==================== block 1
Block 1, cell sizes after repair:
Scale bar: 20 µm.
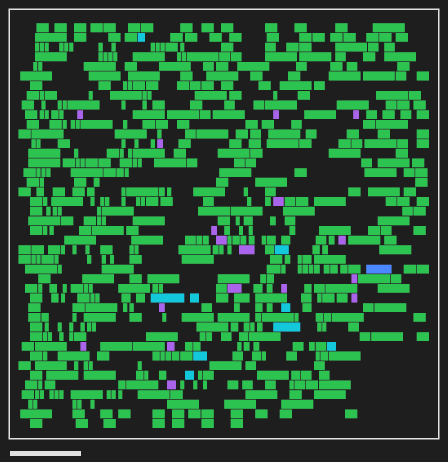

`src/rtl/fib_rpc_sequencer.sv`:
```
// fib_rpc_sequencer
//
// Call sequencer sitting between the RPC decoder/encoder streams and the
// `fib` compute core. One call is in flight at a time:
//   IDLE -> accept a tagged request (n, id)
//   CALL -> one-cycle start strobe to the core
//   WAIT -> acknowledge the core and count cycles until its result is valid
//   RESP -> present the tagged result until the encoder takes it
// Arguments whose Fibonacci number overflows 32-bit signed (n > MAX_N) are
// answered directly with an error response; the core is not started.
//
// Ports
//   clk, rst             : clock shared with the core, async active-high reset
//   i_n, i_id            : request argument (signed) and call tag
//   i_valid, i_ready     : request stream handshake
//   fib_ready, fib_in_n  : start strobe and argument to the core
//   fib_valid, fib_out_0 : result valid and result from the core
//   fib_accept           : result acknowledge to the core
//   o_data, o_id         : response result (signed) and echoed tag
//   o_error              : response is an out-of-range rejection
//   o_cycles             : number of WAIT cycles spent on the core (saturating)
//   o_valid, o_ready     : response stream handshake

module fib_rpc_sequencer #(
  parameter int ID_WIDTH  = 8,
  parameter int MAX_N     = 46,
  parameter int CNT_WIDTH = 16
) (
  input  logic                 clk,
  input  logic                 rst,
  input  logic signed [31:0]   i_n,
  input  logic [ID_WIDTH-1:0]  i_id,
  input  logic                 i_valid,
  output logic                 i_ready,
  output logic                 fib_ready,
  output logic signed [31:0]   fib_in_n,
  input  logic                 fib_valid,
  input  logic signed [31:0]   fib_out_0,
  output logic                 fib_accept,
  output logic signed [31:0]   o_data,
  output logic [ID_WIDTH-1:0]  o_id,
  output logic                 o_error,
  output logic [CNT_WIDTH-1:0] o_cycles,
  output logic                 o_valid,
  input  logic                 o_ready
);

  typedef enum logic [1:0] {
    ST_IDLE = 2'd0,
    ST_CALL = 2'd1,
    ST_WAIT = 2'd2,
    ST_RESP = 2'd3
  } state_t;

  localparam logic signed [31:0]   MAX_N_S = 32'(MAX_N);
  localparam logic [CNT_WIDTH-1:0] CNT_ONE = CNT_WIDTH'(1);
  localparam logic [CNT_WIDTH-1:0] CNT_MAX = {CNT_WIDTH{1'b1}};

  state_t                 state_r;
  state_t                 state_s;
  logic [CNT_WIDTH-1:0]   cnt_r;
  logic [CNT_WIDTH-1:0]   cnt_inc_s;
  logic                   over_s;

  // Out-of-range argument detect (signed compare) and saturating count.
  always_comb begin
    over_s = (i_n > MAX_N_S);
    if (cnt_r == CNT_MAX) begin
      cnt_inc_s = cnt_r;
    end else begin
      cnt_inc_s = cnt_r + CNT_ONE;
    end
  end

  // Input stream is only open while no call is in flight.
  assign i_ready = (state_r == ST_IDLE);

  // Next-state logic for the call sequence.
  always_comb begin
    state_s = state_r;
    case (state_r)
      ST_IDLE: begin
        if (i_valid) begin
          if (over_s) begin
            state_s = ST_RESP;
          end else begin
            state_s = ST_CALL;
          end
        end else begin
          state_s = ST_IDLE;
        end
      end
      ST_CALL: begin
        state_s = ST_WAIT;
      end
      ST_WAIT: begin
        // fib_valid still carries the previous call's level until the CALL
        // strobe clears it, so it is only looked at here.
        if (fib_valid) begin
          state_s = ST_RESP;
        end else begin
          state_s = ST_WAIT;
        end
      end
      ST_RESP: begin
        if (o_ready) begin
          state_s = ST_IDLE;
        end else begin
          state_s = ST_RESP;
        end
      end
      default: begin
        state_s = ST_IDLE;
      end
    endcase
  end

  // State register.
  always_ff @(posedge clk or posedge rst) begin
    if (rst) begin
      state_r <= ST_IDLE;
    end else begin
      state_r <= state_s;
    end
  end

  // Registered handshake strobes, decoded from the state being entered so
  // they line up exactly with CALL, WAIT and RESP.
  always_ff @(posedge clk or posedge rst) begin
    if (rst) begin
      fib_ready  <= 1'b0;
      fib_accept <= 1'b0;
      o_valid    <= 1'b0;
    end else begin
      fib_ready  <= (state_s == ST_CALL);
      fib_accept <= (state_s == ST_WAIT);
      o_valid    <= (state_s == ST_RESP);
    end
  end

  // Request capture, cycle counting and result capture.
  always_ff @(posedge clk or posedge rst) begin
    if (rst) begin
      fib_in_n <= 32'sd0;
      o_id     <= {ID_WIDTH{1'b0}};
      o_data   <= 32'sd0;
      o_error  <= 1'b0;
      o_cycles <= {CNT_WIDTH{1'b0}};
      cnt_r    <= {CNT_WIDTH{1'b0}};
    end else begin
      case (state_r)
        ST_IDLE: begin
          if (i_valid) begin
            fib_in_n <= i_n;
            o_id     <= i_id;
            cnt_r    <= {CNT_WIDTH{1'b0}};
            if (over_s) begin
              o_data   <= 32'sd0;
              o_error  <= 1'b1;
              o_cycles <= {CNT_WIDTH{1'b0}};
            end else begin
              o_error  <= 1'b0;
            end
          end
        end
        ST_WAIT: begin
          cnt_r <= cnt_inc_s;
          if (fib_valid) begin
            // The count reported includes the cycle the result arrived in.
            o_data   <= fib_out_0;
            o_cycles <= cnt_inc_s;
          end
        end
        default: begin
          cnt_r <= cnt_r;
        end
      endcase
    end
  end

endmodule
```
`config.mk`:
```
export PLATFORM = sky130hd
export DESIGN_NAME = fib_rpc_sequencer
export DESIGN_NICKNAME = d
export VERILOG_FILES = /design/src/rtl/fib_rpc_sequencer.sv
export SDC_FILE = /design/constraint.sdc
export NUM_CORES = 1
export LEC_CHECK = 0
export ABC_AREA = 0
export CAP_MARGIN = 20
export CORE_MARGIN = 2
export CORE_UTILIZATION = 34
export CTS_BUF_LIST = sky130_fd_sc_hd__clkbuf_2
export DETAILED_ROUTE_END_ITERATION = 6
export PLACE_DENSITY_LB_ADDON = 0.05
export SETUP_SLACK_MARGIN = 0.02
export SLEW_MARGIN = 20
export SYNTH_ARGS = -nofsm -noshare
export SYNTH_HDL_FRONTEND = slang
export SYNTH_SLANG_ARGS = --single-unit
```
`constraint.sdc`:
```
create_clock -name clk -period 6.31 [get_ports clk]
set_clock_uncertainty 0.05 [all_clocks]
set_input_delay 1.262 -clock clk [delete_from_list [all_inputs] [get_ports clk]]
set_output_delay 1.262 -clock clk [all_outputs]
set_load 0.02 [all_outputs]
```
==================== block 2
$ cat src/rtl/issue_queue.sv
// Out-of-order issue queue: tag-based wakeup, single issue port, lowest-free-slot insert.
// Define ISSUE_QUEUE_AGE_ORDER_EN for oldest-ready selection; otherwise lowest ready index wins.
module issue_queue #(
    parameter int unsigned DEPTH     = 16,
    parameter int unsigned PREG_W    = 6,
    parameter int unsigned PAYLOAD_W = 64
) (
    input  logic                       clk,
    input  logic                       rst_n,
    input  logic                       in_valid,
    output logic                       in_ready,
    input  logic [PAYLOAD_W-1:0]       in_payload,
    input  logic [PREG_W-1:0]          in_rs_phys,
    input  logic [PREG_W-1:0]          in_rt_phys,
    input  logic [PREG_W-1:0]          in_rw_phys,
    input  logic                       in_uses_rs,
    input  logic                       in_uses_rt,
    input  logic                       in_uses_rw,
    input  logic                       in_rs_busy,
    input  logic                       in_rt_busy,
    input  logic                       wb_valid,
    input  logic [PREG_W-1:0]          wb_phys,
    input  logic                       flush,
    output logic                       iss_valid,
    input  logic                       iss_ready,
    output logic [PAYLOAD_W-1:0]       iss_payload,
    output logic [PREG_W-1:0]          iss_rs_phys,
    output logic [PREG_W-1:0]          iss_rt_phys,
    output logic [PREG_W-1:0]          iss_rw_phys,
    output logic                       iss_uses_rw,
    output logic [$clog2(DEPTH):0]     occupancy
);

    localparam int unsigned IDX_W = $clog2(DEPTH);
    localparam int unsigned CNT_W = IDX_W + 1;

    logic [DEPTH-1:0]     valid_q, valid_d;
    logic [DEPTH-1:0]     rs_wait_q, rs_wait_d;
    logic [DEPTH-1:0]     rt_wait_q, rt_wait_d;
    logic [DEPTH-1:0]     uses_rs_q, uses_rt_q, uses_rw_q;
    logic [PAYLOAD_W-1:0] payload_q [DEPTH];
    logic [PREG_W-1:0]    rs_q [DEPTH];
    logic [PREG_W-1:0]    rt_q [DEPTH];
    logic [PREG_W-1:0]    rw_q [DEPTH];
    logic [CNT_W-1:0]     occ_q, occ_d;

    logic [DEPTH-1:0]     ready;
    logic [IDX_W-1:0]     ins_idx, sel_idx;
    logic                 sel_found;
    logic                 do_insert, do_issue;

    assign ready     = valid_q & ~rs_wait_q & ~rt_wait_q;
    assign in_ready  = (occ_q < CNT_W'(DEPTH));
    assign do_insert = in_valid && in_ready && !flush;
    assign iss_valid = sel_found && !flush;
    assign do_issue  = iss_valid && iss_ready;
    assign occupancy = occ_q;

    // Lowest-index free slot, judged on the pre-edge valid bits.
    always_comb begin
        ins_idx = '0;
        for (int i = int'(DEPTH) - 1; i >= 0; i--) begin
            if (!valid_q[i]) ins_idx = IDX_W'(i);
        end
    end

`ifdef ISSUE_QUEUE_AGE_ORDER_EN
    // older_q[j][i] set means entry j was inserted before entry i.
    logic [DEPTH-1:0] older_q [DEPTH];
    logic [DEPTH-1:0] older_d [DEPTH];

    always_comb begin
        logic blocked;
        sel_idx   = '0;
        sel_found = 1'b0;
        for (int i = 0; i < int'(DEPTH); i++) begin
            blocked = 1'b0;
            for (int j = 0; j < int'(DEPTH); j++) begin
                if (ready[j] && older_q[j][i]) blocked = 1'b1;
            end
            if (ready[i] && !blocked) begin
                sel_idx   = IDX_W'(i);
                sel_found = 1'b1;
            end
        end
    end

    always_comb begin
        for (int j = 0; j < int'(DEPTH); j++) older_d[j] = older_q[j];
        if (flush) begin
            for (int j = 0; j < int'(DEPTH); j++) older_d[j] = '0;
        end else if (do_insert) begin
            for (int j = 0; j < int'(DEPTH); j++) older_d[j][ins_idx] = valid_q[j];
            older_d[ins_idx] = '0;
        end
    end

    always_ff @(posedge clk or negedge rst_n) begin
        if (!rst_n) begin
            for (int j = 0; j < int'(DEPTH); j++) older_q[j] <= '0;
        end else begin
            for (int j = 0; j < int'(DEPTH); j++) older_q[j] <= older_d[j];
        end
    end
`else
    always_comb begin
        sel_idx   = '0;
        sel_found = 1'b0;
        for (int i = int'(DEPTH) - 1; i >= 0; i--) begin
            if (ready[i]) begin
                sel_idx   = IDX_W'(i);
                sel_found = 1'b1;
            end
        end
    end
`endif

    always_comb begin
        iss_payload = '0;
        iss_rs_phys = '0;
        iss_rt_phys = '0;
        iss_rw_phys = '0;
        iss_uses_rw = 1'b0;
        if (sel_found) begin
            iss_payload = payload_q[sel_idx];
            iss_rs_phys = rs_q[sel_idx];
            iss_rt_phys = rt_q[sel_idx];
            iss_rw_phys = rw_q[sel_idx];
            iss_uses_rw = uses_rw_q[sel_idx];
        end
    end

    always_comb begin
        valid_d   = valid_q;
        rs_wait_d = rs_wait_q;
        rt_wait_d = rt_wait_q;
        occ_d     = occ_q + CNT_W'(do_insert) - CNT_W'(do_issue);
        for (int i = 0; i < int'(DEPTH); i++) begin
            if (wb_valid && uses_rs_q[i] && rs_q[i] == wb_phys) rs_wait_d[i] = 1'b0;
            if (wb_valid && uses_rt_q[i] && rt_q[i] == wb_phys) rt_wait_d[i] = 1'b0;
        end
        if (do_issue) valid_d[sel_idx] = 1'b0;
        if (do_insert) begin
            valid_d[ins_idx]   = 1'b1;
            // Same-cycle writeback bypass so the entry never waits on a tag already produced.
            rs_wait_d[ins_idx] = in_uses_rs && in_rs_busy && !(wb_valid && wb_phys == in_rs_phys);
            rt_wait_d[ins_idx] = in_uses_rt && in_rt_busy && !(wb_valid && wb_phys == in_rt_phys);
        end
        if (flush) begin
            valid_d = '0;
            occ_d   = '0;
        end
    end

    always_ff @(posedge clk or negedge rst_n) begin
        if (!rst_n) begin
            valid_q   <= '0;
            rs_wait_q <= '0;
            rt_wait_q <= '0;
            occ_q     <= '0;
        end else begin
            valid_q   <= valid_d;
            rs_wait_q <= rs_wait_d;
            rt_wait_q <= rt_wait_d;
            occ_q     <= occ_d;
        end
    end

    always_ff @(posedge clk or negedge rst_n) begin
        if (!rst_n) begin
            uses_rs_q <= '0;
            uses_rt_q <= '0;
            uses_rw_q <= '0;
            for (int i = 0; i < int'(DEPTH); i++) begin
                payload_q[i] <= '0;
                rs_q[i]      <= '0;
                rt_q[i]      <= '0;
                rw_q[i]      <= '0;
            end
        end else if (do_insert) begin
            uses_rs_q[ins_idx] <= in_uses_rs;
            uses_rt_q[ins_idx] <= in_uses_rt;
            uses_rw_q[ins_idx] <= in_uses_rw;
            payload_q[ins_idx] <= in_payload;
            rs_q[ins_idx]      <= in_rs_phys;
            rt_q[ins_idx]      <= in_rt_phys;
            rw_q[ins_idx]      <= in_rw_phys;
        end
    end

endmodule

$ cat config.mk
export PLATFORM = sky130hd
export DESIGN_NAME = issue_queue
export DESIGN_NICKNAME = d
export VERILOG_FILES = /design/src/rtl/issue_queue.sv
export SDC_FILE = /design/constraint.sdc
export NUM_CORES = 2
export LEC_CHECK = 0
export CAP_MARGIN = 5
export CORE_AREA = 8 8 283 394
export CTS_CLUSTER_DIAMETER = 60
export DETAILED_ROUTE_END_ITERATION = 6
export DIE_AREA = 0 0 291 402
export PLACE_DENSITY = 0.81
export RECOVER_POWER = 100
export SLEW_MARGIN = 20
export SYNTH_ARGS = -nofsm -noshare
export SYNTH_HDL_FRONTEND = slang
export SYNTH_SLANG_ARGS = --single-unit
$ cat constraint.sdc
create_clock -name clk -period 6.9 [get_ports clk]
set_input_delay 1.035 -clock clk [delete_from_list [all_inputs] [get_ports clk]]
set_output_delay 1.035 -clock clk [all_outputs]
set_load 0.05 [all_outputs]
Block 2, routed metal per tile:
15 x 20 tiles, from dark blue (low) to red (high), scaled to the fullest tile. Values are wire area over tile area, all layers added.
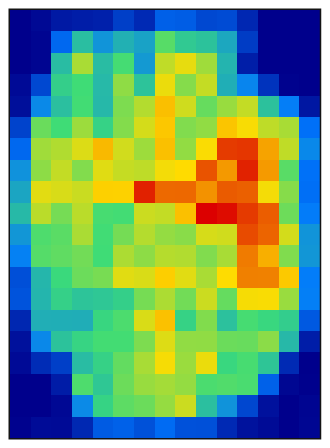
emptiest ninth of the die	lower left
tiles over half the peak	53%
nearly empty tiles	10%
fullest tile	0.70
mean over tiles	0.32
post-detailed-route wirelength per cell: 30.2 µm
GRT Util Overall: 35.6%
DR vias: 48,800

Block 2, where the registers sit:
Scale bar: 100 µm. Other sequential cells in the stronger gray, the rest of the logic in the fainter gray.
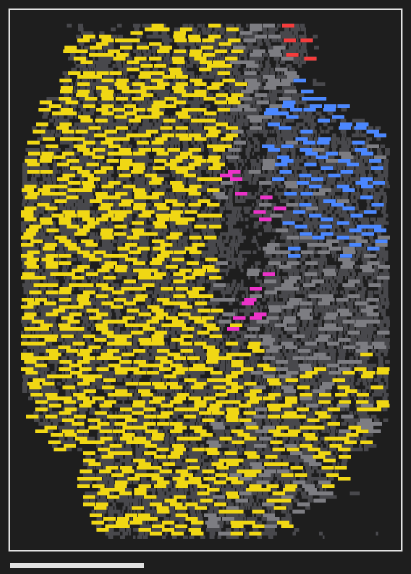
color	name in the netlist	placed flops
red	`occupancy`	5
yellow	`payload_q`	1,024
magenta	`valid_q`	16
blue	`rt_q`	96
area taken by flip-flops and latches: 35,400 µm²
sequential cell power: 9.10 mW
post-layout utilization of the core: 69.2%
flop share of the area: 48.5%

==> flow_summary.ini, block 2 <==
; implementation run metrics
[setup_path]
crit_path_end_kind = register
critical_path_depth = 11
cp_max_fo = 48

[logic_synthesis]
dominant_cell_type_by_area_after_synthesis = sky130_fd_sc_hd__dfrtp_1
mappedNetlistArea_um2 = 65800
top_cells_area = sky130_fd_sc_hd__dfrtp_1 (54%), sky130_fd_sc_hd__mux2_2 (21%), sky130_fd_sc_hd__nand2_1 (5.5%)
synth.ff_latch_count = 1413
synth.lib_cells_used.distinct = 70
ys_chip_area_um2 = 65800
synth.yosys.num_cells = 5584

[layout]
flip_flop_count_of_the_largest_register_after_layout = 1024
multiInputGateArea_um2 = 28600
inv_count = 18
final_cell_mix = sky130_fd_sc_hd__dfrtp_1 (1,413), sky130_fd_sc_hd__mux2_2 (1,224), sky130_fd_sc_hd__nand2_1 (963)
seq_cell_count = 1413

[clocking]
cts_buffers = 135
cts_setup_buffers = 0
cts_resized = 0
cts_tree = built
path_clk_slew_ns = 0.07
cts-root-to-sink-buffers = 3

[sta]
timing_max_transition_violations_final = 2020
hold_viol = 0

[run_status]
failed_checks = DRC, capacitance limit, slew limit
run_status = finished, violations left

[drt]
drcViolationCount = 1
ant_nets = 0

[job]
drv.max_cap_violation_count = 40

[placed_design]
post-place-cells = 6783
worst_slack_after_detailed_placement_ns = 1.18
## block 2: kinds of logic (layout without fill, tap and decap cells)
kind of cell	after synthesis	in the layout	synth area share [%]
simple gates	1382	1382	9.08
xor+xnor	208	208	2.77
fa+ha+maj	6	6	0.126
mux	1372	1372	23.2
buf+inv	496	574	3.04
compound gates	707	707	7.98
flops	1413	1413	53.8
other cells	0	9	0
## block 2: report_power, final
group          internal [mW]  switching, mW  total [mW]  leakage [nW]
Clock                   4.21           3.26        7.47          2.16
Sequential              8.79          0.317        9.10          19.4
Combinational          0.955           1.41        2.37          13.2
Total                   13.9           4.99        18.9          34.7
Block 1, where the registers sit:
Scale bar: 20 µm. Other sequential cells in the stronger gray, the rest of the logic in the fainter gray.
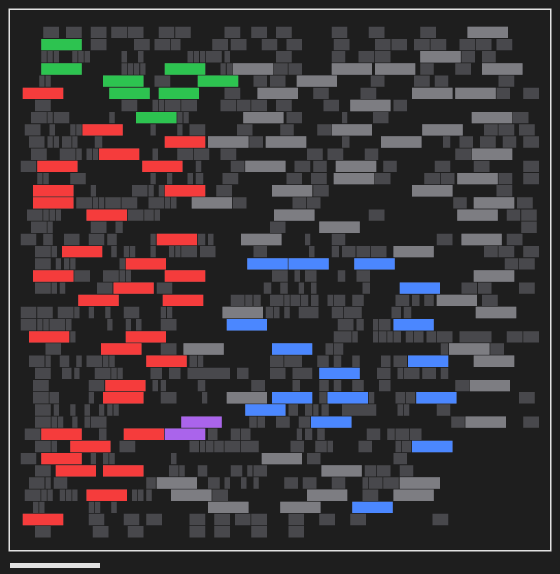
color	name in the netlist	placed flops
green	`o_id`	8
red	`fib_in_n`	32
blue	`cnt_r`	16
purple	`state_r`	2
area taken by flip-flops and latches: 2750 µm²
post-layout utilization of the core: 49.4%
flop share of the area: 42.1%
sequential cell power: 1.17 mW

About 'cell sizes after repair' of block 1:
color	size	cells
green	drive 1 or less	575
purple	drive 2	17
blue	drive 6 and up	1
cyan	drive 3 to 4	9
number of buffers other than clock buffers in the final layout: 173
worst path setup slack after routing: 2.82 ns
Final Instance Area: 6550 µm²

==> flow_summary.ini, block 1 <==
; implementation run metrics
[run_status]
run_status = finished clean

[setup_path]
cp-start-kind = register
count_of_cells_along_the_worst_register_to_register_path = 6
critical_path_depth = 3
cp-endpoint = i_ready
cp_max_fo = 5

[logic_synthesis]
enable_flop_cells = 0
synth.cells.most_frequent = sky130_fd_sc_hd__nand2_1 (133), sky130_fd_sc_hd__dfrtp_1 (110), sky130_fd_sc_hd__a22o_1 (40)
top_cells_area = sky130_fd_sc_hd__dfrtp_1 (60%), sky130_fd_sc_hd__nand2_1 (11%), sky130_fd_sc_hd__a22o_1 (7.6%)
synth_largest_type_area_fraction_pct = 59.5
dominant_cell_type_by_area_after_synthesis = sky130_fd_sc_hd__dfrtp_1
fp_nets = 517

[layout]
seq_cell_count = 110
largest_cell_class = flip-flops and latches
comb_area_share_pct = 26.4
final.fill_count = 1284
inv_count = 7
clk_share_pct = 1.17

[clocking]
cts_setup_buffers = 0
cts-root-to-sink-buffers = 2

[sta]
final-setup-viol-count = 0
timing.final.crit_period_ns = 3.49
timing_max_transition_violations_final = 0

[die]
die_height_um = 121

[placed_design]
gpl_congestion = 0.787

[drt]
drt_pass1_iterations = 4
[block 1: cells by family after synthesis]
| logic type | Yosys count | synth area share (%) |
|---|---|---|
| fa+ha+maj | 1 | 0.271 |
| compound gates | 85 | 14.5 |
| mux | 6 | 1.33 |
| simple gates | 195 | 19.1 |
| flops | 110 | 59.5 |
| buf+inv | 33 | 3.55 |
| xor+xnor | 9 | 1.70 |
[block 1: state kept, by name, summed over array words and instances, names as in the netlist]
signal	flops
cnt_r	16
fib_accept	1
fib_in_n	32
fib_ready	1
o_cycles	16
o_data	32
o_error	1
o_id	8
o_valid	1
state_r	2

## Gallery

Placed standard cells.
image #1
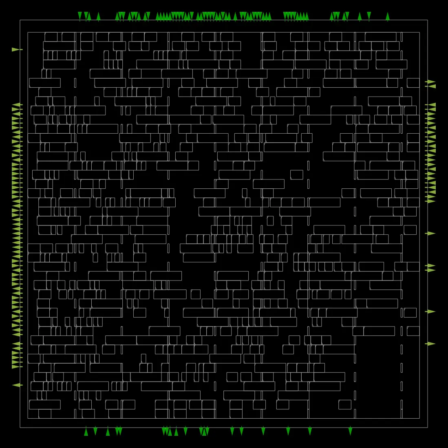
image #2
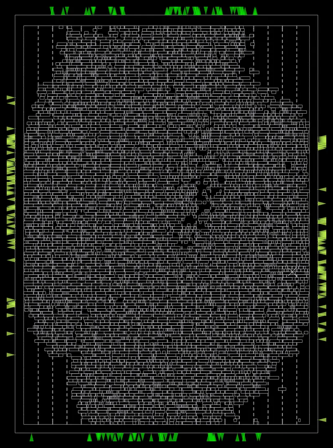
Block 1 is image #1.
Block 2 is image #2.


==================== block 3
Block 3, cell sizes after repair:
Scale bar: 20 µm.
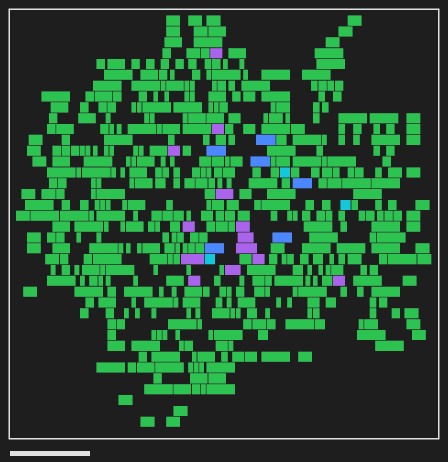

`src/rtl/volume_adjust_stage.sv`:
```
// -----------------------------------------------------------------------------
// volume_adjust_stage
//
// Pipelined digital volume control for the I2S playback path. Each signed PCM
// sample is multiplied by an unsigned gain code and shifted right by
// (VOLUME_BITS-1), so code 2^(VOLUME_BITS-1) is unity. The result is then
// saturated back to SAMPLE_BITS.
//
// Two register stages:
//   stage 1: product + valid
//   stage 2: shifted/saturated result -> sample_out / sample_out_valid
//
// Optional feature macro: VOLUME_ADJUST_RAMP_EN
//   defined   : gain steps by one code toward `volume` after every accepted
//               sample. Gain resets to 0 and never moves while no sample is
//               accepted.
//   undefined : gain loads `volume` every cycle. Reset loads `volume` too.
//
// Ports:
//   mclk             in   master clock (rising edge)
//   rst              in   synchronous active-high reset
//   sample_in        in   signed PCM sample, SAMPLE_BITS wide
//   sample_in_valid  in   sample_in accepted on every cycle this is high
//   volume           in   unsigned target gain code, VOLUME_BITS wide (>= 2)
//   sample_out       out  signed adjusted sample; holds while not valid
//   sample_out_valid out  one-cycle qualifier, two cycles after the input
// -----------------------------------------------------------------------------
module volume_adjust_stage #(
  parameter int SAMPLE_BITS = 16,
  parameter int VOLUME_BITS = 4
) (
  input  logic                          mclk,
  input  logic                          rst,
  input  logic signed [SAMPLE_BITS-1:0] sample_in,
  input  logic                          sample_in_valid,
  input  logic        [VOLUME_BITS-1:0] volume,
  output logic signed [SAMPLE_BITS-1:0] sample_out,
  output logic                          sample_out_valid
);

  // One spare bit over the true product width keeps the zero-extended gain
  // positive inside a signed multiply.
  localparam int PROD_BITS = SAMPLE_BITS + VOLUME_BITS + 1;
  localparam int SHIFT     = VOLUME_BITS - 1;

  // Bits [PROD_BITS-1 : SAMPLE_BITS-1] of the shifted value. They must all
  // match for the value to fit in SAMPLE_BITS without clamping.
  localparam int HEAD_BITS = PROD_BITS - SAMPLE_BITS + 1;

  localparam logic signed [SAMPLE_BITS-1:0] SAT_MAX = {1'b0, {(SAMPLE_BITS-1){1'b1}}};
  localparam logic signed [SAMPLE_BITS-1:0] SAT_MIN = {1'b1, {(SAMPLE_BITS-1){1'b0}}};

  // ---------------------------------------------------------------------------
  // Effective gain
  // ---------------------------------------------------------------------------
  logic [VOLUME_BITS-1:0] gain_reg;
  logic [VOLUME_BITS-1:0] gain_next;

`ifdef VOLUME_ADJUST_RAMP_EN
  localparam logic [VOLUME_BITS-1:0] GAIN_ONE = {{(VOLUME_BITS-1){1'b0}}, 1'b1};

  // A step is taken on the same edge that accepts a sample. That sample has
  // already captured the old gain, so the new value applies to the next one.
  always_comb begin
    gain_next = gain_reg;
    if (rst) begin
      gain_next = '0;
    end else if (sample_in_valid) begin
      if (gain_reg < volume) begin
        gain_next = gain_reg + GAIN_ONE;
      end else if (gain_reg > volume) begin
        gain_next = gain_reg - GAIN_ONE;
      end
    end
  end
`else
  // Registered so a volume change arriving with a sample only affects later
  // samples. This holds during reset as well.
  always_comb begin
    gain_next = volume;
  end
`endif

  always_ff @(posedge mclk) begin
    gain_reg <= gain_next;
  end

  // ---------------------------------------------------------------------------
  // Stage 1: multiply
  // ---------------------------------------------------------------------------
  logic signed [PROD_BITS-1:0] sample_ext;
  logic signed [PROD_BITS-1:0] gain_ext;
  logic signed [PROD_BITS-1:0] prod_next;
  logic signed [PROD_BITS-1:0] prod_reg;
  logic                        valid1_reg;

  always_comb begin
    sample_ext = {{(VOLUME_BITS+1){sample_in[SAMPLE_BITS-1]}}, sample_in};
    gain_ext   = {{(SAMPLE_BITS+1){1'b0}}, gain_reg};
    prod_next  = sample_ext * gain_ext;
  end

  always_ff @(posedge mclk) begin
    if (rst) begin
      prod_reg   <= '0;
      valid1_reg <= 1'b0;
    end else begin
      valid1_reg <= sample_in_valid;
      if (sample_in_valid) begin
        prod_reg <= prod_next;
      end
    end
  end

  // ---------------------------------------------------------------------------
  // Stage 2: arithmetic shift (floor, no rounding) and saturate
  // ---------------------------------------------------------------------------
  logic signed [PROD_BITS-1:0]   shifted;
  logic        [HEAD_BITS-1:0]   head;
  logic signed [SAMPLE_BITS-1:0] sat_next;

  always_comb begin
    shifted  = prod_reg >>> SHIFT;
    head     = shifted[PROD_BITS-1:SAMPLE_BITS-1];
    sat_next = shifted[SAMPLE_BITS-1:0];
    if (!((&head) || !(|head))) begin
      // Out of range: the sign of the full value picks the rail.
      sat_next = shifted[PROD_BITS-1] ? SAT_MIN : SAT_MAX;
    end
  end

  always_ff @(posedge mclk) begin
    if (rst) begin
      sample_out       <= '0;
      sample_out_valid <= 1'b0;
    end else begin
      sample_out_valid <= valid1_reg;
      if (valid1_reg) begin
        sample_out <= sat_next;
      end
    end
  end

endmodule

```
`config.mk`:
```
export PLATFORM = sky130hd
export DESIGN_NAME = volume_adjust_stage
export DESIGN_NICKNAME = d
export VERILOG_FILES = /design/src/rtl/volume_adjust_stage.sv
export SDC_FILE = /design/constraint.sdc
export NUM_CORES = 1
export LEC_CHECK = 0
export CORE_UTILIZATION = 35
export CTS_BUF_LIST = sky130_fd_sc_hd__clkbuf_4 sky130_fd_sc_hd__clkbuf_8
export DETAILED_ROUTE_END_ITERATION = 8
export PLACE_DENSITY = 0.64
export SYNTH_ARGS = -nofsm -noshare
export SYNTH_HDL_FRONTEND = slang
export SYNTH_SLANG_ARGS = --single-unit
```
`constraint.sdc`:
```
create_clock -name mclk -period 4.6 [get_ports mclk]
set_input_delay 0.46 -clock mclk [delete_from_list [all_inputs] [get_ports mclk]]
set_output_delay 0.46 -clock mclk [all_outputs]
set_load 0.02 [all_outputs]
```
==================== block 4
[src/rtl/cpu_pkg.sv]
// Shared definitions for the small accumulator CPU and its program loader:
// memory geometry, opcode encodings, loader FSM states and loader error codes.
package cpu_pkg;

  localparam int unsigned AW    = 5;
  localparam int unsigned DW    = 8;
  localparam int unsigned DEPTH = 32;

  // Opcodes occupy the top 3 bits of each instruction byte.
  localparam logic [2:0] HLT = 3'b000;
  localparam logic [2:0] SKZ = 3'b001;
  localparam logic [2:0] ADD = 3'b010;
  localparam logic [2:0] AND = 3'b011;
  localparam logic [2:0] XOR = 3'b100;
  localparam logic [2:0] LDA = 3'b101;
  localparam logic [2:0] STO = 3'b110;
  localparam logic [2:0] JMP = 3'b111;

  typedef enum logic [2:0] {
    IDLE,
    LOAD,
    VERIFY,
    RUN,
    DONE,
    ERR
  } ld_state_t;

  localparam logic [1:0] ERR_NONE  = 2'b00;
  localparam logic [1:0] ERR_OVF   = 2'b01;
  localparam logic [1:0] ERR_CKSUM = 2'b10;

endpackage

[src/rtl/prog_loader.sv]
// Program loader: streams a byte image into the CPU memory from address 0
// while holding the CPU in reset, reads it back against an 8-bit checksum,
// then releases the CPU and counts cycles until it halts.
//
// Ports:
//   clk, rst            clock (rising edge), asynchronous active-low reset
//   start               one-cycle pulse, begins a load from IDLE/DONE/ERR
//   in_valid/in_data/in_last/in_ready   byte stream, valid/ready handshake
//   mem_addr/mem_wdata/mem_wr/mem_rd    memory port, owned while busy=1
//   mem_rdata           combinational read data
//   cpu_halt            CPU halt flag
//   cpu_rst             active-high CPU reset
//   busy/done/error/err_code            status
//   run_cycles          saturating count of cycles spent running the CPU
module prog_loader #(
  parameter int unsigned AW    = cpu_pkg::AW,
  parameter int unsigned DW    = cpu_pkg::DW,
  parameter int unsigned DEPTH = cpu_pkg::DEPTH,
  parameter int unsigned CW    = 16
) (
  input  logic          clk,
  input  logic          rst,
  input  logic          start,
  input  logic          in_valid,
  input  logic [DW-1:0] in_data,
  input  logic          in_last,
  output logic          in_ready,
  output logic [AW-1:0] mem_addr,
  output logic [DW-1:0] mem_wdata,
  output logic          mem_wr,
  output logic          mem_rd,
  input  logic [DW-1:0] mem_rdata,
  input  logic          cpu_halt,
  output logic          cpu_rst,
  output logic          busy,
  output logic          done,
  output logic          error,
  output logic [1:0]    err_code,
  output logic [CW-1:0] run_cycles
);

  import cpu_pkg::*;

  localparam logic [AW:0]   CNT_ONE  = (AW+1)'(1);
  localparam logic [AW-1:0] ADDR_TOP = AW'(DEPTH - 1);

  ld_state_t     state, state_n;
  logic [AW-1:0] addr, addr_n;
  logic [AW:0]   count, count_n;   // one bit wider: a full image is DEPTH bytes
  logic [DW-1:0] wsum, wsum_n;
  logic [DW-1:0] rsum, rsum_n;
  logic [CW-1:0] run_q, run_n;
  logic [1:0]    code_q, code_n;

  always_ff @(posedge clk or negedge rst) begin
    if (!rst) begin
      state  <= IDLE;
      addr   <= '0;
      count  <= '0;
      wsum   <= '0;
      rsum   <= '0;
      run_q  <= '0;
      code_q <= ERR_NONE;
    end else begin
      state  <= state_n;
      addr   <= addr_n;
      count  <= count_n;
      wsum   <= wsum_n;
      rsum   <= rsum_n;
      run_q  <= run_n;
      code_q <= code_n;
    end
  end

  always_comb begin
    state_n   = state;
    addr_n    = addr;
    count_n   = count;
    wsum_n    = wsum;
    rsum_n    = rsum;
    run_n     = run_q;
    code_n    = code_q;
    in_ready  = 1'b0;
    mem_addr  = '0;
    mem_wdata = '0;
    mem_wr    = 1'b0;
    mem_rd    = 1'b0;
    cpu_rst   = 1'b1;
    busy      = 1'b0;
    done      = 1'b0;
    error     = 1'b0;

    case (state)
      IDLE, DONE, ERR: begin
        done    = (state == DONE);
        error   = (state == ERR);
        // The halted CPU is kept out of reset in DONE so it can be inspected.
        cpu_rst = (state != DONE);
        if (start) begin
          state_n = LOAD;
          addr_n  = '0;
          wsum_n  = '0;
          rsum_n  = '0;
          run_n   = '0;
          code_n  = ERR_NONE;
        end
      end

      LOAD: begin
        in_ready = 1'b1;
        busy     = 1'b1;
        if (in_valid) begin
          mem_wr    = 1'b1;
          mem_addr  = addr;
          mem_wdata = in_data;
          wsum_n    = wsum + in_data;
          if (in_last) begin
            count_n = {1'b0, addr} + CNT_ONE;
            addr_n  = '0;
            state_n = VERIFY;
          end else if (addr == ADDR_TOP) begin
            addr_n  = '0;
            code_n  = ERR_OVF;
            state_n = ERR;
          end else begin
            addr_n = addr + 1'b1;
          end
        end
      end

      VERIFY: begin
        busy     = 1'b1;
        mem_rd   = 1'b1;
        mem_addr = addr;
        rsum_n   = rsum + mem_rdata;
        addr_n   = addr + 1'b1;
        // Decide on the final read using the sum that includes this byte.
        if (({1'b0, addr} + CNT_ONE) == count) begin
          addr_n = '0;
          if (rsum_n == wsum) begin
            state_n = RUN;
          end else begin
            code_n  = ERR_CKSUM;
            state_n = ERR;
          end
        end
      end

      RUN: begin
        cpu_rst = 1'b0;
        if (cpu_halt) begin
          state_n = DONE;
        end else if (run_q != '1) begin
          run_n = run_q + 1'b1;
        end
      end

      default: state_n = IDLE;
    endcase
  end

  assign err_code   = code_q;
  assign run_cycles = run_q;

endmodule

[config.mk]
export PLATFORM = sky130hd
export DESIGN_NAME = prog_loader
export DESIGN_NICKNAME = d
export VERILOG_FILES = /design/src/rtl/cpu_pkg.sv /design/src/rtl/prog_loader.sv
export SDC_FILE = /design/constraint.sdc
export NUM_CORES = 1
export LEC_CHECK = 0
export CAP_MARGIN = 20
export CORE_MARGIN = 2
export CORE_UTILIZATION = 40
export CTS_CLUSTER_SIZE = 20
export DETAILED_ROUTE_END_ITERATION = 10
export GPL_TIMING_DRIVEN = 0
export PLACE_DENSITY = 0.62
export SYNTH_ARGS = -nofsm -noshare
export SYNTH_HDL_FRONTEND = slang
export SYNTH_SLANG_ARGS = --single-unit
[constraint.sdc]
create_clock -name clk -period 4 [get_ports clk]
set_input_delay 0.8 -clock clk [delete_from_list [all_inputs] [get_ports clk]]
set_output_delay 0.8 -clock clk [all_outputs]
set_load 0.1 [all_outputs]

==> notes/layouts.md <==
Pictures saved along the way, in no particular order.

Routed metal per tile.
(a)
21 x 21 tiles, from dark blue (low) to red (high), scaled to the fullest tile. Values are wire area over tile area, all layers added.
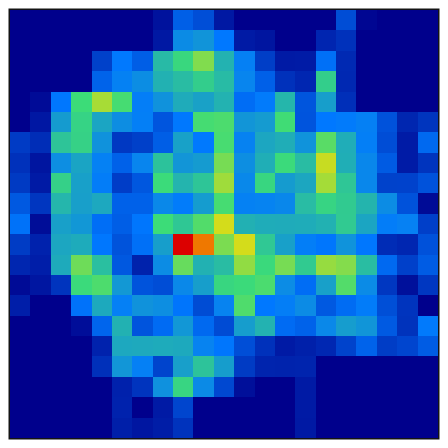
(b)
19 x 19 tiles, from dark blue (low) to red (high), scaled to the fullest tile. Values are wire area over tile area, all layers added.
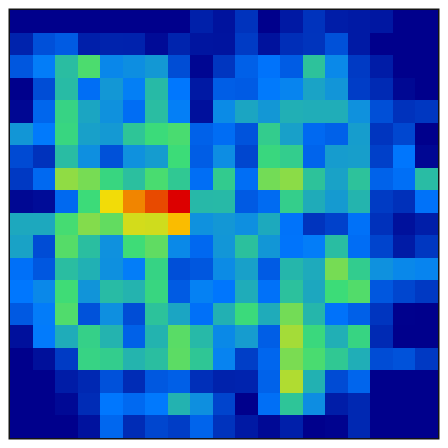
- block 3 = (a)
- block 4 = (b)

Block 4, cell sizes after repair:
Scale bar: 20 µm.
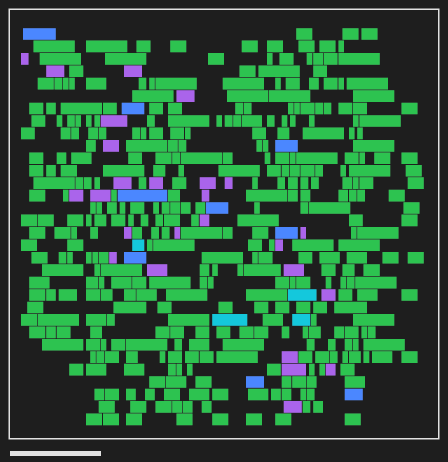
color	size	cells
cyan	drive 3 to 4	4
green	drive 1 or less	365
purple	drive 2	26
blue	drive 6 and up	9
Final Instance Area: 4060 µm²
number of buffers other than clock buffers in the final layout: 70
worst path setup slack after routing: 0.140 ns
synth-to-layout area growth: 26.4%

==> flow_summary.ini, block 4 <==
; implementation run metrics
[setup_path]
r2r_start = addr[0]
worst-endpoint-required_ns = 3.20

[layout]
inv_count = 13
multiInputGateArea_um2 = 1910
seq_cell_count = 48
largest_cell_class = combinational gates

[die]
die_area_um2 = 8770
count_of_standard_cell_rows = 32

[drt]
drcViolationCount = 0

[logic_synthesis]
top_cells_area = sky130_fd_sc_hd__dfrtp_1 (37%), sky130_fd_sc_hd__ha_1 (6.6%), sky130_fd_sc_hd__xor2_1 (6.0%)
compound_gate_fraction_of_synth_area_pct = 16.0

[placed_design]
worst_slack_after_detailed_placement_ns = -0.0510

[run_status]
run_status = finished clean

[clocking]
clk-insertion-delay-late_ns = 0.30
cts_buffers = 5
cts-root-to-sink-buffers = 2
cts_tree = built

[grt]
grt_busiest_layer = met2
antenna_found_initial = 0

[power_and_ir_drop]
vdd_ir_drop_max_mv = 0.669

[sta]
post_route_worst_hold_slack_ns = 0.387
## block 4: flip-flops by register name, summed over array words and instances (netlist names)
name and flops:
run_cycles 16, state 3, rsum 8, wsum 8, count 6, addr 5, err_code 2
## block 4: where the power goes
group | internal, mW | leakage (nW) | switching, mW | total (mW)
logic | 0.604 | 1.18 | 1.14 | 1.74
registers | 0.589 | 0.653 | 0.112 | 0.701
clock network | 0.185 | 0.0541 | 0.169 | 0.354
total | 1.38 | 1.89 | 1.42 | 2.80
## block 4: what timing repair did
item | CTS | global route
hold endpoints to repair | 0 | 0
pin swaps | 0 | 0
setup endpoints to repair | 6 | 2
gates resized | 6 | 2
Block 3, where the registers sit:
Scale bar: 20 µm. Other sequential cells in the stronger gray, the rest of the logic in the fainter gray.
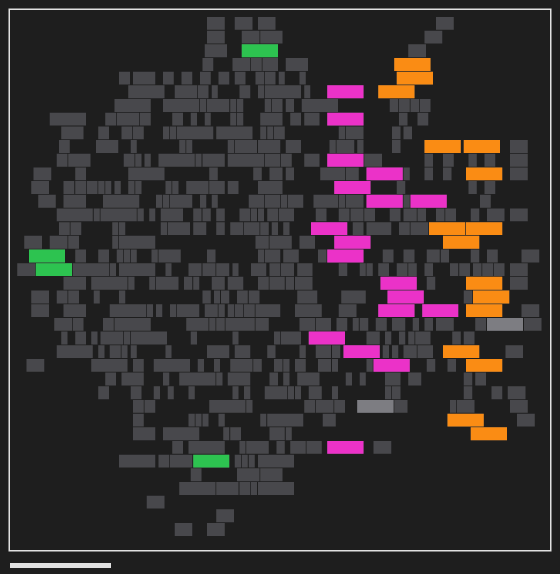
color	name in the netlist	placed flops
magenta	`prod_reg`	18
orange	`sample_out`	16
green	`gain_reg`	4
area taken by flip-flops and latches: 801 µm²
post-layout utilization of the core: 41.3%
flop share of the area: 17.9%
sequential cell power: 439 µW

Block 3, placed standard cells:
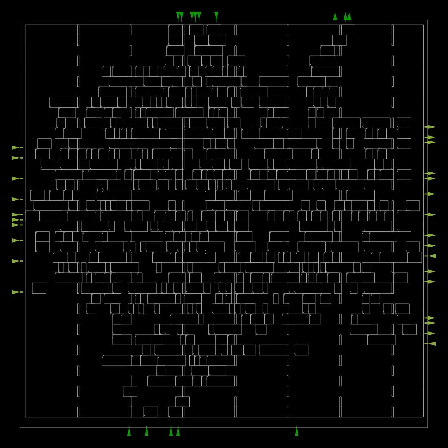
inserted tap cell count: 140
Fillers: 1,140
count of standard-cell rows: 38

Notes on 'cell sizes after repair' of block 3 above:
color	size	cells
cyan	drive 3 to 4	3
purple	drive 2	13
green	drive 1 or less	471
blue	drive 6 and up	6
worst path setup slack after routing: 0.592 ns
Final Instance Area: 4480 µm²
synth-to-layout area growth: 15.1%
number of buffers other than clock buffers in the final layout: 40

==> flow_summary.ini, block 3 <==
; implementation run metrics
[run_status]
run_status = finished clean

[logic_synthesis]
fp_nets = 558
simple_gate_share_pct = 22.0

[grt]
antenna_found_initial = 0

[sta]
achievable-frequency_mhz = 250
fin_skew_ns = 0.0145

[die]
floorplan.io_pins = 40

[hold_path]
hp-start = prod_reg[13]

[clocking]
path_clk_slew_ns = 0.09
cts_tree = built
cts_buffers = 5
cts-root-to-sink-buffers = 2

[layout]
fin_nets = 586

[setup_path]
r2r_start = gain_reg[2]
regToRegSetupSlack_ns = 0.67

[drt]
top_layer = met4
routedLengthMet1_um = 3910
block 3: report_power, final:
part           switching, mW  total [mW]  leakage [nW]  internal [mW]
registers             0.0373       0.439         0.329          0.402
logic                  0.393       0.691          1.65          0.298
clock network          0.134       0.255        0.0434          0.122
block 3: final cells by class:
class                   instances  share of cell area, %
clock buffers                   6                   1.85
clock inverters                 2                  0.335
inverters                      71                   5.95
multi-input cells             334                   61.2
flip-flops and latches         40                   17.9
well taps                     140                   3.91
repair buffers                 40                   8.89

==================== block 5
Block 5, routed metal per tile:
24 x 24 tiles, from dark blue (low) to red (high), scaled to the fullest tile. Values are wire area over tile area, all layers added.
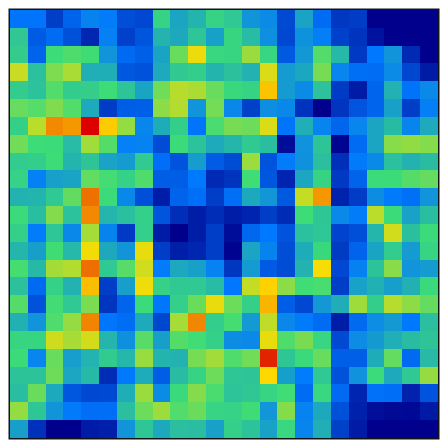

===== src/rtl/ram_port2_arbiter.sv =====
// ram_port2_arbiter: shares the RAM data port (port2) between the CPU (req0) and the debug/loader (req1).
// Define RAM_ARB_ROUND_ROBIN_EN for round-robin tie-breaking; the default build gives req0 fixed priority.
`timescale 1ns/1ps
module ram_port2_arbiter #(
  parameter int WR_LATENCY = 2,
  parameter int MODE_W     = 3  // width of the mem_mode access width/sign encoding
) (
  input  logic              clk,
  input  logic              reset,
  input  logic              req0_valid,
  input  logic              req0_we,
  input  logic [31:0]       req0_adr,
  input  logic [31:0]       req0_wdata,
  input  logic [MODE_W-1:0] req0_mode,
  output logic              req0_ack,
  input  logic              req1_valid,
  input  logic              req1_we,
  input  logic [31:0]       req1_adr,
  input  logic [31:0]       req1_wdata,
  input  logic [MODE_W-1:0] req1_mode,
  output logic              req1_ack,
  output logic [31:0]       rdata,
  output logic              busy,
  input  logic              ram_iregavail,
  input  logic              ram_port2avail,
  input  logic [31:0]       ram_port2o,
  output logic              ram_port2en,
  output logic              ram_port2wen,
  output logic [31:0]       ram_port2adr,
  output logic [31:0]       ram_port2i,
  output logic [MODE_W-1:0] ram_memmode
);
  localparam int CNT_W = $clog2(WR_LATENCY + 1);

  typedef enum logic [2:0] {IDLE, ISSUE, WAIT_RD, WAIT_WR, DONE} state_t;

  state_t            state_q, state_d;
  logic              grant_q, grant_d;
  logic [CNT_W-1:0]  cnt_q, cnt_d;
  logic [31:0]       rdata_q, rdata_d;
  logic              we_q, we_d;
  logic [31:0]       adr_q, adr_d;
  logic [31:0]       wdata_q, wdata_d;
  logic [MODE_W-1:0] mode_q, mode_d;
  logic              winner;

`ifdef RAM_ARB_ROUND_ROBIN_EN
  logic last_grant_q, last_grant_d;

  always_comb begin
    last_grant_d = last_grant_q;
    if (state_q == DONE) last_grant_d = grant_q;
  end

  always_ff @(posedge clk) begin
    if (reset) last_grant_q <= 1'b1;
    else       last_grant_q <= last_grant_d;
  end

  assign winner = (req0_valid && req1_valid) ? ~last_grant_q : ~req0_valid;
`else
  assign winner = ~req0_valid;
`endif

  always_comb begin
    state_d = state_q;
    grant_d = grant_q;
    cnt_d   = cnt_q;
    rdata_d = rdata_q;
    we_d    = we_q;
    adr_d   = adr_q;
    wdata_d = wdata_q;
    mode_d  = mode_q;
    case (state_q)
      IDLE: begin
        if (req0_valid || req1_valid) begin
          grant_d = winner;
          we_d    = winner ? req1_we    : req0_we;
          adr_d   = winner ? req1_adr   : req0_adr;
          wdata_d = winner ? req1_wdata : req0_wdata;
          mode_d  = winner ? req1_mode  : req0_mode;
          state_d = ISSUE;
        end
      end
      ISSUE: begin
        // The RAM only takes port2 while it sits in its fetch/idle state.
        if (ram_iregavail) begin
          if (we_q) begin
            state_d = WAIT_WR;
            cnt_d   = CNT_W'(WR_LATENCY);
          end else begin
            state_d = WAIT_RD;
          end
        end
      end
      WAIT_RD: begin
        if (ram_port2avail) begin
          rdata_d = ram_port2o;
          state_d = DONE;
        end
      end
      WAIT_WR: begin
        if (cnt_q == CNT_W'(1)) state_d = DONE;
        else                    cnt_d   = cnt_q - CNT_W'(1);
      end
      DONE:    state_d = IDLE;
      default: state_d = IDLE;
    endcase
  end

  always_ff @(posedge clk) begin
    if (reset) begin
      state_q <= IDLE;
      grant_q <= 1'b0;
      cnt_q   <= '0;
      rdata_q <= '0;
      we_q    <= 1'b0;
      adr_q   <= '0;
      wdata_q <= '0;
      mode_q  <= '0;
    end else begin
      state_q <= state_d;
      grant_q <= grant_d;
      cnt_q   <= cnt_d;
      rdata_q <= rdata_d;
      we_q    <= we_d;
      adr_q   <= adr_d;
      wdata_q <= wdata_d;
      mode_q  <= mode_d;
    end
  end

  assign busy         = (state_q != IDLE);
  assign req0_ack     = (state_q == DONE) && !grant_q;
  assign req1_ack     = (state_q == DONE) &&  grant_q;
  assign rdata        = rdata_q;
  assign ram_port2en  = (state_q == ISSUE);
  assign ram_port2wen = we_q;
  assign ram_port2adr = adr_q;
  assign ram_port2i   = wdata_q;
  assign ram_memmode  = mode_q;

  // The granted requester must keep valid up while its transaction is in flight.
  a_hold_valid: assert property (@(posedge clk) disable iff (reset)
    (state_q inside {ISSUE, WAIT_RD, WAIT_WR}) |-> (grant_q ? req1_valid : req0_valid));

endmodule

===== config.mk =====
export PLATFORM = sky130hd
export DESIGN_NAME = ram_port2_arbiter
export DESIGN_NICKNAME = d
export VERILOG_FILES = /design/src/rtl/ram_port2_arbiter.sv
export SDC_FILE = /design/constraint.sdc
export NUM_CORES = 1
export LEC_CHECK = 0
export CAP_MARGIN = 0
export CORE_MARGIN = 3
export CORE_UTILIZATION = 35
export DETAILED_ROUTE_END_ITERATION = 8
export HOLD_SLACK_MARGIN = 0.12
export PLACE_DENSITY_LB_ADDON = 0.1
export SYNTH_ARGS = -nofsm -noshare
export SYNTH_HDL_FRONTEND = slang
export SYNTH_SLANG_ARGS = --single-unit

===== constraint.sdc =====
create_clock -name clk -period 4.09 [get_ports clk]
set_clock_uncertainty 0.05 [all_clocks]
set_input_delay 0.6135 -clock clk [delete_from_list [all_inputs] [get_ports clk]]
set_output_delay 0.6135 -clock clk [all_outputs]
set_load 0.02 [all_outputs]

==================== block 6
File: config.mk
export PLATFORM = sky130hd
export DESIGN_NAME = call_return_ctrl
export DESIGN_NICKNAME = d
export VERILOG_FILES = /design/src/rtl/callstk_pkg.sv /design/src/rtl/callstk_sp.sv /design/src/rtl/call_return_ctrl.sv
export SDC_FILE = /design/constraint.sdc
export NUM_CORES = 1
export LEC_CHECK = 0
export CAP_MARGIN = 10
export CELL_PAD_IN_SITES_DETAIL_PLACEMENT = 0
export CELL_PAD_IN_SITES_GLOBAL_PLACEMENT = 1
export CORE_MARGIN = 2
export CORE_UTILIZATION = 25
export DETAILED_ROUTE_END_ITERATION = 6
export DONT_BUFFER_PORTS = 1
export PLACE_DENSITY_LB_ADDON = 0.1
export REMOVE_ABC_BUFFERS = 1
export SLEW_MARGIN = 0
export SYNTH_ARGS = -nofsm -noshare
export SYNTH_HDL_FRONTEND = slang
export SYNTH_SLANG_ARGS = --single-unit
File: constraint.sdc
create_clock -name clk -period 3.37 [get_ports clk]
set_clock_uncertainty 0.2 [all_clocks]
set_input_delay 0.337 -clock clk [delete_from_list [all_inputs] [get_ports clk]]
set_output_delay 0.337 -clock clk [all_outputs]
set_load 0.02 [all_outputs]
File: src/rtl/callstk_pkg.sv
// Shared call-stack definitions: FSM state encoding and default geometry
// used by call_return_ctrl, function_stack and decode.
package callstk_pkg;

    typedef enum logic {IDLE, RD_WAIT} callstk_state_t;

    localparam int unsigned IA_WIDTH_DEF = 12;
    localparam int unsigned DEPTH_DEF    = 16;

endpackage

File: src/rtl/callstk_sp.sv
// Up/down stack-pointer counter for the call stack; holds 0..DEPTH and
// reports full/empty so the controller can gate push/pop.
module callstk_sp #(
    parameter int unsigned DEPTH    = 16,
    parameter int unsigned SP_WIDTH = $clog2(DEPTH + 1)
) (
    input  logic                clk,
    input  logic                rst_n,
    input  logic                inc_i,
    input  logic                dec_i,
    output logic [SP_WIDTH-1:0] sp_o,
    output logic                full_o,
    output logic                empty_o
);

    localparam logic [SP_WIDTH-1:0] SP_ONE  = SP_WIDTH'(1);
    localparam logic [SP_WIDTH-1:0] SP_FULL = SP_WIDTH'(DEPTH);

    logic [SP_WIDTH-1:0] r_sp;

    always_ff @(posedge clk or negedge rst_n) begin
        if (!rst_n) begin
            r_sp <= '0;
        end else if (inc_i && !full_o) begin
            r_sp <= r_sp + SP_ONE;
        end else if (dec_i && !empty_o) begin
            r_sp <= r_sp - SP_ONE;
        end
    end

    assign sp_o    = r_sp;
    assign full_o  = (r_sp == SP_FULL);
    assign empty_o = (r_sp == '0);

endmodule

File: src/rtl/call_return_ctrl.sv
// Call/return sequencer: pushes pc+1 on call, pops on ret and issues a
// one-cycle fetch redirect one cycle later while stalling decode.
module call_return_ctrl
    import callstk_pkg::*;
#(
    parameter int unsigned IA_WIDTH = IA_WIDTH_DEF,
    parameter int unsigned DEPTH    = DEPTH_DEF,
    parameter int unsigned SP_WIDTH = $clog2(DEPTH + 1)
) (
    input  logic                clk,
    input  logic                rst_n,
    input  logic                call_i,
    input  logic                ret_i,
    input  logic [IA_WIDTH-1:0] pc_i,
    input  logic                clear_err_i,
    output logic                mem_we_o,
    output logic [SP_WIDTH-2:0] mem_addr_o,
    output logic [IA_WIDTH-1:0] mem_din_o,
    input  logic [IA_WIDTH-1:0] mem_dout_i,
    output logic                redirect_valid_o,
    output logic [IA_WIDTH-1:0] redirect_addr_o,
    output logic                stall_o,
    output logic                overflow_o,
    output logic                underflow_o,
    output logic [SP_WIDTH-1:0] depth_o
);

    localparam int unsigned AW = SP_WIDTH - 1;

    callstk_state_t      r_state;
    logic                r_overflow;
    logic                r_underflow;

    logic [SP_WIDTH-1:0] w_sp;
    logic [AW-1:0]       w_sp_lo;
    logic [AW-1:0]       w_top_addr;
    logic                w_full;
    logic                w_empty;
    logic                w_idle;
    logic                w_call_only;
    logic                w_ret_only;
    logic                w_both;
    logic                w_do_call;
    logic                w_do_ret;
    logic                w_ovf_set;
    logic                w_unf_set;

    callstk_sp #(
        .DEPTH    (DEPTH),
        .SP_WIDTH (SP_WIDTH)
    ) u_sp (
        .clk     (clk),
        .rst_n   (rst_n),
        .inc_i   (w_do_call),
        .dec_i   (w_do_ret),
        .sp_o    (w_sp),
        .full_o  (w_full),
        .empty_o (w_empty)
    );

    assign w_idle      = (r_state == IDLE);
    assign w_call_only = w_idle &&  call_i && !ret_i;
    assign w_ret_only  = w_idle && !call_i &&  ret_i;
    assign w_both      = w_idle &&  call_i &&  ret_i;
    assign w_do_call   = w_call_only && !w_full;
    assign w_do_ret    = w_ret_only  && !w_empty;
    assign w_ovf_set   = (w_call_only && w_full)  || w_both;
    assign w_unf_set   = (w_ret_only  && w_empty) || w_both;

    // Low bits of sp: at sp==DEPTH they wrap to 0, so minus one still lands on DEPTH-1.
    assign w_sp_lo    = w_sp[AW-1:0];
    assign w_top_addr = w_empty ? '0 : w_sp_lo - AW'(1);

    always_ff @(posedge clk or negedge rst_n) begin
        if (!rst_n) begin
            r_state     <= IDLE;
            r_overflow  <= 1'b0;
            r_underflow <= 1'b0;
        end else begin
            case (r_state)
                IDLE:    r_state <= w_do_ret ? RD_WAIT : IDLE;
                RD_WAIT: r_state <= IDLE;
                default: r_state <= IDLE;
            endcase
            if (w_ovf_set) begin
                r_overflow <= 1'b1;
            end else if (clear_err_i) begin
                r_overflow <= 1'b0;
            end
            if (w_unf_set) begin
                r_underflow <= 1'b1;
            end else if (clear_err_i) begin
                r_underflow <= 1'b0;
            end
        end
    end

    assign mem_we_o         = w_do_call;
    assign mem_addr_o       = w_do_call ? w_sp_lo : w_top_addr;
    assign mem_din_o        = w_do_call ? pc_i + IA_WIDTH'(1) : '0;
    assign redirect_valid_o = !w_idle;
    assign redirect_addr_o  = w_idle ? '0 : mem_dout_i;
    assign stall_o          = w_do_ret || !w_idle;
    assign overflow_o       = r_overflow;
    assign underflow_o      = r_underflow;
    assign depth_o          = w_sp;

endmodule

==================== block 7
==> src/rtl/instr_encoder.sv <==
// RV32I instruction encoder: one request in, one or two encoded words out.
// LI expands to LUI (+ ADDI when the low part is nonzero); out-of-range
// requests are replaced by a flagged NOP.
module instr_encoder #(
  parameter int unsigned DATA_WIDTH = 32
) (
  input  logic                  i_clk,
  input  logic                  i_rst,
  input  logic                  i_valid,
  output logic                  o_ready,
  input  logic [2:0]            i_fmt,
  input  logic [6:0]            i_opcode,
  input  logic [2:0]            i_funct3,
  input  logic [6:0]            i_funct7,
  input  logic [4:0]            i_rd,
  input  logic [4:0]            i_rs1,
  input  logic [4:0]            i_rs2,
  input  logic [DATA_WIDTH-1:0] i_imm,
  output logic                  o_valid,
  input  logic                  i_ready,
  output logic [DATA_WIDTH-1:0] o_instr,
  output logic                  o_err,
  output logic                  o_last
);

  localparam logic [6:0] OP_IMM = 7'h13;
  localparam logic [6:0] OP_LUI = 7'h37;

  typedef enum logic [1:0] {
    IDLE,
    OUT,
    OUT2
  } state_t;

  state_t state_q, state_d;

  logic [DATA_WIDTH-1:0] instr_q, word2_q;
  logic                  err_q, last_q, pend_q;

  logic [DATA_WIDTH-1:0] word1, word2;
  logic                  has2, err;
  logic                  fits12, fits13, fits21;
  logic [19:0]           li_hi;
  logic                  accept, xfer;

  // Range checks: a value fits N signed bits when all bits from N-1 up agree.
  always_comb begin
    fits12 = (&i_imm[31:11]) | ~(|i_imm[31:11]);
    fits13 = (&i_imm[31:12]) | ~(|i_imm[31:12]);
    fits21 = (&i_imm[31:20]) | ~(|i_imm[31:20]);
    // (imm + 0x800) >> 12 without a full-width adder: the carry out of the
    // low 12 bits is exactly imm[11].
    li_hi  = i_imm[31:12] + {19'd0, i_imm[11]};
  end

  // Encode the presented request into its first word and optional second word.
  always_comb begin
    word1 = '0;
    word2 = '0;
    has2  = 1'b0;
    err   = 1'b0;
    unique case (i_fmt)
      3'd0: word1 = {i_funct7, i_rs2, i_rs1, i_funct3, i_rd, i_opcode};
      3'd1: begin
        err   = ~fits12;
        word1 = {i_imm[11:0], i_rs1, i_funct3, i_rd, i_opcode};
      end
      3'd2: begin
        err   = ~fits12;
        word1 = {i_imm[11:5], i_rs2, i_rs1, i_funct3, i_imm[4:0], i_opcode};
      end
      3'd3: begin
        err   = ~fits13 | i_imm[0];
        word1 = {i_imm[12], i_imm[10:5], i_rs2, i_rs1, i_funct3,
                 i_imm[4:1], i_imm[11], i_opcode};
      end
      3'd4: begin
        err   = |i_imm[11:0];
        word1 = {i_imm[31:12], i_rd, i_opcode};
      end
      3'd5: begin
        err   = ~fits21 | i_imm[0];
        word1 = {i_imm[20], i_imm[10:1], i_imm[11], i_imm[19:12], i_rd, i_opcode};
      end
      3'd6: begin
        if (fits12) begin
          word1 = {i_imm[11:0], 5'd0, 3'b000, i_rd, OP_IMM};
        end else begin
          word1 = {li_hi, i_rd, OP_LUI};
          word2 = {i_imm[11:0], i_rd, 3'b000, i_rd, OP_IMM};
          has2  = |i_imm[11:0];
        end
      end
      default: err = 1'b1;
    endcase
    if (err) begin
      word1 = {{(DATA_WIDTH-7){1'b0}}, OP_IMM};
      has2  = 1'b0;
    end
  end

  // State register.
  always_ff @(posedge i_clk) begin
    if (i_rst) state_q <= IDLE;
    else       state_q <= state_d;
  end

  // Next-state logic and handshake qualifiers.
  always_comb begin
    state_d = state_q;
    accept  = 1'b0;
    xfer    = 1'b0;
    unique case (state_q)
      IDLE: begin
        accept = i_valid;
        if (i_valid) state_d = OUT;
      end
      OUT: begin
        xfer = i_ready;
        if (i_ready) state_d = pend_q ? OUT2 : IDLE;
      end
      OUT2: begin
        xfer = i_ready;
        if (i_ready) state_d = IDLE;
      end
      default: state_d = IDLE;
    endcase
  end

  // Output word registers; held while the consumer stalls.
  always_ff @(posedge i_clk) begin
    if (i_rst) begin
      instr_q <= '0;
      word2_q <= '0;
      err_q   <= 1'b0;
      last_q  <= 1'b0;
      pend_q  <= 1'b0;
    end else if (accept) begin
      instr_q <= word1;
      word2_q <= word2;
      err_q   <= err;
      last_q  <= ~has2;
      pend_q  <= has2;
    end else if (xfer && pend_q) begin
      instr_q <= word2_q;
      err_q   <= 1'b0;
      last_q  <= 1'b1;
      pend_q  <= 1'b0;
    end
  end

  // Outputs are forced quiet for as long as reset is held.
  always_comb begin
    o_ready = (state_q == IDLE) & ~i_rst;
    o_valid = (state_q != IDLE) & ~i_rst;
    o_instr = i_rst ? '0 : instr_q;
    o_err   = err_q & ~i_rst;
    o_last  = last_q & ~i_rst;
  end

endmodule

==> config.mk <==
export PLATFORM = sky130hd
export DESIGN_NAME = instr_encoder
export DESIGN_NICKNAME = d
export VERILOG_FILES = /design/src/rtl/instr_encoder.sv
export SDC_FILE = /design/constraint.sdc
export NUM_CORES = 1
export LEC_CHECK = 0
export CAP_MARGIN = 0
export CORE_ASPECT_RATIO = 2
export CORE_UTILIZATION = 49
export CTS_CLUSTER_SIZE = 12
export DETAILED_ROUTE_END_ITERATION = 7
export GPL_ROUTABILITY_DRIVEN = 0
export PLACE_DENSITY = 0.89
export SYNTH_ARGS = -nofsm -noshare
export SYNTH_HDL_FRONTEND = slang
export SYNTH_SLANG_ARGS = --single-unit
==> constraint.sdc <==
create_clock -name i_clk -period 3.6 [get_ports i_clk]
set_input_delay 0.36 -clock i_clk [delete_from_list [all_inputs] [get_ports i_clk]]
set_output_delay 0.36 -clock i_clk [all_outputs]
set_load 0.01 [all_outputs]

==> screenshots <==
Routed clock nets over the placement.
panel A
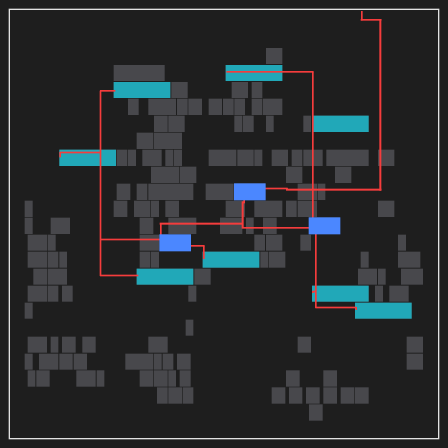
panel B
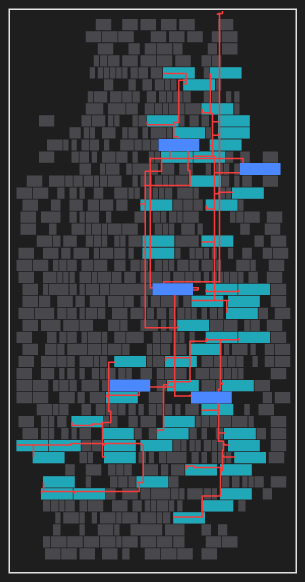
panel C
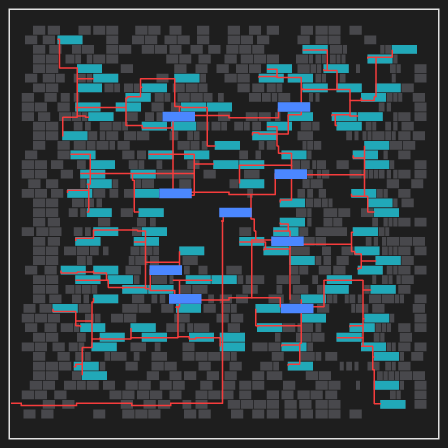
| from | picture |
|---|---|
| block 7 | panel B |
| block 5 | panel C |
| block 6 | panel A |

Key to panel C:
[cyan] flip-flops | count: 106
[red] clock wires | length: 1,200 µm
[blue] cells driving clock nets | count: 9
routed clock nets	10

Block 7, placed standard cells:
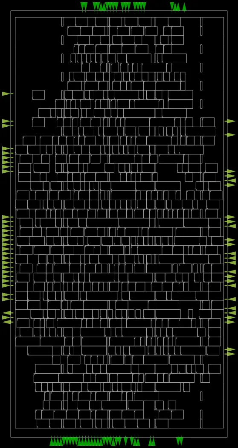
post-layout utilization of the core: 66.8%
inserted tap cell count: 94
number of standard cells in the final layout excluding fillers: 717
core region area: 7600 µm²
flop share of the area: 21.7%

Block 7, cell sizes after repair:
Scale bar: 20 µm.
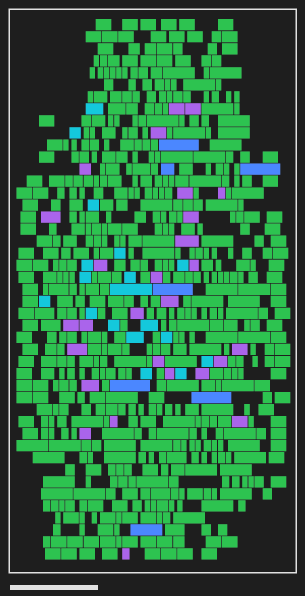
color	size	cells
green	drive 1 or less	571
blue	drive 6 and up	7
purple	drive 2	27
cyan	drive 3 to 4	18
number of buffers other than clock buffers in the final layout: 121
Final Instance Area: 5080 µm²
synth-to-layout area growth: 32.4%

==> flow_summary.ini, block 7 <==
; implementation run metrics
[run_status]
run_status = finished clean

[drt]
dr_wl_met3_um = 940

[layout]
flip_flop_count_of_the_largest_register_after_layout = 32
seqCellArea_um2 = 1100
layout.cells.most_common = sky130_fd_sc_hd__clkdlybuf4s50_1
fin_nets = 699

[die]
floorplan.io_pins = 107
initial_utilization_pct = 50.4

[logic_synthesis]
enable_flop_cells = 0
top_cell = sky130_fd_sc_hd__nand2_1
async_flop_share_pct = 0
ys_chip_area_um2 = 3830
synth_warnings = 0
synth.cells.most_frequent = sky130_fd_sc_hd__nand2_1 (98), sky130_fd_sc_hd__a21oi_1 (56), sky130_fd_sc_hd__dfxtp_1 (55)

[power_and_ir_drop]
power.density_nw_per_um2 = 314
power_report.internal_total_mw = 1.11

[setup_path]
cp_max_fo = 13
r2r_end = instr_q[20]

[clocking]
cts-root-to-sink-buffers = 2
clock-root-buffer = sky130_fd_sc_hd__clkbuf_16
cts_tree = built
cts_max_level = 2

[grt]
grt_start_max_net_pins = 86
grt_busiest_layer = met2

[hold_path]
whs_endpoint = err_q

[sta]
setup_repair_after_global_routing_missed_its_margin = no
totalNegativeSetupSlack_ns = 0
max_slew_headroom_pct = 51.1
timing_max_transition_violations_final = 0
-- block 7: area by class of cell --
cell class                      count  area share [%]
Sequential cell                    55            21.7
Inverter                            8           0.592
Clock inverter                      3           0.370
Multi-Input combinational cell    431            49.3
Tap cell                           94            2.32
Clock buffer                        5            2.46
Timing Repair Buffer              121            23.3
-- block 7: per-stage QoR --
step / setup WS, ns / util, %
floorplan: 0.990 / -
global placement: 0.338 / 64.9
detailed placement: 0.237 / 64.9
CTS: 0.540 / 66.8
global route: 0.343 / 66.8
finish: 0.520 / 66.8
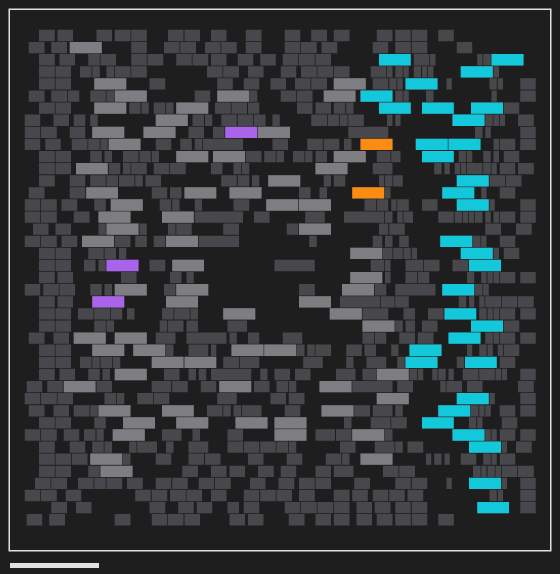
Block 5: where the registers sit
Scale bar: 20 µm. Other sequential cells in the stronger gray, the rest of the logic in the fainter gray.
color	name in the netlist	placed flops
orange	`cnt_q`	2
cyan	`rdata`	32
purple	`ram_memmode`	3
sequential cell power: 1.26 mW
flop share of the area: 27.4%
area taken by flip-flops and latches: 2120 µm²
post-layout utilization of the core: 60.3%

Notes on 'routed metal per tile' of block 5 above:
fullest tile	0.46
mean over tiles	0.17
tiles over half the peak	23%
nearly empty tiles	3.3%
DR vias: 4,586
GRT Util Overall: 19.4%
overall routed net length: 15,000 µm
post-detailed-route wirelength per cell: 16.5 µm

==> flow_summary.ini, block 5 <==
; implementation run metrics
[run_status]
run_status = finished clean

[layout]
fin_nets = 913
share_of_layout_cells_above_drive_strength_1_pct = 6.21
syn2layout_area_growth_pct = 66.2

[setup_path]
worstPathBufferInverterCount = 3
crit_start = state_q[0]
crit_chain = nor3_4 > buf_4 > inv_2 > clkdlybuf4s50_1
critical_path_depth = 4

[sta]
finalClockPeriodUsage_pct = 71.9
worst_slew_pin_slew_ns = 1.21

[logic_synthesis]
simple_gate_share_pct = 8.38
dominant_cell_type_by_area_after_synthesis = sky130_fd_sc_hd__dfxtp_1
synth.lib_cells_used.distinct = 30
async_flop_share_pct = 0

[drt]
ant_nets = 0

[hold_path]
whs_endpoint = rdata[13]

[grt]
grt_first_pass_wirelength_um = 22900

[clocking]
cts-root-to-sink-buffers = 2
[block 5: final cells by class]
type | instances | area [µm²]
multi-input cells | 333 | 2290
flip-flops and latches | 106 | 2120
inverters | 5 | 18.8
fillers | 1123 | 5090
repair buffers | 283 | 2810
clock inverters | 4 | 53.8
well taps | 172 | 215
clock buffers | 10 | 229
[block 5: state kept, by name, indices dropped and copies added, names as in the netlist]
signal        cells
ram_memmode       3
state_q           3
rdata            32
cnt_q             2
grant_q           1
ram_port2adr     32
ram_port2wen      1
ram_port2i       32
Block 6, routed metal per tile:
14 x 14 tiles, from dark blue (low) to red (high), scaled to the fullest tile. Values are wire area over tile area, all layers added.
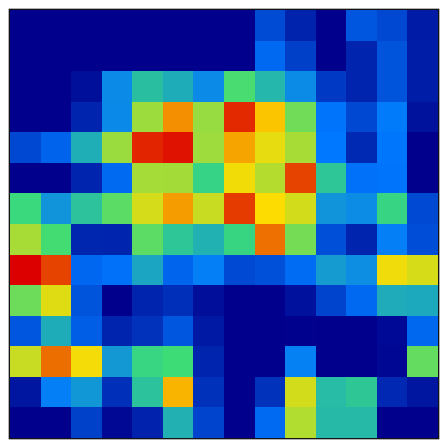
mean over tiles	0.11
densest ninth of the die	center
nearly empty tiles	24%
DR vias: 1,028
GRT Util Overall: 14.6%
post-detailed-route wirelength per cell: 16.4 µm
overall routed net length: 3110 µm

==> flow_summary.ini, block 6 <==
; implementation run metrics
[sta]
timing.final.ws_setup_ns = 0.483
setup_repair_after_global_routing_missed_its_margin = no
achievable-frequency_mhz = 346

[setup_path]
r2r_end = u_sp.sp_o[3]

[layout]
final_cell_mix = sky130_fd_sc_hd__nor2_1 (15), sky130_fd_sc_hd__and2_1 (11), sky130_fd_sc_hd__a21oi_1 (8), sky130_fd_sc_hd__xor2_1 (8), sky130_fd_sc_hd__dfrtp_1 (8)
layoutNonFillerInstCount = 189
syn2layout_area_growth_pct = 13.0
seqCellArea_um2 = 200
share_of_layout_cells_above_drive_strength_1_pct = 12.9

[die]
die_area_um2 = 4700

[power_and_ir_drop]
net-switching-power_uw = 458
seq_power_uw = 195
clock_power_share_pct = 13.7
power_report.internal_total_uw = 419

[logic_synthesis]
synth.yosys.num_cells = 134
top_cells_area = sky130_fd_sc_hd__dfrtp_1 (19%), sky130_fd_sc_hd__ha_1 (7.2%), sky130_fd_sc_hd__xor2_1 (6.7%)
enable_flop_cells = 0
simple_gate_share_pct = 34.8
syn_area_per_cell_um2 = 7.78

[clocking]
cts-root-to-sink-buffers = 2
cts_sinks = 8

[placed_design]
port_buffers = 0
detailedPlacementHpwl_um = 2440

[job]
tool_warnings = 26

[grt]
via_count_of_the_first_global_routing_pass = 1038

[run_status]
run_status = finished clean
block 6: flip-flops by register name (all words and copies together), names as in the netlist:
| register | count |
|---|---|
| u_sp.sp_o | 5 |
| underflow_o | 1 |
| overflow_o | 1 |
| redirect_valid_o | 1 |
block 6: routing by layer:
metal	up-vias	global-route usage [%]	wire (µm)
met5	-	0	0
met4	0	3.00	27
met3	2	5.03	293
met2	48	24.8	1490
met1	477	17.7	1290
li1	501	-	-
block 6: timing repair:
item	4_1_cts	5_1_grt
hold buffers	2	0
hold endpoints to repair	10	0
setup buffers	0	0

==================== block 8
Block 8, cell sizes after repair:
Scale bar: 50 µm.
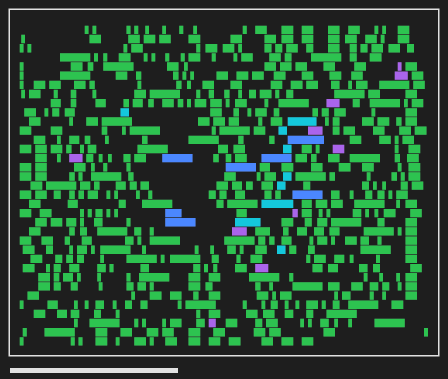

File: src/rtl/risc_pkg.sv
// Shared types for the KGP-RISC branch path: branch opcodes, FSM states, PC step.
package risc_pkg;

    typedef enum logic [3:0] {
        BR_B    = 4'd0,
        BR_BR   = 4'd1,
        BR_BL   = 4'd2,
        BR_BCY  = 4'd3,
        BR_BNCY = 4'd4,
        BR_BZ   = 4'd5,
        BR_BNZ  = 4'd6,
        BR_BLTZ = 4'd7
    } br_op_e;

    typedef enum logic {
        ST_IDLE = 1'b0,
        ST_HOLD = 1'b1
    } fbu_state_e;

    localparam int unsigned PC_INC = 4;

endpackage

File: src/rtl/branch_cond_eval.sv
// Combinational branch resolution: taken decision and next PC from opcode, carry flag and br_rs.
module branch_cond_eval
    import risc_pkg::*;
#(
    parameter int ADDR_W = 32,
    parameter int DATA_W = 32
) (
    input  logic [3:0]        op,
    input  logic              flag_c,
    input  logic [DATA_W-1:0] rs,
    input  logic [ADDR_W-1:0] target,
    input  logic [ADDR_W-1:0] pc,
    output logic              taken,
    output logic [ADDR_W-1:0] next_pc
);

    logic [ADDR_W-1:0] dest;

    always_comb begin
        taken = 1'b0;
        dest  = target;
        case (br_op_e'(op))
            BR_B:    taken = 1'b1;
            BR_BR: begin
                taken = 1'b1;
                dest  = rs[ADDR_W-1:0];
            end
            BR_BL:   taken = 1'b1;
            BR_BCY:  taken = flag_c;
            BR_BNCY: taken = !flag_c;
            BR_BZ:   taken = (rs == '0);
            BR_BNZ:  taken = (rs != '0);
            BR_BLTZ: taken = rs[DATA_W-1];
            default: taken = 1'b0;
        endcase
        // Wraps modulo 2^ADDR_W, so 0xFFFFFFFC falls through to 0.
        next_pc = taken ? dest : pc + ADDR_W'(PC_INC);
    end

endmodule

File: src/rtl/flag_branch_unit.sv
// Flag register plus registered branch decision with valid/ready handshake.
// Optional link write for BL is enabled by defining FBU_LINK_EN.
module flag_branch_unit
    import risc_pkg::*;
#(
    parameter int ADDR_W = 32,
    parameter int DATA_W = 32
) (
    input  logic              clk,
    input  logic              rst,
    input  logic              alu_valid,
    input  logic              alu_set_flags,
    input  logic [DATA_W-1:0] alu_sum,
    input  logic              alu_cout,
    input  logic              alu_overflow,
    input  logic              br_valid,
    output logic              br_ready,
    input  logic [3:0]        br_op,
    input  logic [ADDR_W-1:0] br_target,
    input  logic [DATA_W-1:0] br_rs,
    input  logic [ADDR_W-1:0] pc_in,
    output logic              res_valid,
    input  logic              res_ready,
    output logic              res_taken,
    output logic [ADDR_W-1:0] res_next_pc,
    output logic              link_we,
    output logic [ADDR_W-1:0] link_data,
    output logic              flag_c,
    output logic              flag_v,
    output logic              flag_z,
    output logic              flag_n
);

    fbu_state_e        state, next_state;
    logic              flag_upd;
    logic              carry_eval;
    logic              accept;
    logic              ev_taken;
    logic [ADDR_W-1:0] ev_next_pc;

    assign flag_upd = alu_valid && alu_set_flags;

    always_ff @(posedge clk or posedge rst) begin
        if (rst) begin
            flag_c <= 1'b0;
            flag_v <= 1'b0;
            flag_z <= 1'b0;
            flag_n <= 1'b0;
        end else if (flag_upd) begin
            flag_c <= alu_cout;
            flag_v <= alu_overflow;
            flag_z <= (alu_sum == '0);
            flag_n <= alu_sum[DATA_W-1];
        end
    end

    // A same-cycle flag update is forwarded so the branch sees the new carry.
    assign carry_eval = flag_upd ? alu_cout : flag_c;

    branch_cond_eval #(
        .ADDR_W(ADDR_W),
        .DATA_W(DATA_W)
    ) u_eval (
        .op      (br_op),
        .flag_c  (carry_eval),
        .rs      (br_rs),
        .target  (br_target),
        .pc      (pc_in),
        .taken   (ev_taken),
        .next_pc (ev_next_pc)
    );

    always_ff @(posedge clk or posedge rst) begin
        if (rst) state <= ST_IDLE;
        else     state <= next_state;
    end

    always_comb begin
        next_state = state;
        br_ready   = 1'b1;
        case (state)
            ST_IDLE: begin
                br_ready = !res_valid || res_ready;
                if (res_valid && !res_ready) next_state = ST_HOLD;
            end
            ST_HOLD: begin
                br_ready = res_ready;
                if (res_ready) next_state = ST_IDLE;
            end
            default: next_state = ST_IDLE;
        endcase
        accept = br_valid && br_ready;
    end

    always_ff @(posedge clk or posedge rst) begin
        if (rst) begin
            res_valid   <= 1'b0;
            res_taken   <= 1'b0;
            res_next_pc <= '0;
        end else if (accept) begin
            res_valid   <= 1'b1;
            res_taken   <= ev_taken;
            res_next_pc <= ev_next_pc;
        end else if (res_ready) begin
            res_valid   <= 1'b0;
        end
    end

`ifdef FBU_LINK_EN
    always_ff @(posedge clk or posedge rst) begin
        if (rst) begin
            link_we   <= 1'b0;
            link_data <= '0;
        end else if (accept) begin
            link_we   <= (br_op == 4'(BR_BL));
            link_data <= pc_in + ADDR_W'(PC_INC);
        end else if (res_ready) begin
            link_we   <= 1'b0;
        end
    end
`else
    assign link_we   = 1'b0;
    assign link_data = '0;
`endif

endmodule
File: config.mk
export PLATFORM = sky130hd
export DESIGN_NAME = flag_branch_unit
export DESIGN_NICKNAME = d
export VERILOG_FILES = /design/src/rtl/risc_pkg.sv /design/src/rtl/branch_cond_eval.sv /design/src/rtl/flag_branch_unit.sv
export SDC_FILE = /design/constraint.sdc
export NUM_CORES = 1
export LEC_CHECK = 0
export CELL_PAD_IN_SITES_DETAIL_PLACEMENT = 1
export CELL_PAD_IN_SITES_GLOBAL_PLACEMENT = 1
export CORE_ASPECT_RATIO = 0.8
export CORE_MARGIN = 2
export CORE_UTILIZATION = 26
export DETAILED_ROUTE_END_ITERATION = 8
export PLACE_DENSITY_LB_ADDON = 0.1
export SYNTH_ARGS = -nofsm -noshare
export SYNTH_HDL_FRONTEND = slang
export SYNTH_SLANG_ARGS = --single-unit
File: constraint.sdc
create_clock -name clk -period 4.5 [get_ports clk]
set_clock_uncertainty 0.15 [all_clocks]
set_input_delay 0.9 -clock clk [delete_from_list [all_inputs] [get_ports clk]]
set_output_delay 0.9 -clock clk [all_outputs]
set_load 0.005 [all_outputs]
==================== block 9
**src/rtl/cabac_bit_fetcher_if.sv**
```systemverilog
// Byte-source and decoder-side signal bundle for the CABAC bit fetcher.
// master = source/decoder side, slave = the fetcher itself.
interface cabac_bit_fetcher_if #(
  parameter int BUF_W    = 32,
  parameter int MAX_BITS = 16
);
  localparam int FW = $clog2(BUF_W + 1);

  logic [7:0]          byte_in;
  logic                byte_ready;
  logic                byte_request;
  logic                rd_valid;
  logic [4:0]          rd_num;
  logic                rd_ack;
  logic [MAX_BITS-1:0] rd_data;
  logic                align_req;
  logic [FW-1:0]       fill_level;
  logic [31:0]         bits_consumed;
  logic                err;

  modport master (
    output byte_in, byte_ready,
    output rd_valid, rd_num, align_req,
    input  byte_request, rd_ack, rd_data,
    input  fill_level, bits_consumed, err
  );

  modport slave (
    input  byte_in, byte_ready,
    input  rd_valid, rd_num, align_req,
    output byte_request, rd_ack, rd_data,
    output fill_level, bits_consumed, err
  );
endinterface

```
**src/rtl/cabac_bit_fetcher.sv**
```systemverilog
// Byte stream to MSB-first bit reservoir with variable-length reads,
// byte alignment and consumed-bit accounting for the CABAC engine.
module cabac_bit_fetcher #(
  parameter int BUF_W    = 32,
  parameter int MAX_BITS = 16
) (
  input logic                clk,
  input logic                rst,
  cabac_bit_fetcher_if.slave bus
);
  localparam int FW = $clog2(BUF_W + 1);
  localparam logic [FW-1:0] LIM  = FW'(BUF_W - 8);
  localparam logic [FW-1:0] BYTE = FW'(8);
  localparam logic [4:0]    MAXN = 5'(MAX_BITS);

  logic [BUF_W-1:0]    r_res;
  logic [FW-1:0]       r_fill;
  logic                r_ack;
  logic [MAX_BITS-1:0] r_data;
  logic [31:0]         r_cons;
  logic                r_err;

  logic                w_req;
  logic                w_take;
  logic                w_illegal;
  logic                w_try;
  logic                w_rd;
  logic                w_bad;
  logic [FW-1:0]       w_shamt;
  logic [FW-1:0]       w_fill_s;
  logic [FW-1:0]       w_fill_n;
  logic [BUF_W-1:0]    w_res_s;
  logic [BUF_W-1:0]    w_ins;
  logic [BUF_W-1:0]    w_res_n;
  logic [MAX_BITS-1:0] w_top;

  assign w_req  = !rst && (r_fill <= LIM);
  assign w_take = w_req && bus.byte_ready;

  assign w_illegal = (bus.rd_num == 5'd0)
                  || (bus.rd_num > MAXN);
  assign w_try = bus.rd_valid && !r_ack
              && !bus.align_req;
  assign w_rd  = w_try && !w_illegal
              && (32'(r_fill) >= 32'(bus.rd_num));
  assign w_bad = w_try && w_illegal;

  // align and read never both shift: a read is held off by align_req
  always_comb begin
    w_shamt = '0;
    unique case (1'b1)
      bus.align_req: w_shamt = {{(FW-3){1'b0}}, r_fill[2:0]};
      w_rd:          w_shamt = FW'(bus.rd_num);
      default:       ;
    endcase
  end

  assign w_res_s  = r_res << w_shamt;
  assign w_fill_s = r_fill - w_shamt;

  // new byte lands right under the bits still valid after this edge's shift
  assign w_ins    = {bus.byte_in, {(BUF_W-8){1'b0}}} >> w_fill_s;
  assign w_res_n  = w_take ? (w_res_s | w_ins) : w_res_s;
  assign w_fill_n = w_fill_s + (w_take ? BYTE : '0);

  assign w_top = r_res[BUF_W-1 -: MAX_BITS] >> (MAXN - bus.rd_num);

  always_ff @(posedge clk) begin
    if (rst) begin
      r_res  <= '0;
      r_fill <= '0;
      r_ack  <= 1'b0;
      r_data <= '0;
      r_cons <= '0;
      r_err  <= 1'b0;
    end else begin
      r_res  <= w_res_n;
      r_fill <= w_fill_n;
      r_ack  <= w_rd || w_bad;
      if (w_rd)
        r_data <= w_top;
      else if (w_bad)
        r_data <= '0;
      r_cons <= r_cons + 32'(w_shamt);
      if (w_bad)
        r_err <= 1'b1;
    end
  end

  assign bus.byte_request  = w_req;
  assign bus.rd_ack        = r_ack;
  assign bus.rd_data       = r_data;
  assign bus.fill_level    = r_fill;
  assign bus.bits_consumed = r_cons;
  assign bus.err           = r_err;
endmodule

```
**src/flat_wrapper.sv**
```systemverilog
// flat-port wrapper written by rule: the top's interface ports become plain ports
module cabac_bit_fetcher_flat 
#(
  parameter int BUF_W    = 32,
  parameter int MAX_BITS = 16
)
  (clk, rst, bus_byte_in, bus_byte_ready, bus_rd_valid, bus_rd_num, bus_align_req, bus_byte_request, bus_rd_ack, bus_rd_data, bus_fill_level, bus_bits_consumed, bus_err);
  cabac_bit_fetcher_if #(.BUF_W(BUF_W), .MAX_BITS(MAX_BITS)) bus_i ();
  input logic clk;
  input logic rst;
  input wire logic [$bits(bus_i.byte_in)-1:0] bus_byte_in;
  input wire logic [$bits(bus_i.byte_ready)-1:0] bus_byte_ready;
  input wire logic [$bits(bus_i.rd_valid)-1:0] bus_rd_valid;
  input wire logic [$bits(bus_i.rd_num)-1:0] bus_rd_num;
  input wire logic [$bits(bus_i.align_req)-1:0] bus_align_req;
  output wire logic [$bits(bus_i.byte_request)-1:0] bus_byte_request;
  output wire logic [$bits(bus_i.rd_ack)-1:0] bus_rd_ack;
  output wire logic [$bits(bus_i.rd_data)-1:0] bus_rd_data;
  output wire logic [$bits(bus_i.fill_level)-1:0] bus_fill_level;
  output wire logic [$bits(bus_i.bits_consumed)-1:0] bus_bits_consumed;
  output wire logic [$bits(bus_i.err)-1:0] bus_err;
  assign bus_i.byte_in = bus_byte_in;
  assign bus_i.byte_ready = bus_byte_ready;
  assign bus_i.rd_valid = bus_rd_valid;
  assign bus_i.rd_num = bus_rd_num;
  assign bus_i.align_req = bus_align_req;
  assign bus_byte_request = bus_i.byte_request;
  assign bus_rd_ack = bus_i.rd_ack;
  assign bus_rd_data = bus_i.rd_data;
  assign bus_fill_level = bus_i.fill_level;
  assign bus_bits_consumed = bus_i.bits_consumed;
  assign bus_err = bus_i.err;
  cabac_bit_fetcher #(.BUF_W(BUF_W), .MAX_BITS(MAX_BITS)) u_core (.clk(clk), .rst(rst), .bus(bus_i));
endmodule
```
**config.mk**
```make
export PLATFORM = sky130hd
export DESIGN_NAME = cabac_bit_fetcher_flat
export DESIGN_NICKNAME = d
export VERILOG_FILES = /design/src/rtl/cabac_bit_fetcher_if.sv /design/src/rtl/cabac_bit_fetcher.sv /design/src/flat_wrapper.sv
export SDC_FILE = /design/constraint.sdc
export NUM_CORES = 1
export LEC_CHECK = 0
export ABC_CLOCK_PERIOD_IN_PS = 8600
export CAP_MARGIN = 20
export CELL_PAD_IN_SITES_DETAIL_PLACEMENT = 0
export CELL_PAD_IN_SITES_GLOBAL_PLACEMENT = 2
export CORE_MARGIN = 1.5
export CORE_UTILIZATION = 36
export DETAILED_ROUTE_END_ITERATION = 12
export PLACE_DENSITY = 0.89
export SYNTH_ARGS = -nofsm -noshare
export SYNTH_HDL_FRONTEND = slang
export SYNTH_SLANG_ARGS = --single-unit
```
**constraint.sdc**
```tcl
create_clock -name clk -period 8.6 [get_ports clk]
set_input_delay 1.72 -clock clk [delete_from_list [all_inputs] [get_ports clk]]
set_output_delay 1.72 -clock clk [all_outputs]
set_load 0.02 [all_outputs]
```
==================== block 10
## src/rtl/pf_slot_pkg.sv

```systemverilog
// Shared types for the prefetch slot tracker.
// Optional feature macro used by the top: PF_SLOT_FLUSH_EN (flush port + FLUSH state).
package pf_slot_pkg;

  localparam int PF_LOG_DEPTH = 3;
  localparam int PF_DEPTH     = 1 << PF_LOG_DEPTH;

  typedef logic [PF_LOG_DEPTH-1:0] slot_idx_t;
  typedef logic [PF_LOG_DEPTH:0]   slot_cnt_t;

  typedef enum logic {
    RUN   = 1'b0,
    FLUSH = 1'b1
  } slot_state_e;

endpackage

```

## src/rtl/slot_range_mask.sv

```systemverilog
// Combinational cyclic range mask: bit i is set when slot i lies in head..tail-1
// (wrapping). head==tail yields all ones; the caller qualifies with its empty flag.
module slot_range_mask #(
  parameter  int LOG_DEPTH = 3,
  localparam int DEPTH     = 1 << LOG_DEPTH
) (
  input  logic [LOG_DEPTH-1:0] head,
  input  logic [LOG_DEPTH-1:0] tail,
  output logic [DEPTH-1:0]     mask
);

  logic [LOG_DEPTH-1:0] span;

  // Occupied span length modulo DEPTH.
  assign span = tail - head;

  for (genvar i = 0; i < DEPTH; i++) begin : g_bit
    logic [LOG_DEPTH-1:0] off;
    // Distance of slot i from head, modulo DEPTH.
    assign off     = LOG_DEPTH'(i) - head;
    assign mask[i] = (head == tail) | (off < span);
  end

endmodule

```

## src/rtl/prefetch_slot_ctrl.sv

```systemverilog
// In-order-retire, out-of-order-complete slot tracker for the prefetcher's
// cyclic entry array. Slots are allocated at tail, marked done on completion,
// and retired from head.
// Optional feature: define PF_SLOT_FLUSH_EN to add the flush port and FLUSH state.
//
// Retire handshake: ret_valid is asserted while the head slot is occupied and
// done; a transfer happens on a cycle where ret_valid & ret_ready are both high.
// ret_valid only drops after a transfer, and ret_idx holds steady while
// ret_valid is high and ret_ready is low.
module prefetch_slot_ctrl
  import pf_slot_pkg::*;
#(
  parameter  int LOG_DEPTH = PF_LOG_DEPTH,
  localparam int DEPTH     = 1 << LOG_DEPTH
) (
  input  logic                 clk,
  input  logic                 resetN,
  input  logic                 alloc_req,
  output logic                 alloc_gnt,
  output logic [LOG_DEPTH-1:0] alloc_idx,
  input  logic                 cmpl_valid,
  input  logic [LOG_DEPTH-1:0] cmpl_idx,
  output logic                 cmpl_err,
  output logic                 ret_valid,
  output logic [LOG_DEPTH-1:0] ret_idx,
  input  logic                 ret_ready,
  output logic [DEPTH-1:0]     valid_mask,
  output logic [LOG_DEPTH:0]   count,
  output logic                 full,
  output logic                 empty,
`ifdef PF_SLOT_FLUSH_EN
  input  logic                 flush,
`endif
  output logic                 fsm_state
);

  logic [LOG_DEPTH-1:0] head;
  logic [LOG_DEPTH-1:0] tail;
  logic [LOG_DEPTH:0]   count_q;
  logic [DEPTH-1:0]     done;
  logic [DEPTH-1:0]     range_mask;
  logic                 cmpl_err_q;
  logic                 run;
  logic                 retire;
  slot_state_e          state;
  slot_state_e          state_next;

  slot_range_mask #(.LOG_DEPTH(LOG_DEPTH)) u_range_mask (
    .head (head),
    .tail (tail),
    .mask (range_mask)
  );

  assign run        = (state == RUN);
  assign full       = (count_q == (LOG_DEPTH+1)'(DEPTH));
  assign empty      = (count_q == '0);
  // Full is taken from registered count: a same-cycle retire frees nothing yet.
  assign alloc_gnt  = alloc_req & ~full & run;
  assign alloc_idx  = tail;
  assign ret_valid  = ~empty & done[head] & run;
  assign ret_idx    = head;
  assign retire     = ret_valid & ret_ready;
  assign valid_mask = empty ? '0 : range_mask;
  assign count      = count_q;
  assign cmpl_err   = cmpl_err_q;
  assign fsm_state  = (state == FLUSH);

  // FSM state register.
  always_ff @(posedge clk or negedge resetN) begin
    if (!resetN) state <= RUN;
    else         state <= state_next;
  end

  // FSM next state: FLUSH lasts while flush is held, then returns to RUN.
  always_comb begin
    state_next = state;
`ifdef PF_SLOT_FLUSH_EN
    case (state)
      RUN:     if (flush)  state_next = FLUSH;
      FLUSH:   if (!flush) state_next = RUN;
      default:             state_next = RUN;
    endcase
`else
    state_next = RUN;
`endif
  end

  // Pointers and occupancy count; a FLUSH cycle clears them.
  always_ff @(posedge clk or negedge resetN) begin
    if (!resetN) begin
      head    <= '0;
      tail    <= '0;
      count_q <= '0;
    end else if (!run) begin
      head    <= '0;
      tail    <= '0;
      count_q <= '0;
    end else begin
      if (alloc_gnt) tail <= tail + 1'b1;
      if (retire)    head <= head + 1'b1;
      count_q <= count_q + (LOG_DEPTH+1)'(alloc_gnt) - (LOG_DEPTH+1)'(retire);
    end
  end

  // Done flags and completion error pulse. Completions only land on occupied
  // slots; the slot being allocated this cycle is not yet occupied.
  always_ff @(posedge clk or negedge resetN) begin
    if (!resetN) begin
      done       <= '0;
      cmpl_err_q <= 1'b0;
    end else begin
      cmpl_err_q <= 1'b0;
      if (!run) begin
        done <= '0;
      end else begin
        if (cmpl_valid) begin
          if (valid_mask[cmpl_idx]) done[cmpl_idx] <= 1'b1;
          else                      cmpl_err_q     <= 1'b1;
        end
        if (retire)    done[head] <= 1'b0;
        if (alloc_gnt) done[tail] <= 1'b0;
      end
    end
  end

endmodule
```

## config.mk

```make
export PLATFORM = sky130hd
export DESIGN_NAME = prefetch_slot_ctrl
export DESIGN_NICKNAME = d
export VERILOG_FILES = /design/src/rtl/pf_slot_pkg.sv /design/src/rtl/slot_range_mask.sv /design/src/rtl/prefetch_slot_ctrl.sv
export SDC_FILE = /design/constraint.sdc
export NUM_CORES = 1
export LEC_CHECK = 0
export ABC_CLOCK_PERIOD_IN_PS = 2900
export CORE_ASPECT_RATIO = 0.9
export CORE_MARGIN = 1
export CORE_UTILIZATION = 35
export DETAILED_ROUTE_END_ITERATION = 8
export PLACE_DENSITY = 0.67
export SLEW_MARGIN = 20
export SYNTH_ARGS = -nofsm -noshare
export SYNTH_HDL_FRONTEND = slang
export SYNTH_SLANG_ARGS = --single-unit
```

## constraint.sdc

```tcl
create_clock -name clk -period 2.9 [get_ports clk]
set_input_delay 0.58 -clock clk [delete_from_list [all_inputs] [get_ports clk]]
set_output_delay 0.58 -clock clk [all_outputs]
set_load 0.005 [all_outputs]
```

==================== block 11
### config.mk
export PLATFORM = sky130hd
export DESIGN_NAME = instr_fetch_unit
export DESIGN_NICKNAME = d
export VERILOG_FILES = /design/src/rtl/instr_fetch_unit.sv
export SDC_FILE = /design/constraint.sdc
export NUM_CORES = 1
export LEC_CHECK = 0
export ABC_AREA = 1
export CAP_MARGIN = 20
export CORE_MARGIN = 2
export CORE_UTILIZATION = 51
export DETAILED_ROUTE_END_ITERATION = 16
export GPL_TIMING_DRIVEN = 0
export PLACE_DENSITY_LB_ADDON = 0.15
export SETUP_SLACK_MARGIN = 0.5
export SYNTH_ARGS = -nofsm -noshare
export SYNTH_HDL_FRONTEND = slang
export SYNTH_SLANG_ARGS = --single-unit
### constraint.sdc
create_clock -name clk -period 4.2 [get_ports clk]
set_input_delay 1.26 -clock clk [delete_from_list [all_inputs] [get_ports clk]]
set_output_delay 1.26 -clock clk [all_outputs]
set_load 0.1 [all_outputs]
### src/rtl/instr_fetch_unit.sv
// Fetch stage: holds the PC, fetches one instruction word per req/ready handshake,
// and computes the next PC from the branch/zero/jump outcome when the datapath retires.
module instr_fetch_unit #(
  parameter logic [31:0] RESET_PC = 32'h0000_0000,
  parameter int          CNT_W    = 32
) (
  input  logic             clk,
  input  logic             rst,
  input  logic             en,
  output logic             imem_req,
  output logic [31:0]      imem_addr,
  input  logic             imem_ready,
  input  logic [31:0]      imem_rdata,
  output logic [31:0]      instr,
  output logic [5:0]       opcode,
  output logic             instr_valid,
  output logic [31:0]      pc,
  output logic [31:0]      pc_plus4,
  input  logic             retire,
  input  logic             branch,
  input  logic             zero,
  input  logic             jump,
  output logic [CNT_W-1:0] retired_cnt
);

  localparam logic [1:0] IDLE  = 2'd0;
  localparam logic [1:0] FETCH = 2'd1;
  localparam logic [1:0] EXEC  = 2'd2;

  logic [1:0]  state;
  logic [31:0] branch_off;
  logic [31:0] next_pc;

  // Request is decoded from state so an async reset withdraws it immediately.
  assign imem_req   = (state == FETCH);
  assign imem_addr  = pc;
  assign opcode     = instr[31:26];
  assign pc_plus4   = pc + 32'd4;
  assign branch_off = {{14{instr[15]}}, instr[15:0], 2'b00};

  // Jump outranks a taken branch; everything wraps modulo 2^32.
  always_comb begin
    next_pc = pc_plus4;
    if (jump)
      next_pc = {pc_plus4[31:28], instr[25:0], 2'b00};
    else if (branch && zero)
      next_pc = pc_plus4 + branch_off;
  end

  always_ff @(posedge clk or posedge rst) begin
    if (rst) begin
      state       <= IDLE;
      pc          <= RESET_PC;
      instr       <= 32'h0;
      instr_valid <= 1'b0;
      retired_cnt <= '0;
    end else begin
      case (state)
        IDLE: begin
          if (en)
            state <= FETCH;
        end
        FETCH: begin
          if (imem_ready) begin
            instr       <= imem_rdata;
            instr_valid <= 1'b1;
            state       <= EXEC;
          end
        end
        EXEC: begin
          if (retire) begin
            pc          <= next_pc;
            instr_valid <= 1'b0;
            retired_cnt <= retired_cnt + CNT_W'(1);
            state       <= en ? FETCH : IDLE;
          end
        end
        default: state <= IDLE;
      endcase
    end
  end

endmodule
Block 11, placed standard cells:
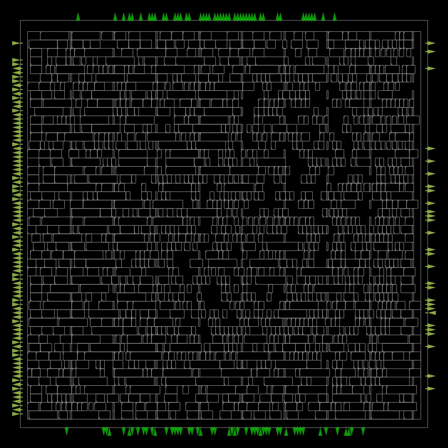
number of standard cells in the final layout excluding fillers: 1,721
count of standard-cell rows: 46
flop share of the area: 22.2%

Block 11, where the registers sit:
Scale bar: 50 µm. Other sequential cells in the stronger gray, the rest of the logic in the fainter gray.
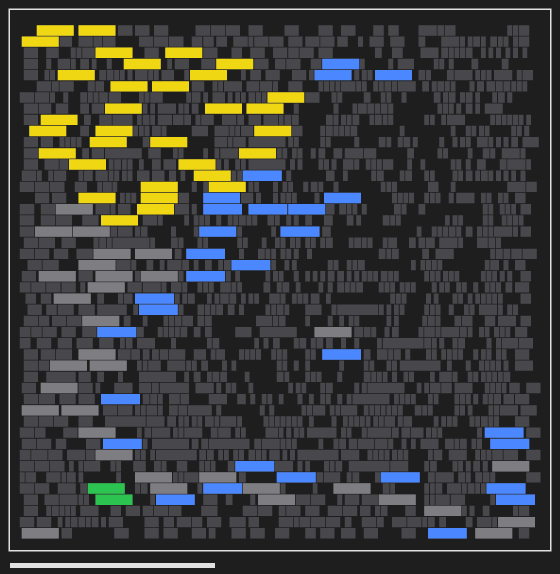
color	name in the netlist	placed flops
blue	`imem_addr`	30
green	`state`	2
yellow	`retired_cnt`	32
post-layout utilization of the core: 69.6%
area taken by flip-flops and latches: 2460 µm²

==> flow_summary.ini, block 11 <==
; implementation run metrics
[logic_synthesis]
synth_warnings = 0
synth.mux.area_fraction_pct = 1.90
synth.yosys.num_cells = 1281
compound_gate_fraction_of_synth_area_pct = 6.49
top_logic_kind = simple AND/OR/NAND/NOR gates

[setup_path]
worstSetupPathType = reg2out
worstPathBufferInverterCount = 1

[clocking]
cts_sinks = 97

[die]
die.size.x_um = 131
die_height_um = 131

[sta]
finalClockPeriodUsage_pct = 87.2

[placed_design]
detailedPlacementHpwl_um = 22900
worst_slack_after_detailed_placement_ns = -0.0598

[grt]
global_route.usage.met1_pct = 43.7

[drt]
vias = 8999
met2_wirelength_um = 13400

[layout]
syn2layout_area_growth_pct = 33.4

[run_status]
run_status = finished clean
block 11: layout make-up:
class	count	area, µm²
multi-input cells	918	4860
fillers	1431	4830
flip-flops and latches	97	2460
repair buffers	203	1990
inverters	208	785
plain buffers	63	395
well taps	216	270
clock buffers	10	239
clock inverters	6	61.3
Block 8, routed clock nets over the placement:
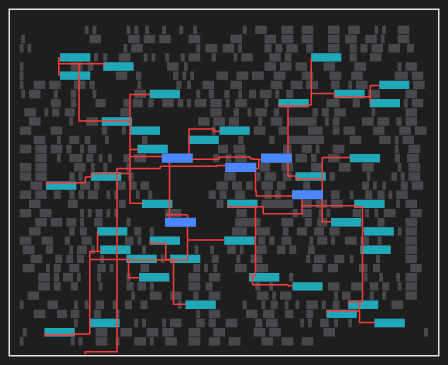
[blue] cells driving clock nets | count: 5
[cyan] flip-flops | count: 39
[red] clock wires | length: 740 µm
flops lie	widely spread
routed clock nets	6
clock network latency to the later pin of the worst-skew pair: 0.28 ns

About 'cell sizes after repair' of block 8:
color	size	cells
green	drive 1 or less	541
cyan	drive 3 to 4	9
blue	drive 6 and up	7
purple	drive 2	10
synth-to-layout area growth: 61.6%
worst path setup slack after routing: 1.15 ns
number of buffers other than clock buffers in the final layout: 184
Final Instance Area: 5090 µm²

==> flow_summary.ini, block 8 <==
; implementation run metrics
[run_status]
run_status = finished clean

[logic_synthesis]
synth.lib_cells_used.distinct = 39
synth.yosys.num_cells = 401
synthXorXnorAreaFrac_pct = 7.51

[grt]
grt_busiest_layer = met2
grt_first_pass_wirelength_um = 20300
grt_remaining_overflow = 0

[die]
initial_utilization_pct = 27.0

[drt]
drt_pass1_iterations = 4
drcViolationCount = 0
vias = 3485

[clocking]
cts_tree = built

[sta]
totalNegativeSetupSlack_ns = 0

[layout]
share_of_layout_cells_above_drive_strength_1_pct = 4.59

[setup_path]
cp-endpoint = res_next_pc[2]
## block 8: layer usage
layer	vias to the layer above	share of wire (%)
met4	0	0.80
met1	1678	47
met3	6	5.6
met5	-	0
li1	1687	-
met2	114	46
## block 8: cell type report
class	count	area, µm²
clock buffer	6	139
fill	1407	6560
tap	148	185
sequential	39	976
clock inverter	2	35.0
timing repair buffer	184	1830
inverter	6	22.5
multi-input combinational	330	1910
Block 10, where the registers sit:
Scale bar: 20 µm. Other sequential cells in the stronger gray, the rest of the logic in the fainter gray.
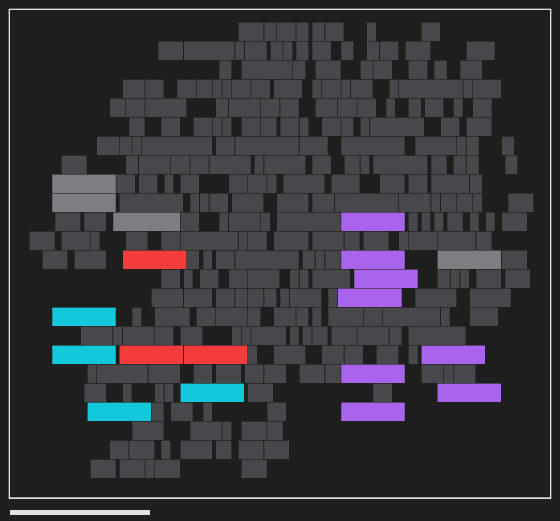
color	name in the netlist	placed flops
red	`ret_idx`	3
purple	`done`	8
cyan	`count`	4
post-layout utilization of the core: 58.2%
flop share of the area: 16.8%

Block 10, routed metal per tile:
15 x 14 tiles, from dark blue (low) to red (high), scaled to the fullest tile. Values are wire area over tile area, all layers added.
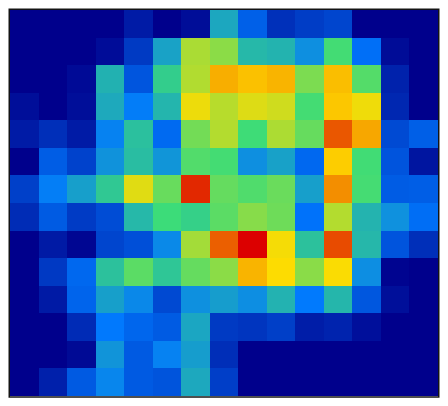
fullest tile	0.57
mean over tiles	0.16
nearly empty tiles	22%
tiles over half the peak	25%
post-detailed-route wirelength per cell: 15.6 µm
GRT Util Overall: 19.8%

==> flow_summary.ini, block 10 <==
; implementation run metrics
[run_status]
run_status = finished, violations left
failed_checks = setup timing

[logic_synthesis]
top_cell = sky130_fd_sc_hd__inv_1
top_cells_area = sky130_fd_sc_hd__dfrtp_1 (27%), sky130_fd_sc_hd__ha_1 (16%), sky130_fd_sc_hd__inv_1 (5.9%)
top_logic_kind = AND-OR/OR-AND gates
synthXorXnorAreaFrac_pct = 5.67

[sta]
timing.final.ws_setup_ns = -0.351
final-setup-viol-count = 17

[layout]
layout.clock_buffers = 4
inv_count = 28

[setup_path]
max_stage_delay_ns = 0.55
cp-start-kind = register

[hold_path]
hold_class = reg2reg

[die]
taps = 65

[drt]
routedLengthMet1_um = 2320
drt_pass1_iterations = 4
wirelength_um = 5490
block 10: final timing paths:
path	from	endpoint	slack, ns	depth (start not counted)
setup / recovery	alloc_idx[0]	valid_mask[6]	-0.35	12
setup reg to reg	alloc_idx[0]	done[5]	-0.27	15
hold / removal	done[3]	done[3]	0.51	2
hold reg to reg	done[3]	done[3]	0.51	2
max in group asynchronous	resetN	alloc_idx[0]	2.02	2
min in group asynchronous	resetN	count[2]	0.66	2
block 10: sequential cells by signal, summed over array words and instances (netlist names):
signal	count
count	4
alloc_idx	3
cmpl_err	1
done	8
ret_idx	3
Block 9, placed standard cells:
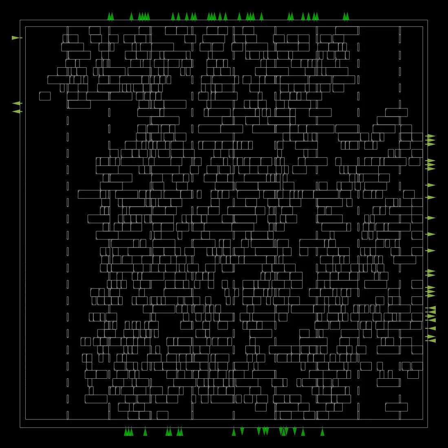
count of standard-cell rows: 48
number of standard cells in the final layout excluding fillers: 1,068

==> flow_summary.ini, block 9 <==
; implementation run metrics
[run_status]
run_status = finished clean

[logic_synthesis]
mappedNetlistArea_um2 = 6320
enable_flop_cells = 0
top_cells_area = sky130_fd_sc_hd__dfxtp_1 (28%), sky130_fd_sc_hd__mux2i_1 (10%), sky130_fd_sc_hd__nor2_1 (6.2%)
synthesis.instances = 787
post_synth_fa_ha_maj_area_fraction_pct = 4.20
top_logic_kind = AND-OR/OR-AND gates

[job]
tool_warnings = 27
drv.max_cap_violation_count = 0

[setup_path]
cp_slowest_cell = sky130_fd_sc_hd__fa_1
count_of_cells_along_the_worst_register_to_register_path = 14
r2r_end = u_core.r_res[19]
r2r_start = u_core.bus.fill_level[3]
crit_path_end_kind = register

[placed_design]
gpl_congestion = 0.957

[drt]
first_iter_violations = 575

[sta]
fin_skew_ns = 0.0115
max_slew_headroom_pct = 30.9
post_route_worst_hold_slack_ns = 0.467
final-setup-viol-count = 0

[clocking]
cts_setup_buffers = 0

[hold_path]
hold_class = reg2reg
whs_endpoint = u_core.bus.rd_data[3]

[die]
die_area_um2 = 18400
die_height_um = 135

[grt]
grt_remaining_overflow = 0
grtUsageTotal_pct = 22.3
## block 9: layout make-up
cell class	instances	area (µm²)	area share (%)
clock buffers	10	239	3.20
multi-input cells	630	4210	56.3
flip-flops and latches	88	1760	23.6
repair buffers	89	848	11.3
clock inverters	6	51.3	0.686
well taps	225	282	3.76
inverters	20	85.1	1.14
## block 9: routing by layer
layer | GRT usage [%] | part of all wire, % | routed length, µm
met2 | 36.2 | 48 | 9600
met4 | 9.50 | 2.4 | 484
met3 | 3.93 | 5.7 | 1140
met5 | 0 | 0 | 0
met1 | 29.0 | 44 | 8860

==================== block 12
Block 12, placed standard cells:
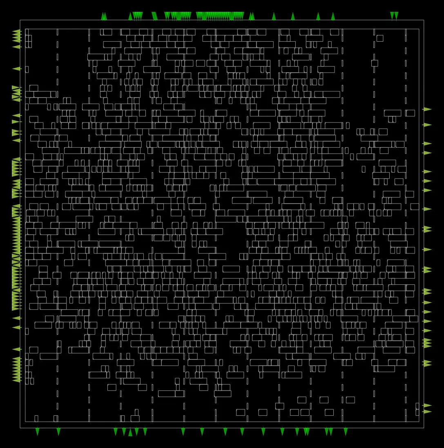

===== config.mk =====
export PLATFORM = sky130hd
export DESIGN_NAME = fp_align_pipe
export DESIGN_NICKNAME = d
export VERILOG_FILES = /design/src/rtl/fp_align_pipe.sv
export SDC_FILE = /design/constraint.sdc
export NUM_CORES = 1
export LEC_CHECK = 0
export CAP_MARGIN = 5
export CORE_AREA = 2 2 174 176
export CTS_CLUSTER_SIZE = 25
export DETAILED_ROUTE_END_ITERATION = 16
export DIE_AREA = 0 0 176 178
export PLACE_DENSITY = 0.48
export REMOVE_ABC_BUFFERS = 1
export SYNTH_ARGS = -nofsm -noshare
export SYNTH_HDL_FRONTEND = slang
export SYNTH_SLANG_ARGS = --single-unit

===== constraint.sdc =====
create_clock -name clk -period 4.95 [get_ports clk]
set_input_delay 0.7425 -clock clk [delete_from_list [all_inputs] [get_ports clk]]
set_output_delay 0.7425 -clock clk [all_outputs]
set_load 0.01 [all_outputs]

===== src/rtl/fp_align_pipe.sv =====
// Operand-alignment front end for the IEEE-754 adder: magnitude ordering, effective op,
// guard/round/sticky right shift of the smaller significand and special-value detection.
module fp_align_pipe #(
  parameter  int EXP_SIZE  = 8,
  parameter  int FRAC_SIZE = 23,
  localparam int FP_SIZE   = 1 + EXP_SIZE + FRAC_SIZE,
  localparam int SIG_W     = FRAC_SIZE + 4
) (
  input  logic                clk,
  input  logic                rst,
  input  logic                in_valid,
  output logic                in_ready,
  input  logic [FP_SIZE-1:0]  in_a,
  input  logic [FP_SIZE-1:0]  in_b,
  input  logic                in_sub,
  output logic                out_valid,
  input  logic                out_ready,
  output logic                out_sign,
  output logic [EXP_SIZE-1:0] out_exp,
  output logic                out_eff_sub,
  output logic [SIG_W-1:0]    out_sig_big,
  output logic [SIG_W-1:0]    out_sig_small,
  output logic                out_special,
  output logic [FP_SIZE-1:0]  out_special_val
);

  localparam logic [EXP_SIZE-1:0] EXP_ONE = EXP_SIZE'(1);
  localparam logic [FP_SIZE-1:0]  QNAN    = {1'b0, {EXP_SIZE{1'b1}}, 1'b1, {(FRAC_SIZE-1){1'b0}}};

  logic                 sign_a, sign_b;
  logic [EXP_SIZE-1:0]  exp_a, exp_b, eexp_a, eexp_b;
  logic [FRAC_SIZE-1:0] frac_a, frac_b;
  logic [SIG_W-1:0]     sig_a, sig_b;
  logic                 a_big;
  logic                 nan_a, nan_b, inf_a, inf_b;

  assign sign_a = in_a[FP_SIZE-1];
  assign sign_b = in_b[FP_SIZE-1] ^ in_sub;
  assign exp_a  = in_a[FP_SIZE-2 -: EXP_SIZE];
  assign exp_b  = in_b[FP_SIZE-2 -: EXP_SIZE];
  assign frac_a = in_a[FRAC_SIZE-1:0];
  assign frac_b = in_b[FRAC_SIZE-1:0];

  // Denormals carry no hidden bit but share the exponent of the smallest normal.
  assign eexp_a = (exp_a == '0) ? EXP_ONE : exp_a;
  assign eexp_b = (exp_b == '0) ? EXP_ONE : exp_b;
  assign sig_a  = {exp_a != '0, frac_a, 3'b000};
  assign sig_b  = {exp_b != '0, frac_b, 3'b000};

  // Full {exp,frac} compare so equal exponents still order correctly; ties keep A as big.
  assign a_big = in_a[FP_SIZE-2:0] >= in_b[FP_SIZE-2:0];

  assign nan_a = (&exp_a) && (frac_a != '0);
  assign nan_b = (&exp_b) && (frac_b != '0);
  assign inf_a = (&exp_a) && (frac_a == '0);
  assign inf_b = (&exp_b) && (frac_b == '0);

  // Stage 1 next-state
  logic                sign1_d, eff_sub1_d, special1_d;
  logic [EXP_SIZE-1:0] exp1_d, diff1_d;
  logic [SIG_W-1:0]    sig_big1_d, sig_small1_d;
  logic [FP_SIZE-1:0]  special_val1_d;

  always_comb begin
    sign1_d      = a_big ? sign_a : sign_b;
    exp1_d       = a_big ? eexp_a : eexp_b;
    sig_big1_d   = a_big ? sig_a  : sig_b;
    sig_small1_d = a_big ? sig_b  : sig_a;
    diff1_d      = exp1_d - (a_big ? eexp_b : eexp_a);
    eff_sub1_d   = sign_a ^ sign_b;
  end

  always_comb begin
    special1_d     = 1'b1;
    special_val1_d = '0;
    if (nan_a || nan_b) begin
      special_val1_d = QNAN;
    end else if (inf_a && inf_b && eff_sub1_d) begin
      special_val1_d = QNAN;
    end else if (inf_a) begin
      special_val1_d = {sign_a, {EXP_SIZE{1'b1}}, {FRAC_SIZE{1'b0}}};
    end else if (inf_b) begin
      special_val1_d = {sign_b, {EXP_SIZE{1'b1}}, {FRAC_SIZE{1'b0}}};
    end else begin
      special1_d = 1'b0;
    end
  end

  // Stage 1 registers
  logic                v1_q, sign1_q, eff_sub1_q, special1_q;
  logic [EXP_SIZE-1:0] exp1_q, diff1_q;
  logic [SIG_W-1:0]    sig_big1_q, sig_small1_q;
  logic [FP_SIZE-1:0]  special_val1_q;

  // Stage 2 registers (drive the outputs directly)
  logic                v2_q, sign2_q, eff_sub2_q, special2_q;
  logic [EXP_SIZE-1:0] exp2_q;
  logic [SIG_W-1:0]    sig_big2_q, sig_small2_q;
  logic [FP_SIZE-1:0]  special_val2_q;

  logic rdy1, rdy2;
  assign rdy2     = !v2_q || out_ready;
  assign rdy1     = !v1_q || rdy2;
  assign in_ready = rdy1 && !rst;

  // Shift distances at or beyond SIG_W yield zero shifted bits and an all-ones mask,
  // so the sticky-only result falls out of the same expressions.
  logic [SIG_W-1:0] shifted, lost_mask, sig_small2_d;
  logic             sticky;

  always_comb begin
    shifted      = sig_small1_q >> diff1_q;
    lost_mask    = ~({SIG_W{1'b1}} << diff1_q);
    sticky       = |(sig_small1_q & lost_mask);
    sig_small2_d = shifted | {{(SIG_W-1){1'b0}}, sticky};
  end

  always_ff @(posedge clk) begin
    if (rst) begin
      v1_q           <= 1'b0;
      sign1_q        <= 1'b0;
      eff_sub1_q     <= 1'b0;
      special1_q     <= 1'b0;
      exp1_q         <= '0;
      diff1_q        <= '0;
      sig_big1_q     <= '0;
      sig_small1_q   <= '0;
      special_val1_q <= '0;
      v2_q           <= 1'b0;
      sign2_q        <= 1'b0;
      eff_sub2_q     <= 1'b0;
      special2_q     <= 1'b0;
      exp2_q         <= '0;
      sig_big2_q     <= '0;
      sig_small2_q   <= '0;
      special_val2_q <= '0;
    end else begin
      if (rdy1) begin
        v1_q <= in_valid;
      end
      if (in_valid && rdy1) begin
        sign1_q        <= sign1_d;
        eff_sub1_q     <= eff_sub1_d;
        special1_q     <= special1_d;
        exp1_q         <= exp1_d;
        diff1_q        <= diff1_d;
        sig_big1_q     <= sig_big1_d;
        sig_small1_q   <= sig_small1_d;
        special_val1_q <= special_val1_d;
      end
      if (rdy2) begin
        v2_q <= v1_q;
      end
      if (v1_q && rdy2) begin
        sign2_q        <= sign1_q;
        eff_sub2_q     <= eff_sub1_q;
        special2_q     <= special1_q;
        exp2_q         <= exp1_q;
        sig_big2_q     <= sig_big1_q;
        sig_small2_q   <= sig_small2_d;
        special_val2_q <= special_val1_q;
      end
    end
  end

  assign out_valid       = v2_q;
  assign out_sign        = sign2_q;
  assign out_exp         = exp2_q;
  assign out_eff_sub     = eff_sub2_q;
  assign out_sig_big     = sig_big2_q;
  assign out_sig_small   = sig_small2_q;
  assign out_special     = special2_q;
  assign out_special_val = special_val2_q;

endmodule


==================== block 13
<file path="src/rtl/csd_digit_scheduler_pkg.sv">
// Shared types and constants for the CSD digit scheduler and its converter.
package csd_sched_pkg;

    typedef enum logic [1:0] {
        IDLE,
        CONV,
        EMIT
    } csd_state_t;

    localparam int unsigned NDIG = 10;
    localparam int unsigned NCSD = 9;
    localparam int unsigned POSW = 4;

    localparam logic [1:0] DIG_POS  = 2'b01;
    localparam logic [1:0] DIG_NEG  = 2'b11;
    localparam logic [1:0] DIG_ZERO = 2'b00;

endpackage

</file>
<file path="src/rtl/csd_digit_scheduler_csd_out.sv">
// Signed-digit to canonical-signed-digit converter (fixed 10 in / 9 out digits).
// Values beyond the 9-digit CSD range (|v| > 341) keep only their low 9 digits.
module CSD_out (
    input  logic [19:0] x,
    output logic [8:0]  mag,
    output logic [8:0]  sgn
);
    import csd_sched_pkg::*;

    logic [9:0] v;
    logic [8:0] th;

    always_comb begin
        v = '0;
        for (int unsigned i = 0; i < NDIG; i++) begin
            case (x[2*i +: 2])
                DIG_POS: v = v + (10'd1 << i);
                DIG_NEG: v = v - (10'd1 << i);
                default: v = v;
            endcase
        end
        // th is bits [9:1] of 3*v, computed as v + (v >> 1); NAF digits follow from it.
        th  = v[8:0] + v[9:1];
        mag = th ^ v[9:1];
        sgn = ~th & v[9:1];
    end

endmodule

</file>
<file path="src/rtl/csd_digit_scheduler.sv">
// Accepts one signed-digit coefficient, converts it to CSD, then streams the
// nonzero digits lowest position first, one per dig_valid/dig_ready beat.
module csd_digit_scheduler #(
    parameter int unsigned NDIG      = csd_sched_pkg::NDIG,
    parameter int unsigned NCSD      = csd_sched_pkg::NCSD,
    parameter int unsigned POSW      = csd_sched_pkg::POSW,
    parameter bit          ZERO_BEAT = 1'b1
) (
    input  logic              clk,
    input  logic              rst,
    input  logic              in_valid,
    output logic              in_ready,
    input  logic [2*NDIG-1:0] in_x,
    input  logic              flush,
    output logic              dig_valid,
    input  logic              dig_ready,
    output logic [POSW-1:0]   dig_pos,
    output logic              dig_neg,
    output logic              dig_last,
    output logic              dig_zero,
    output logic [POSW-1:0]   nz_cnt,
    output logic              busy
);
    import csd_sched_pkg::*;

    csd_state_t        state_q, state_d;
    logic [2*NDIG-1:0] x_q, x_d;
    logic [NCSD-1:0]   mag_q, mag_d;
    logic [NCSD-1:0]   sgn_q, sgn_d;
    logic [POSW-1:0]   nz_q, nz_d;
    logic [NCSD-1:0]   csd_mag, csd_sgn;
    logic [POSW-1:0]   pos;
    logic              emit;

    function automatic logic [POSW-1:0] lsb_index(input logic [NCSD-1:0] v);
        lsb_index = '0;
        for (int unsigned i = NCSD; i > 0; i--) begin
            if (v[i-1]) lsb_index = POSW'(i - 1);
        end
    endfunction

    function automatic logic [POSW-1:0] popcount(input logic [NCSD-1:0] v);
        popcount = '0;
        for (int unsigned i = 0; i < NCSD; i++) begin
            popcount = popcount + POSW'(v[i]);
        end
    endfunction

    CSD_out u_csd_out (
        .x   (x_q),
        .mag (csd_mag),
        .sgn (csd_sgn)
    );

    always_comb begin
        state_d = state_q;
        x_d     = x_q;
        mag_d   = mag_q;
        sgn_d   = sgn_q;
        nz_d    = nz_q;

        emit      = (state_q == EMIT);
        pos       = lsb_index(mag_q);
        in_ready  = (state_q == IDLE) && !flush;
        busy      = (state_q != IDLE);
        dig_valid = emit;
        dig_zero  = emit && (mag_q == '0);
        dig_pos   = emit ? pos : '0;
        dig_neg   = emit && sgn_q[pos];
        dig_last  = emit && ((mag_q == '0) ||
                             ((mag_q & (mag_q - NCSD'(1))) == '0));

        if (flush) begin
            state_d = IDLE;
            mag_d   = '0;
            sgn_d   = '0;
            nz_d    = '0;
        end else begin
            case (state_q)
                IDLE: begin
                    if (in_valid) begin
                        x_d     = in_x;
                        state_d = CONV;
                    end
                end
                CONV: begin
                    mag_d   = csd_mag;
                    sgn_d   = csd_sgn;
                    nz_d    = popcount(csd_mag);
                    state_d = ((csd_mag == '0) && !ZERO_BEAT) ? IDLE : EMIT;
                end
                EMIT: begin
                    if (dig_ready) begin
                        mag_d[pos] = 1'b0;
                        if (dig_last) state_d = IDLE;
                    end
                end
                default: state_d = IDLE;
            endcase
        end
    end

    always_ff @(posedge clk or posedge rst) begin
        if (rst) begin
            state_q <= IDLE;
            x_q     <= '0;
            mag_q   <= '0;
            sgn_q   <= '0;
            nz_q    <= '0;
        end else begin
            state_q <= state_d;
            x_q     <= x_d;
            mag_q   <= mag_d;
            sgn_q   <= sgn_d;
            nz_q    <= nz_d;
        end
    end

    assign nz_cnt = nz_q;

endmodule
</file>
<file path="config.mk">
export PLATFORM = sky130hd
export DESIGN_NAME = csd_digit_scheduler
export DESIGN_NICKNAME = d
export VERILOG_FILES = /design/src/rtl/csd_digit_scheduler_pkg.sv /design/src/rtl/csd_digit_scheduler_csd_out.sv /design/src/rtl/csd_digit_scheduler.sv
export SDC_FILE = /design/constraint.sdc
export NUM_CORES = 1
export LEC_CHECK = 0
export CAP_MARGIN = 20
export CORE_MARGIN = 8
export CORE_UTILIZATION = 41
export DETAILED_ROUTE_END_ITERATION = 10
export SETUP_SLACK_MARGIN = 0.02
export SYNTH_ARGS = -nofsm -noshare
export SYNTH_HDL_FRONTEND = slang
export SYNTH_SLANG_ARGS = --single-unit
</file>
<file path="constraint.sdc">
create_clock -name clk -period 12.45 [get_ports clk]
set_input_delay 2.49 -clock clk [delete_from_list [all_inputs] [get_ports clk]]
set_output_delay 2.49 -clock clk [all_outputs]
set_load 0.005 [all_outputs]
</file>
==================== block 14
## config.mk

```make
export PLATFORM = sky130hd
export DESIGN_NAME = usb_spi_responder
export DESIGN_NICKNAME = d
export VERILOG_FILES = /design/src/rtl/usb_spi_responder.sv
export SDC_FILE = /design/constraint.sdc
export NUM_CORES = 1
export LEC_CHECK = 0
export ABC_AREA = 1
export CAP_MARGIN = 5
export CORE_AREA = 2 2 170 189
export CTS_BUF_LIST = sky130_fd_sc_hd__clkbuf_2
export DETAILED_ROUTE_END_ITERATION = 12
export DIE_AREA = 0 0 172 191
export RECOVER_POWER = 25
export SLEW_MARGIN = 20
export SYNTH_ARGS = -nofsm -noshare
export SYNTH_HDL_FRONTEND = slang
export SYNTH_SLANG_ARGS = --single-unit
```

## constraint.sdc

```tcl
create_clock -name clk_clk -period 2.7 [get_ports clk_clk]
set_input_delay 0.27 -clock clk_clk [delete_from_list [all_inputs] [get_ports clk_clk]]
set_output_delay 0.27 -clock clk_clk [all_outputs]
set_load 0.01 [all_outputs]
```

## src/rtl/usb_spi_responder.sv

```systemverilog
// rtl/usb_spi_responder.sv - SPI mode-0 slave exposing a 32x8 register file with a W1C interrupt register
// Optional feature: define SPI_RESPONDER_AUTOINC_EN to advance the address after every data byte.
`timescale 1ns/1ps
module usb_spi_responder #(
  parameter int SYNC_STAGES = 2,
  parameter int IRQ_REG     = 25,
  parameter int IEN_REG     = 26
) (
  input  logic       clk_clk,
  input  logic       reset_reset_n,
  input  logic       spi0_SCLK,
  input  logic       spi0_MOSI,
  input  logic       spi0_SS_n,
  output logic       spi0_MISO,
  input  logic [7:0] set_irq,
  output logic       usb_irq_export,
  output logic       wr_strobe,
  output logic [4:0] wr_addr,
  output logic [7:0] wr_data
);
  localparam logic [4:0] IRQ_ADDR = 5'(IRQ_REG);
  localparam logic [4:0] IEN_ADDR = 5'(IEN_REG);

  typedef enum logic [1:0] {IDLE, CMD, DATA} state_t;
  state_t state_q, state_d;

  logic [SYNC_STAGES-1:0] sclk_sync, mosi_sync, ss_sync;
  logic       sclk_d, ss_d;
  logic       sclk_s, mosi_s, ss_s;
  logic       sclk_rise, sclk_fall, ss_fall, ss_rise;
  logic [2:0] bit_cnt;
  logic [7:0] shift_in, shift_out, rx_byte;
  logic [4:0] addr, addr_next;
  logic       write_q;
  logic [7:0] regs [32];
  logic [7:0] irq_next;

  assign sclk_s = sclk_sync[SYNC_STAGES-1];
  assign mosi_s = mosi_sync[SYNC_STAGES-1];
  assign ss_s   = ss_sync[SYNC_STAGES-1];

  // SCLK edges only count while the synchronized select is asserted
  assign sclk_rise = sclk_s & ~sclk_d & ~ss_s;
  assign sclk_fall = ~sclk_s & sclk_d & ~ss_s;
  assign ss_fall   = ~ss_s & ss_d;
  assign ss_rise   = ss_s & ~ss_d;
  assign rx_byte   = {shift_in[6:0], mosi_s};

`ifdef SPI_RESPONDER_AUTOINC_EN
  assign addr_next = addr + 5'd1;
`else
  assign addr_next = addr;
`endif

  assign spi0_MISO = (state_q != IDLE) && !ss_s && shift_out[7];

  // Select resets to "asserted" so a transfer already running at reset release is never picked up
  always_ff @(posedge clk_clk) begin
    if (!reset_reset_n) begin
      sclk_sync <= '0;
      mosi_sync <= '0;
      ss_sync   <= '0;
      sclk_d    <= 1'b0;
      ss_d      <= 1'b0;
    end else begin
      sclk_sync <= {sclk_sync[SYNC_STAGES-2:0], spi0_SCLK};
      mosi_sync <= {mosi_sync[SYNC_STAGES-2:0], spi0_MOSI};
      ss_sync   <= {ss_sync[SYNC_STAGES-2:0], spi0_SS_n};
      sclk_d    <= sclk_s;
      ss_d      <= ss_s;
    end
  end

  always_ff @(posedge clk_clk) begin
    if (!reset_reset_n) state_q <= IDLE;
    else                state_q <= state_d;
  end

  always_comb begin
    state_d = state_q;
    case (state_q)
      IDLE:    if (ss_fall) state_d = CMD;
      CMD: begin
        if (ss_rise)                              state_d = IDLE;
        else if (sclk_rise && bit_cnt == 3'd7)    state_d = DATA;
      end
      DATA:    if (ss_rise) state_d = IDLE;
      default: state_d = IDLE;
    endcase
  end

  // The next MISO byte is loaded on the fall that closes a byte so its MSB is not shifted away
  always_ff @(posedge clk_clk) begin
    if (!reset_reset_n) begin
      bit_cnt   <= 3'd0;
      shift_in  <= 8'h00;
      shift_out <= 8'h00;
      addr      <= 5'd0;
      write_q   <= 1'b0;
      wr_strobe <= 1'b0;
      wr_addr   <= 5'd0;
      wr_data   <= 8'h00;
    end else begin
      wr_strobe <= 1'b0;
      if (state_q == IDLE) begin
        bit_cnt  <= 3'd0;
        shift_in <= 8'h00;
        if (ss_fall) shift_out <= regs[IRQ_ADDR];
      end else if (ss_rise) begin
        bit_cnt   <= 3'd0;
        shift_in  <= 8'h00;
        shift_out <= 8'h00;
      end else begin
        if (sclk_rise) begin
          shift_in <= rx_byte;
          bit_cnt  <= bit_cnt + 3'd1;
          if (bit_cnt == 3'd7) begin
            if (state_q == CMD) begin
              addr    <= rx_byte[7:3];
              write_q <= rx_byte[1];
            end else begin
              if (write_q) begin
                wr_strobe <= 1'b1;
                wr_addr   <= addr;
                wr_data   <= rx_byte;
              end
              addr <= addr_next;
            end
          end
        end
        if (sclk_fall) begin
          if (bit_cnt == 3'd0) shift_out <= write_q ? 8'h00 : regs[addr];
          else                 shift_out <= {shift_out[6:0], 1'b0};
        end
      end
    end
  end

  // Local set bits are applied after the write-1-to-clear so a same-cycle set survives
  always_comb begin
    irq_next = regs[IRQ_ADDR];
    if (wr_strobe && wr_addr == IRQ_ADDR) irq_next = regs[IRQ_ADDR] & ~wr_data;
    irq_next = irq_next | set_irq;
  end

  always_ff @(posedge clk_clk) begin
    if (!reset_reset_n) begin
      for (int i = 0; i < 32; i++) regs[i] <= 8'h00;
      usb_irq_export <= 1'b0;
    end else begin
      if (wr_strobe && wr_addr != IRQ_ADDR) regs[wr_addr] <= wr_data;
      regs[IRQ_ADDR] <= irq_next;
      usb_irq_export <= |(regs[IRQ_ADDR] & regs[IEN_ADDR]);
    end
  end

endmodule

```

==================== block 15
### src/rtl/booth_mult_seq_if.sv
// Handshake and operand/result bundle for the sequential Booth multiplier.
interface booth_mult_seq_if #(
  parameter int unsigned WIDTH = 8
);
  logic                 start;
  logic                 signed_mode;
  logic [WIDTH-1:0]     multiplicand;
  logic [WIDTH-1:0]     multiplier;
  logic [2*WIDTH-1:0]   product;
  logic                 busy;
  logic                 done;

  modport master (
    output start, signed_mode, multiplicand, multiplier,
    input  product, busy, done
  );

  modport slave (
    input  start, signed_mode, multiplicand, multiplier,
    output product, busy, done
  );
endinterface

### src/rtl/booth_mult_seq.sv
// Sequential radix-2 Booth multiplier, WIDTH-bit operands, signed/unsigned per operation,
// start/busy/done handshake with a held product register.
module booth_mult_seq #(
  parameter int unsigned WIDTH = 8,
  parameter int unsigned CNT_W = $clog2(WIDTH + 2)
) (
  input  logic             clk,
  input  logic             rst_n,
  booth_mult_seq_if.slave  bus
);

  // One extra bit lets unsigned operands share the signed recurrence
  localparam int unsigned IW = WIDTH + 1;
  localparam int unsigned PW = 2 * WIDTH;

  typedef enum logic [1:0] {
    S_IDLE = 2'd0,
    S_RUN  = 2'd1,
    S_DONE = 2'd2
  } state_e;

  state_e            state_q, state_d;
  logic [IW-1:0]     a_q, a_d;
  logic [IW-1:0]     q_q, q_d;
  logic [IW-1:0]     m_q, m_d;
  logic              q1_q, q1_d;
  logic [CNT_W-1:0]  cnt_q, cnt_d;
  logic [PW-1:0]     product_q, product_d;
  logic              busy_q, busy_d;
  logic              done_q, done_d;

  logic [IW-1:0]     m_ext_c;
  logic [IW-1:0]     q_ext_c;
  logic [IW-1:0]     sum_c;

  // Operand extension for the load action
  always_comb begin
    m_ext_c = {1'b0, bus.multiplicand};
    q_ext_c = {1'b0, bus.multiplier};
    if (bus.signed_mode) begin
      m_ext_c = {bus.multiplicand[WIDTH-1], bus.multiplicand};
      q_ext_c = {bus.multiplier[WIDTH-1], bus.multiplier};
    end
  end

  // Booth add/subtract selected by {Q[0], Q_1}
  always_comb begin
    sum_c = a_q;
    case ({q_q[0], q1_q})
      2'b01:   sum_c = a_q + m_q;
      2'b10:   sum_c = a_q + ~m_q + IW'(1);
      default: sum_c = a_q;
    endcase
  end

  always_comb begin
    state_d   = state_q;
    a_d       = a_q;
    q_d       = q_q;
    m_d       = m_q;
    q1_d      = q1_q;
    cnt_d     = cnt_q;
    product_d = product_q;

    case (state_q)
      S_IDLE, S_DONE: begin
        state_d = S_IDLE;
        if (bus.start) begin
          a_d     = '0;
          q_d     = q_ext_c;
          m_d     = m_ext_c;
          q1_d    = 1'b0;
          cnt_d   = '0;
          state_d = S_RUN;
        end
      end
      S_RUN: begin
        // Arithmetic right shift of {sum, Q, Q_1}
        a_d   = {sum_c[IW-1], sum_c[IW-1:1]};
        q_d   = {sum_c[0], q_q[IW-1:1]};
        q1_d  = q_q[0];
        cnt_d = cnt_q + CNT_W'(1);
        if (cnt_q == CNT_W'(IW - 1)) begin
          state_d   = S_DONE;
          product_d = {a_d[WIDTH-2:0], q_d};
        end
      end
      default: state_d = S_IDLE;
    endcase

    busy_d = (state_d == S_RUN);
    done_d = (state_d == S_DONE);
  end

  always_ff @(posedge clk or negedge rst_n) begin
    if (!rst_n) begin
      state_q   <= S_IDLE;
      a_q       <= '0;
      q_q       <= '0;
      m_q       <= '0;
      q1_q      <= 1'b0;
      cnt_q     <= '0;
      product_q <= '0;
      busy_q    <= 1'b0;
      done_q    <= 1'b0;
    end else begin
      state_q   <= state_d;
      a_q       <= a_d;
      q_q       <= q_d;
      m_q       <= m_d;
      q1_q      <= q1_d;
      cnt_q     <= cnt_d;
      product_q <= product_d;
      busy_q    <= busy_d;
      done_q    <= done_d;
    end
  end

  assign bus.product = product_q;
  assign bus.busy    = busy_q;
  assign bus.done    = done_q;

endmodule

### src/flat_wrapper.sv
// flat-port wrapper written by rule: the top's interface ports become plain ports
module booth_mult_seq_flat 
#(
  parameter int unsigned WIDTH = 8,
  parameter int unsigned CNT_W = $clog2(WIDTH + 2)
)
  (clk, rst_n, bus_start, bus_signed_mode, bus_multiplicand, bus_multiplier, bus_product, bus_busy, bus_done);
  booth_mult_seq_if #(.WIDTH(WIDTH)) bus_i ();
  input  logic clk;
  input  logic rst_n;
  input wire logic [$bits(bus_i.start)-1:0] bus_start;
  input wire logic [$bits(bus_i.signed_mode)-1:0] bus_signed_mode;
  input wire logic [$bits(bus_i.multiplicand)-1:0] bus_multiplicand;
  input wire logic [$bits(bus_i.multiplier)-1:0] bus_multiplier;
  output wire logic [$bits(bus_i.product)-1:0] bus_product;
  output wire logic [$bits(bus_i.busy)-1:0] bus_busy;
  output wire logic [$bits(bus_i.done)-1:0] bus_done;
  assign bus_i.start = bus_start;
  assign bus_i.signed_mode = bus_signed_mode;
  assign bus_i.multiplicand = bus_multiplicand;
  assign bus_i.multiplier = bus_multiplier;
  assign bus_product = bus_i.product;
  assign bus_busy = bus_i.busy;
  assign bus_done = bus_i.done;
  booth_mult_seq #(.WIDTH(WIDTH), .CNT_W(CNT_W)) u_core (.clk(clk), .rst_n(rst_n), .bus(bus_i));
endmodule
### config.mk
export PLATFORM = sky130hd
export DESIGN_NAME = booth_mult_seq_flat
export DESIGN_NICKNAME = d
export VERILOG_FILES = /design/src/rtl/booth_mult_seq_if.sv /design/src/rtl/booth_mult_seq.sv /design/src/flat_wrapper.sv
export SDC_FILE = /design/constraint.sdc
export NUM_CORES = 1
export LEC_CHECK = 0
export ABC_AREA = 1
export CAP_MARGIN = 20
export CORE_ASPECT_RATIO = 0.75
export CORE_MARGIN = 3
export CORE_UTILIZATION = 35
export DETAILED_ROUTE_END_ITERATION = 10
export GPL_TIMING_DRIVEN = 1
export MAX_ROUTING_LAYER = met4
export RECOVER_POWER = 50
export SYNTH_ARGS = -nofsm -noshare
export SYNTH_HDL_FRONTEND = slang
export SYNTH_SLANG_ARGS = --single-unit
### constraint.sdc
create_clock -name clk -period 2.2 [get_ports clk]
set_clock_uncertainty 0.15 [all_clocks]
set_input_delay 0.44 -clock clk [delete_from_list [all_inputs] [get_ports clk]]
set_output_delay 0.44 -clock clk [all_outputs]
set_load 0.1 [all_outputs]
Block 14, placed standard cells:
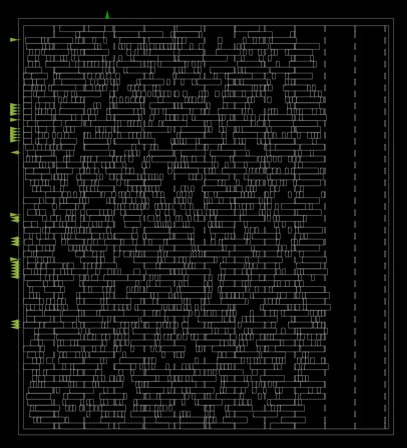
Fillers: 3,045
core region area: 31,000 µm²

==> flow_summary.ini, block 14 <==
; implementation run metrics
[job]
drv.max_cap_violation_count = 0

[hold_path]
whs_endpoint = mosi_sync[1]

[die]
floorplan.io_pins = 29
initial_utilization_pct = 44.5
die_height_um = 191

[grt]
global_route.usage.met1_pct = 32.3
groute.layer.met2.usage_pct = 39.4

[clocking]
path_clk_slew_ns = 0.10
cts_resized = 1
clock-root-buffer = sky130_fd_sc_hd__clkbuf_2
cts_setup_buffers = 0

[drt]
top_layer = met4
dr_wl_met3_um = 2730
routedLengthMet1_um = 15800

[run_status]
run_status = finished clean

[sta]
fin_skew_ns = 0.0511
hold_viol = 0
timing.final.crit_period_ns = 2.52

[logic_synthesis]
ys_chip_area_um2 = 13800
compound_gate_fraction_of_synth_area_pct = 4.94
synthXorXnorAreaFrac_pct = 0
synth-seq-area-share_pct = 63.1

[setup_path]
count_of_cells_along_the_worst_register_to_register_path = 9
cp_slowest_cell = sky130_fd_sc_hd__clkdlybuf4s50_1
block 14: metrics by stage:
step | util, %
6_report | 48.7
3_5_place_dp | 46.6
2_1_floorplan | -
5_1_grt | 48.7
3_3_place_gp | 46.6
4_1_cts | 48.9
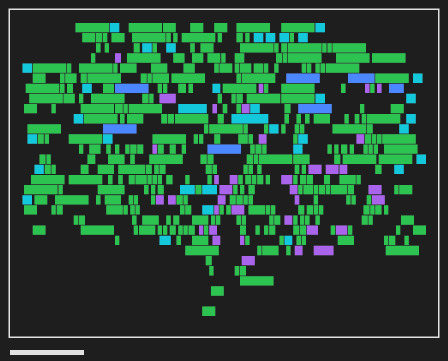
Block 15: cell sizes after repair
Scale bar: 20 µm.
color	size	cells
cyan	drive 3 to 4	34
purple	drive 2	36
blue	drive 6 and up	7
green	drive 1 or less	346
Final Instance Area: 3690 µm²
worst path setup slack after routing: 0.186 ns
number of buffers other than clock buffers in the final layout: 47
synth-to-layout area growth: 18.6%

Block 15, routed metal per tile:
23 x 18 tiles, from dark blue (low) to red (high), scaled to the fullest tile. Values are wire area over tile area, all layers added.
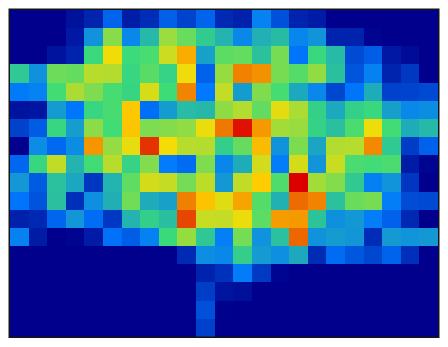
fullest tile	0.39
nearly empty tiles	29%
densest ninth of the die	center
overall routed net length: 7500 µm
post-detailed-route wirelength per cell: 14.1 µm
GRT Util Overall: 16.6%
DR vias: 2,527

==> flow_summary.ini, block 15 <==
; implementation run metrics
[run_status]
run_status = finished clean

[clocking]
clock-root-buffer = sky130_fd_sc_hd__clkbuf_16
clk-insertion-delay-late_ns = 0.29
cts-root-to-sink-buffers = 2

[layout]
final.fill_count = 891
flip_flop_count_of_the_largest_register_after_layout = 16
seqCellArea_um2 = 1280
area.share.sequential_pct = 34.6
inv_count = 58

[setup_path]
most_repeated_library_cell_on_the_critical_path = sky130_fd_sc_hd__nand2_1
crit_path_end_kind = register
cp_slowest_cell = sky130_fd_sc_hd__fa_1
crit_chain = inv_1 > ha_1 > fa_1 > inv_1 > nand2_1 > nand2_4 > nand3_2 > nand2_1 > nand2_1 > nand3_2 > nand3_2 > nand3_1 > nand2_1
worstSetupPathType = reg2reg
regToRegSetupSlack_ns = 0.19

[logic_synthesis]
mappedNetlistArea_um2 = 3110
ys_chip_area_um2 = 3110
compound_gate_fraction_of_synth_area_pct = 10.3
synth.mux.area_fraction_pct = 0
synth_warnings = 0

[grt]
grt_first_pass_wirelength_um = 12900
global_route.usage.met1_pct = 24.5

[sta]
finalClockPeriodUsage_pct = 91.6
final-setup-viol-count = 0
post_route_worst_hold_slack_ns = 0.336

[die]
placeableCoreArea_um2 = 8560
Block 12, routed metal per tile:
35 x 36 tiles, from dark blue (low) to red (high), scaled to the fullest tile. Values are wire area over tile area, all layers added.
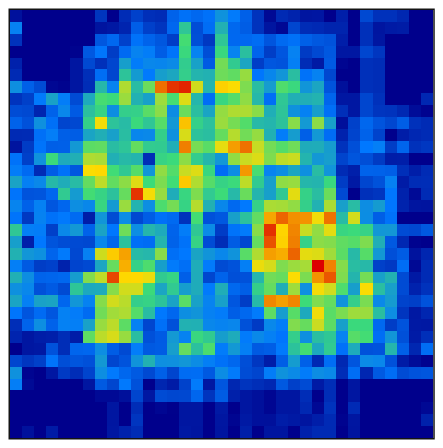
nearly empty tiles	14%
fullest tile	0.60
densest ninth of the die	center
mean over tiles	0.16
post-detailed-route wirelength per cell: 19.3 µm
GRT Util Overall: 20.3%

About 'placed standard cells' of block 12:
Flop Count: 135
flop share of the area: 24.1%
post-layout utilization of the core: 38.1%
core region area: 29,400 µm²
inserted tap cell count: 390

==> flow_summary.ini, block 12 <==
; implementation run metrics
[setup_path]
path_delay_family = AND-OR/OR-AND gates
cp_slowest_cell = sky130_fd_sc_hd__clkdlybuf4s50_1

[sta]
finalClockPeriodUsage_pct = 93.8
timing.final.ws_setup_ns = 0.308
final-setup-viol-count = 0

[run_status]
run_status = finished clean

[placed_design]
post-place-cells = 1635
port_buffers = 142

[drt]
ant_nets = 0
route.detailed.vias_per_inst = 5.32
drcViolationCount = 0

[layout]
multiInputGateArea_um2 = 5340

[logic_synthesis]
dominant_cell_type_by_area_after_synthesis = sky130_fd_sc_hd__dfxtp_1
synth-main-ff-cell = sky130_fd_sc_hd__dfxtp_1

[grt]
global_route.usage.met1_pct = 28.2
==> block 12: state kept, by name (all words and copies together), names as in the netlist <==
signal and cells:
out_sign 1, sig_small1_q 24, sign1_q 1, exp1_q 8, out_special_val 3, diff1_q 8, sig_big1_q 24, out_exp 8
out_eff_sub 1, out_sig_small 27, eff_sub1_q 1, v1_q 1, out_sig_big 24, out_valid 1, special_val1_q 3
Block 13, placed standard cells:
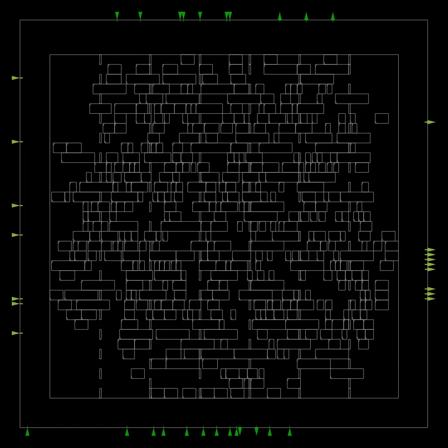
Flop Count: 43
core region area: 9200 µm²
flop share of the area: 24.5%

==> flow_summary.ini, block 13 <==
; implementation run metrics
[hold_path]
hp-start = x_q[7]
hold_class = reg2reg
holdPathStages = 1

[sta]
totalNegativeSetupSlack_ns = 0
achievable-frequency_mhz = 92.9
hold_viol = 0

[run_status]
run_status = finished clean

[logic_synthesis]
synth.yosys.num_cells = 433
synth.cells.most_frequent = sky130_fd_sc_hd__nand2_1 (60), sky130_fd_sc_hd__dfrtp_1 (43), sky130_fd_sc_hd__a21oi_1 (34)
mappedNetlistArea_um2 = 3850
syn_area_per_cell_um2 = 8.90
synthesis.instances = 433
top_logic_kind = AND-OR/OR-AND gates

[layout]
final.fill_count = 924
clk_share_pct = 3.01
largest_cell_class = combinational gates
n_all_buffers = 39

[drt]
wirelength_um = 8320
first_iter_violations = 81

[setup_path]
critical_path_depth = 42
r2r_end = nz_cnt[2]
count_of_cells_along_the_worst_register_to_register_path = 42
worst-endpoint-arrival_ns = 10.95
cp_max_fo = 8
path_delay_family = adder cells

[clocking]
cts_buffers = 5

[grt]
grt_remaining_overflow = 0

[die]
initial_utilization_pct = 41.9
## block 13: through the flow
stage	setup WS, ns	instances	cell area (µm²)
2_1_floorplan	2.57	433	3850
3_3_place_gp	1.75	563	4260
3_5_place_dp	1.64	563	4260
4_1_cts	1.58	571	4390
5_1_grt	0.806	572	4400
6_report	1.68	572	4400
## block 13: metal layers
layer | up-vias | wire, µm | GRT usage, %
met5 | - | 0 | 0
met4 | 0 | 99 | 2.84
met3 | 11 | 265 | 2.29
met2 | 46 | 4240 | 24.7
met1 | 1514 | 3710 | 15.9
li1 | 1558 | - | -

==> notes/layouts.md <==
Pictures saved along the way, in no particular order.

Where the registers sit.
picture 1
Scale bar: 20 µm. Other sequential cells in the stronger gray, the rest of the logic in the fainter gray.
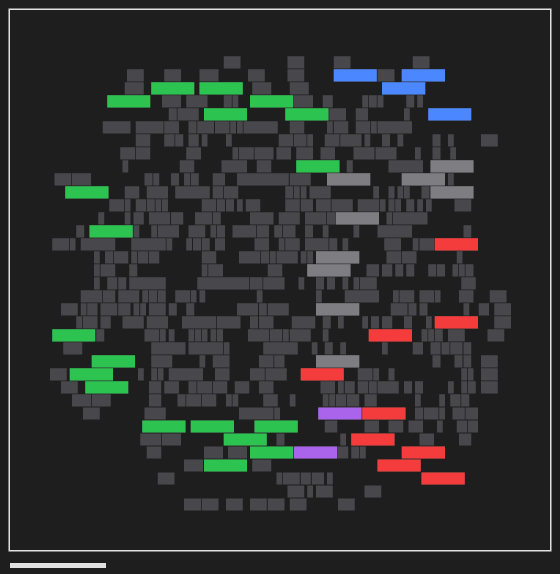
picture 2
Scale bar: 20 µm. Other sequential cells in the stronger gray, the rest of the logic in the fainter gray.
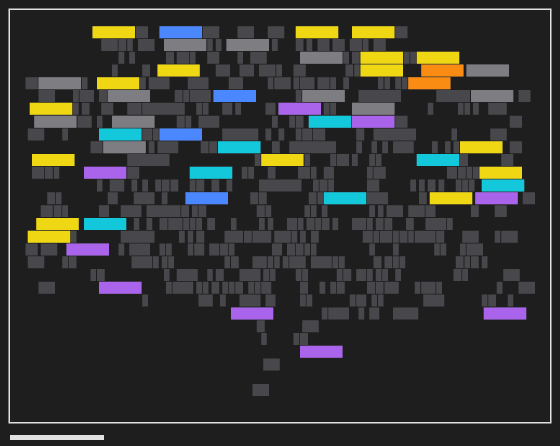
picture 3
Scale bar: 50 µm. Other sequential cells in the stronger gray, the rest of the logic in the fainter gray.
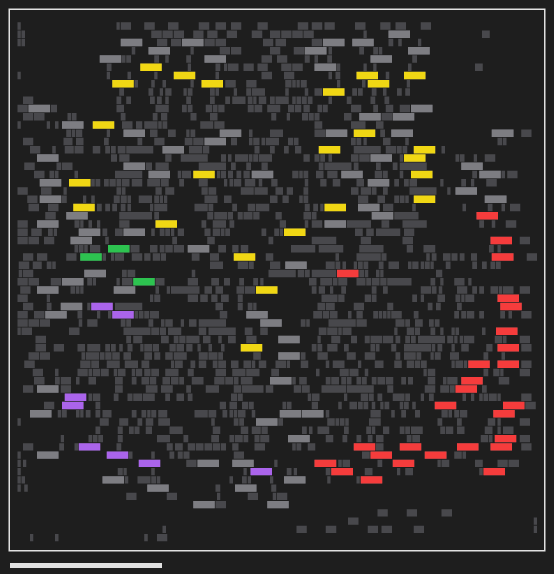
picture 4
Scale bar: 50 µm. Other sequential cells in the stronger gray, the rest of the logic in the fainter gray.
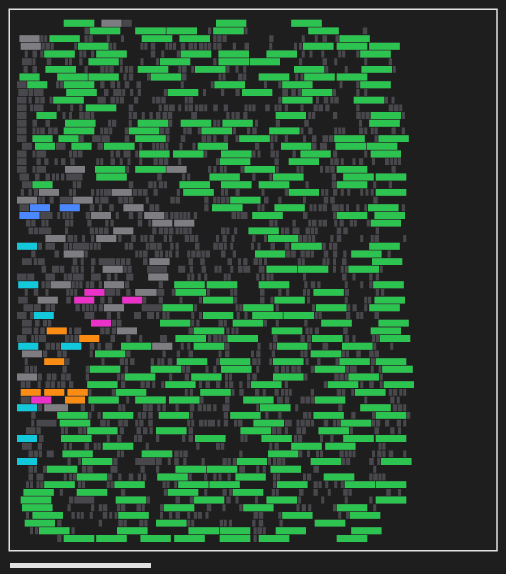
Picture 4 is block 14.
Picture 3 is block 12.
Picture 2 is block 15.
Picture 1 is block 13.


==================== block 16
Block 16, where the registers sit:
Scale bar: 20 µm. Other sequential cells in the stronger gray, the rest of the logic in the fainter gray.
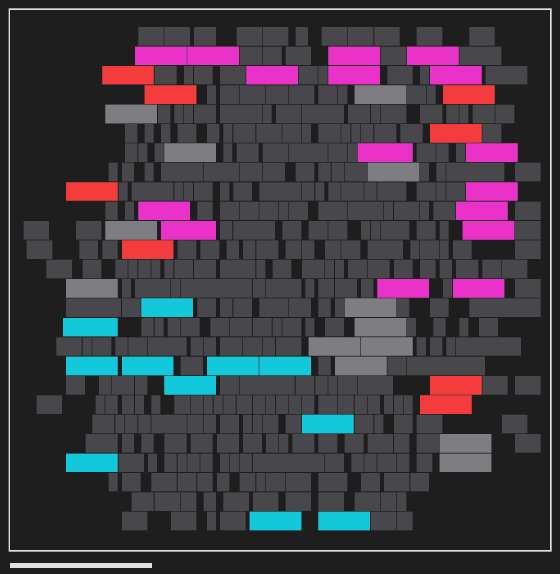

$ cat src/rtl/crc_check.sv
`default_nettype none
// ============================================================================
// Module  : crc_check
// Brief   : Receive-side CRC-16 (x^16+x^12+x^5+1) trailer checker for
//           sof/eof framed byte streams; pass/fail/length result per frame.
// Revision: 1.0
// ============================================================================
module crc_check #(
  parameter logic [15:0] CRC_INIT = 16'h0000,
  parameter int          LEN_W    = 11
) (
  input  logic             clk,
  input  logic             reset,
  input  logic             init,
  input  logic [7:0]       d,
  input  logic             d_valid,
  input  logic             sof,
  input  logic             eof,
  output logic [15:0]      crc_reg,
  output logic             done,
  output logic             crc_ok,
  output logic             crc_err,
  output logic             len_err,
  output logic [LEN_W-1:0] frame_len,
  output logic             busy
);

  typedef enum logic [0:0] {
    S_IDLE = 1'b0,
    S_RECV = 1'b1
  } state_t;

  localparam logic [LEN_W-1:0] c_len_max = '1;
  localparam logic [LEN_W-1:0] c_len_one = LEN_W'(1);
  localparam logic [LEN_W-1:0] c_len_two = LEN_W'(2);

  state_t           r_state;
  logic [15:0]      r_crc;
  logic [7:0]       r_h1;
  logic [7:0]       r_h2;
  logic [LEN_W-1:0] r_frame_len;
  logic             r_done;
  logic             r_crc_ok;
  logic             r_crc_err;
  logic             r_len_err;

  logic [LEN_W-1:0] w_len_inc;
  logic [15:0]      w_crc_next;
  logic             w_match;
  logic             w_len_bad;

  // Serial CRC over one byte, LSB first.
  function automatic logic [15:0] f_upd(input logic [15:0] c, input logic [7:0] b);
    logic [15:0] v_c;
    logic        v_fb;
    v_c = c;
    for (int i = 0; i < 8; i++) begin
      v_fb = v_c[15] ^ b[i];
      v_c  = {v_c[14:0], 1'b0} ^ (v_fb ? 16'h1021 : 16'h0000);
    end
    return v_c;
  endfunction

  function automatic logic [7:0] f_rev(input logic [7:0] b);
    logic [7:0] v_r;
    for (int i = 0; i < 8; i++) v_r[i] = b[7-i];
    return v_r;
  endfunction

  // The oldest held byte joins the CRC only once two younger bytes exist,
  // so the two trailer bytes never reach the CRC register.
  assign w_len_inc  = (r_frame_len == c_len_max) ? r_frame_len : r_frame_len + c_len_one;
  assign w_crc_next = (r_frame_len >= c_len_two) ? f_upd(r_crc, r_h2) : r_crc;
  assign w_match    = ({r_h1, d} == {~f_rev(w_crc_next[15:8]), ~f_rev(w_crc_next[7:0])});
  assign w_len_bad  = (r_frame_len < c_len_two) | (w_len_inc == c_len_max);

  always_ff @(posedge clk) begin
    if (!reset || init) begin
      r_state     <= S_IDLE;
      r_crc       <= CRC_INIT;
      r_h1        <= 8'h00;
      r_h2        <= 8'h00;
      r_frame_len <= '0;
      r_done      <= 1'b0;
      r_crc_ok    <= 1'b0;
      r_crc_err   <= 1'b0;
      r_len_err   <= 1'b0;
    end else begin
      r_done <= 1'b0;
      if (d_valid) begin
        if (sof) begin
          r_crc       <= CRC_INIT;
          r_h1        <= d;
          r_frame_len <= c_len_one;
          r_crc_ok    <= 1'b0;
          r_crc_err   <= 1'b0;
          if (eof) begin
            r_len_err <= 1'b1;
            r_done    <= 1'b1;
            r_state   <= S_IDLE;
          end else begin
            r_len_err <= 1'b0;
            r_state   <= S_RECV;
          end
        end else if (r_state == S_RECV) begin
          r_crc       <= w_crc_next;
          r_h2        <= r_h1;
          r_h1        <= d;
          r_frame_len <= w_len_inc;
          if (eof) begin
            r_crc_ok  <= w_match & ~w_len_bad;
            r_crc_err <= ~w_match & ~w_len_bad;
            r_len_err <= w_len_bad;
            r_done    <= 1'b1;
            r_state   <= S_IDLE;
          end
        end
      end
    end
  end

  assign crc_reg   = r_crc;
  assign done      = r_done;
  assign crc_ok    = r_crc_ok;
  assign crc_err   = r_crc_err;
  assign len_err   = r_len_err;
  assign frame_len = r_frame_len;
  assign busy      = (r_state == S_RECV);

endmodule
`default_nettype wire

$ cat config.mk
export PLATFORM = sky130hd
export DESIGN_NAME = crc_check
export DESIGN_NICKNAME = d
export VERILOG_FILES = /design/src/rtl/crc_check.sv
export SDC_FILE = /design/constraint.sdc
export NUM_CORES = 1
export LEC_CHECK = 0
export CORE_UTILIZATION = 50
export DETAILED_ROUTE_END_ITERATION = 10
export PLACE_DENSITY = 0.88
export SETUP_SLACK_MARGIN = 0.15
export SYNTH_ARGS = -nofsm -noshare
export SYNTH_HDL_FRONTEND = slang
export SYNTH_SLANG_ARGS = --single-unit
$ cat constraint.sdc
create_clock -name clk -period 2.6 [get_ports clk]
set_input_delay 0.52 -clock clk [delete_from_list [all_inputs] [get_ports clk]]
set_output_delay 0.52 -clock clk [all_outputs]
set_load 0.01 [all_outputs]
==================== block 17
==> src/rtl/bky_shift_ctrl.sv <==
// ============================================================================
// Module : bky_shift_ctrl
// Shifts six Buckeye config registers in parallel. The BKY_READBACK_EN macro
// enables capture of AMPOUT into per-chip readback buffers.
// Rev    : 1.0
// ============================================================================
`default_nettype none

module bky_shift_ctrl #(
  parameter int CLK_DIV = 4,
  parameter int NBITS   = 48
) (
  input  logic             CMSCLK,
  input  logic             RST_B,
  input  logic             START,
  input  logic [5:0]       MASK,
  input  logic             WR_EN,
  input  logic [2:0]       WR_CHIP,
  input  logic [NBITS-1:0] DIN,
  input  logic [2:0]       RD_CHIP,
  output logic [NBITS-1:0] DOUT,
  input  logic [5:0]       AMPOUT,
  output logic [5:0]       AMPIN,
  output logic [5:0]       AMPCLK,
  output logic             BUSY,
  output logic             DONE
);

  localparam int            CW         = $clog2(NBITS);
  localparam logic [3:0]    c_div_last = 4'(CLK_DIV - 1);
  localparam logic [CW-1:0] c_cnt_last = CW'(NBITS - 1);

  typedef enum logic [1:0] {
    IDLE = 2'd0,
    LOW  = 2'd1,
    HIGH = 2'd2,
    FIN  = 2'd3
  } state_t;

  state_t           r_state;
  logic [3:0]       r_div;
  logic [CW-1:0]    r_cnt;
  logic [5:0]       r_msk;
  logic [5:0]       r_ampin;
  logic [5:0]       r_ampclk;
  logic             r_busy;
  logic             r_done;
  logic [NBITS-1:0] r_wbuf [6];
  logic             w_div_last;

  assign w_div_last = (r_div == c_div_last);
  assign AMPIN      = r_ampin;
  assign AMPCLK     = r_ampclk;
  assign BUSY       = r_busy;
  assign DONE       = r_done;

  // Bit idx of every write buffer, gated by the chip mask.
  function automatic logic [5:0] tx_bits(input logic [CW-1:0] idx, input logic [5:0] m);
    logic [5:0] b;
    b = '0;
    for (int k = 0; k < 6; k++) b[k] = m[k] & r_wbuf[k][idx];
    return b;
  endfunction

  always_ff @(posedge CMSCLK or negedge RST_B) begin
    if (!RST_B) begin
      for (int k = 0; k < 6; k++) r_wbuf[k] <= '0;
    end else if (WR_EN && (r_state == IDLE) && (WR_CHIP != 3'd0) && (WR_CHIP != 3'd7)) begin
      r_wbuf[WR_CHIP - 3'd1] <= DIN;
    end
  end

  always_ff @(posedge CMSCLK or negedge RST_B) begin
    if (!RST_B) begin
      r_state  <= IDLE;
      r_div    <= '0;
      r_cnt    <= '0;
      r_msk    <= '0;
      r_ampin  <= '0;
      r_ampclk <= '0;
      r_busy   <= 1'b0;
      r_done   <= 1'b0;
    end else begin
      r_done <= 1'b0;
      case (r_state)
        IDLE: begin
          if (START) begin
            if (MASK != 6'd0) begin
              r_msk   <= MASK;
              r_cnt   <= '0;
              r_div   <= '0;
              r_ampin <= tx_bits('0, MASK);
              r_busy  <= 1'b1;
              r_state <= LOW;
            end else begin
              r_done  <= 1'b1;
              r_state <= FIN;
            end
          end
        end
        LOW: begin
          if (w_div_last) begin
            r_div    <= '0;
            r_ampclk <= r_msk;
            r_state  <= HIGH;
          end else begin
            r_div <= r_div + 4'd1;
          end
        end
        HIGH: begin
          if (w_div_last) begin
            r_div    <= '0;
            r_ampclk <= '0;
            r_cnt    <= r_cnt + 1'b1;
            if (r_cnt == c_cnt_last) begin
              r_ampin <= '0;
              r_busy  <= 1'b0;
              r_done  <= 1'b1;
              r_state <= FIN;
            end else begin
              r_ampin <= tx_bits(r_cnt + 1'b1, r_msk);
              r_state <= LOW;
            end
          end else begin
            r_div <= r_div + 4'd1;
          end
        end
        default: r_state <= IDLE;
      endcase
    end
  end

`ifdef BKY_READBACK_EN
  logic [NBITS-1:0] r_rbuf [6];
  logic             w_capture;

  // Sampled on the edge that raises AMPCLK, so this is the chip's pre-shift bit.
  assign w_capture = (r_state == LOW) && w_div_last;

  always_ff @(posedge CMSCLK or negedge RST_B) begin
    if (!RST_B) begin
      for (int k = 0; k < 6; k++) r_rbuf[k] <= '0;
    end else if (w_capture) begin
      for (int k = 0; k < 6; k++) begin
        if (r_msk[k]) r_rbuf[k][r_cnt] <= AMPOUT[k];
      end
    end
  end

  always_comb begin
    DOUT = '0;
    case (RD_CHIP)
      3'd1:    DOUT = r_rbuf[0];
      3'd2:    DOUT = r_rbuf[1];
      3'd3:    DOUT = r_rbuf[2];
      3'd4:    DOUT = r_rbuf[3];
      3'd5:    DOUT = r_rbuf[4];
      3'd6:    DOUT = r_rbuf[5];
      default: DOUT = '0;
    endcase
  end
`else
  logic w_unused_ampout;
  assign w_unused_ampout = ^AMPOUT;
  assign DOUT            = '0;
`endif

endmodule

`default_nettype wire

==> config.mk <==
export PLATFORM = sky130hd
export DESIGN_NAME = bky_shift_ctrl
export DESIGN_NICKNAME = d
export VERILOG_FILES = /design/src/rtl/bky_shift_ctrl.sv
export SDC_FILE = /design/constraint.sdc
export NUM_CORES = 1
export LEC_CHECK = 0
export ABC_AREA = 1
export CAP_MARGIN = 40
export CELL_PAD_IN_SITES_DETAIL_PLACEMENT = 1
export CELL_PAD_IN_SITES_GLOBAL_PLACEMENT = 2
export CORE_MARGIN = 4
export CORE_UTILIZATION = 37
export DETAILED_ROUTE_END_ITERATION = 10
export PLACE_DENSITY = 0.95
export SLEW_MARGIN = 40
export SYNTH_ARGS = -nofsm -noshare
export SYNTH_HDL_FRONTEND = slang
export SYNTH_SLANG_ARGS = --single-unit
==> constraint.sdc <==
create_clock -name CMSCLK -period 4.6 [get_ports CMSCLK]
set_input_delay 0.46 -clock CMSCLK [delete_from_list [all_inputs] [get_ports CMSCLK]]
set_output_delay 0.46 -clock CMSCLK [all_outputs]
set_load 0.03 [all_outputs]
==================== block 18
**config.mk**
```make
export PLATFORM = sky130hd
export DESIGN_NAME = lfsr_stream
export DESIGN_NICKNAME = d
export VERILOG_FILES = /design/src/rtl/lfsr_stream.sv
export SDC_FILE = /design/constraint.sdc
export NUM_CORES = 1
export LEC_CHECK = 0
export ABC_AREA = 0
export CAP_MARGIN = 20
export CORE_ASPECT_RATIO = 0.5
export CORE_MARGIN = 10
export CORE_UTILIZATION = 40
export DETAILED_ROUTE_END_ITERATION = 10
export HOLD_SLACK_MARGIN = 0.05
export PLACE_DENSITY = 0.84
export SETUP_SLACK_MARGIN = 0.05
export SLEW_MARGIN = 20
export SYNTH_ARGS = -nofsm -noshare
export SYNTH_HDL_FRONTEND = slang
export SYNTH_SLANG_ARGS = --single-unit
```
**constraint.sdc**
```tcl
create_clock -name clk -period 4.4 [get_ports clk]
set_clock_uncertainty 0.15 [all_clocks]
set_input_delay 0.88 -clock clk [delete_from_list [all_inputs] [get_ports clk]]
set_output_delay 0.88 -clock clk [all_outputs]
set_load 0.02 [all_outputs]
```
**src/rtl/lfsr_stream.sv**
```systemverilog
// Multi-bit XNOR Fibonacci LFSR with a valid/ready output stream, reseeding and lockup guard.
// Optional accepted-word counter enabled by defining LFSR_STREAM_WORD_COUNT_EN.
module lfsr_stream #(
  parameter int               WIDTH        = 32,
  parameter int               OUT_BITS     = 8,
  parameter logic [WIDTH-1:0] POLYNOMIAL   = '0,
  parameter logic [WIDTH-1:0] SEED_DEFAULT = WIDTH'(1),
  parameter int               COUNT_WIDTH  = 32
) (
  input  logic                   clk,
  input  logic                   reset,
  input  logic                   seed_load,
  input  logic [WIDTH-1:0]       seed,
  output logic                   out_valid,
  input  logic                   out_ready,
  output logic [OUT_BITS-1:0]    out_data,
  output logic                   lockup_fixed,
  output logic [COUNT_WIDTH-1:0] word_count
);

  function automatic logic [63:0] koopman(input int w);
    case (w)
      4:  return 64'h9;                 5:  return 64'h12;
      6:  return 64'h21;                7:  return 64'h41;
      8:  return 64'h8E;                9:  return 64'h108;
      10: return 64'h204;               11: return 64'h402;
      12: return 64'h829;               13: return 64'h100D;
      14: return 64'h2015;              15: return 64'h4001;
      16: return 64'h8016;              17: return 64'h10004;
      18: return 64'h20013;             19: return 64'h40013;
      20: return 64'h80004;             21: return 64'h100002;
      22: return 64'h200001;            23: return 64'h400010;
      24: return 64'h80000D;            25: return 64'h1000004;
      26: return 64'h2000023;           27: return 64'h4000013;
      28: return 64'h8000004;           29: return 64'h10000002;
      30: return 64'h20000029;          31: return 64'h40000004;
      32: return 64'h80000057;          33: return 64'h100000029;
      34: return 64'h200000073;         35: return 64'h400000002;
      36: return 64'h80000003B;         37: return 64'h100000001F;
      38: return 64'h2000000031;        39: return 64'h4000000008;
      40: return 64'h800000001C;        41: return 64'h10000000004;
      42: return 64'h2000000001F;       43: return 64'h4000000002C;
      44: return 64'h80000000032;       45: return 64'h10000000000D;
      46: return 64'h200000000097;      47: return 64'h400000000010;
      48: return 64'h80000000005B;      49: return 64'h1000000000038;
      50: return 64'h200000000000E;     51: return 64'h4000000000025;
      52: return 64'h8000000000004;     53: return 64'h10000000000023;
      54: return 64'h2000000000003E;    55: return 64'h40000000000023;
      56: return 64'h8000000000004A;    57: return 64'h100000000000016;
      58: return 64'h200000000000031;   59: return 64'h40000000000003D;
      60: return 64'h800000000000001;   61: return 64'h1000000000000013;
      62: return 64'h2000000000000034;  63: return 64'h4000000000000001;
      64: return 64'h800000000000000D;
      default: return 64'h0;
    endcase
  endfunction

  localparam logic [WIDTH-1:0] POLY = (POLYNOMIAL != '0) ? POLYNOMIAL : WIDTH'(koopman(WIDTH));

  if (OUT_BITS < 1 || OUT_BITS > WIDTH) begin : g_bad_out_bits
    $error("lfsr_stream: OUT_BITS must be in 1..WIDTH");
  end
  if (WIDTH < 2) begin : g_bad_width
    $error("lfsr_stream: WIDTH must be at least 2");
  end
  if (POLYNOMIAL == '0 && (WIDTH < 4 || WIDTH > 64)) begin : g_no_table_poly
    $error("lfsr_stream: built-in polynomial table covers WIDTH 4..64 only");
  end
  if (SEED_DEFAULT == '1) begin : g_bad_seed
    $error("lfsr_stream: SEED_DEFAULT must not be the all-ones lockup state");
  end

  function automatic logic [WIDTH-1:0] advance(input logic [WIDTH-1:0] s);
    logic [WIDTH-1:0] t;
    t = s;
    for (int i = 0; i < OUT_BITS; i++) begin
      t = {t[WIDTH-2:0], ~^(t & POLY)};
    end
    return t;
  endfunction

  logic [WIDTH-1:0]    state_q, state_d, adv;
  logic [OUT_BITS-1:0] data_q, data_d;
  logic                valid_q, valid_d;
  logic                lock_q, lock_d;

  // Seed load overrides everything; otherwise refill when empty or when the word is taken.
  always_comb begin
    state_d = state_q;
    data_d  = data_q;
    valid_d = valid_q;
    lock_d  = 1'b0;
    adv     = advance(state_q);
    if (seed_load) begin
      valid_d = 1'b0;
      if (&seed) begin
        state_d = '0;
        lock_d  = 1'b1;
      end else begin
        state_d = seed;
      end
    end else if (!valid_q || out_ready) begin
      state_d = adv;
      data_d  = adv[OUT_BITS-1:0];
      valid_d = 1'b1;
    end
  end

  always_ff @(posedge clk or posedge reset) begin
    if (reset) begin
      state_q <= SEED_DEFAULT;
      data_q  <= '0;
      valid_q <= 1'b0;
      lock_q  <= 1'b0;
    end else begin
      state_q <= state_d;
      data_q  <= data_d;
      valid_q <= valid_d;
      lock_q  <= lock_d;
    end
  end

  assign out_valid    = valid_q;
  assign out_data     = data_q;
  assign lockup_fixed = lock_q;

`ifdef LFSR_STREAM_WORD_COUNT_EN
  function automatic logic [COUNT_WIDTH-1:0] sat_inc(input logic [COUNT_WIDTH-1:0] c);
    return (&c) ? c : c + COUNT_WIDTH'(1);
  endfunction

  logic [COUNT_WIDTH-1:0] count_q, count_d;

  always_comb begin
    count_d = count_q;
    if (seed_load) begin
      count_d = '0;
    end else if (valid_q && out_ready) begin
      count_d = sat_inc(count_q);
    end
  end

  always_ff @(posedge clk or posedge reset) begin
    if (reset) begin
      count_q <= '0;
    end else begin
      count_q <= count_d;
    end
  end

  assign word_count = count_q;
`else
  assign word_count = '0;
`endif

endmodule

```
==================== block 19
File: config.mk
export PLATFORM = sky130hd
export DESIGN_NAME = main_control_fsm
export DESIGN_NICKNAME = d
export VERILOG_FILES = /design/src/rtl/mips_ctrl_pkg.sv /design/src/rtl/ctrl_outdec.sv /design/src/rtl/main_control_fsm.sv
export SDC_FILE = /design/constraint.sdc
export NUM_CORES = 1
export LEC_CHECK = 0
export ABC_AREA = 1
export CAP_MARGIN = 20
export CELL_PAD_IN_SITES_DETAIL_PLACEMENT = 0
export CELL_PAD_IN_SITES_GLOBAL_PLACEMENT = 1
export CORE_ASPECT_RATIO = 0.8
export CORE_MARGIN = 1
export CORE_UTILIZATION = 30
export CTS_BUF_LIST = sky130_fd_sc_hd__clkbuf_4
export DETAILED_ROUTE_END_ITERATION = 7
export PLACE_DENSITY = 0.89
export SLEW_MARGIN = 20
export SYNTH_ARGS = -nofsm -noshare
export SYNTH_HDL_FRONTEND = slang
export SYNTH_SLANG_ARGS = --single-unit
File: constraint.sdc
create_clock -name clk -period 4.47 [get_ports clk]
set_input_delay 0.6705 -clock clk [delete_from_list [all_inputs] [get_ports clk]]
set_output_delay 0.6705 -clock clk [all_outputs]
set_load 0.03 [all_outputs]
File: src/rtl/mips_ctrl_pkg.sv
// Shared opcodes, ALU/mux encodings and state type for the multi-cycle MIPS main controller.
package mips_ctrl_pkg;

  localparam logic [5:0] OP_RTYPE = 6'b000000;
  localparam logic [5:0] OP_LW    = 6'b100011;
  localparam logic [5:0] OP_SW    = 6'b101011;
  localparam logic [5:0] OP_BEQ   = 6'b000100;
  localparam logic [5:0] OP_J     = 6'b000010;
  localparam logic [5:0] OP_ADDI  = 6'b001000;

  localparam logic [1:0] ALUOP_ADD   = 2'b00;
  localparam logic [1:0] ALUOP_SUB   = 2'b01;
  localparam logic [1:0] ALUOP_FUNCT = 2'b10;

  localparam logic [1:0] SRCB_B     = 2'b00;
  localparam logic [1:0] SRCB_FOUR  = 2'b01;
  localparam logic [1:0] SRCB_IMM   = 2'b10;
  localparam logic [1:0] SRCB_IMMSH = 2'b11;

  localparam logic [1:0] PCSRC_ALU    = 2'b00;
  localparam logic [1:0] PCSRC_ALUOUT = 2'b01;
  localparam logic [1:0] PCSRC_JUMP   = 2'b10;

  typedef enum logic [3:0] {
    S_FETCH   = 4'd0,
    S_DECODE  = 4'd1,
    S_MEMADR  = 4'd2,
    S_MEMRD   = 4'd3,
    S_MEMWB   = 4'd4,
    S_MEMWR   = 4'd5,
    S_RTYPEEX = 4'd6,
    S_RTYPEWB = 4'd7,
    S_BEQEX   = 4'd8,
    S_JEX     = 4'd9,
    S_ADDIEX  = 4'd10,
    S_ADDIWB  = 4'd11
  } state_t;

endpackage

File: src/rtl/ctrl_outdec.sv
// Combinational control-word decode: state (plus wait-count terminal flag, zero, bad opcode) to datapath controls.
module ctrl_outdec
  import mips_ctrl_pkg::*;
(
  input  state_t     state,
  input  logic       last,
  input  logic       zero,
  input  logic       op_bad,
  output logic       iord,
  output logic       mem_write,
  output logic       ir_write,
  output logic       reg_dst,
  output logic       mem_to_reg,
  output logic       reg_write,
  output logic       alu_src_a,
  output logic [1:0] alu_src_b,
  output logic [1:0] alu_op,
  output logic [1:0] pc_src,
  output logic       pc_en,
  output logic       illegal_op
);

  logic pc_write;
  logic branch;

  always_comb begin
    iord       = 1'b0;
    mem_write  = 1'b0;
    ir_write   = 1'b0;
    reg_dst    = 1'b0;
    mem_to_reg = 1'b0;
    reg_write  = 1'b0;
    alu_src_a  = 1'b0;
    alu_src_b  = SRCB_B;
    alu_op     = ALUOP_ADD;
    pc_src     = PCSRC_ALU;
    pc_write   = 1'b0;
    branch     = 1'b0;
    illegal_op = 1'b0;
    case (state)
      S_FETCH: begin
        alu_src_b = SRCB_FOUR;
        ir_write  = last;
        pc_write  = last;
      end
      S_DECODE: begin
        alu_src_b  = SRCB_IMMSH;
        illegal_op = op_bad;
      end
      S_MEMADR: begin
        alu_src_a = 1'b1;
        alu_src_b = SRCB_IMM;
      end
      S_MEMRD: iord = 1'b1;
      S_MEMWB: begin
        mem_to_reg = 1'b1;
        reg_write  = 1'b1;
      end
      S_MEMWR: begin
        iord      = 1'b1;
        mem_write = last;
      end
      S_RTYPEEX: begin
        alu_src_a = 1'b1;
        alu_op    = ALUOP_FUNCT;
      end
      S_RTYPEWB: begin
        reg_dst   = 1'b1;
        reg_write = 1'b1;
      end
      S_BEQEX: begin
        alu_src_a = 1'b1;
        alu_op    = ALUOP_SUB;
        pc_src    = PCSRC_ALUOUT;
        branch    = 1'b1;
      end
      S_JEX: begin
        pc_src   = PCSRC_JUMP;
        pc_write = 1'b1;
      end
      S_ADDIEX: begin
        alu_src_a = 1'b1;
        alu_src_b = SRCB_IMM;
      end
      S_ADDIWB: reg_write = 1'b1;
      default: ;
    endcase
  end

  assign pc_en = pc_write | (branch & zero);

endmodule

File: src/rtl/main_control_fsm.sv
// Multi-cycle MIPS main controller: Moore FSM with a shared memory wait counter.
// Optional macro CTRL_ADDI_EN adds the ADDIEX/ADDIWB path for opcode 001000.
module main_control_fsm
  import mips_ctrl_pkg::*;
#(
  parameter int MEM_LAT = 0
) (
  input  logic       clk,
  input  logic       reset,
  input  logic [5:0] op,
  input  logic       zero,
  output logic       iord,
  output logic       mem_write,
  output logic       ir_write,
  output logic       reg_dst,
  output logic       mem_to_reg,
  output logic       reg_write,
  output logic       alu_src_a,
  output logic [1:0] alu_src_b,
  output logic [1:0] alu_op,
  output logic [1:0] pc_src,
  output logic       pc_en,
  output logic       illegal_op
);

  // state     | meaning
  // FETCH     | read instruction at PC, PC+4 (waits MEM_LAT cycles)
  // DECODE    | read registers, precompute branch target, dispatch on op
  // MEMADR    | ALUOut = A + SignImm
  // MEMRD     | read data memory (waits MEM_LAT cycles)
  // MEMWB     | write MDR to rt
  // MEMWR     | write B to data memory (waits MEM_LAT cycles)
  // RTYPEEX   | ALU op from funct
  // RTYPEWB   | write ALUOut to rd
  // BEQEX     | compare A-B, branch on zero
  // JEX       | load jump target
  // ADDIEX    | A + SignImm (CTRL_ADDI_EN only)
  // ADDIWB    | write ALUOut to rt (CTRL_ADDI_EN only)

  localparam logic [3:0] LAT = 4'(MEM_LAT);

  state_t     state;
  state_t     state_n;
  logic [3:0] cnt;
  logic       last;
  logic       op_bad;

  assign last = (cnt == LAT);

  always_comb begin
    state_n = state;
    op_bad  = 1'b0;
    case (state)
      S_FETCH:  if (last) state_n = S_DECODE;
      S_DECODE: begin
        case (op)
          OP_LW, OP_SW: state_n = S_MEMADR;
          OP_RTYPE:     state_n = S_RTYPEEX;
          OP_BEQ:       state_n = S_BEQEX;
          OP_J:         state_n = S_JEX;
`ifdef CTRL_ADDI_EN
          OP_ADDI:      state_n = S_ADDIEX;
`else
          OP_ADDI: begin
            op_bad  = 1'b1;
            state_n = S_FETCH;
          end
`endif
          default: begin
            op_bad  = 1'b1;
            state_n = S_FETCH;
          end
        endcase
      end
      S_MEMADR:  state_n = (op == OP_LW) ? S_MEMRD : S_MEMWR;
      S_MEMRD:   if (last) state_n = S_MEMWB;
      S_MEMWB:   state_n = S_FETCH;
      S_MEMWR:   if (last) state_n = S_FETCH;
      S_RTYPEEX: state_n = S_RTYPEWB;
      S_RTYPEWB: state_n = S_FETCH;
      S_BEQEX:   state_n = S_FETCH;
      S_JEX:     state_n = S_FETCH;
      S_ADDIEX:  state_n = S_ADDIWB;
      S_ADDIWB:  state_n = S_FETCH;
      default:   state_n = S_FETCH;
    endcase
  end

  // Only the wait states ever hold, so any state change is an entry that restarts the count.
  always_ff @(posedge clk) begin
    if (reset) begin
      state <= S_FETCH;
      cnt   <= 4'd0;
    end else begin
      state <= state_n;
      cnt   <= (state_n != state) ? 4'd0 : cnt + 4'd1;
    end
  end

  ctrl_outdec u_outdec (
    .state      (state),
    .last       (last),
    .zero       (zero),
    .op_bad     (op_bad),
    .iord       (iord),
    .mem_write  (mem_write),
    .ir_write   (ir_write),
    .reg_dst    (reg_dst),
    .mem_to_reg (mem_to_reg),
    .reg_write  (reg_write),
    .alu_src_a  (alu_src_a),
    .alu_src_b  (alu_src_b),
    .alu_op     (alu_op),
    .pc_src     (pc_src),
    .pc_en      (pc_en),
    .illegal_op (illegal_op)
  );

endmodule

Block 16, placed standard cells:
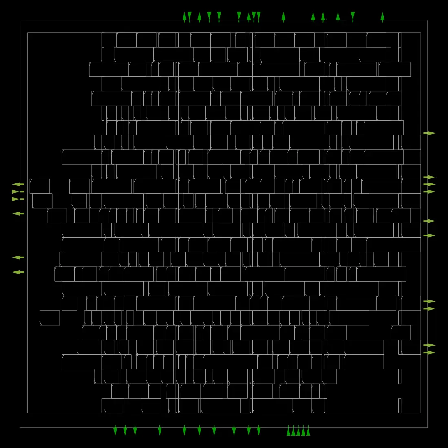
inserted tap cell count: 70
flop share of the area: 26.0%

About 'where the registers sit' of block 16:
color	name in the netlist	placed flops
cyan	`frame_len`	11
red	`r_h2`	8
magenta	`crc_reg`	16
sequential cell power: 745 µW
area taken by flip-flops and latches: 965 µm²

==> flow_summary.ini, block 16 <==
; implementation run metrics
[power_and_ir_drop]
power.density_nw_per_um2 = 383
power_leakage_nw = 1.33

[logic_synthesis]
synth.ff_latch_count = 48
synthesis.instances = 328
top_cell = sky130_fd_sc_hd__dfxtp_1
syn_area_per_cell_um2 = 8.30

[setup_path]
critical_path_depth = 10
r2r_start = frame_len[8]
regToRegSetupSlack_ns = 0.09

[placed_design]
post-place-cells = 456
detailedPlacementHpwl_um = 5500

[clocking]
path_clk_slew_ns = 0.09
cts_max_level = 2
cts_resized = 7

[sta]
finalClockPeriodUsage_pct = 96.6
fin_skew_ns = 0.00913

[run_status]
run_status = finished clean

[job]
tool_warnings = 28

[die]
die_area_um2 = 5740
count_of_standard_cell_rows = 26

[layout]
layoutNonFillerInstCount = 474
final_core_utilization_pct = 71.7

[drt]
vias = 2969
block 16: worst min-delay path by stage:
stage | from | endpoint | depth (start not counted)
2_1_floorplan | r_h2[4] | r_h2[4] | 2
3_3_place_gp | crc_err | crc_err | 2
3_5_place_dp | r_h2[5] | r_h2[5] | 2
4_1_cts | r_h2[5] | r_h2[5] | 2
5_1_grt | r_h1[4] | r_h1[4] | 2
6_report | r_h2[5] | r_h2[5] | 2
block 16: routing by layer:
layer	vias up	part of all wire, %	GRT usage [%]
met5	-	0	0
met4	0	3.6	10.5
met3	48	9.5	5.03
met2	225	47	46.5
met1	1367	40	39.3
li1	1329	-	-
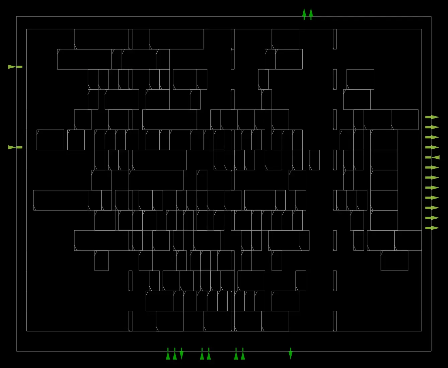
Block 19: placed standard cells
Fillers: 247
core region area: 2180 µm²
flop share of the area: 16.3%

Block 19, cell sizes after repair:
Scale bar: 20 µm.
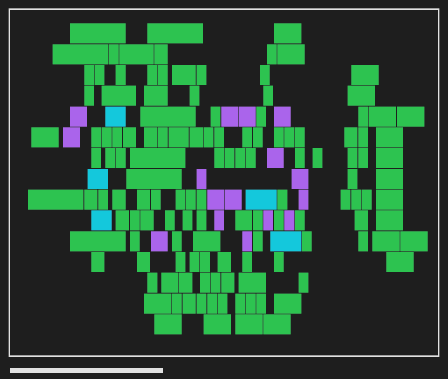
color	size	cells
purple	drive 2	16
cyan	drive 3 to 4	5
green	drive 1 or less	131
number of buffers other than clock buffers in the final layout: 23
synth-to-layout area growth: 40.5%
worst path setup slack after routing: 1.53 ns
Final Instance Area: 985 µm²

==> flow_summary.ini, block 19 <==
; implementation run metrics
[layout]
antenna_cells_inserted = 0
inv_count = 22
fin_nets = 165
share_of_layout_cells_above_drive_strength_1_pct = 13.8

[logic_synthesis]
syn_area_per_cell_um2 = 5.56
mappedNetlistArea_um2 = 701
synth.yosys.num_cells = 126
synth_largest_type_area_fraction_pct = 22.9

[drt]
top_layer = met4
drt_pass1_iterations = 4

[setup_path]
crit_start = op[3]
worst-endpoint-arrival_ns = 2.27
r2r_end = cnt[0]

[placed_design]
detailedPlacementHpwl_um = 1400

[grt]
grt_start_max_net_pins = 8

[clocking]
clk-insertion-delay-late_ns = 0.24

[hold_path]
hp-start = cnt[0]

[run_status]
run_status = finished clean

[die]
die_area_um2 = 2530

[sta]
finalClockPeriodUsage_pct = 65.9
-- block 19: critical path, stage by stage --
cell and delay [ns]:
sky130_fd_sc_hd__clkdlybuf4s50_1 0.48, sky130_fd_sc_hd__nor2_1 0.09, sky130_fd_sc_hd__nand4_1 0.13, sky130_fd_sc_hd__nand2_1 0.08
sky130_fd_sc_hd__nor3_1 0.13, sky130_fd_sc_hd__clkdlybuf4s50_1 0.69
-- block 19: power by group --
group          switching [mW]  internal [mW]
logic                  0.0619         0.0407
clock network          0.0212         0.0305
registers             0.00481         0.0759
total                  0.0879          0.147
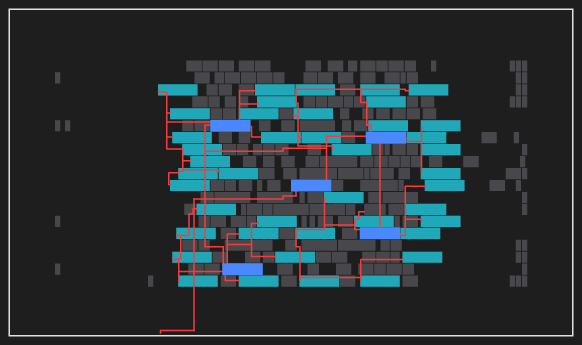
Block 18: routed clock nets over the placement
[blue] cells driving clock nets | count: 5
[red] clock wires | length: 527 µm
[cyan] flip-flops | count: 42
routed clock nets	6
clock distribution power: 422 µW
relative contribution of the clock network to total power: 22.0%
clock network latency to the later pin of the worst-skew pair: 0.29 ns

Block 18, cell sizes after repair:
Scale bar: 50 µm.
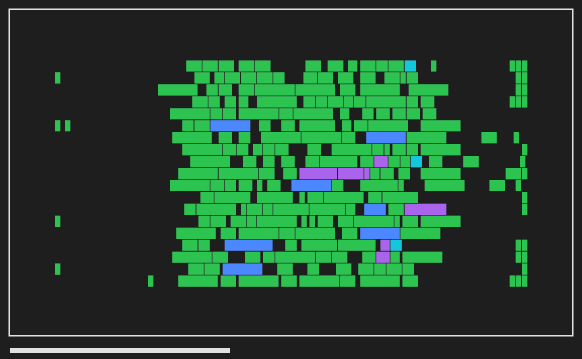
color	size	cells
cyan	drive 3 to 4	3
green	drive 1 or less	220
purple	drive 2	7
blue	drive 6 and up	7
Final Instance Area: 2900 µm²
number of buffers other than clock buffers in the final layout: 48

==> flow_summary.ini, block 18 <==
; implementation run metrics
[layout]
seqCellArea_um2 = 1050
final_cell_mix = sky130_fd_sc_hd__clkdlybuf4s50_1 (45), sky130_fd_sc_hd__dfrtp_1 (41), sky130_fd_sc_hd__a21o_1 (32), sky130_fd_sc_hd__conb_1 (32), sky130_fd_sc_hd__a22o_1 (24)
share_of_layout_cells_above_drive_strength_1_pct = 7.17
seq_cell_count = 42

[logic_synthesis]
top_cell = sky130_fd_sc_hd__dfrtp_1
mappedNetlistArea_um2 = 2330

[setup_path]
max_stage_delay_ns = 0.52
crit_path_end_kind = register

[clocking]
postCtsHoldBufs = 0
cts_setup_buffers = 0
cts-root-to-sink-buffers = 2

[power_and_ir_drop]
power_report.internal_total_mw = 1.32
comb_power_share_pct = 46.1

[drt]
ant_nets = 0

[hold_path]
hold_class = reg2reg

[run_status]
run_status = finished clean
==> block 18: kinds of logic (layout without fill, tap and decap cells) <==
group,count (synthesis),count (layout),synth area share (%)
buffers and inverters,44,57,12.4
AOI/OAI and AO/OA,65,65,23.0
xor gates and xnor gates,18,18,13.8
and+or+nand+nor,23,23,5.43
other,1,32,0.161
DFF,42,42,45.2
==> block 18: layer usage <==
metal | track usage, % | wire (µm) | vias up
met5 | 0 | 0 | -
met4 | 3.47 | 68 | 0
met3 | 4.54 | 468 | 6
met2 | 21.7 | 2980 | 78
met1 | 14.0 | 2360 | 851
li1 | - | - | 737
Block 17, routed clock nets over the placement:
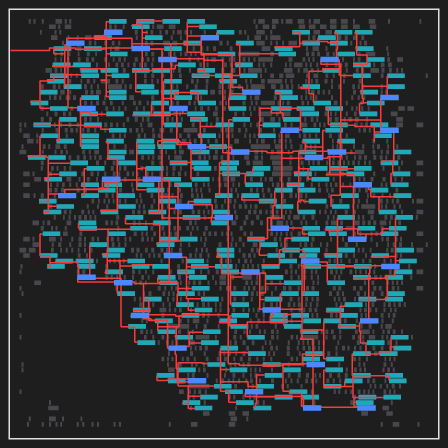
[red] clock wires | length: 4,650 µm
[blue] cells driving clock nets | count: 39
[cyan] flip-flops | count: 320
routed clock nets	40
flops lie	widely spread
clock network latency to the later pin of the worst-skew pair: 0.55 ns
relative contribution of the clock network to total power: 25.8%
largest clock skew in the final design: 0.00808 ns
clock distribution power: 3.12 mW

Block 17, placed standard cells:
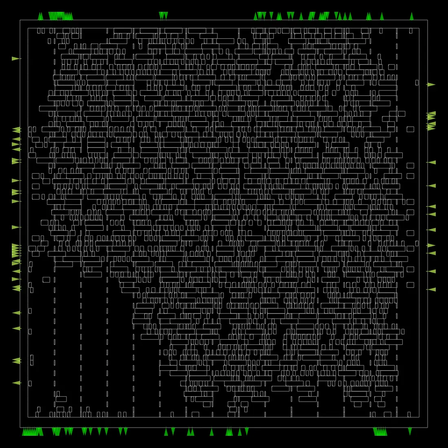
flop share of the area: 44.6%
inserted tap cell count: 539
number of standard cells in the final layout excluding fillers: 2,578
count of standard-cell rows: 75
core region area: 41,900 µm²

==> flow_summary.ini, block 17 <==
; implementation run metrics
[hold_path]
hold_class = reg2reg
holdPathStages = 2
hp-start = r_wbuf[228]

[run_status]
run_status = finished clean

[setup_path]
count_of_cells_along_the_worst_register_to_register_path = 10
crit_path_end_kind = register
cp-start-kind = register

[grt]
grt_remaining_overflow = 0
grtUsageTotal_pct = 19.6

[placed_design]
post-place-cells = 2509

[die]
floorplan.io_pins = 132
die_area_um2 = 45700

[drt]
drcViolationCount = 0
vias = 13200
ant_nets = 0

[clocking]
cts_tree = built

[logic_synthesis]
enable_flop_cells = 0
simple_gate_share_pct = 23.0
synth.yosys.num_cells = 1996
synth.cells.most_frequent = sky130_fd_sc_hd__nand2_1 (585), sky130_fd_sc_hd__dfrtp_1 (320), sky130_fd_sc_hd__inv_1 (204)
synth-main-ff-cell = sky130_fd_sc_hd__dfrtp_1
async_flop_share_pct = 100
syn_area_per_cell_um2 = 7.85

[power_and_ir_drop]
total_power_mw = 12.1
vdd_ir_drop_max_mv = 0.240

[sta]
max_slew_headroom_pct = 44.3

[layout]
layout.clock_buffers = 57
## block 17: state kept, by name (all words and copies together) (netlist names)
name     cells
r_wbuf     288
AMPCLK       6
AMPIN        6
r_cnt        6
r_msk        6
r_div        4
r_state      2
BUSY         1
DONE         1
## block 17: worst min-delay path by stage
stage | endpoint
finish | r_wbuf[228]
global route | r_wbuf[142]
CTS | r_wbuf[276]
detailed placement | r_wbuf[276]
global placement | r_wbuf[228]
floorplan | AMPCLK[0]

==> layout pictures side by side <==
Routed metal per tile.
shot_01.png
26 x 15 tiles, from dark blue (low) to red (high), scaled to the fullest tile. Values are wire area over tile area, all layers added.
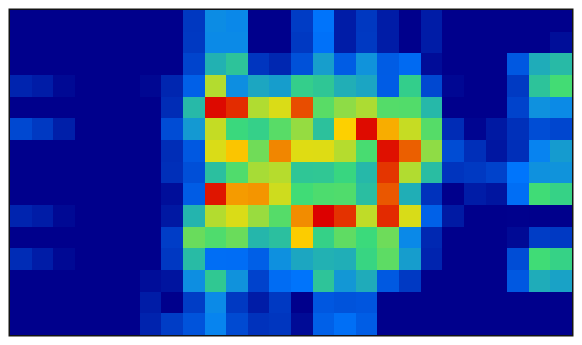
shot_02.png
15 x 15 tiles, from dark blue (low) to red (high), scaled to the fullest tile. Values are wire area over tile area, all layers added.
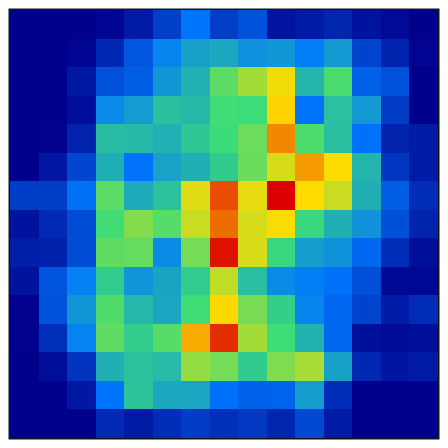
shot_03.png
21 x 21 tiles, from dark blue (low) to red (high), scaled to the fullest tile. Values are wire area over tile area, all layers added.
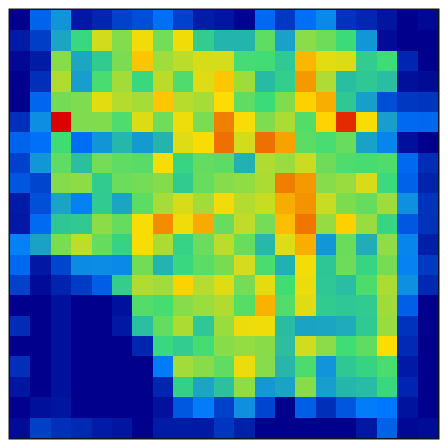
shot_04.png
11 x 9 tiles, from dark blue (low) to red (high), scaled to the fullest tile. Values are wire area over tile area, all layers added.
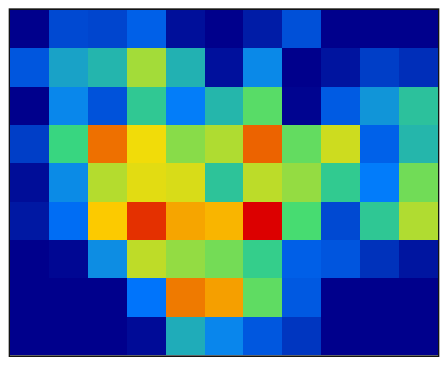
- block 16 = shot_02.png
- block 19 = shot_04.png
- block 17 = shot_03.png
- block 18 = shot_01.png



==> layout pictures side by side <==
Metal 3.
Plate I
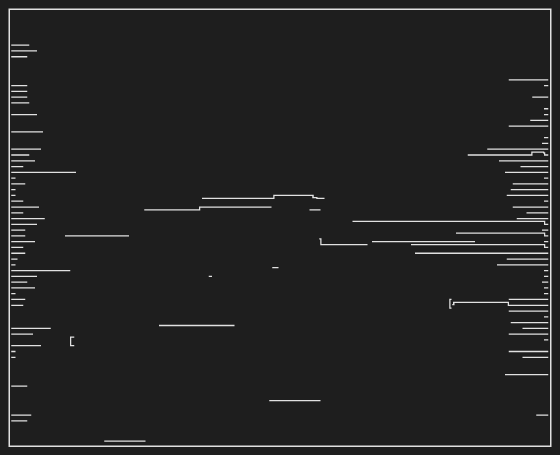
Plate II
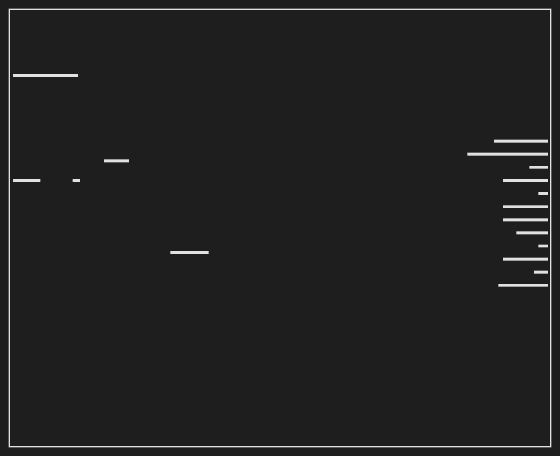
Plate III
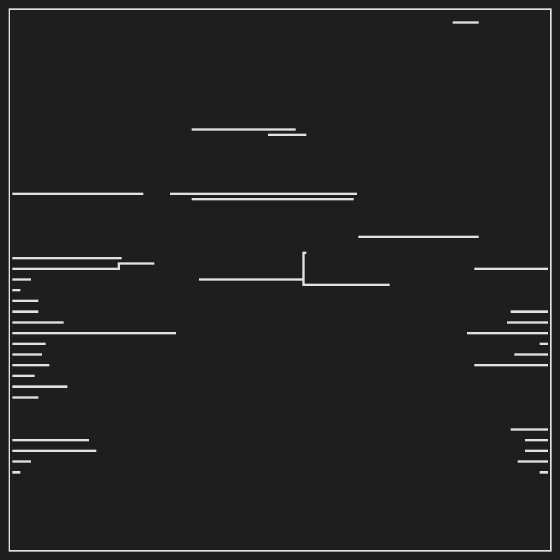
- block 19 = Plate II
- block 6 = Plate III
- block 8 = Plate I

Key to Plate III:
main direction	horizontal
longest straight run	23.5 µm


==> layout pictures side by side <==
Routed clock nets over the placement.
panel A
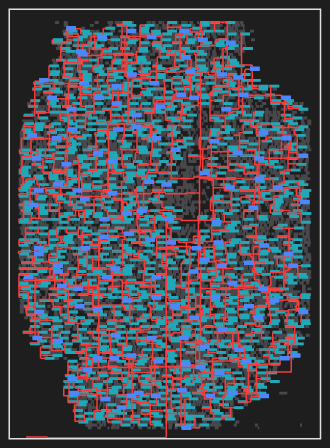
panel B
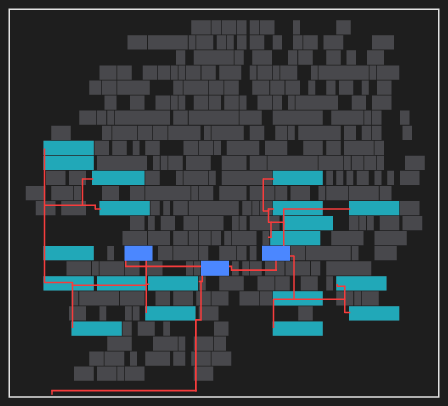
panel C
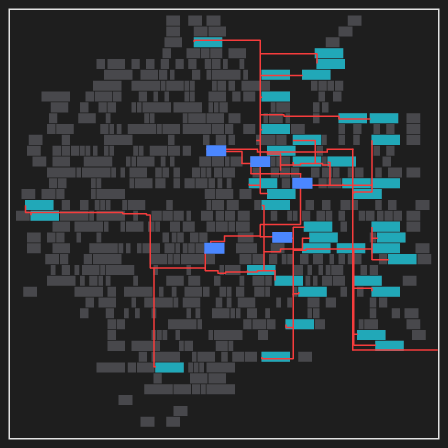
panel D
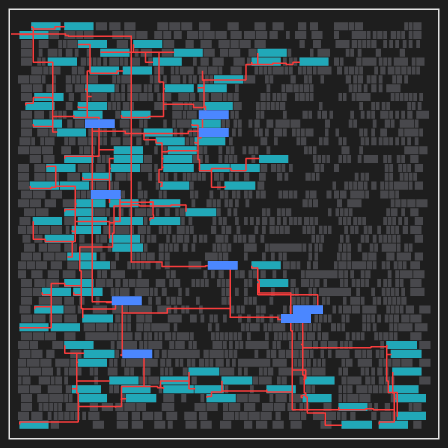
panel E
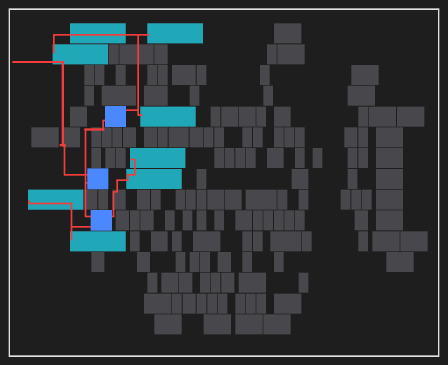
panel F
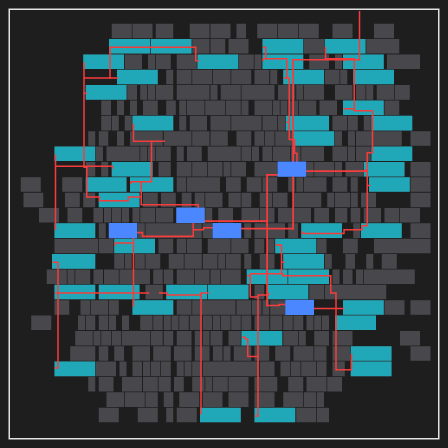
block 19: panel E
block 11: panel D
block 16: panel F
block 2: panel A
block 10: panel B
block 3: panel C
Of these, most sequential cells: panel A
Of these, fewest sequential cells: panel E

Power and IR drop assume default switching activity.
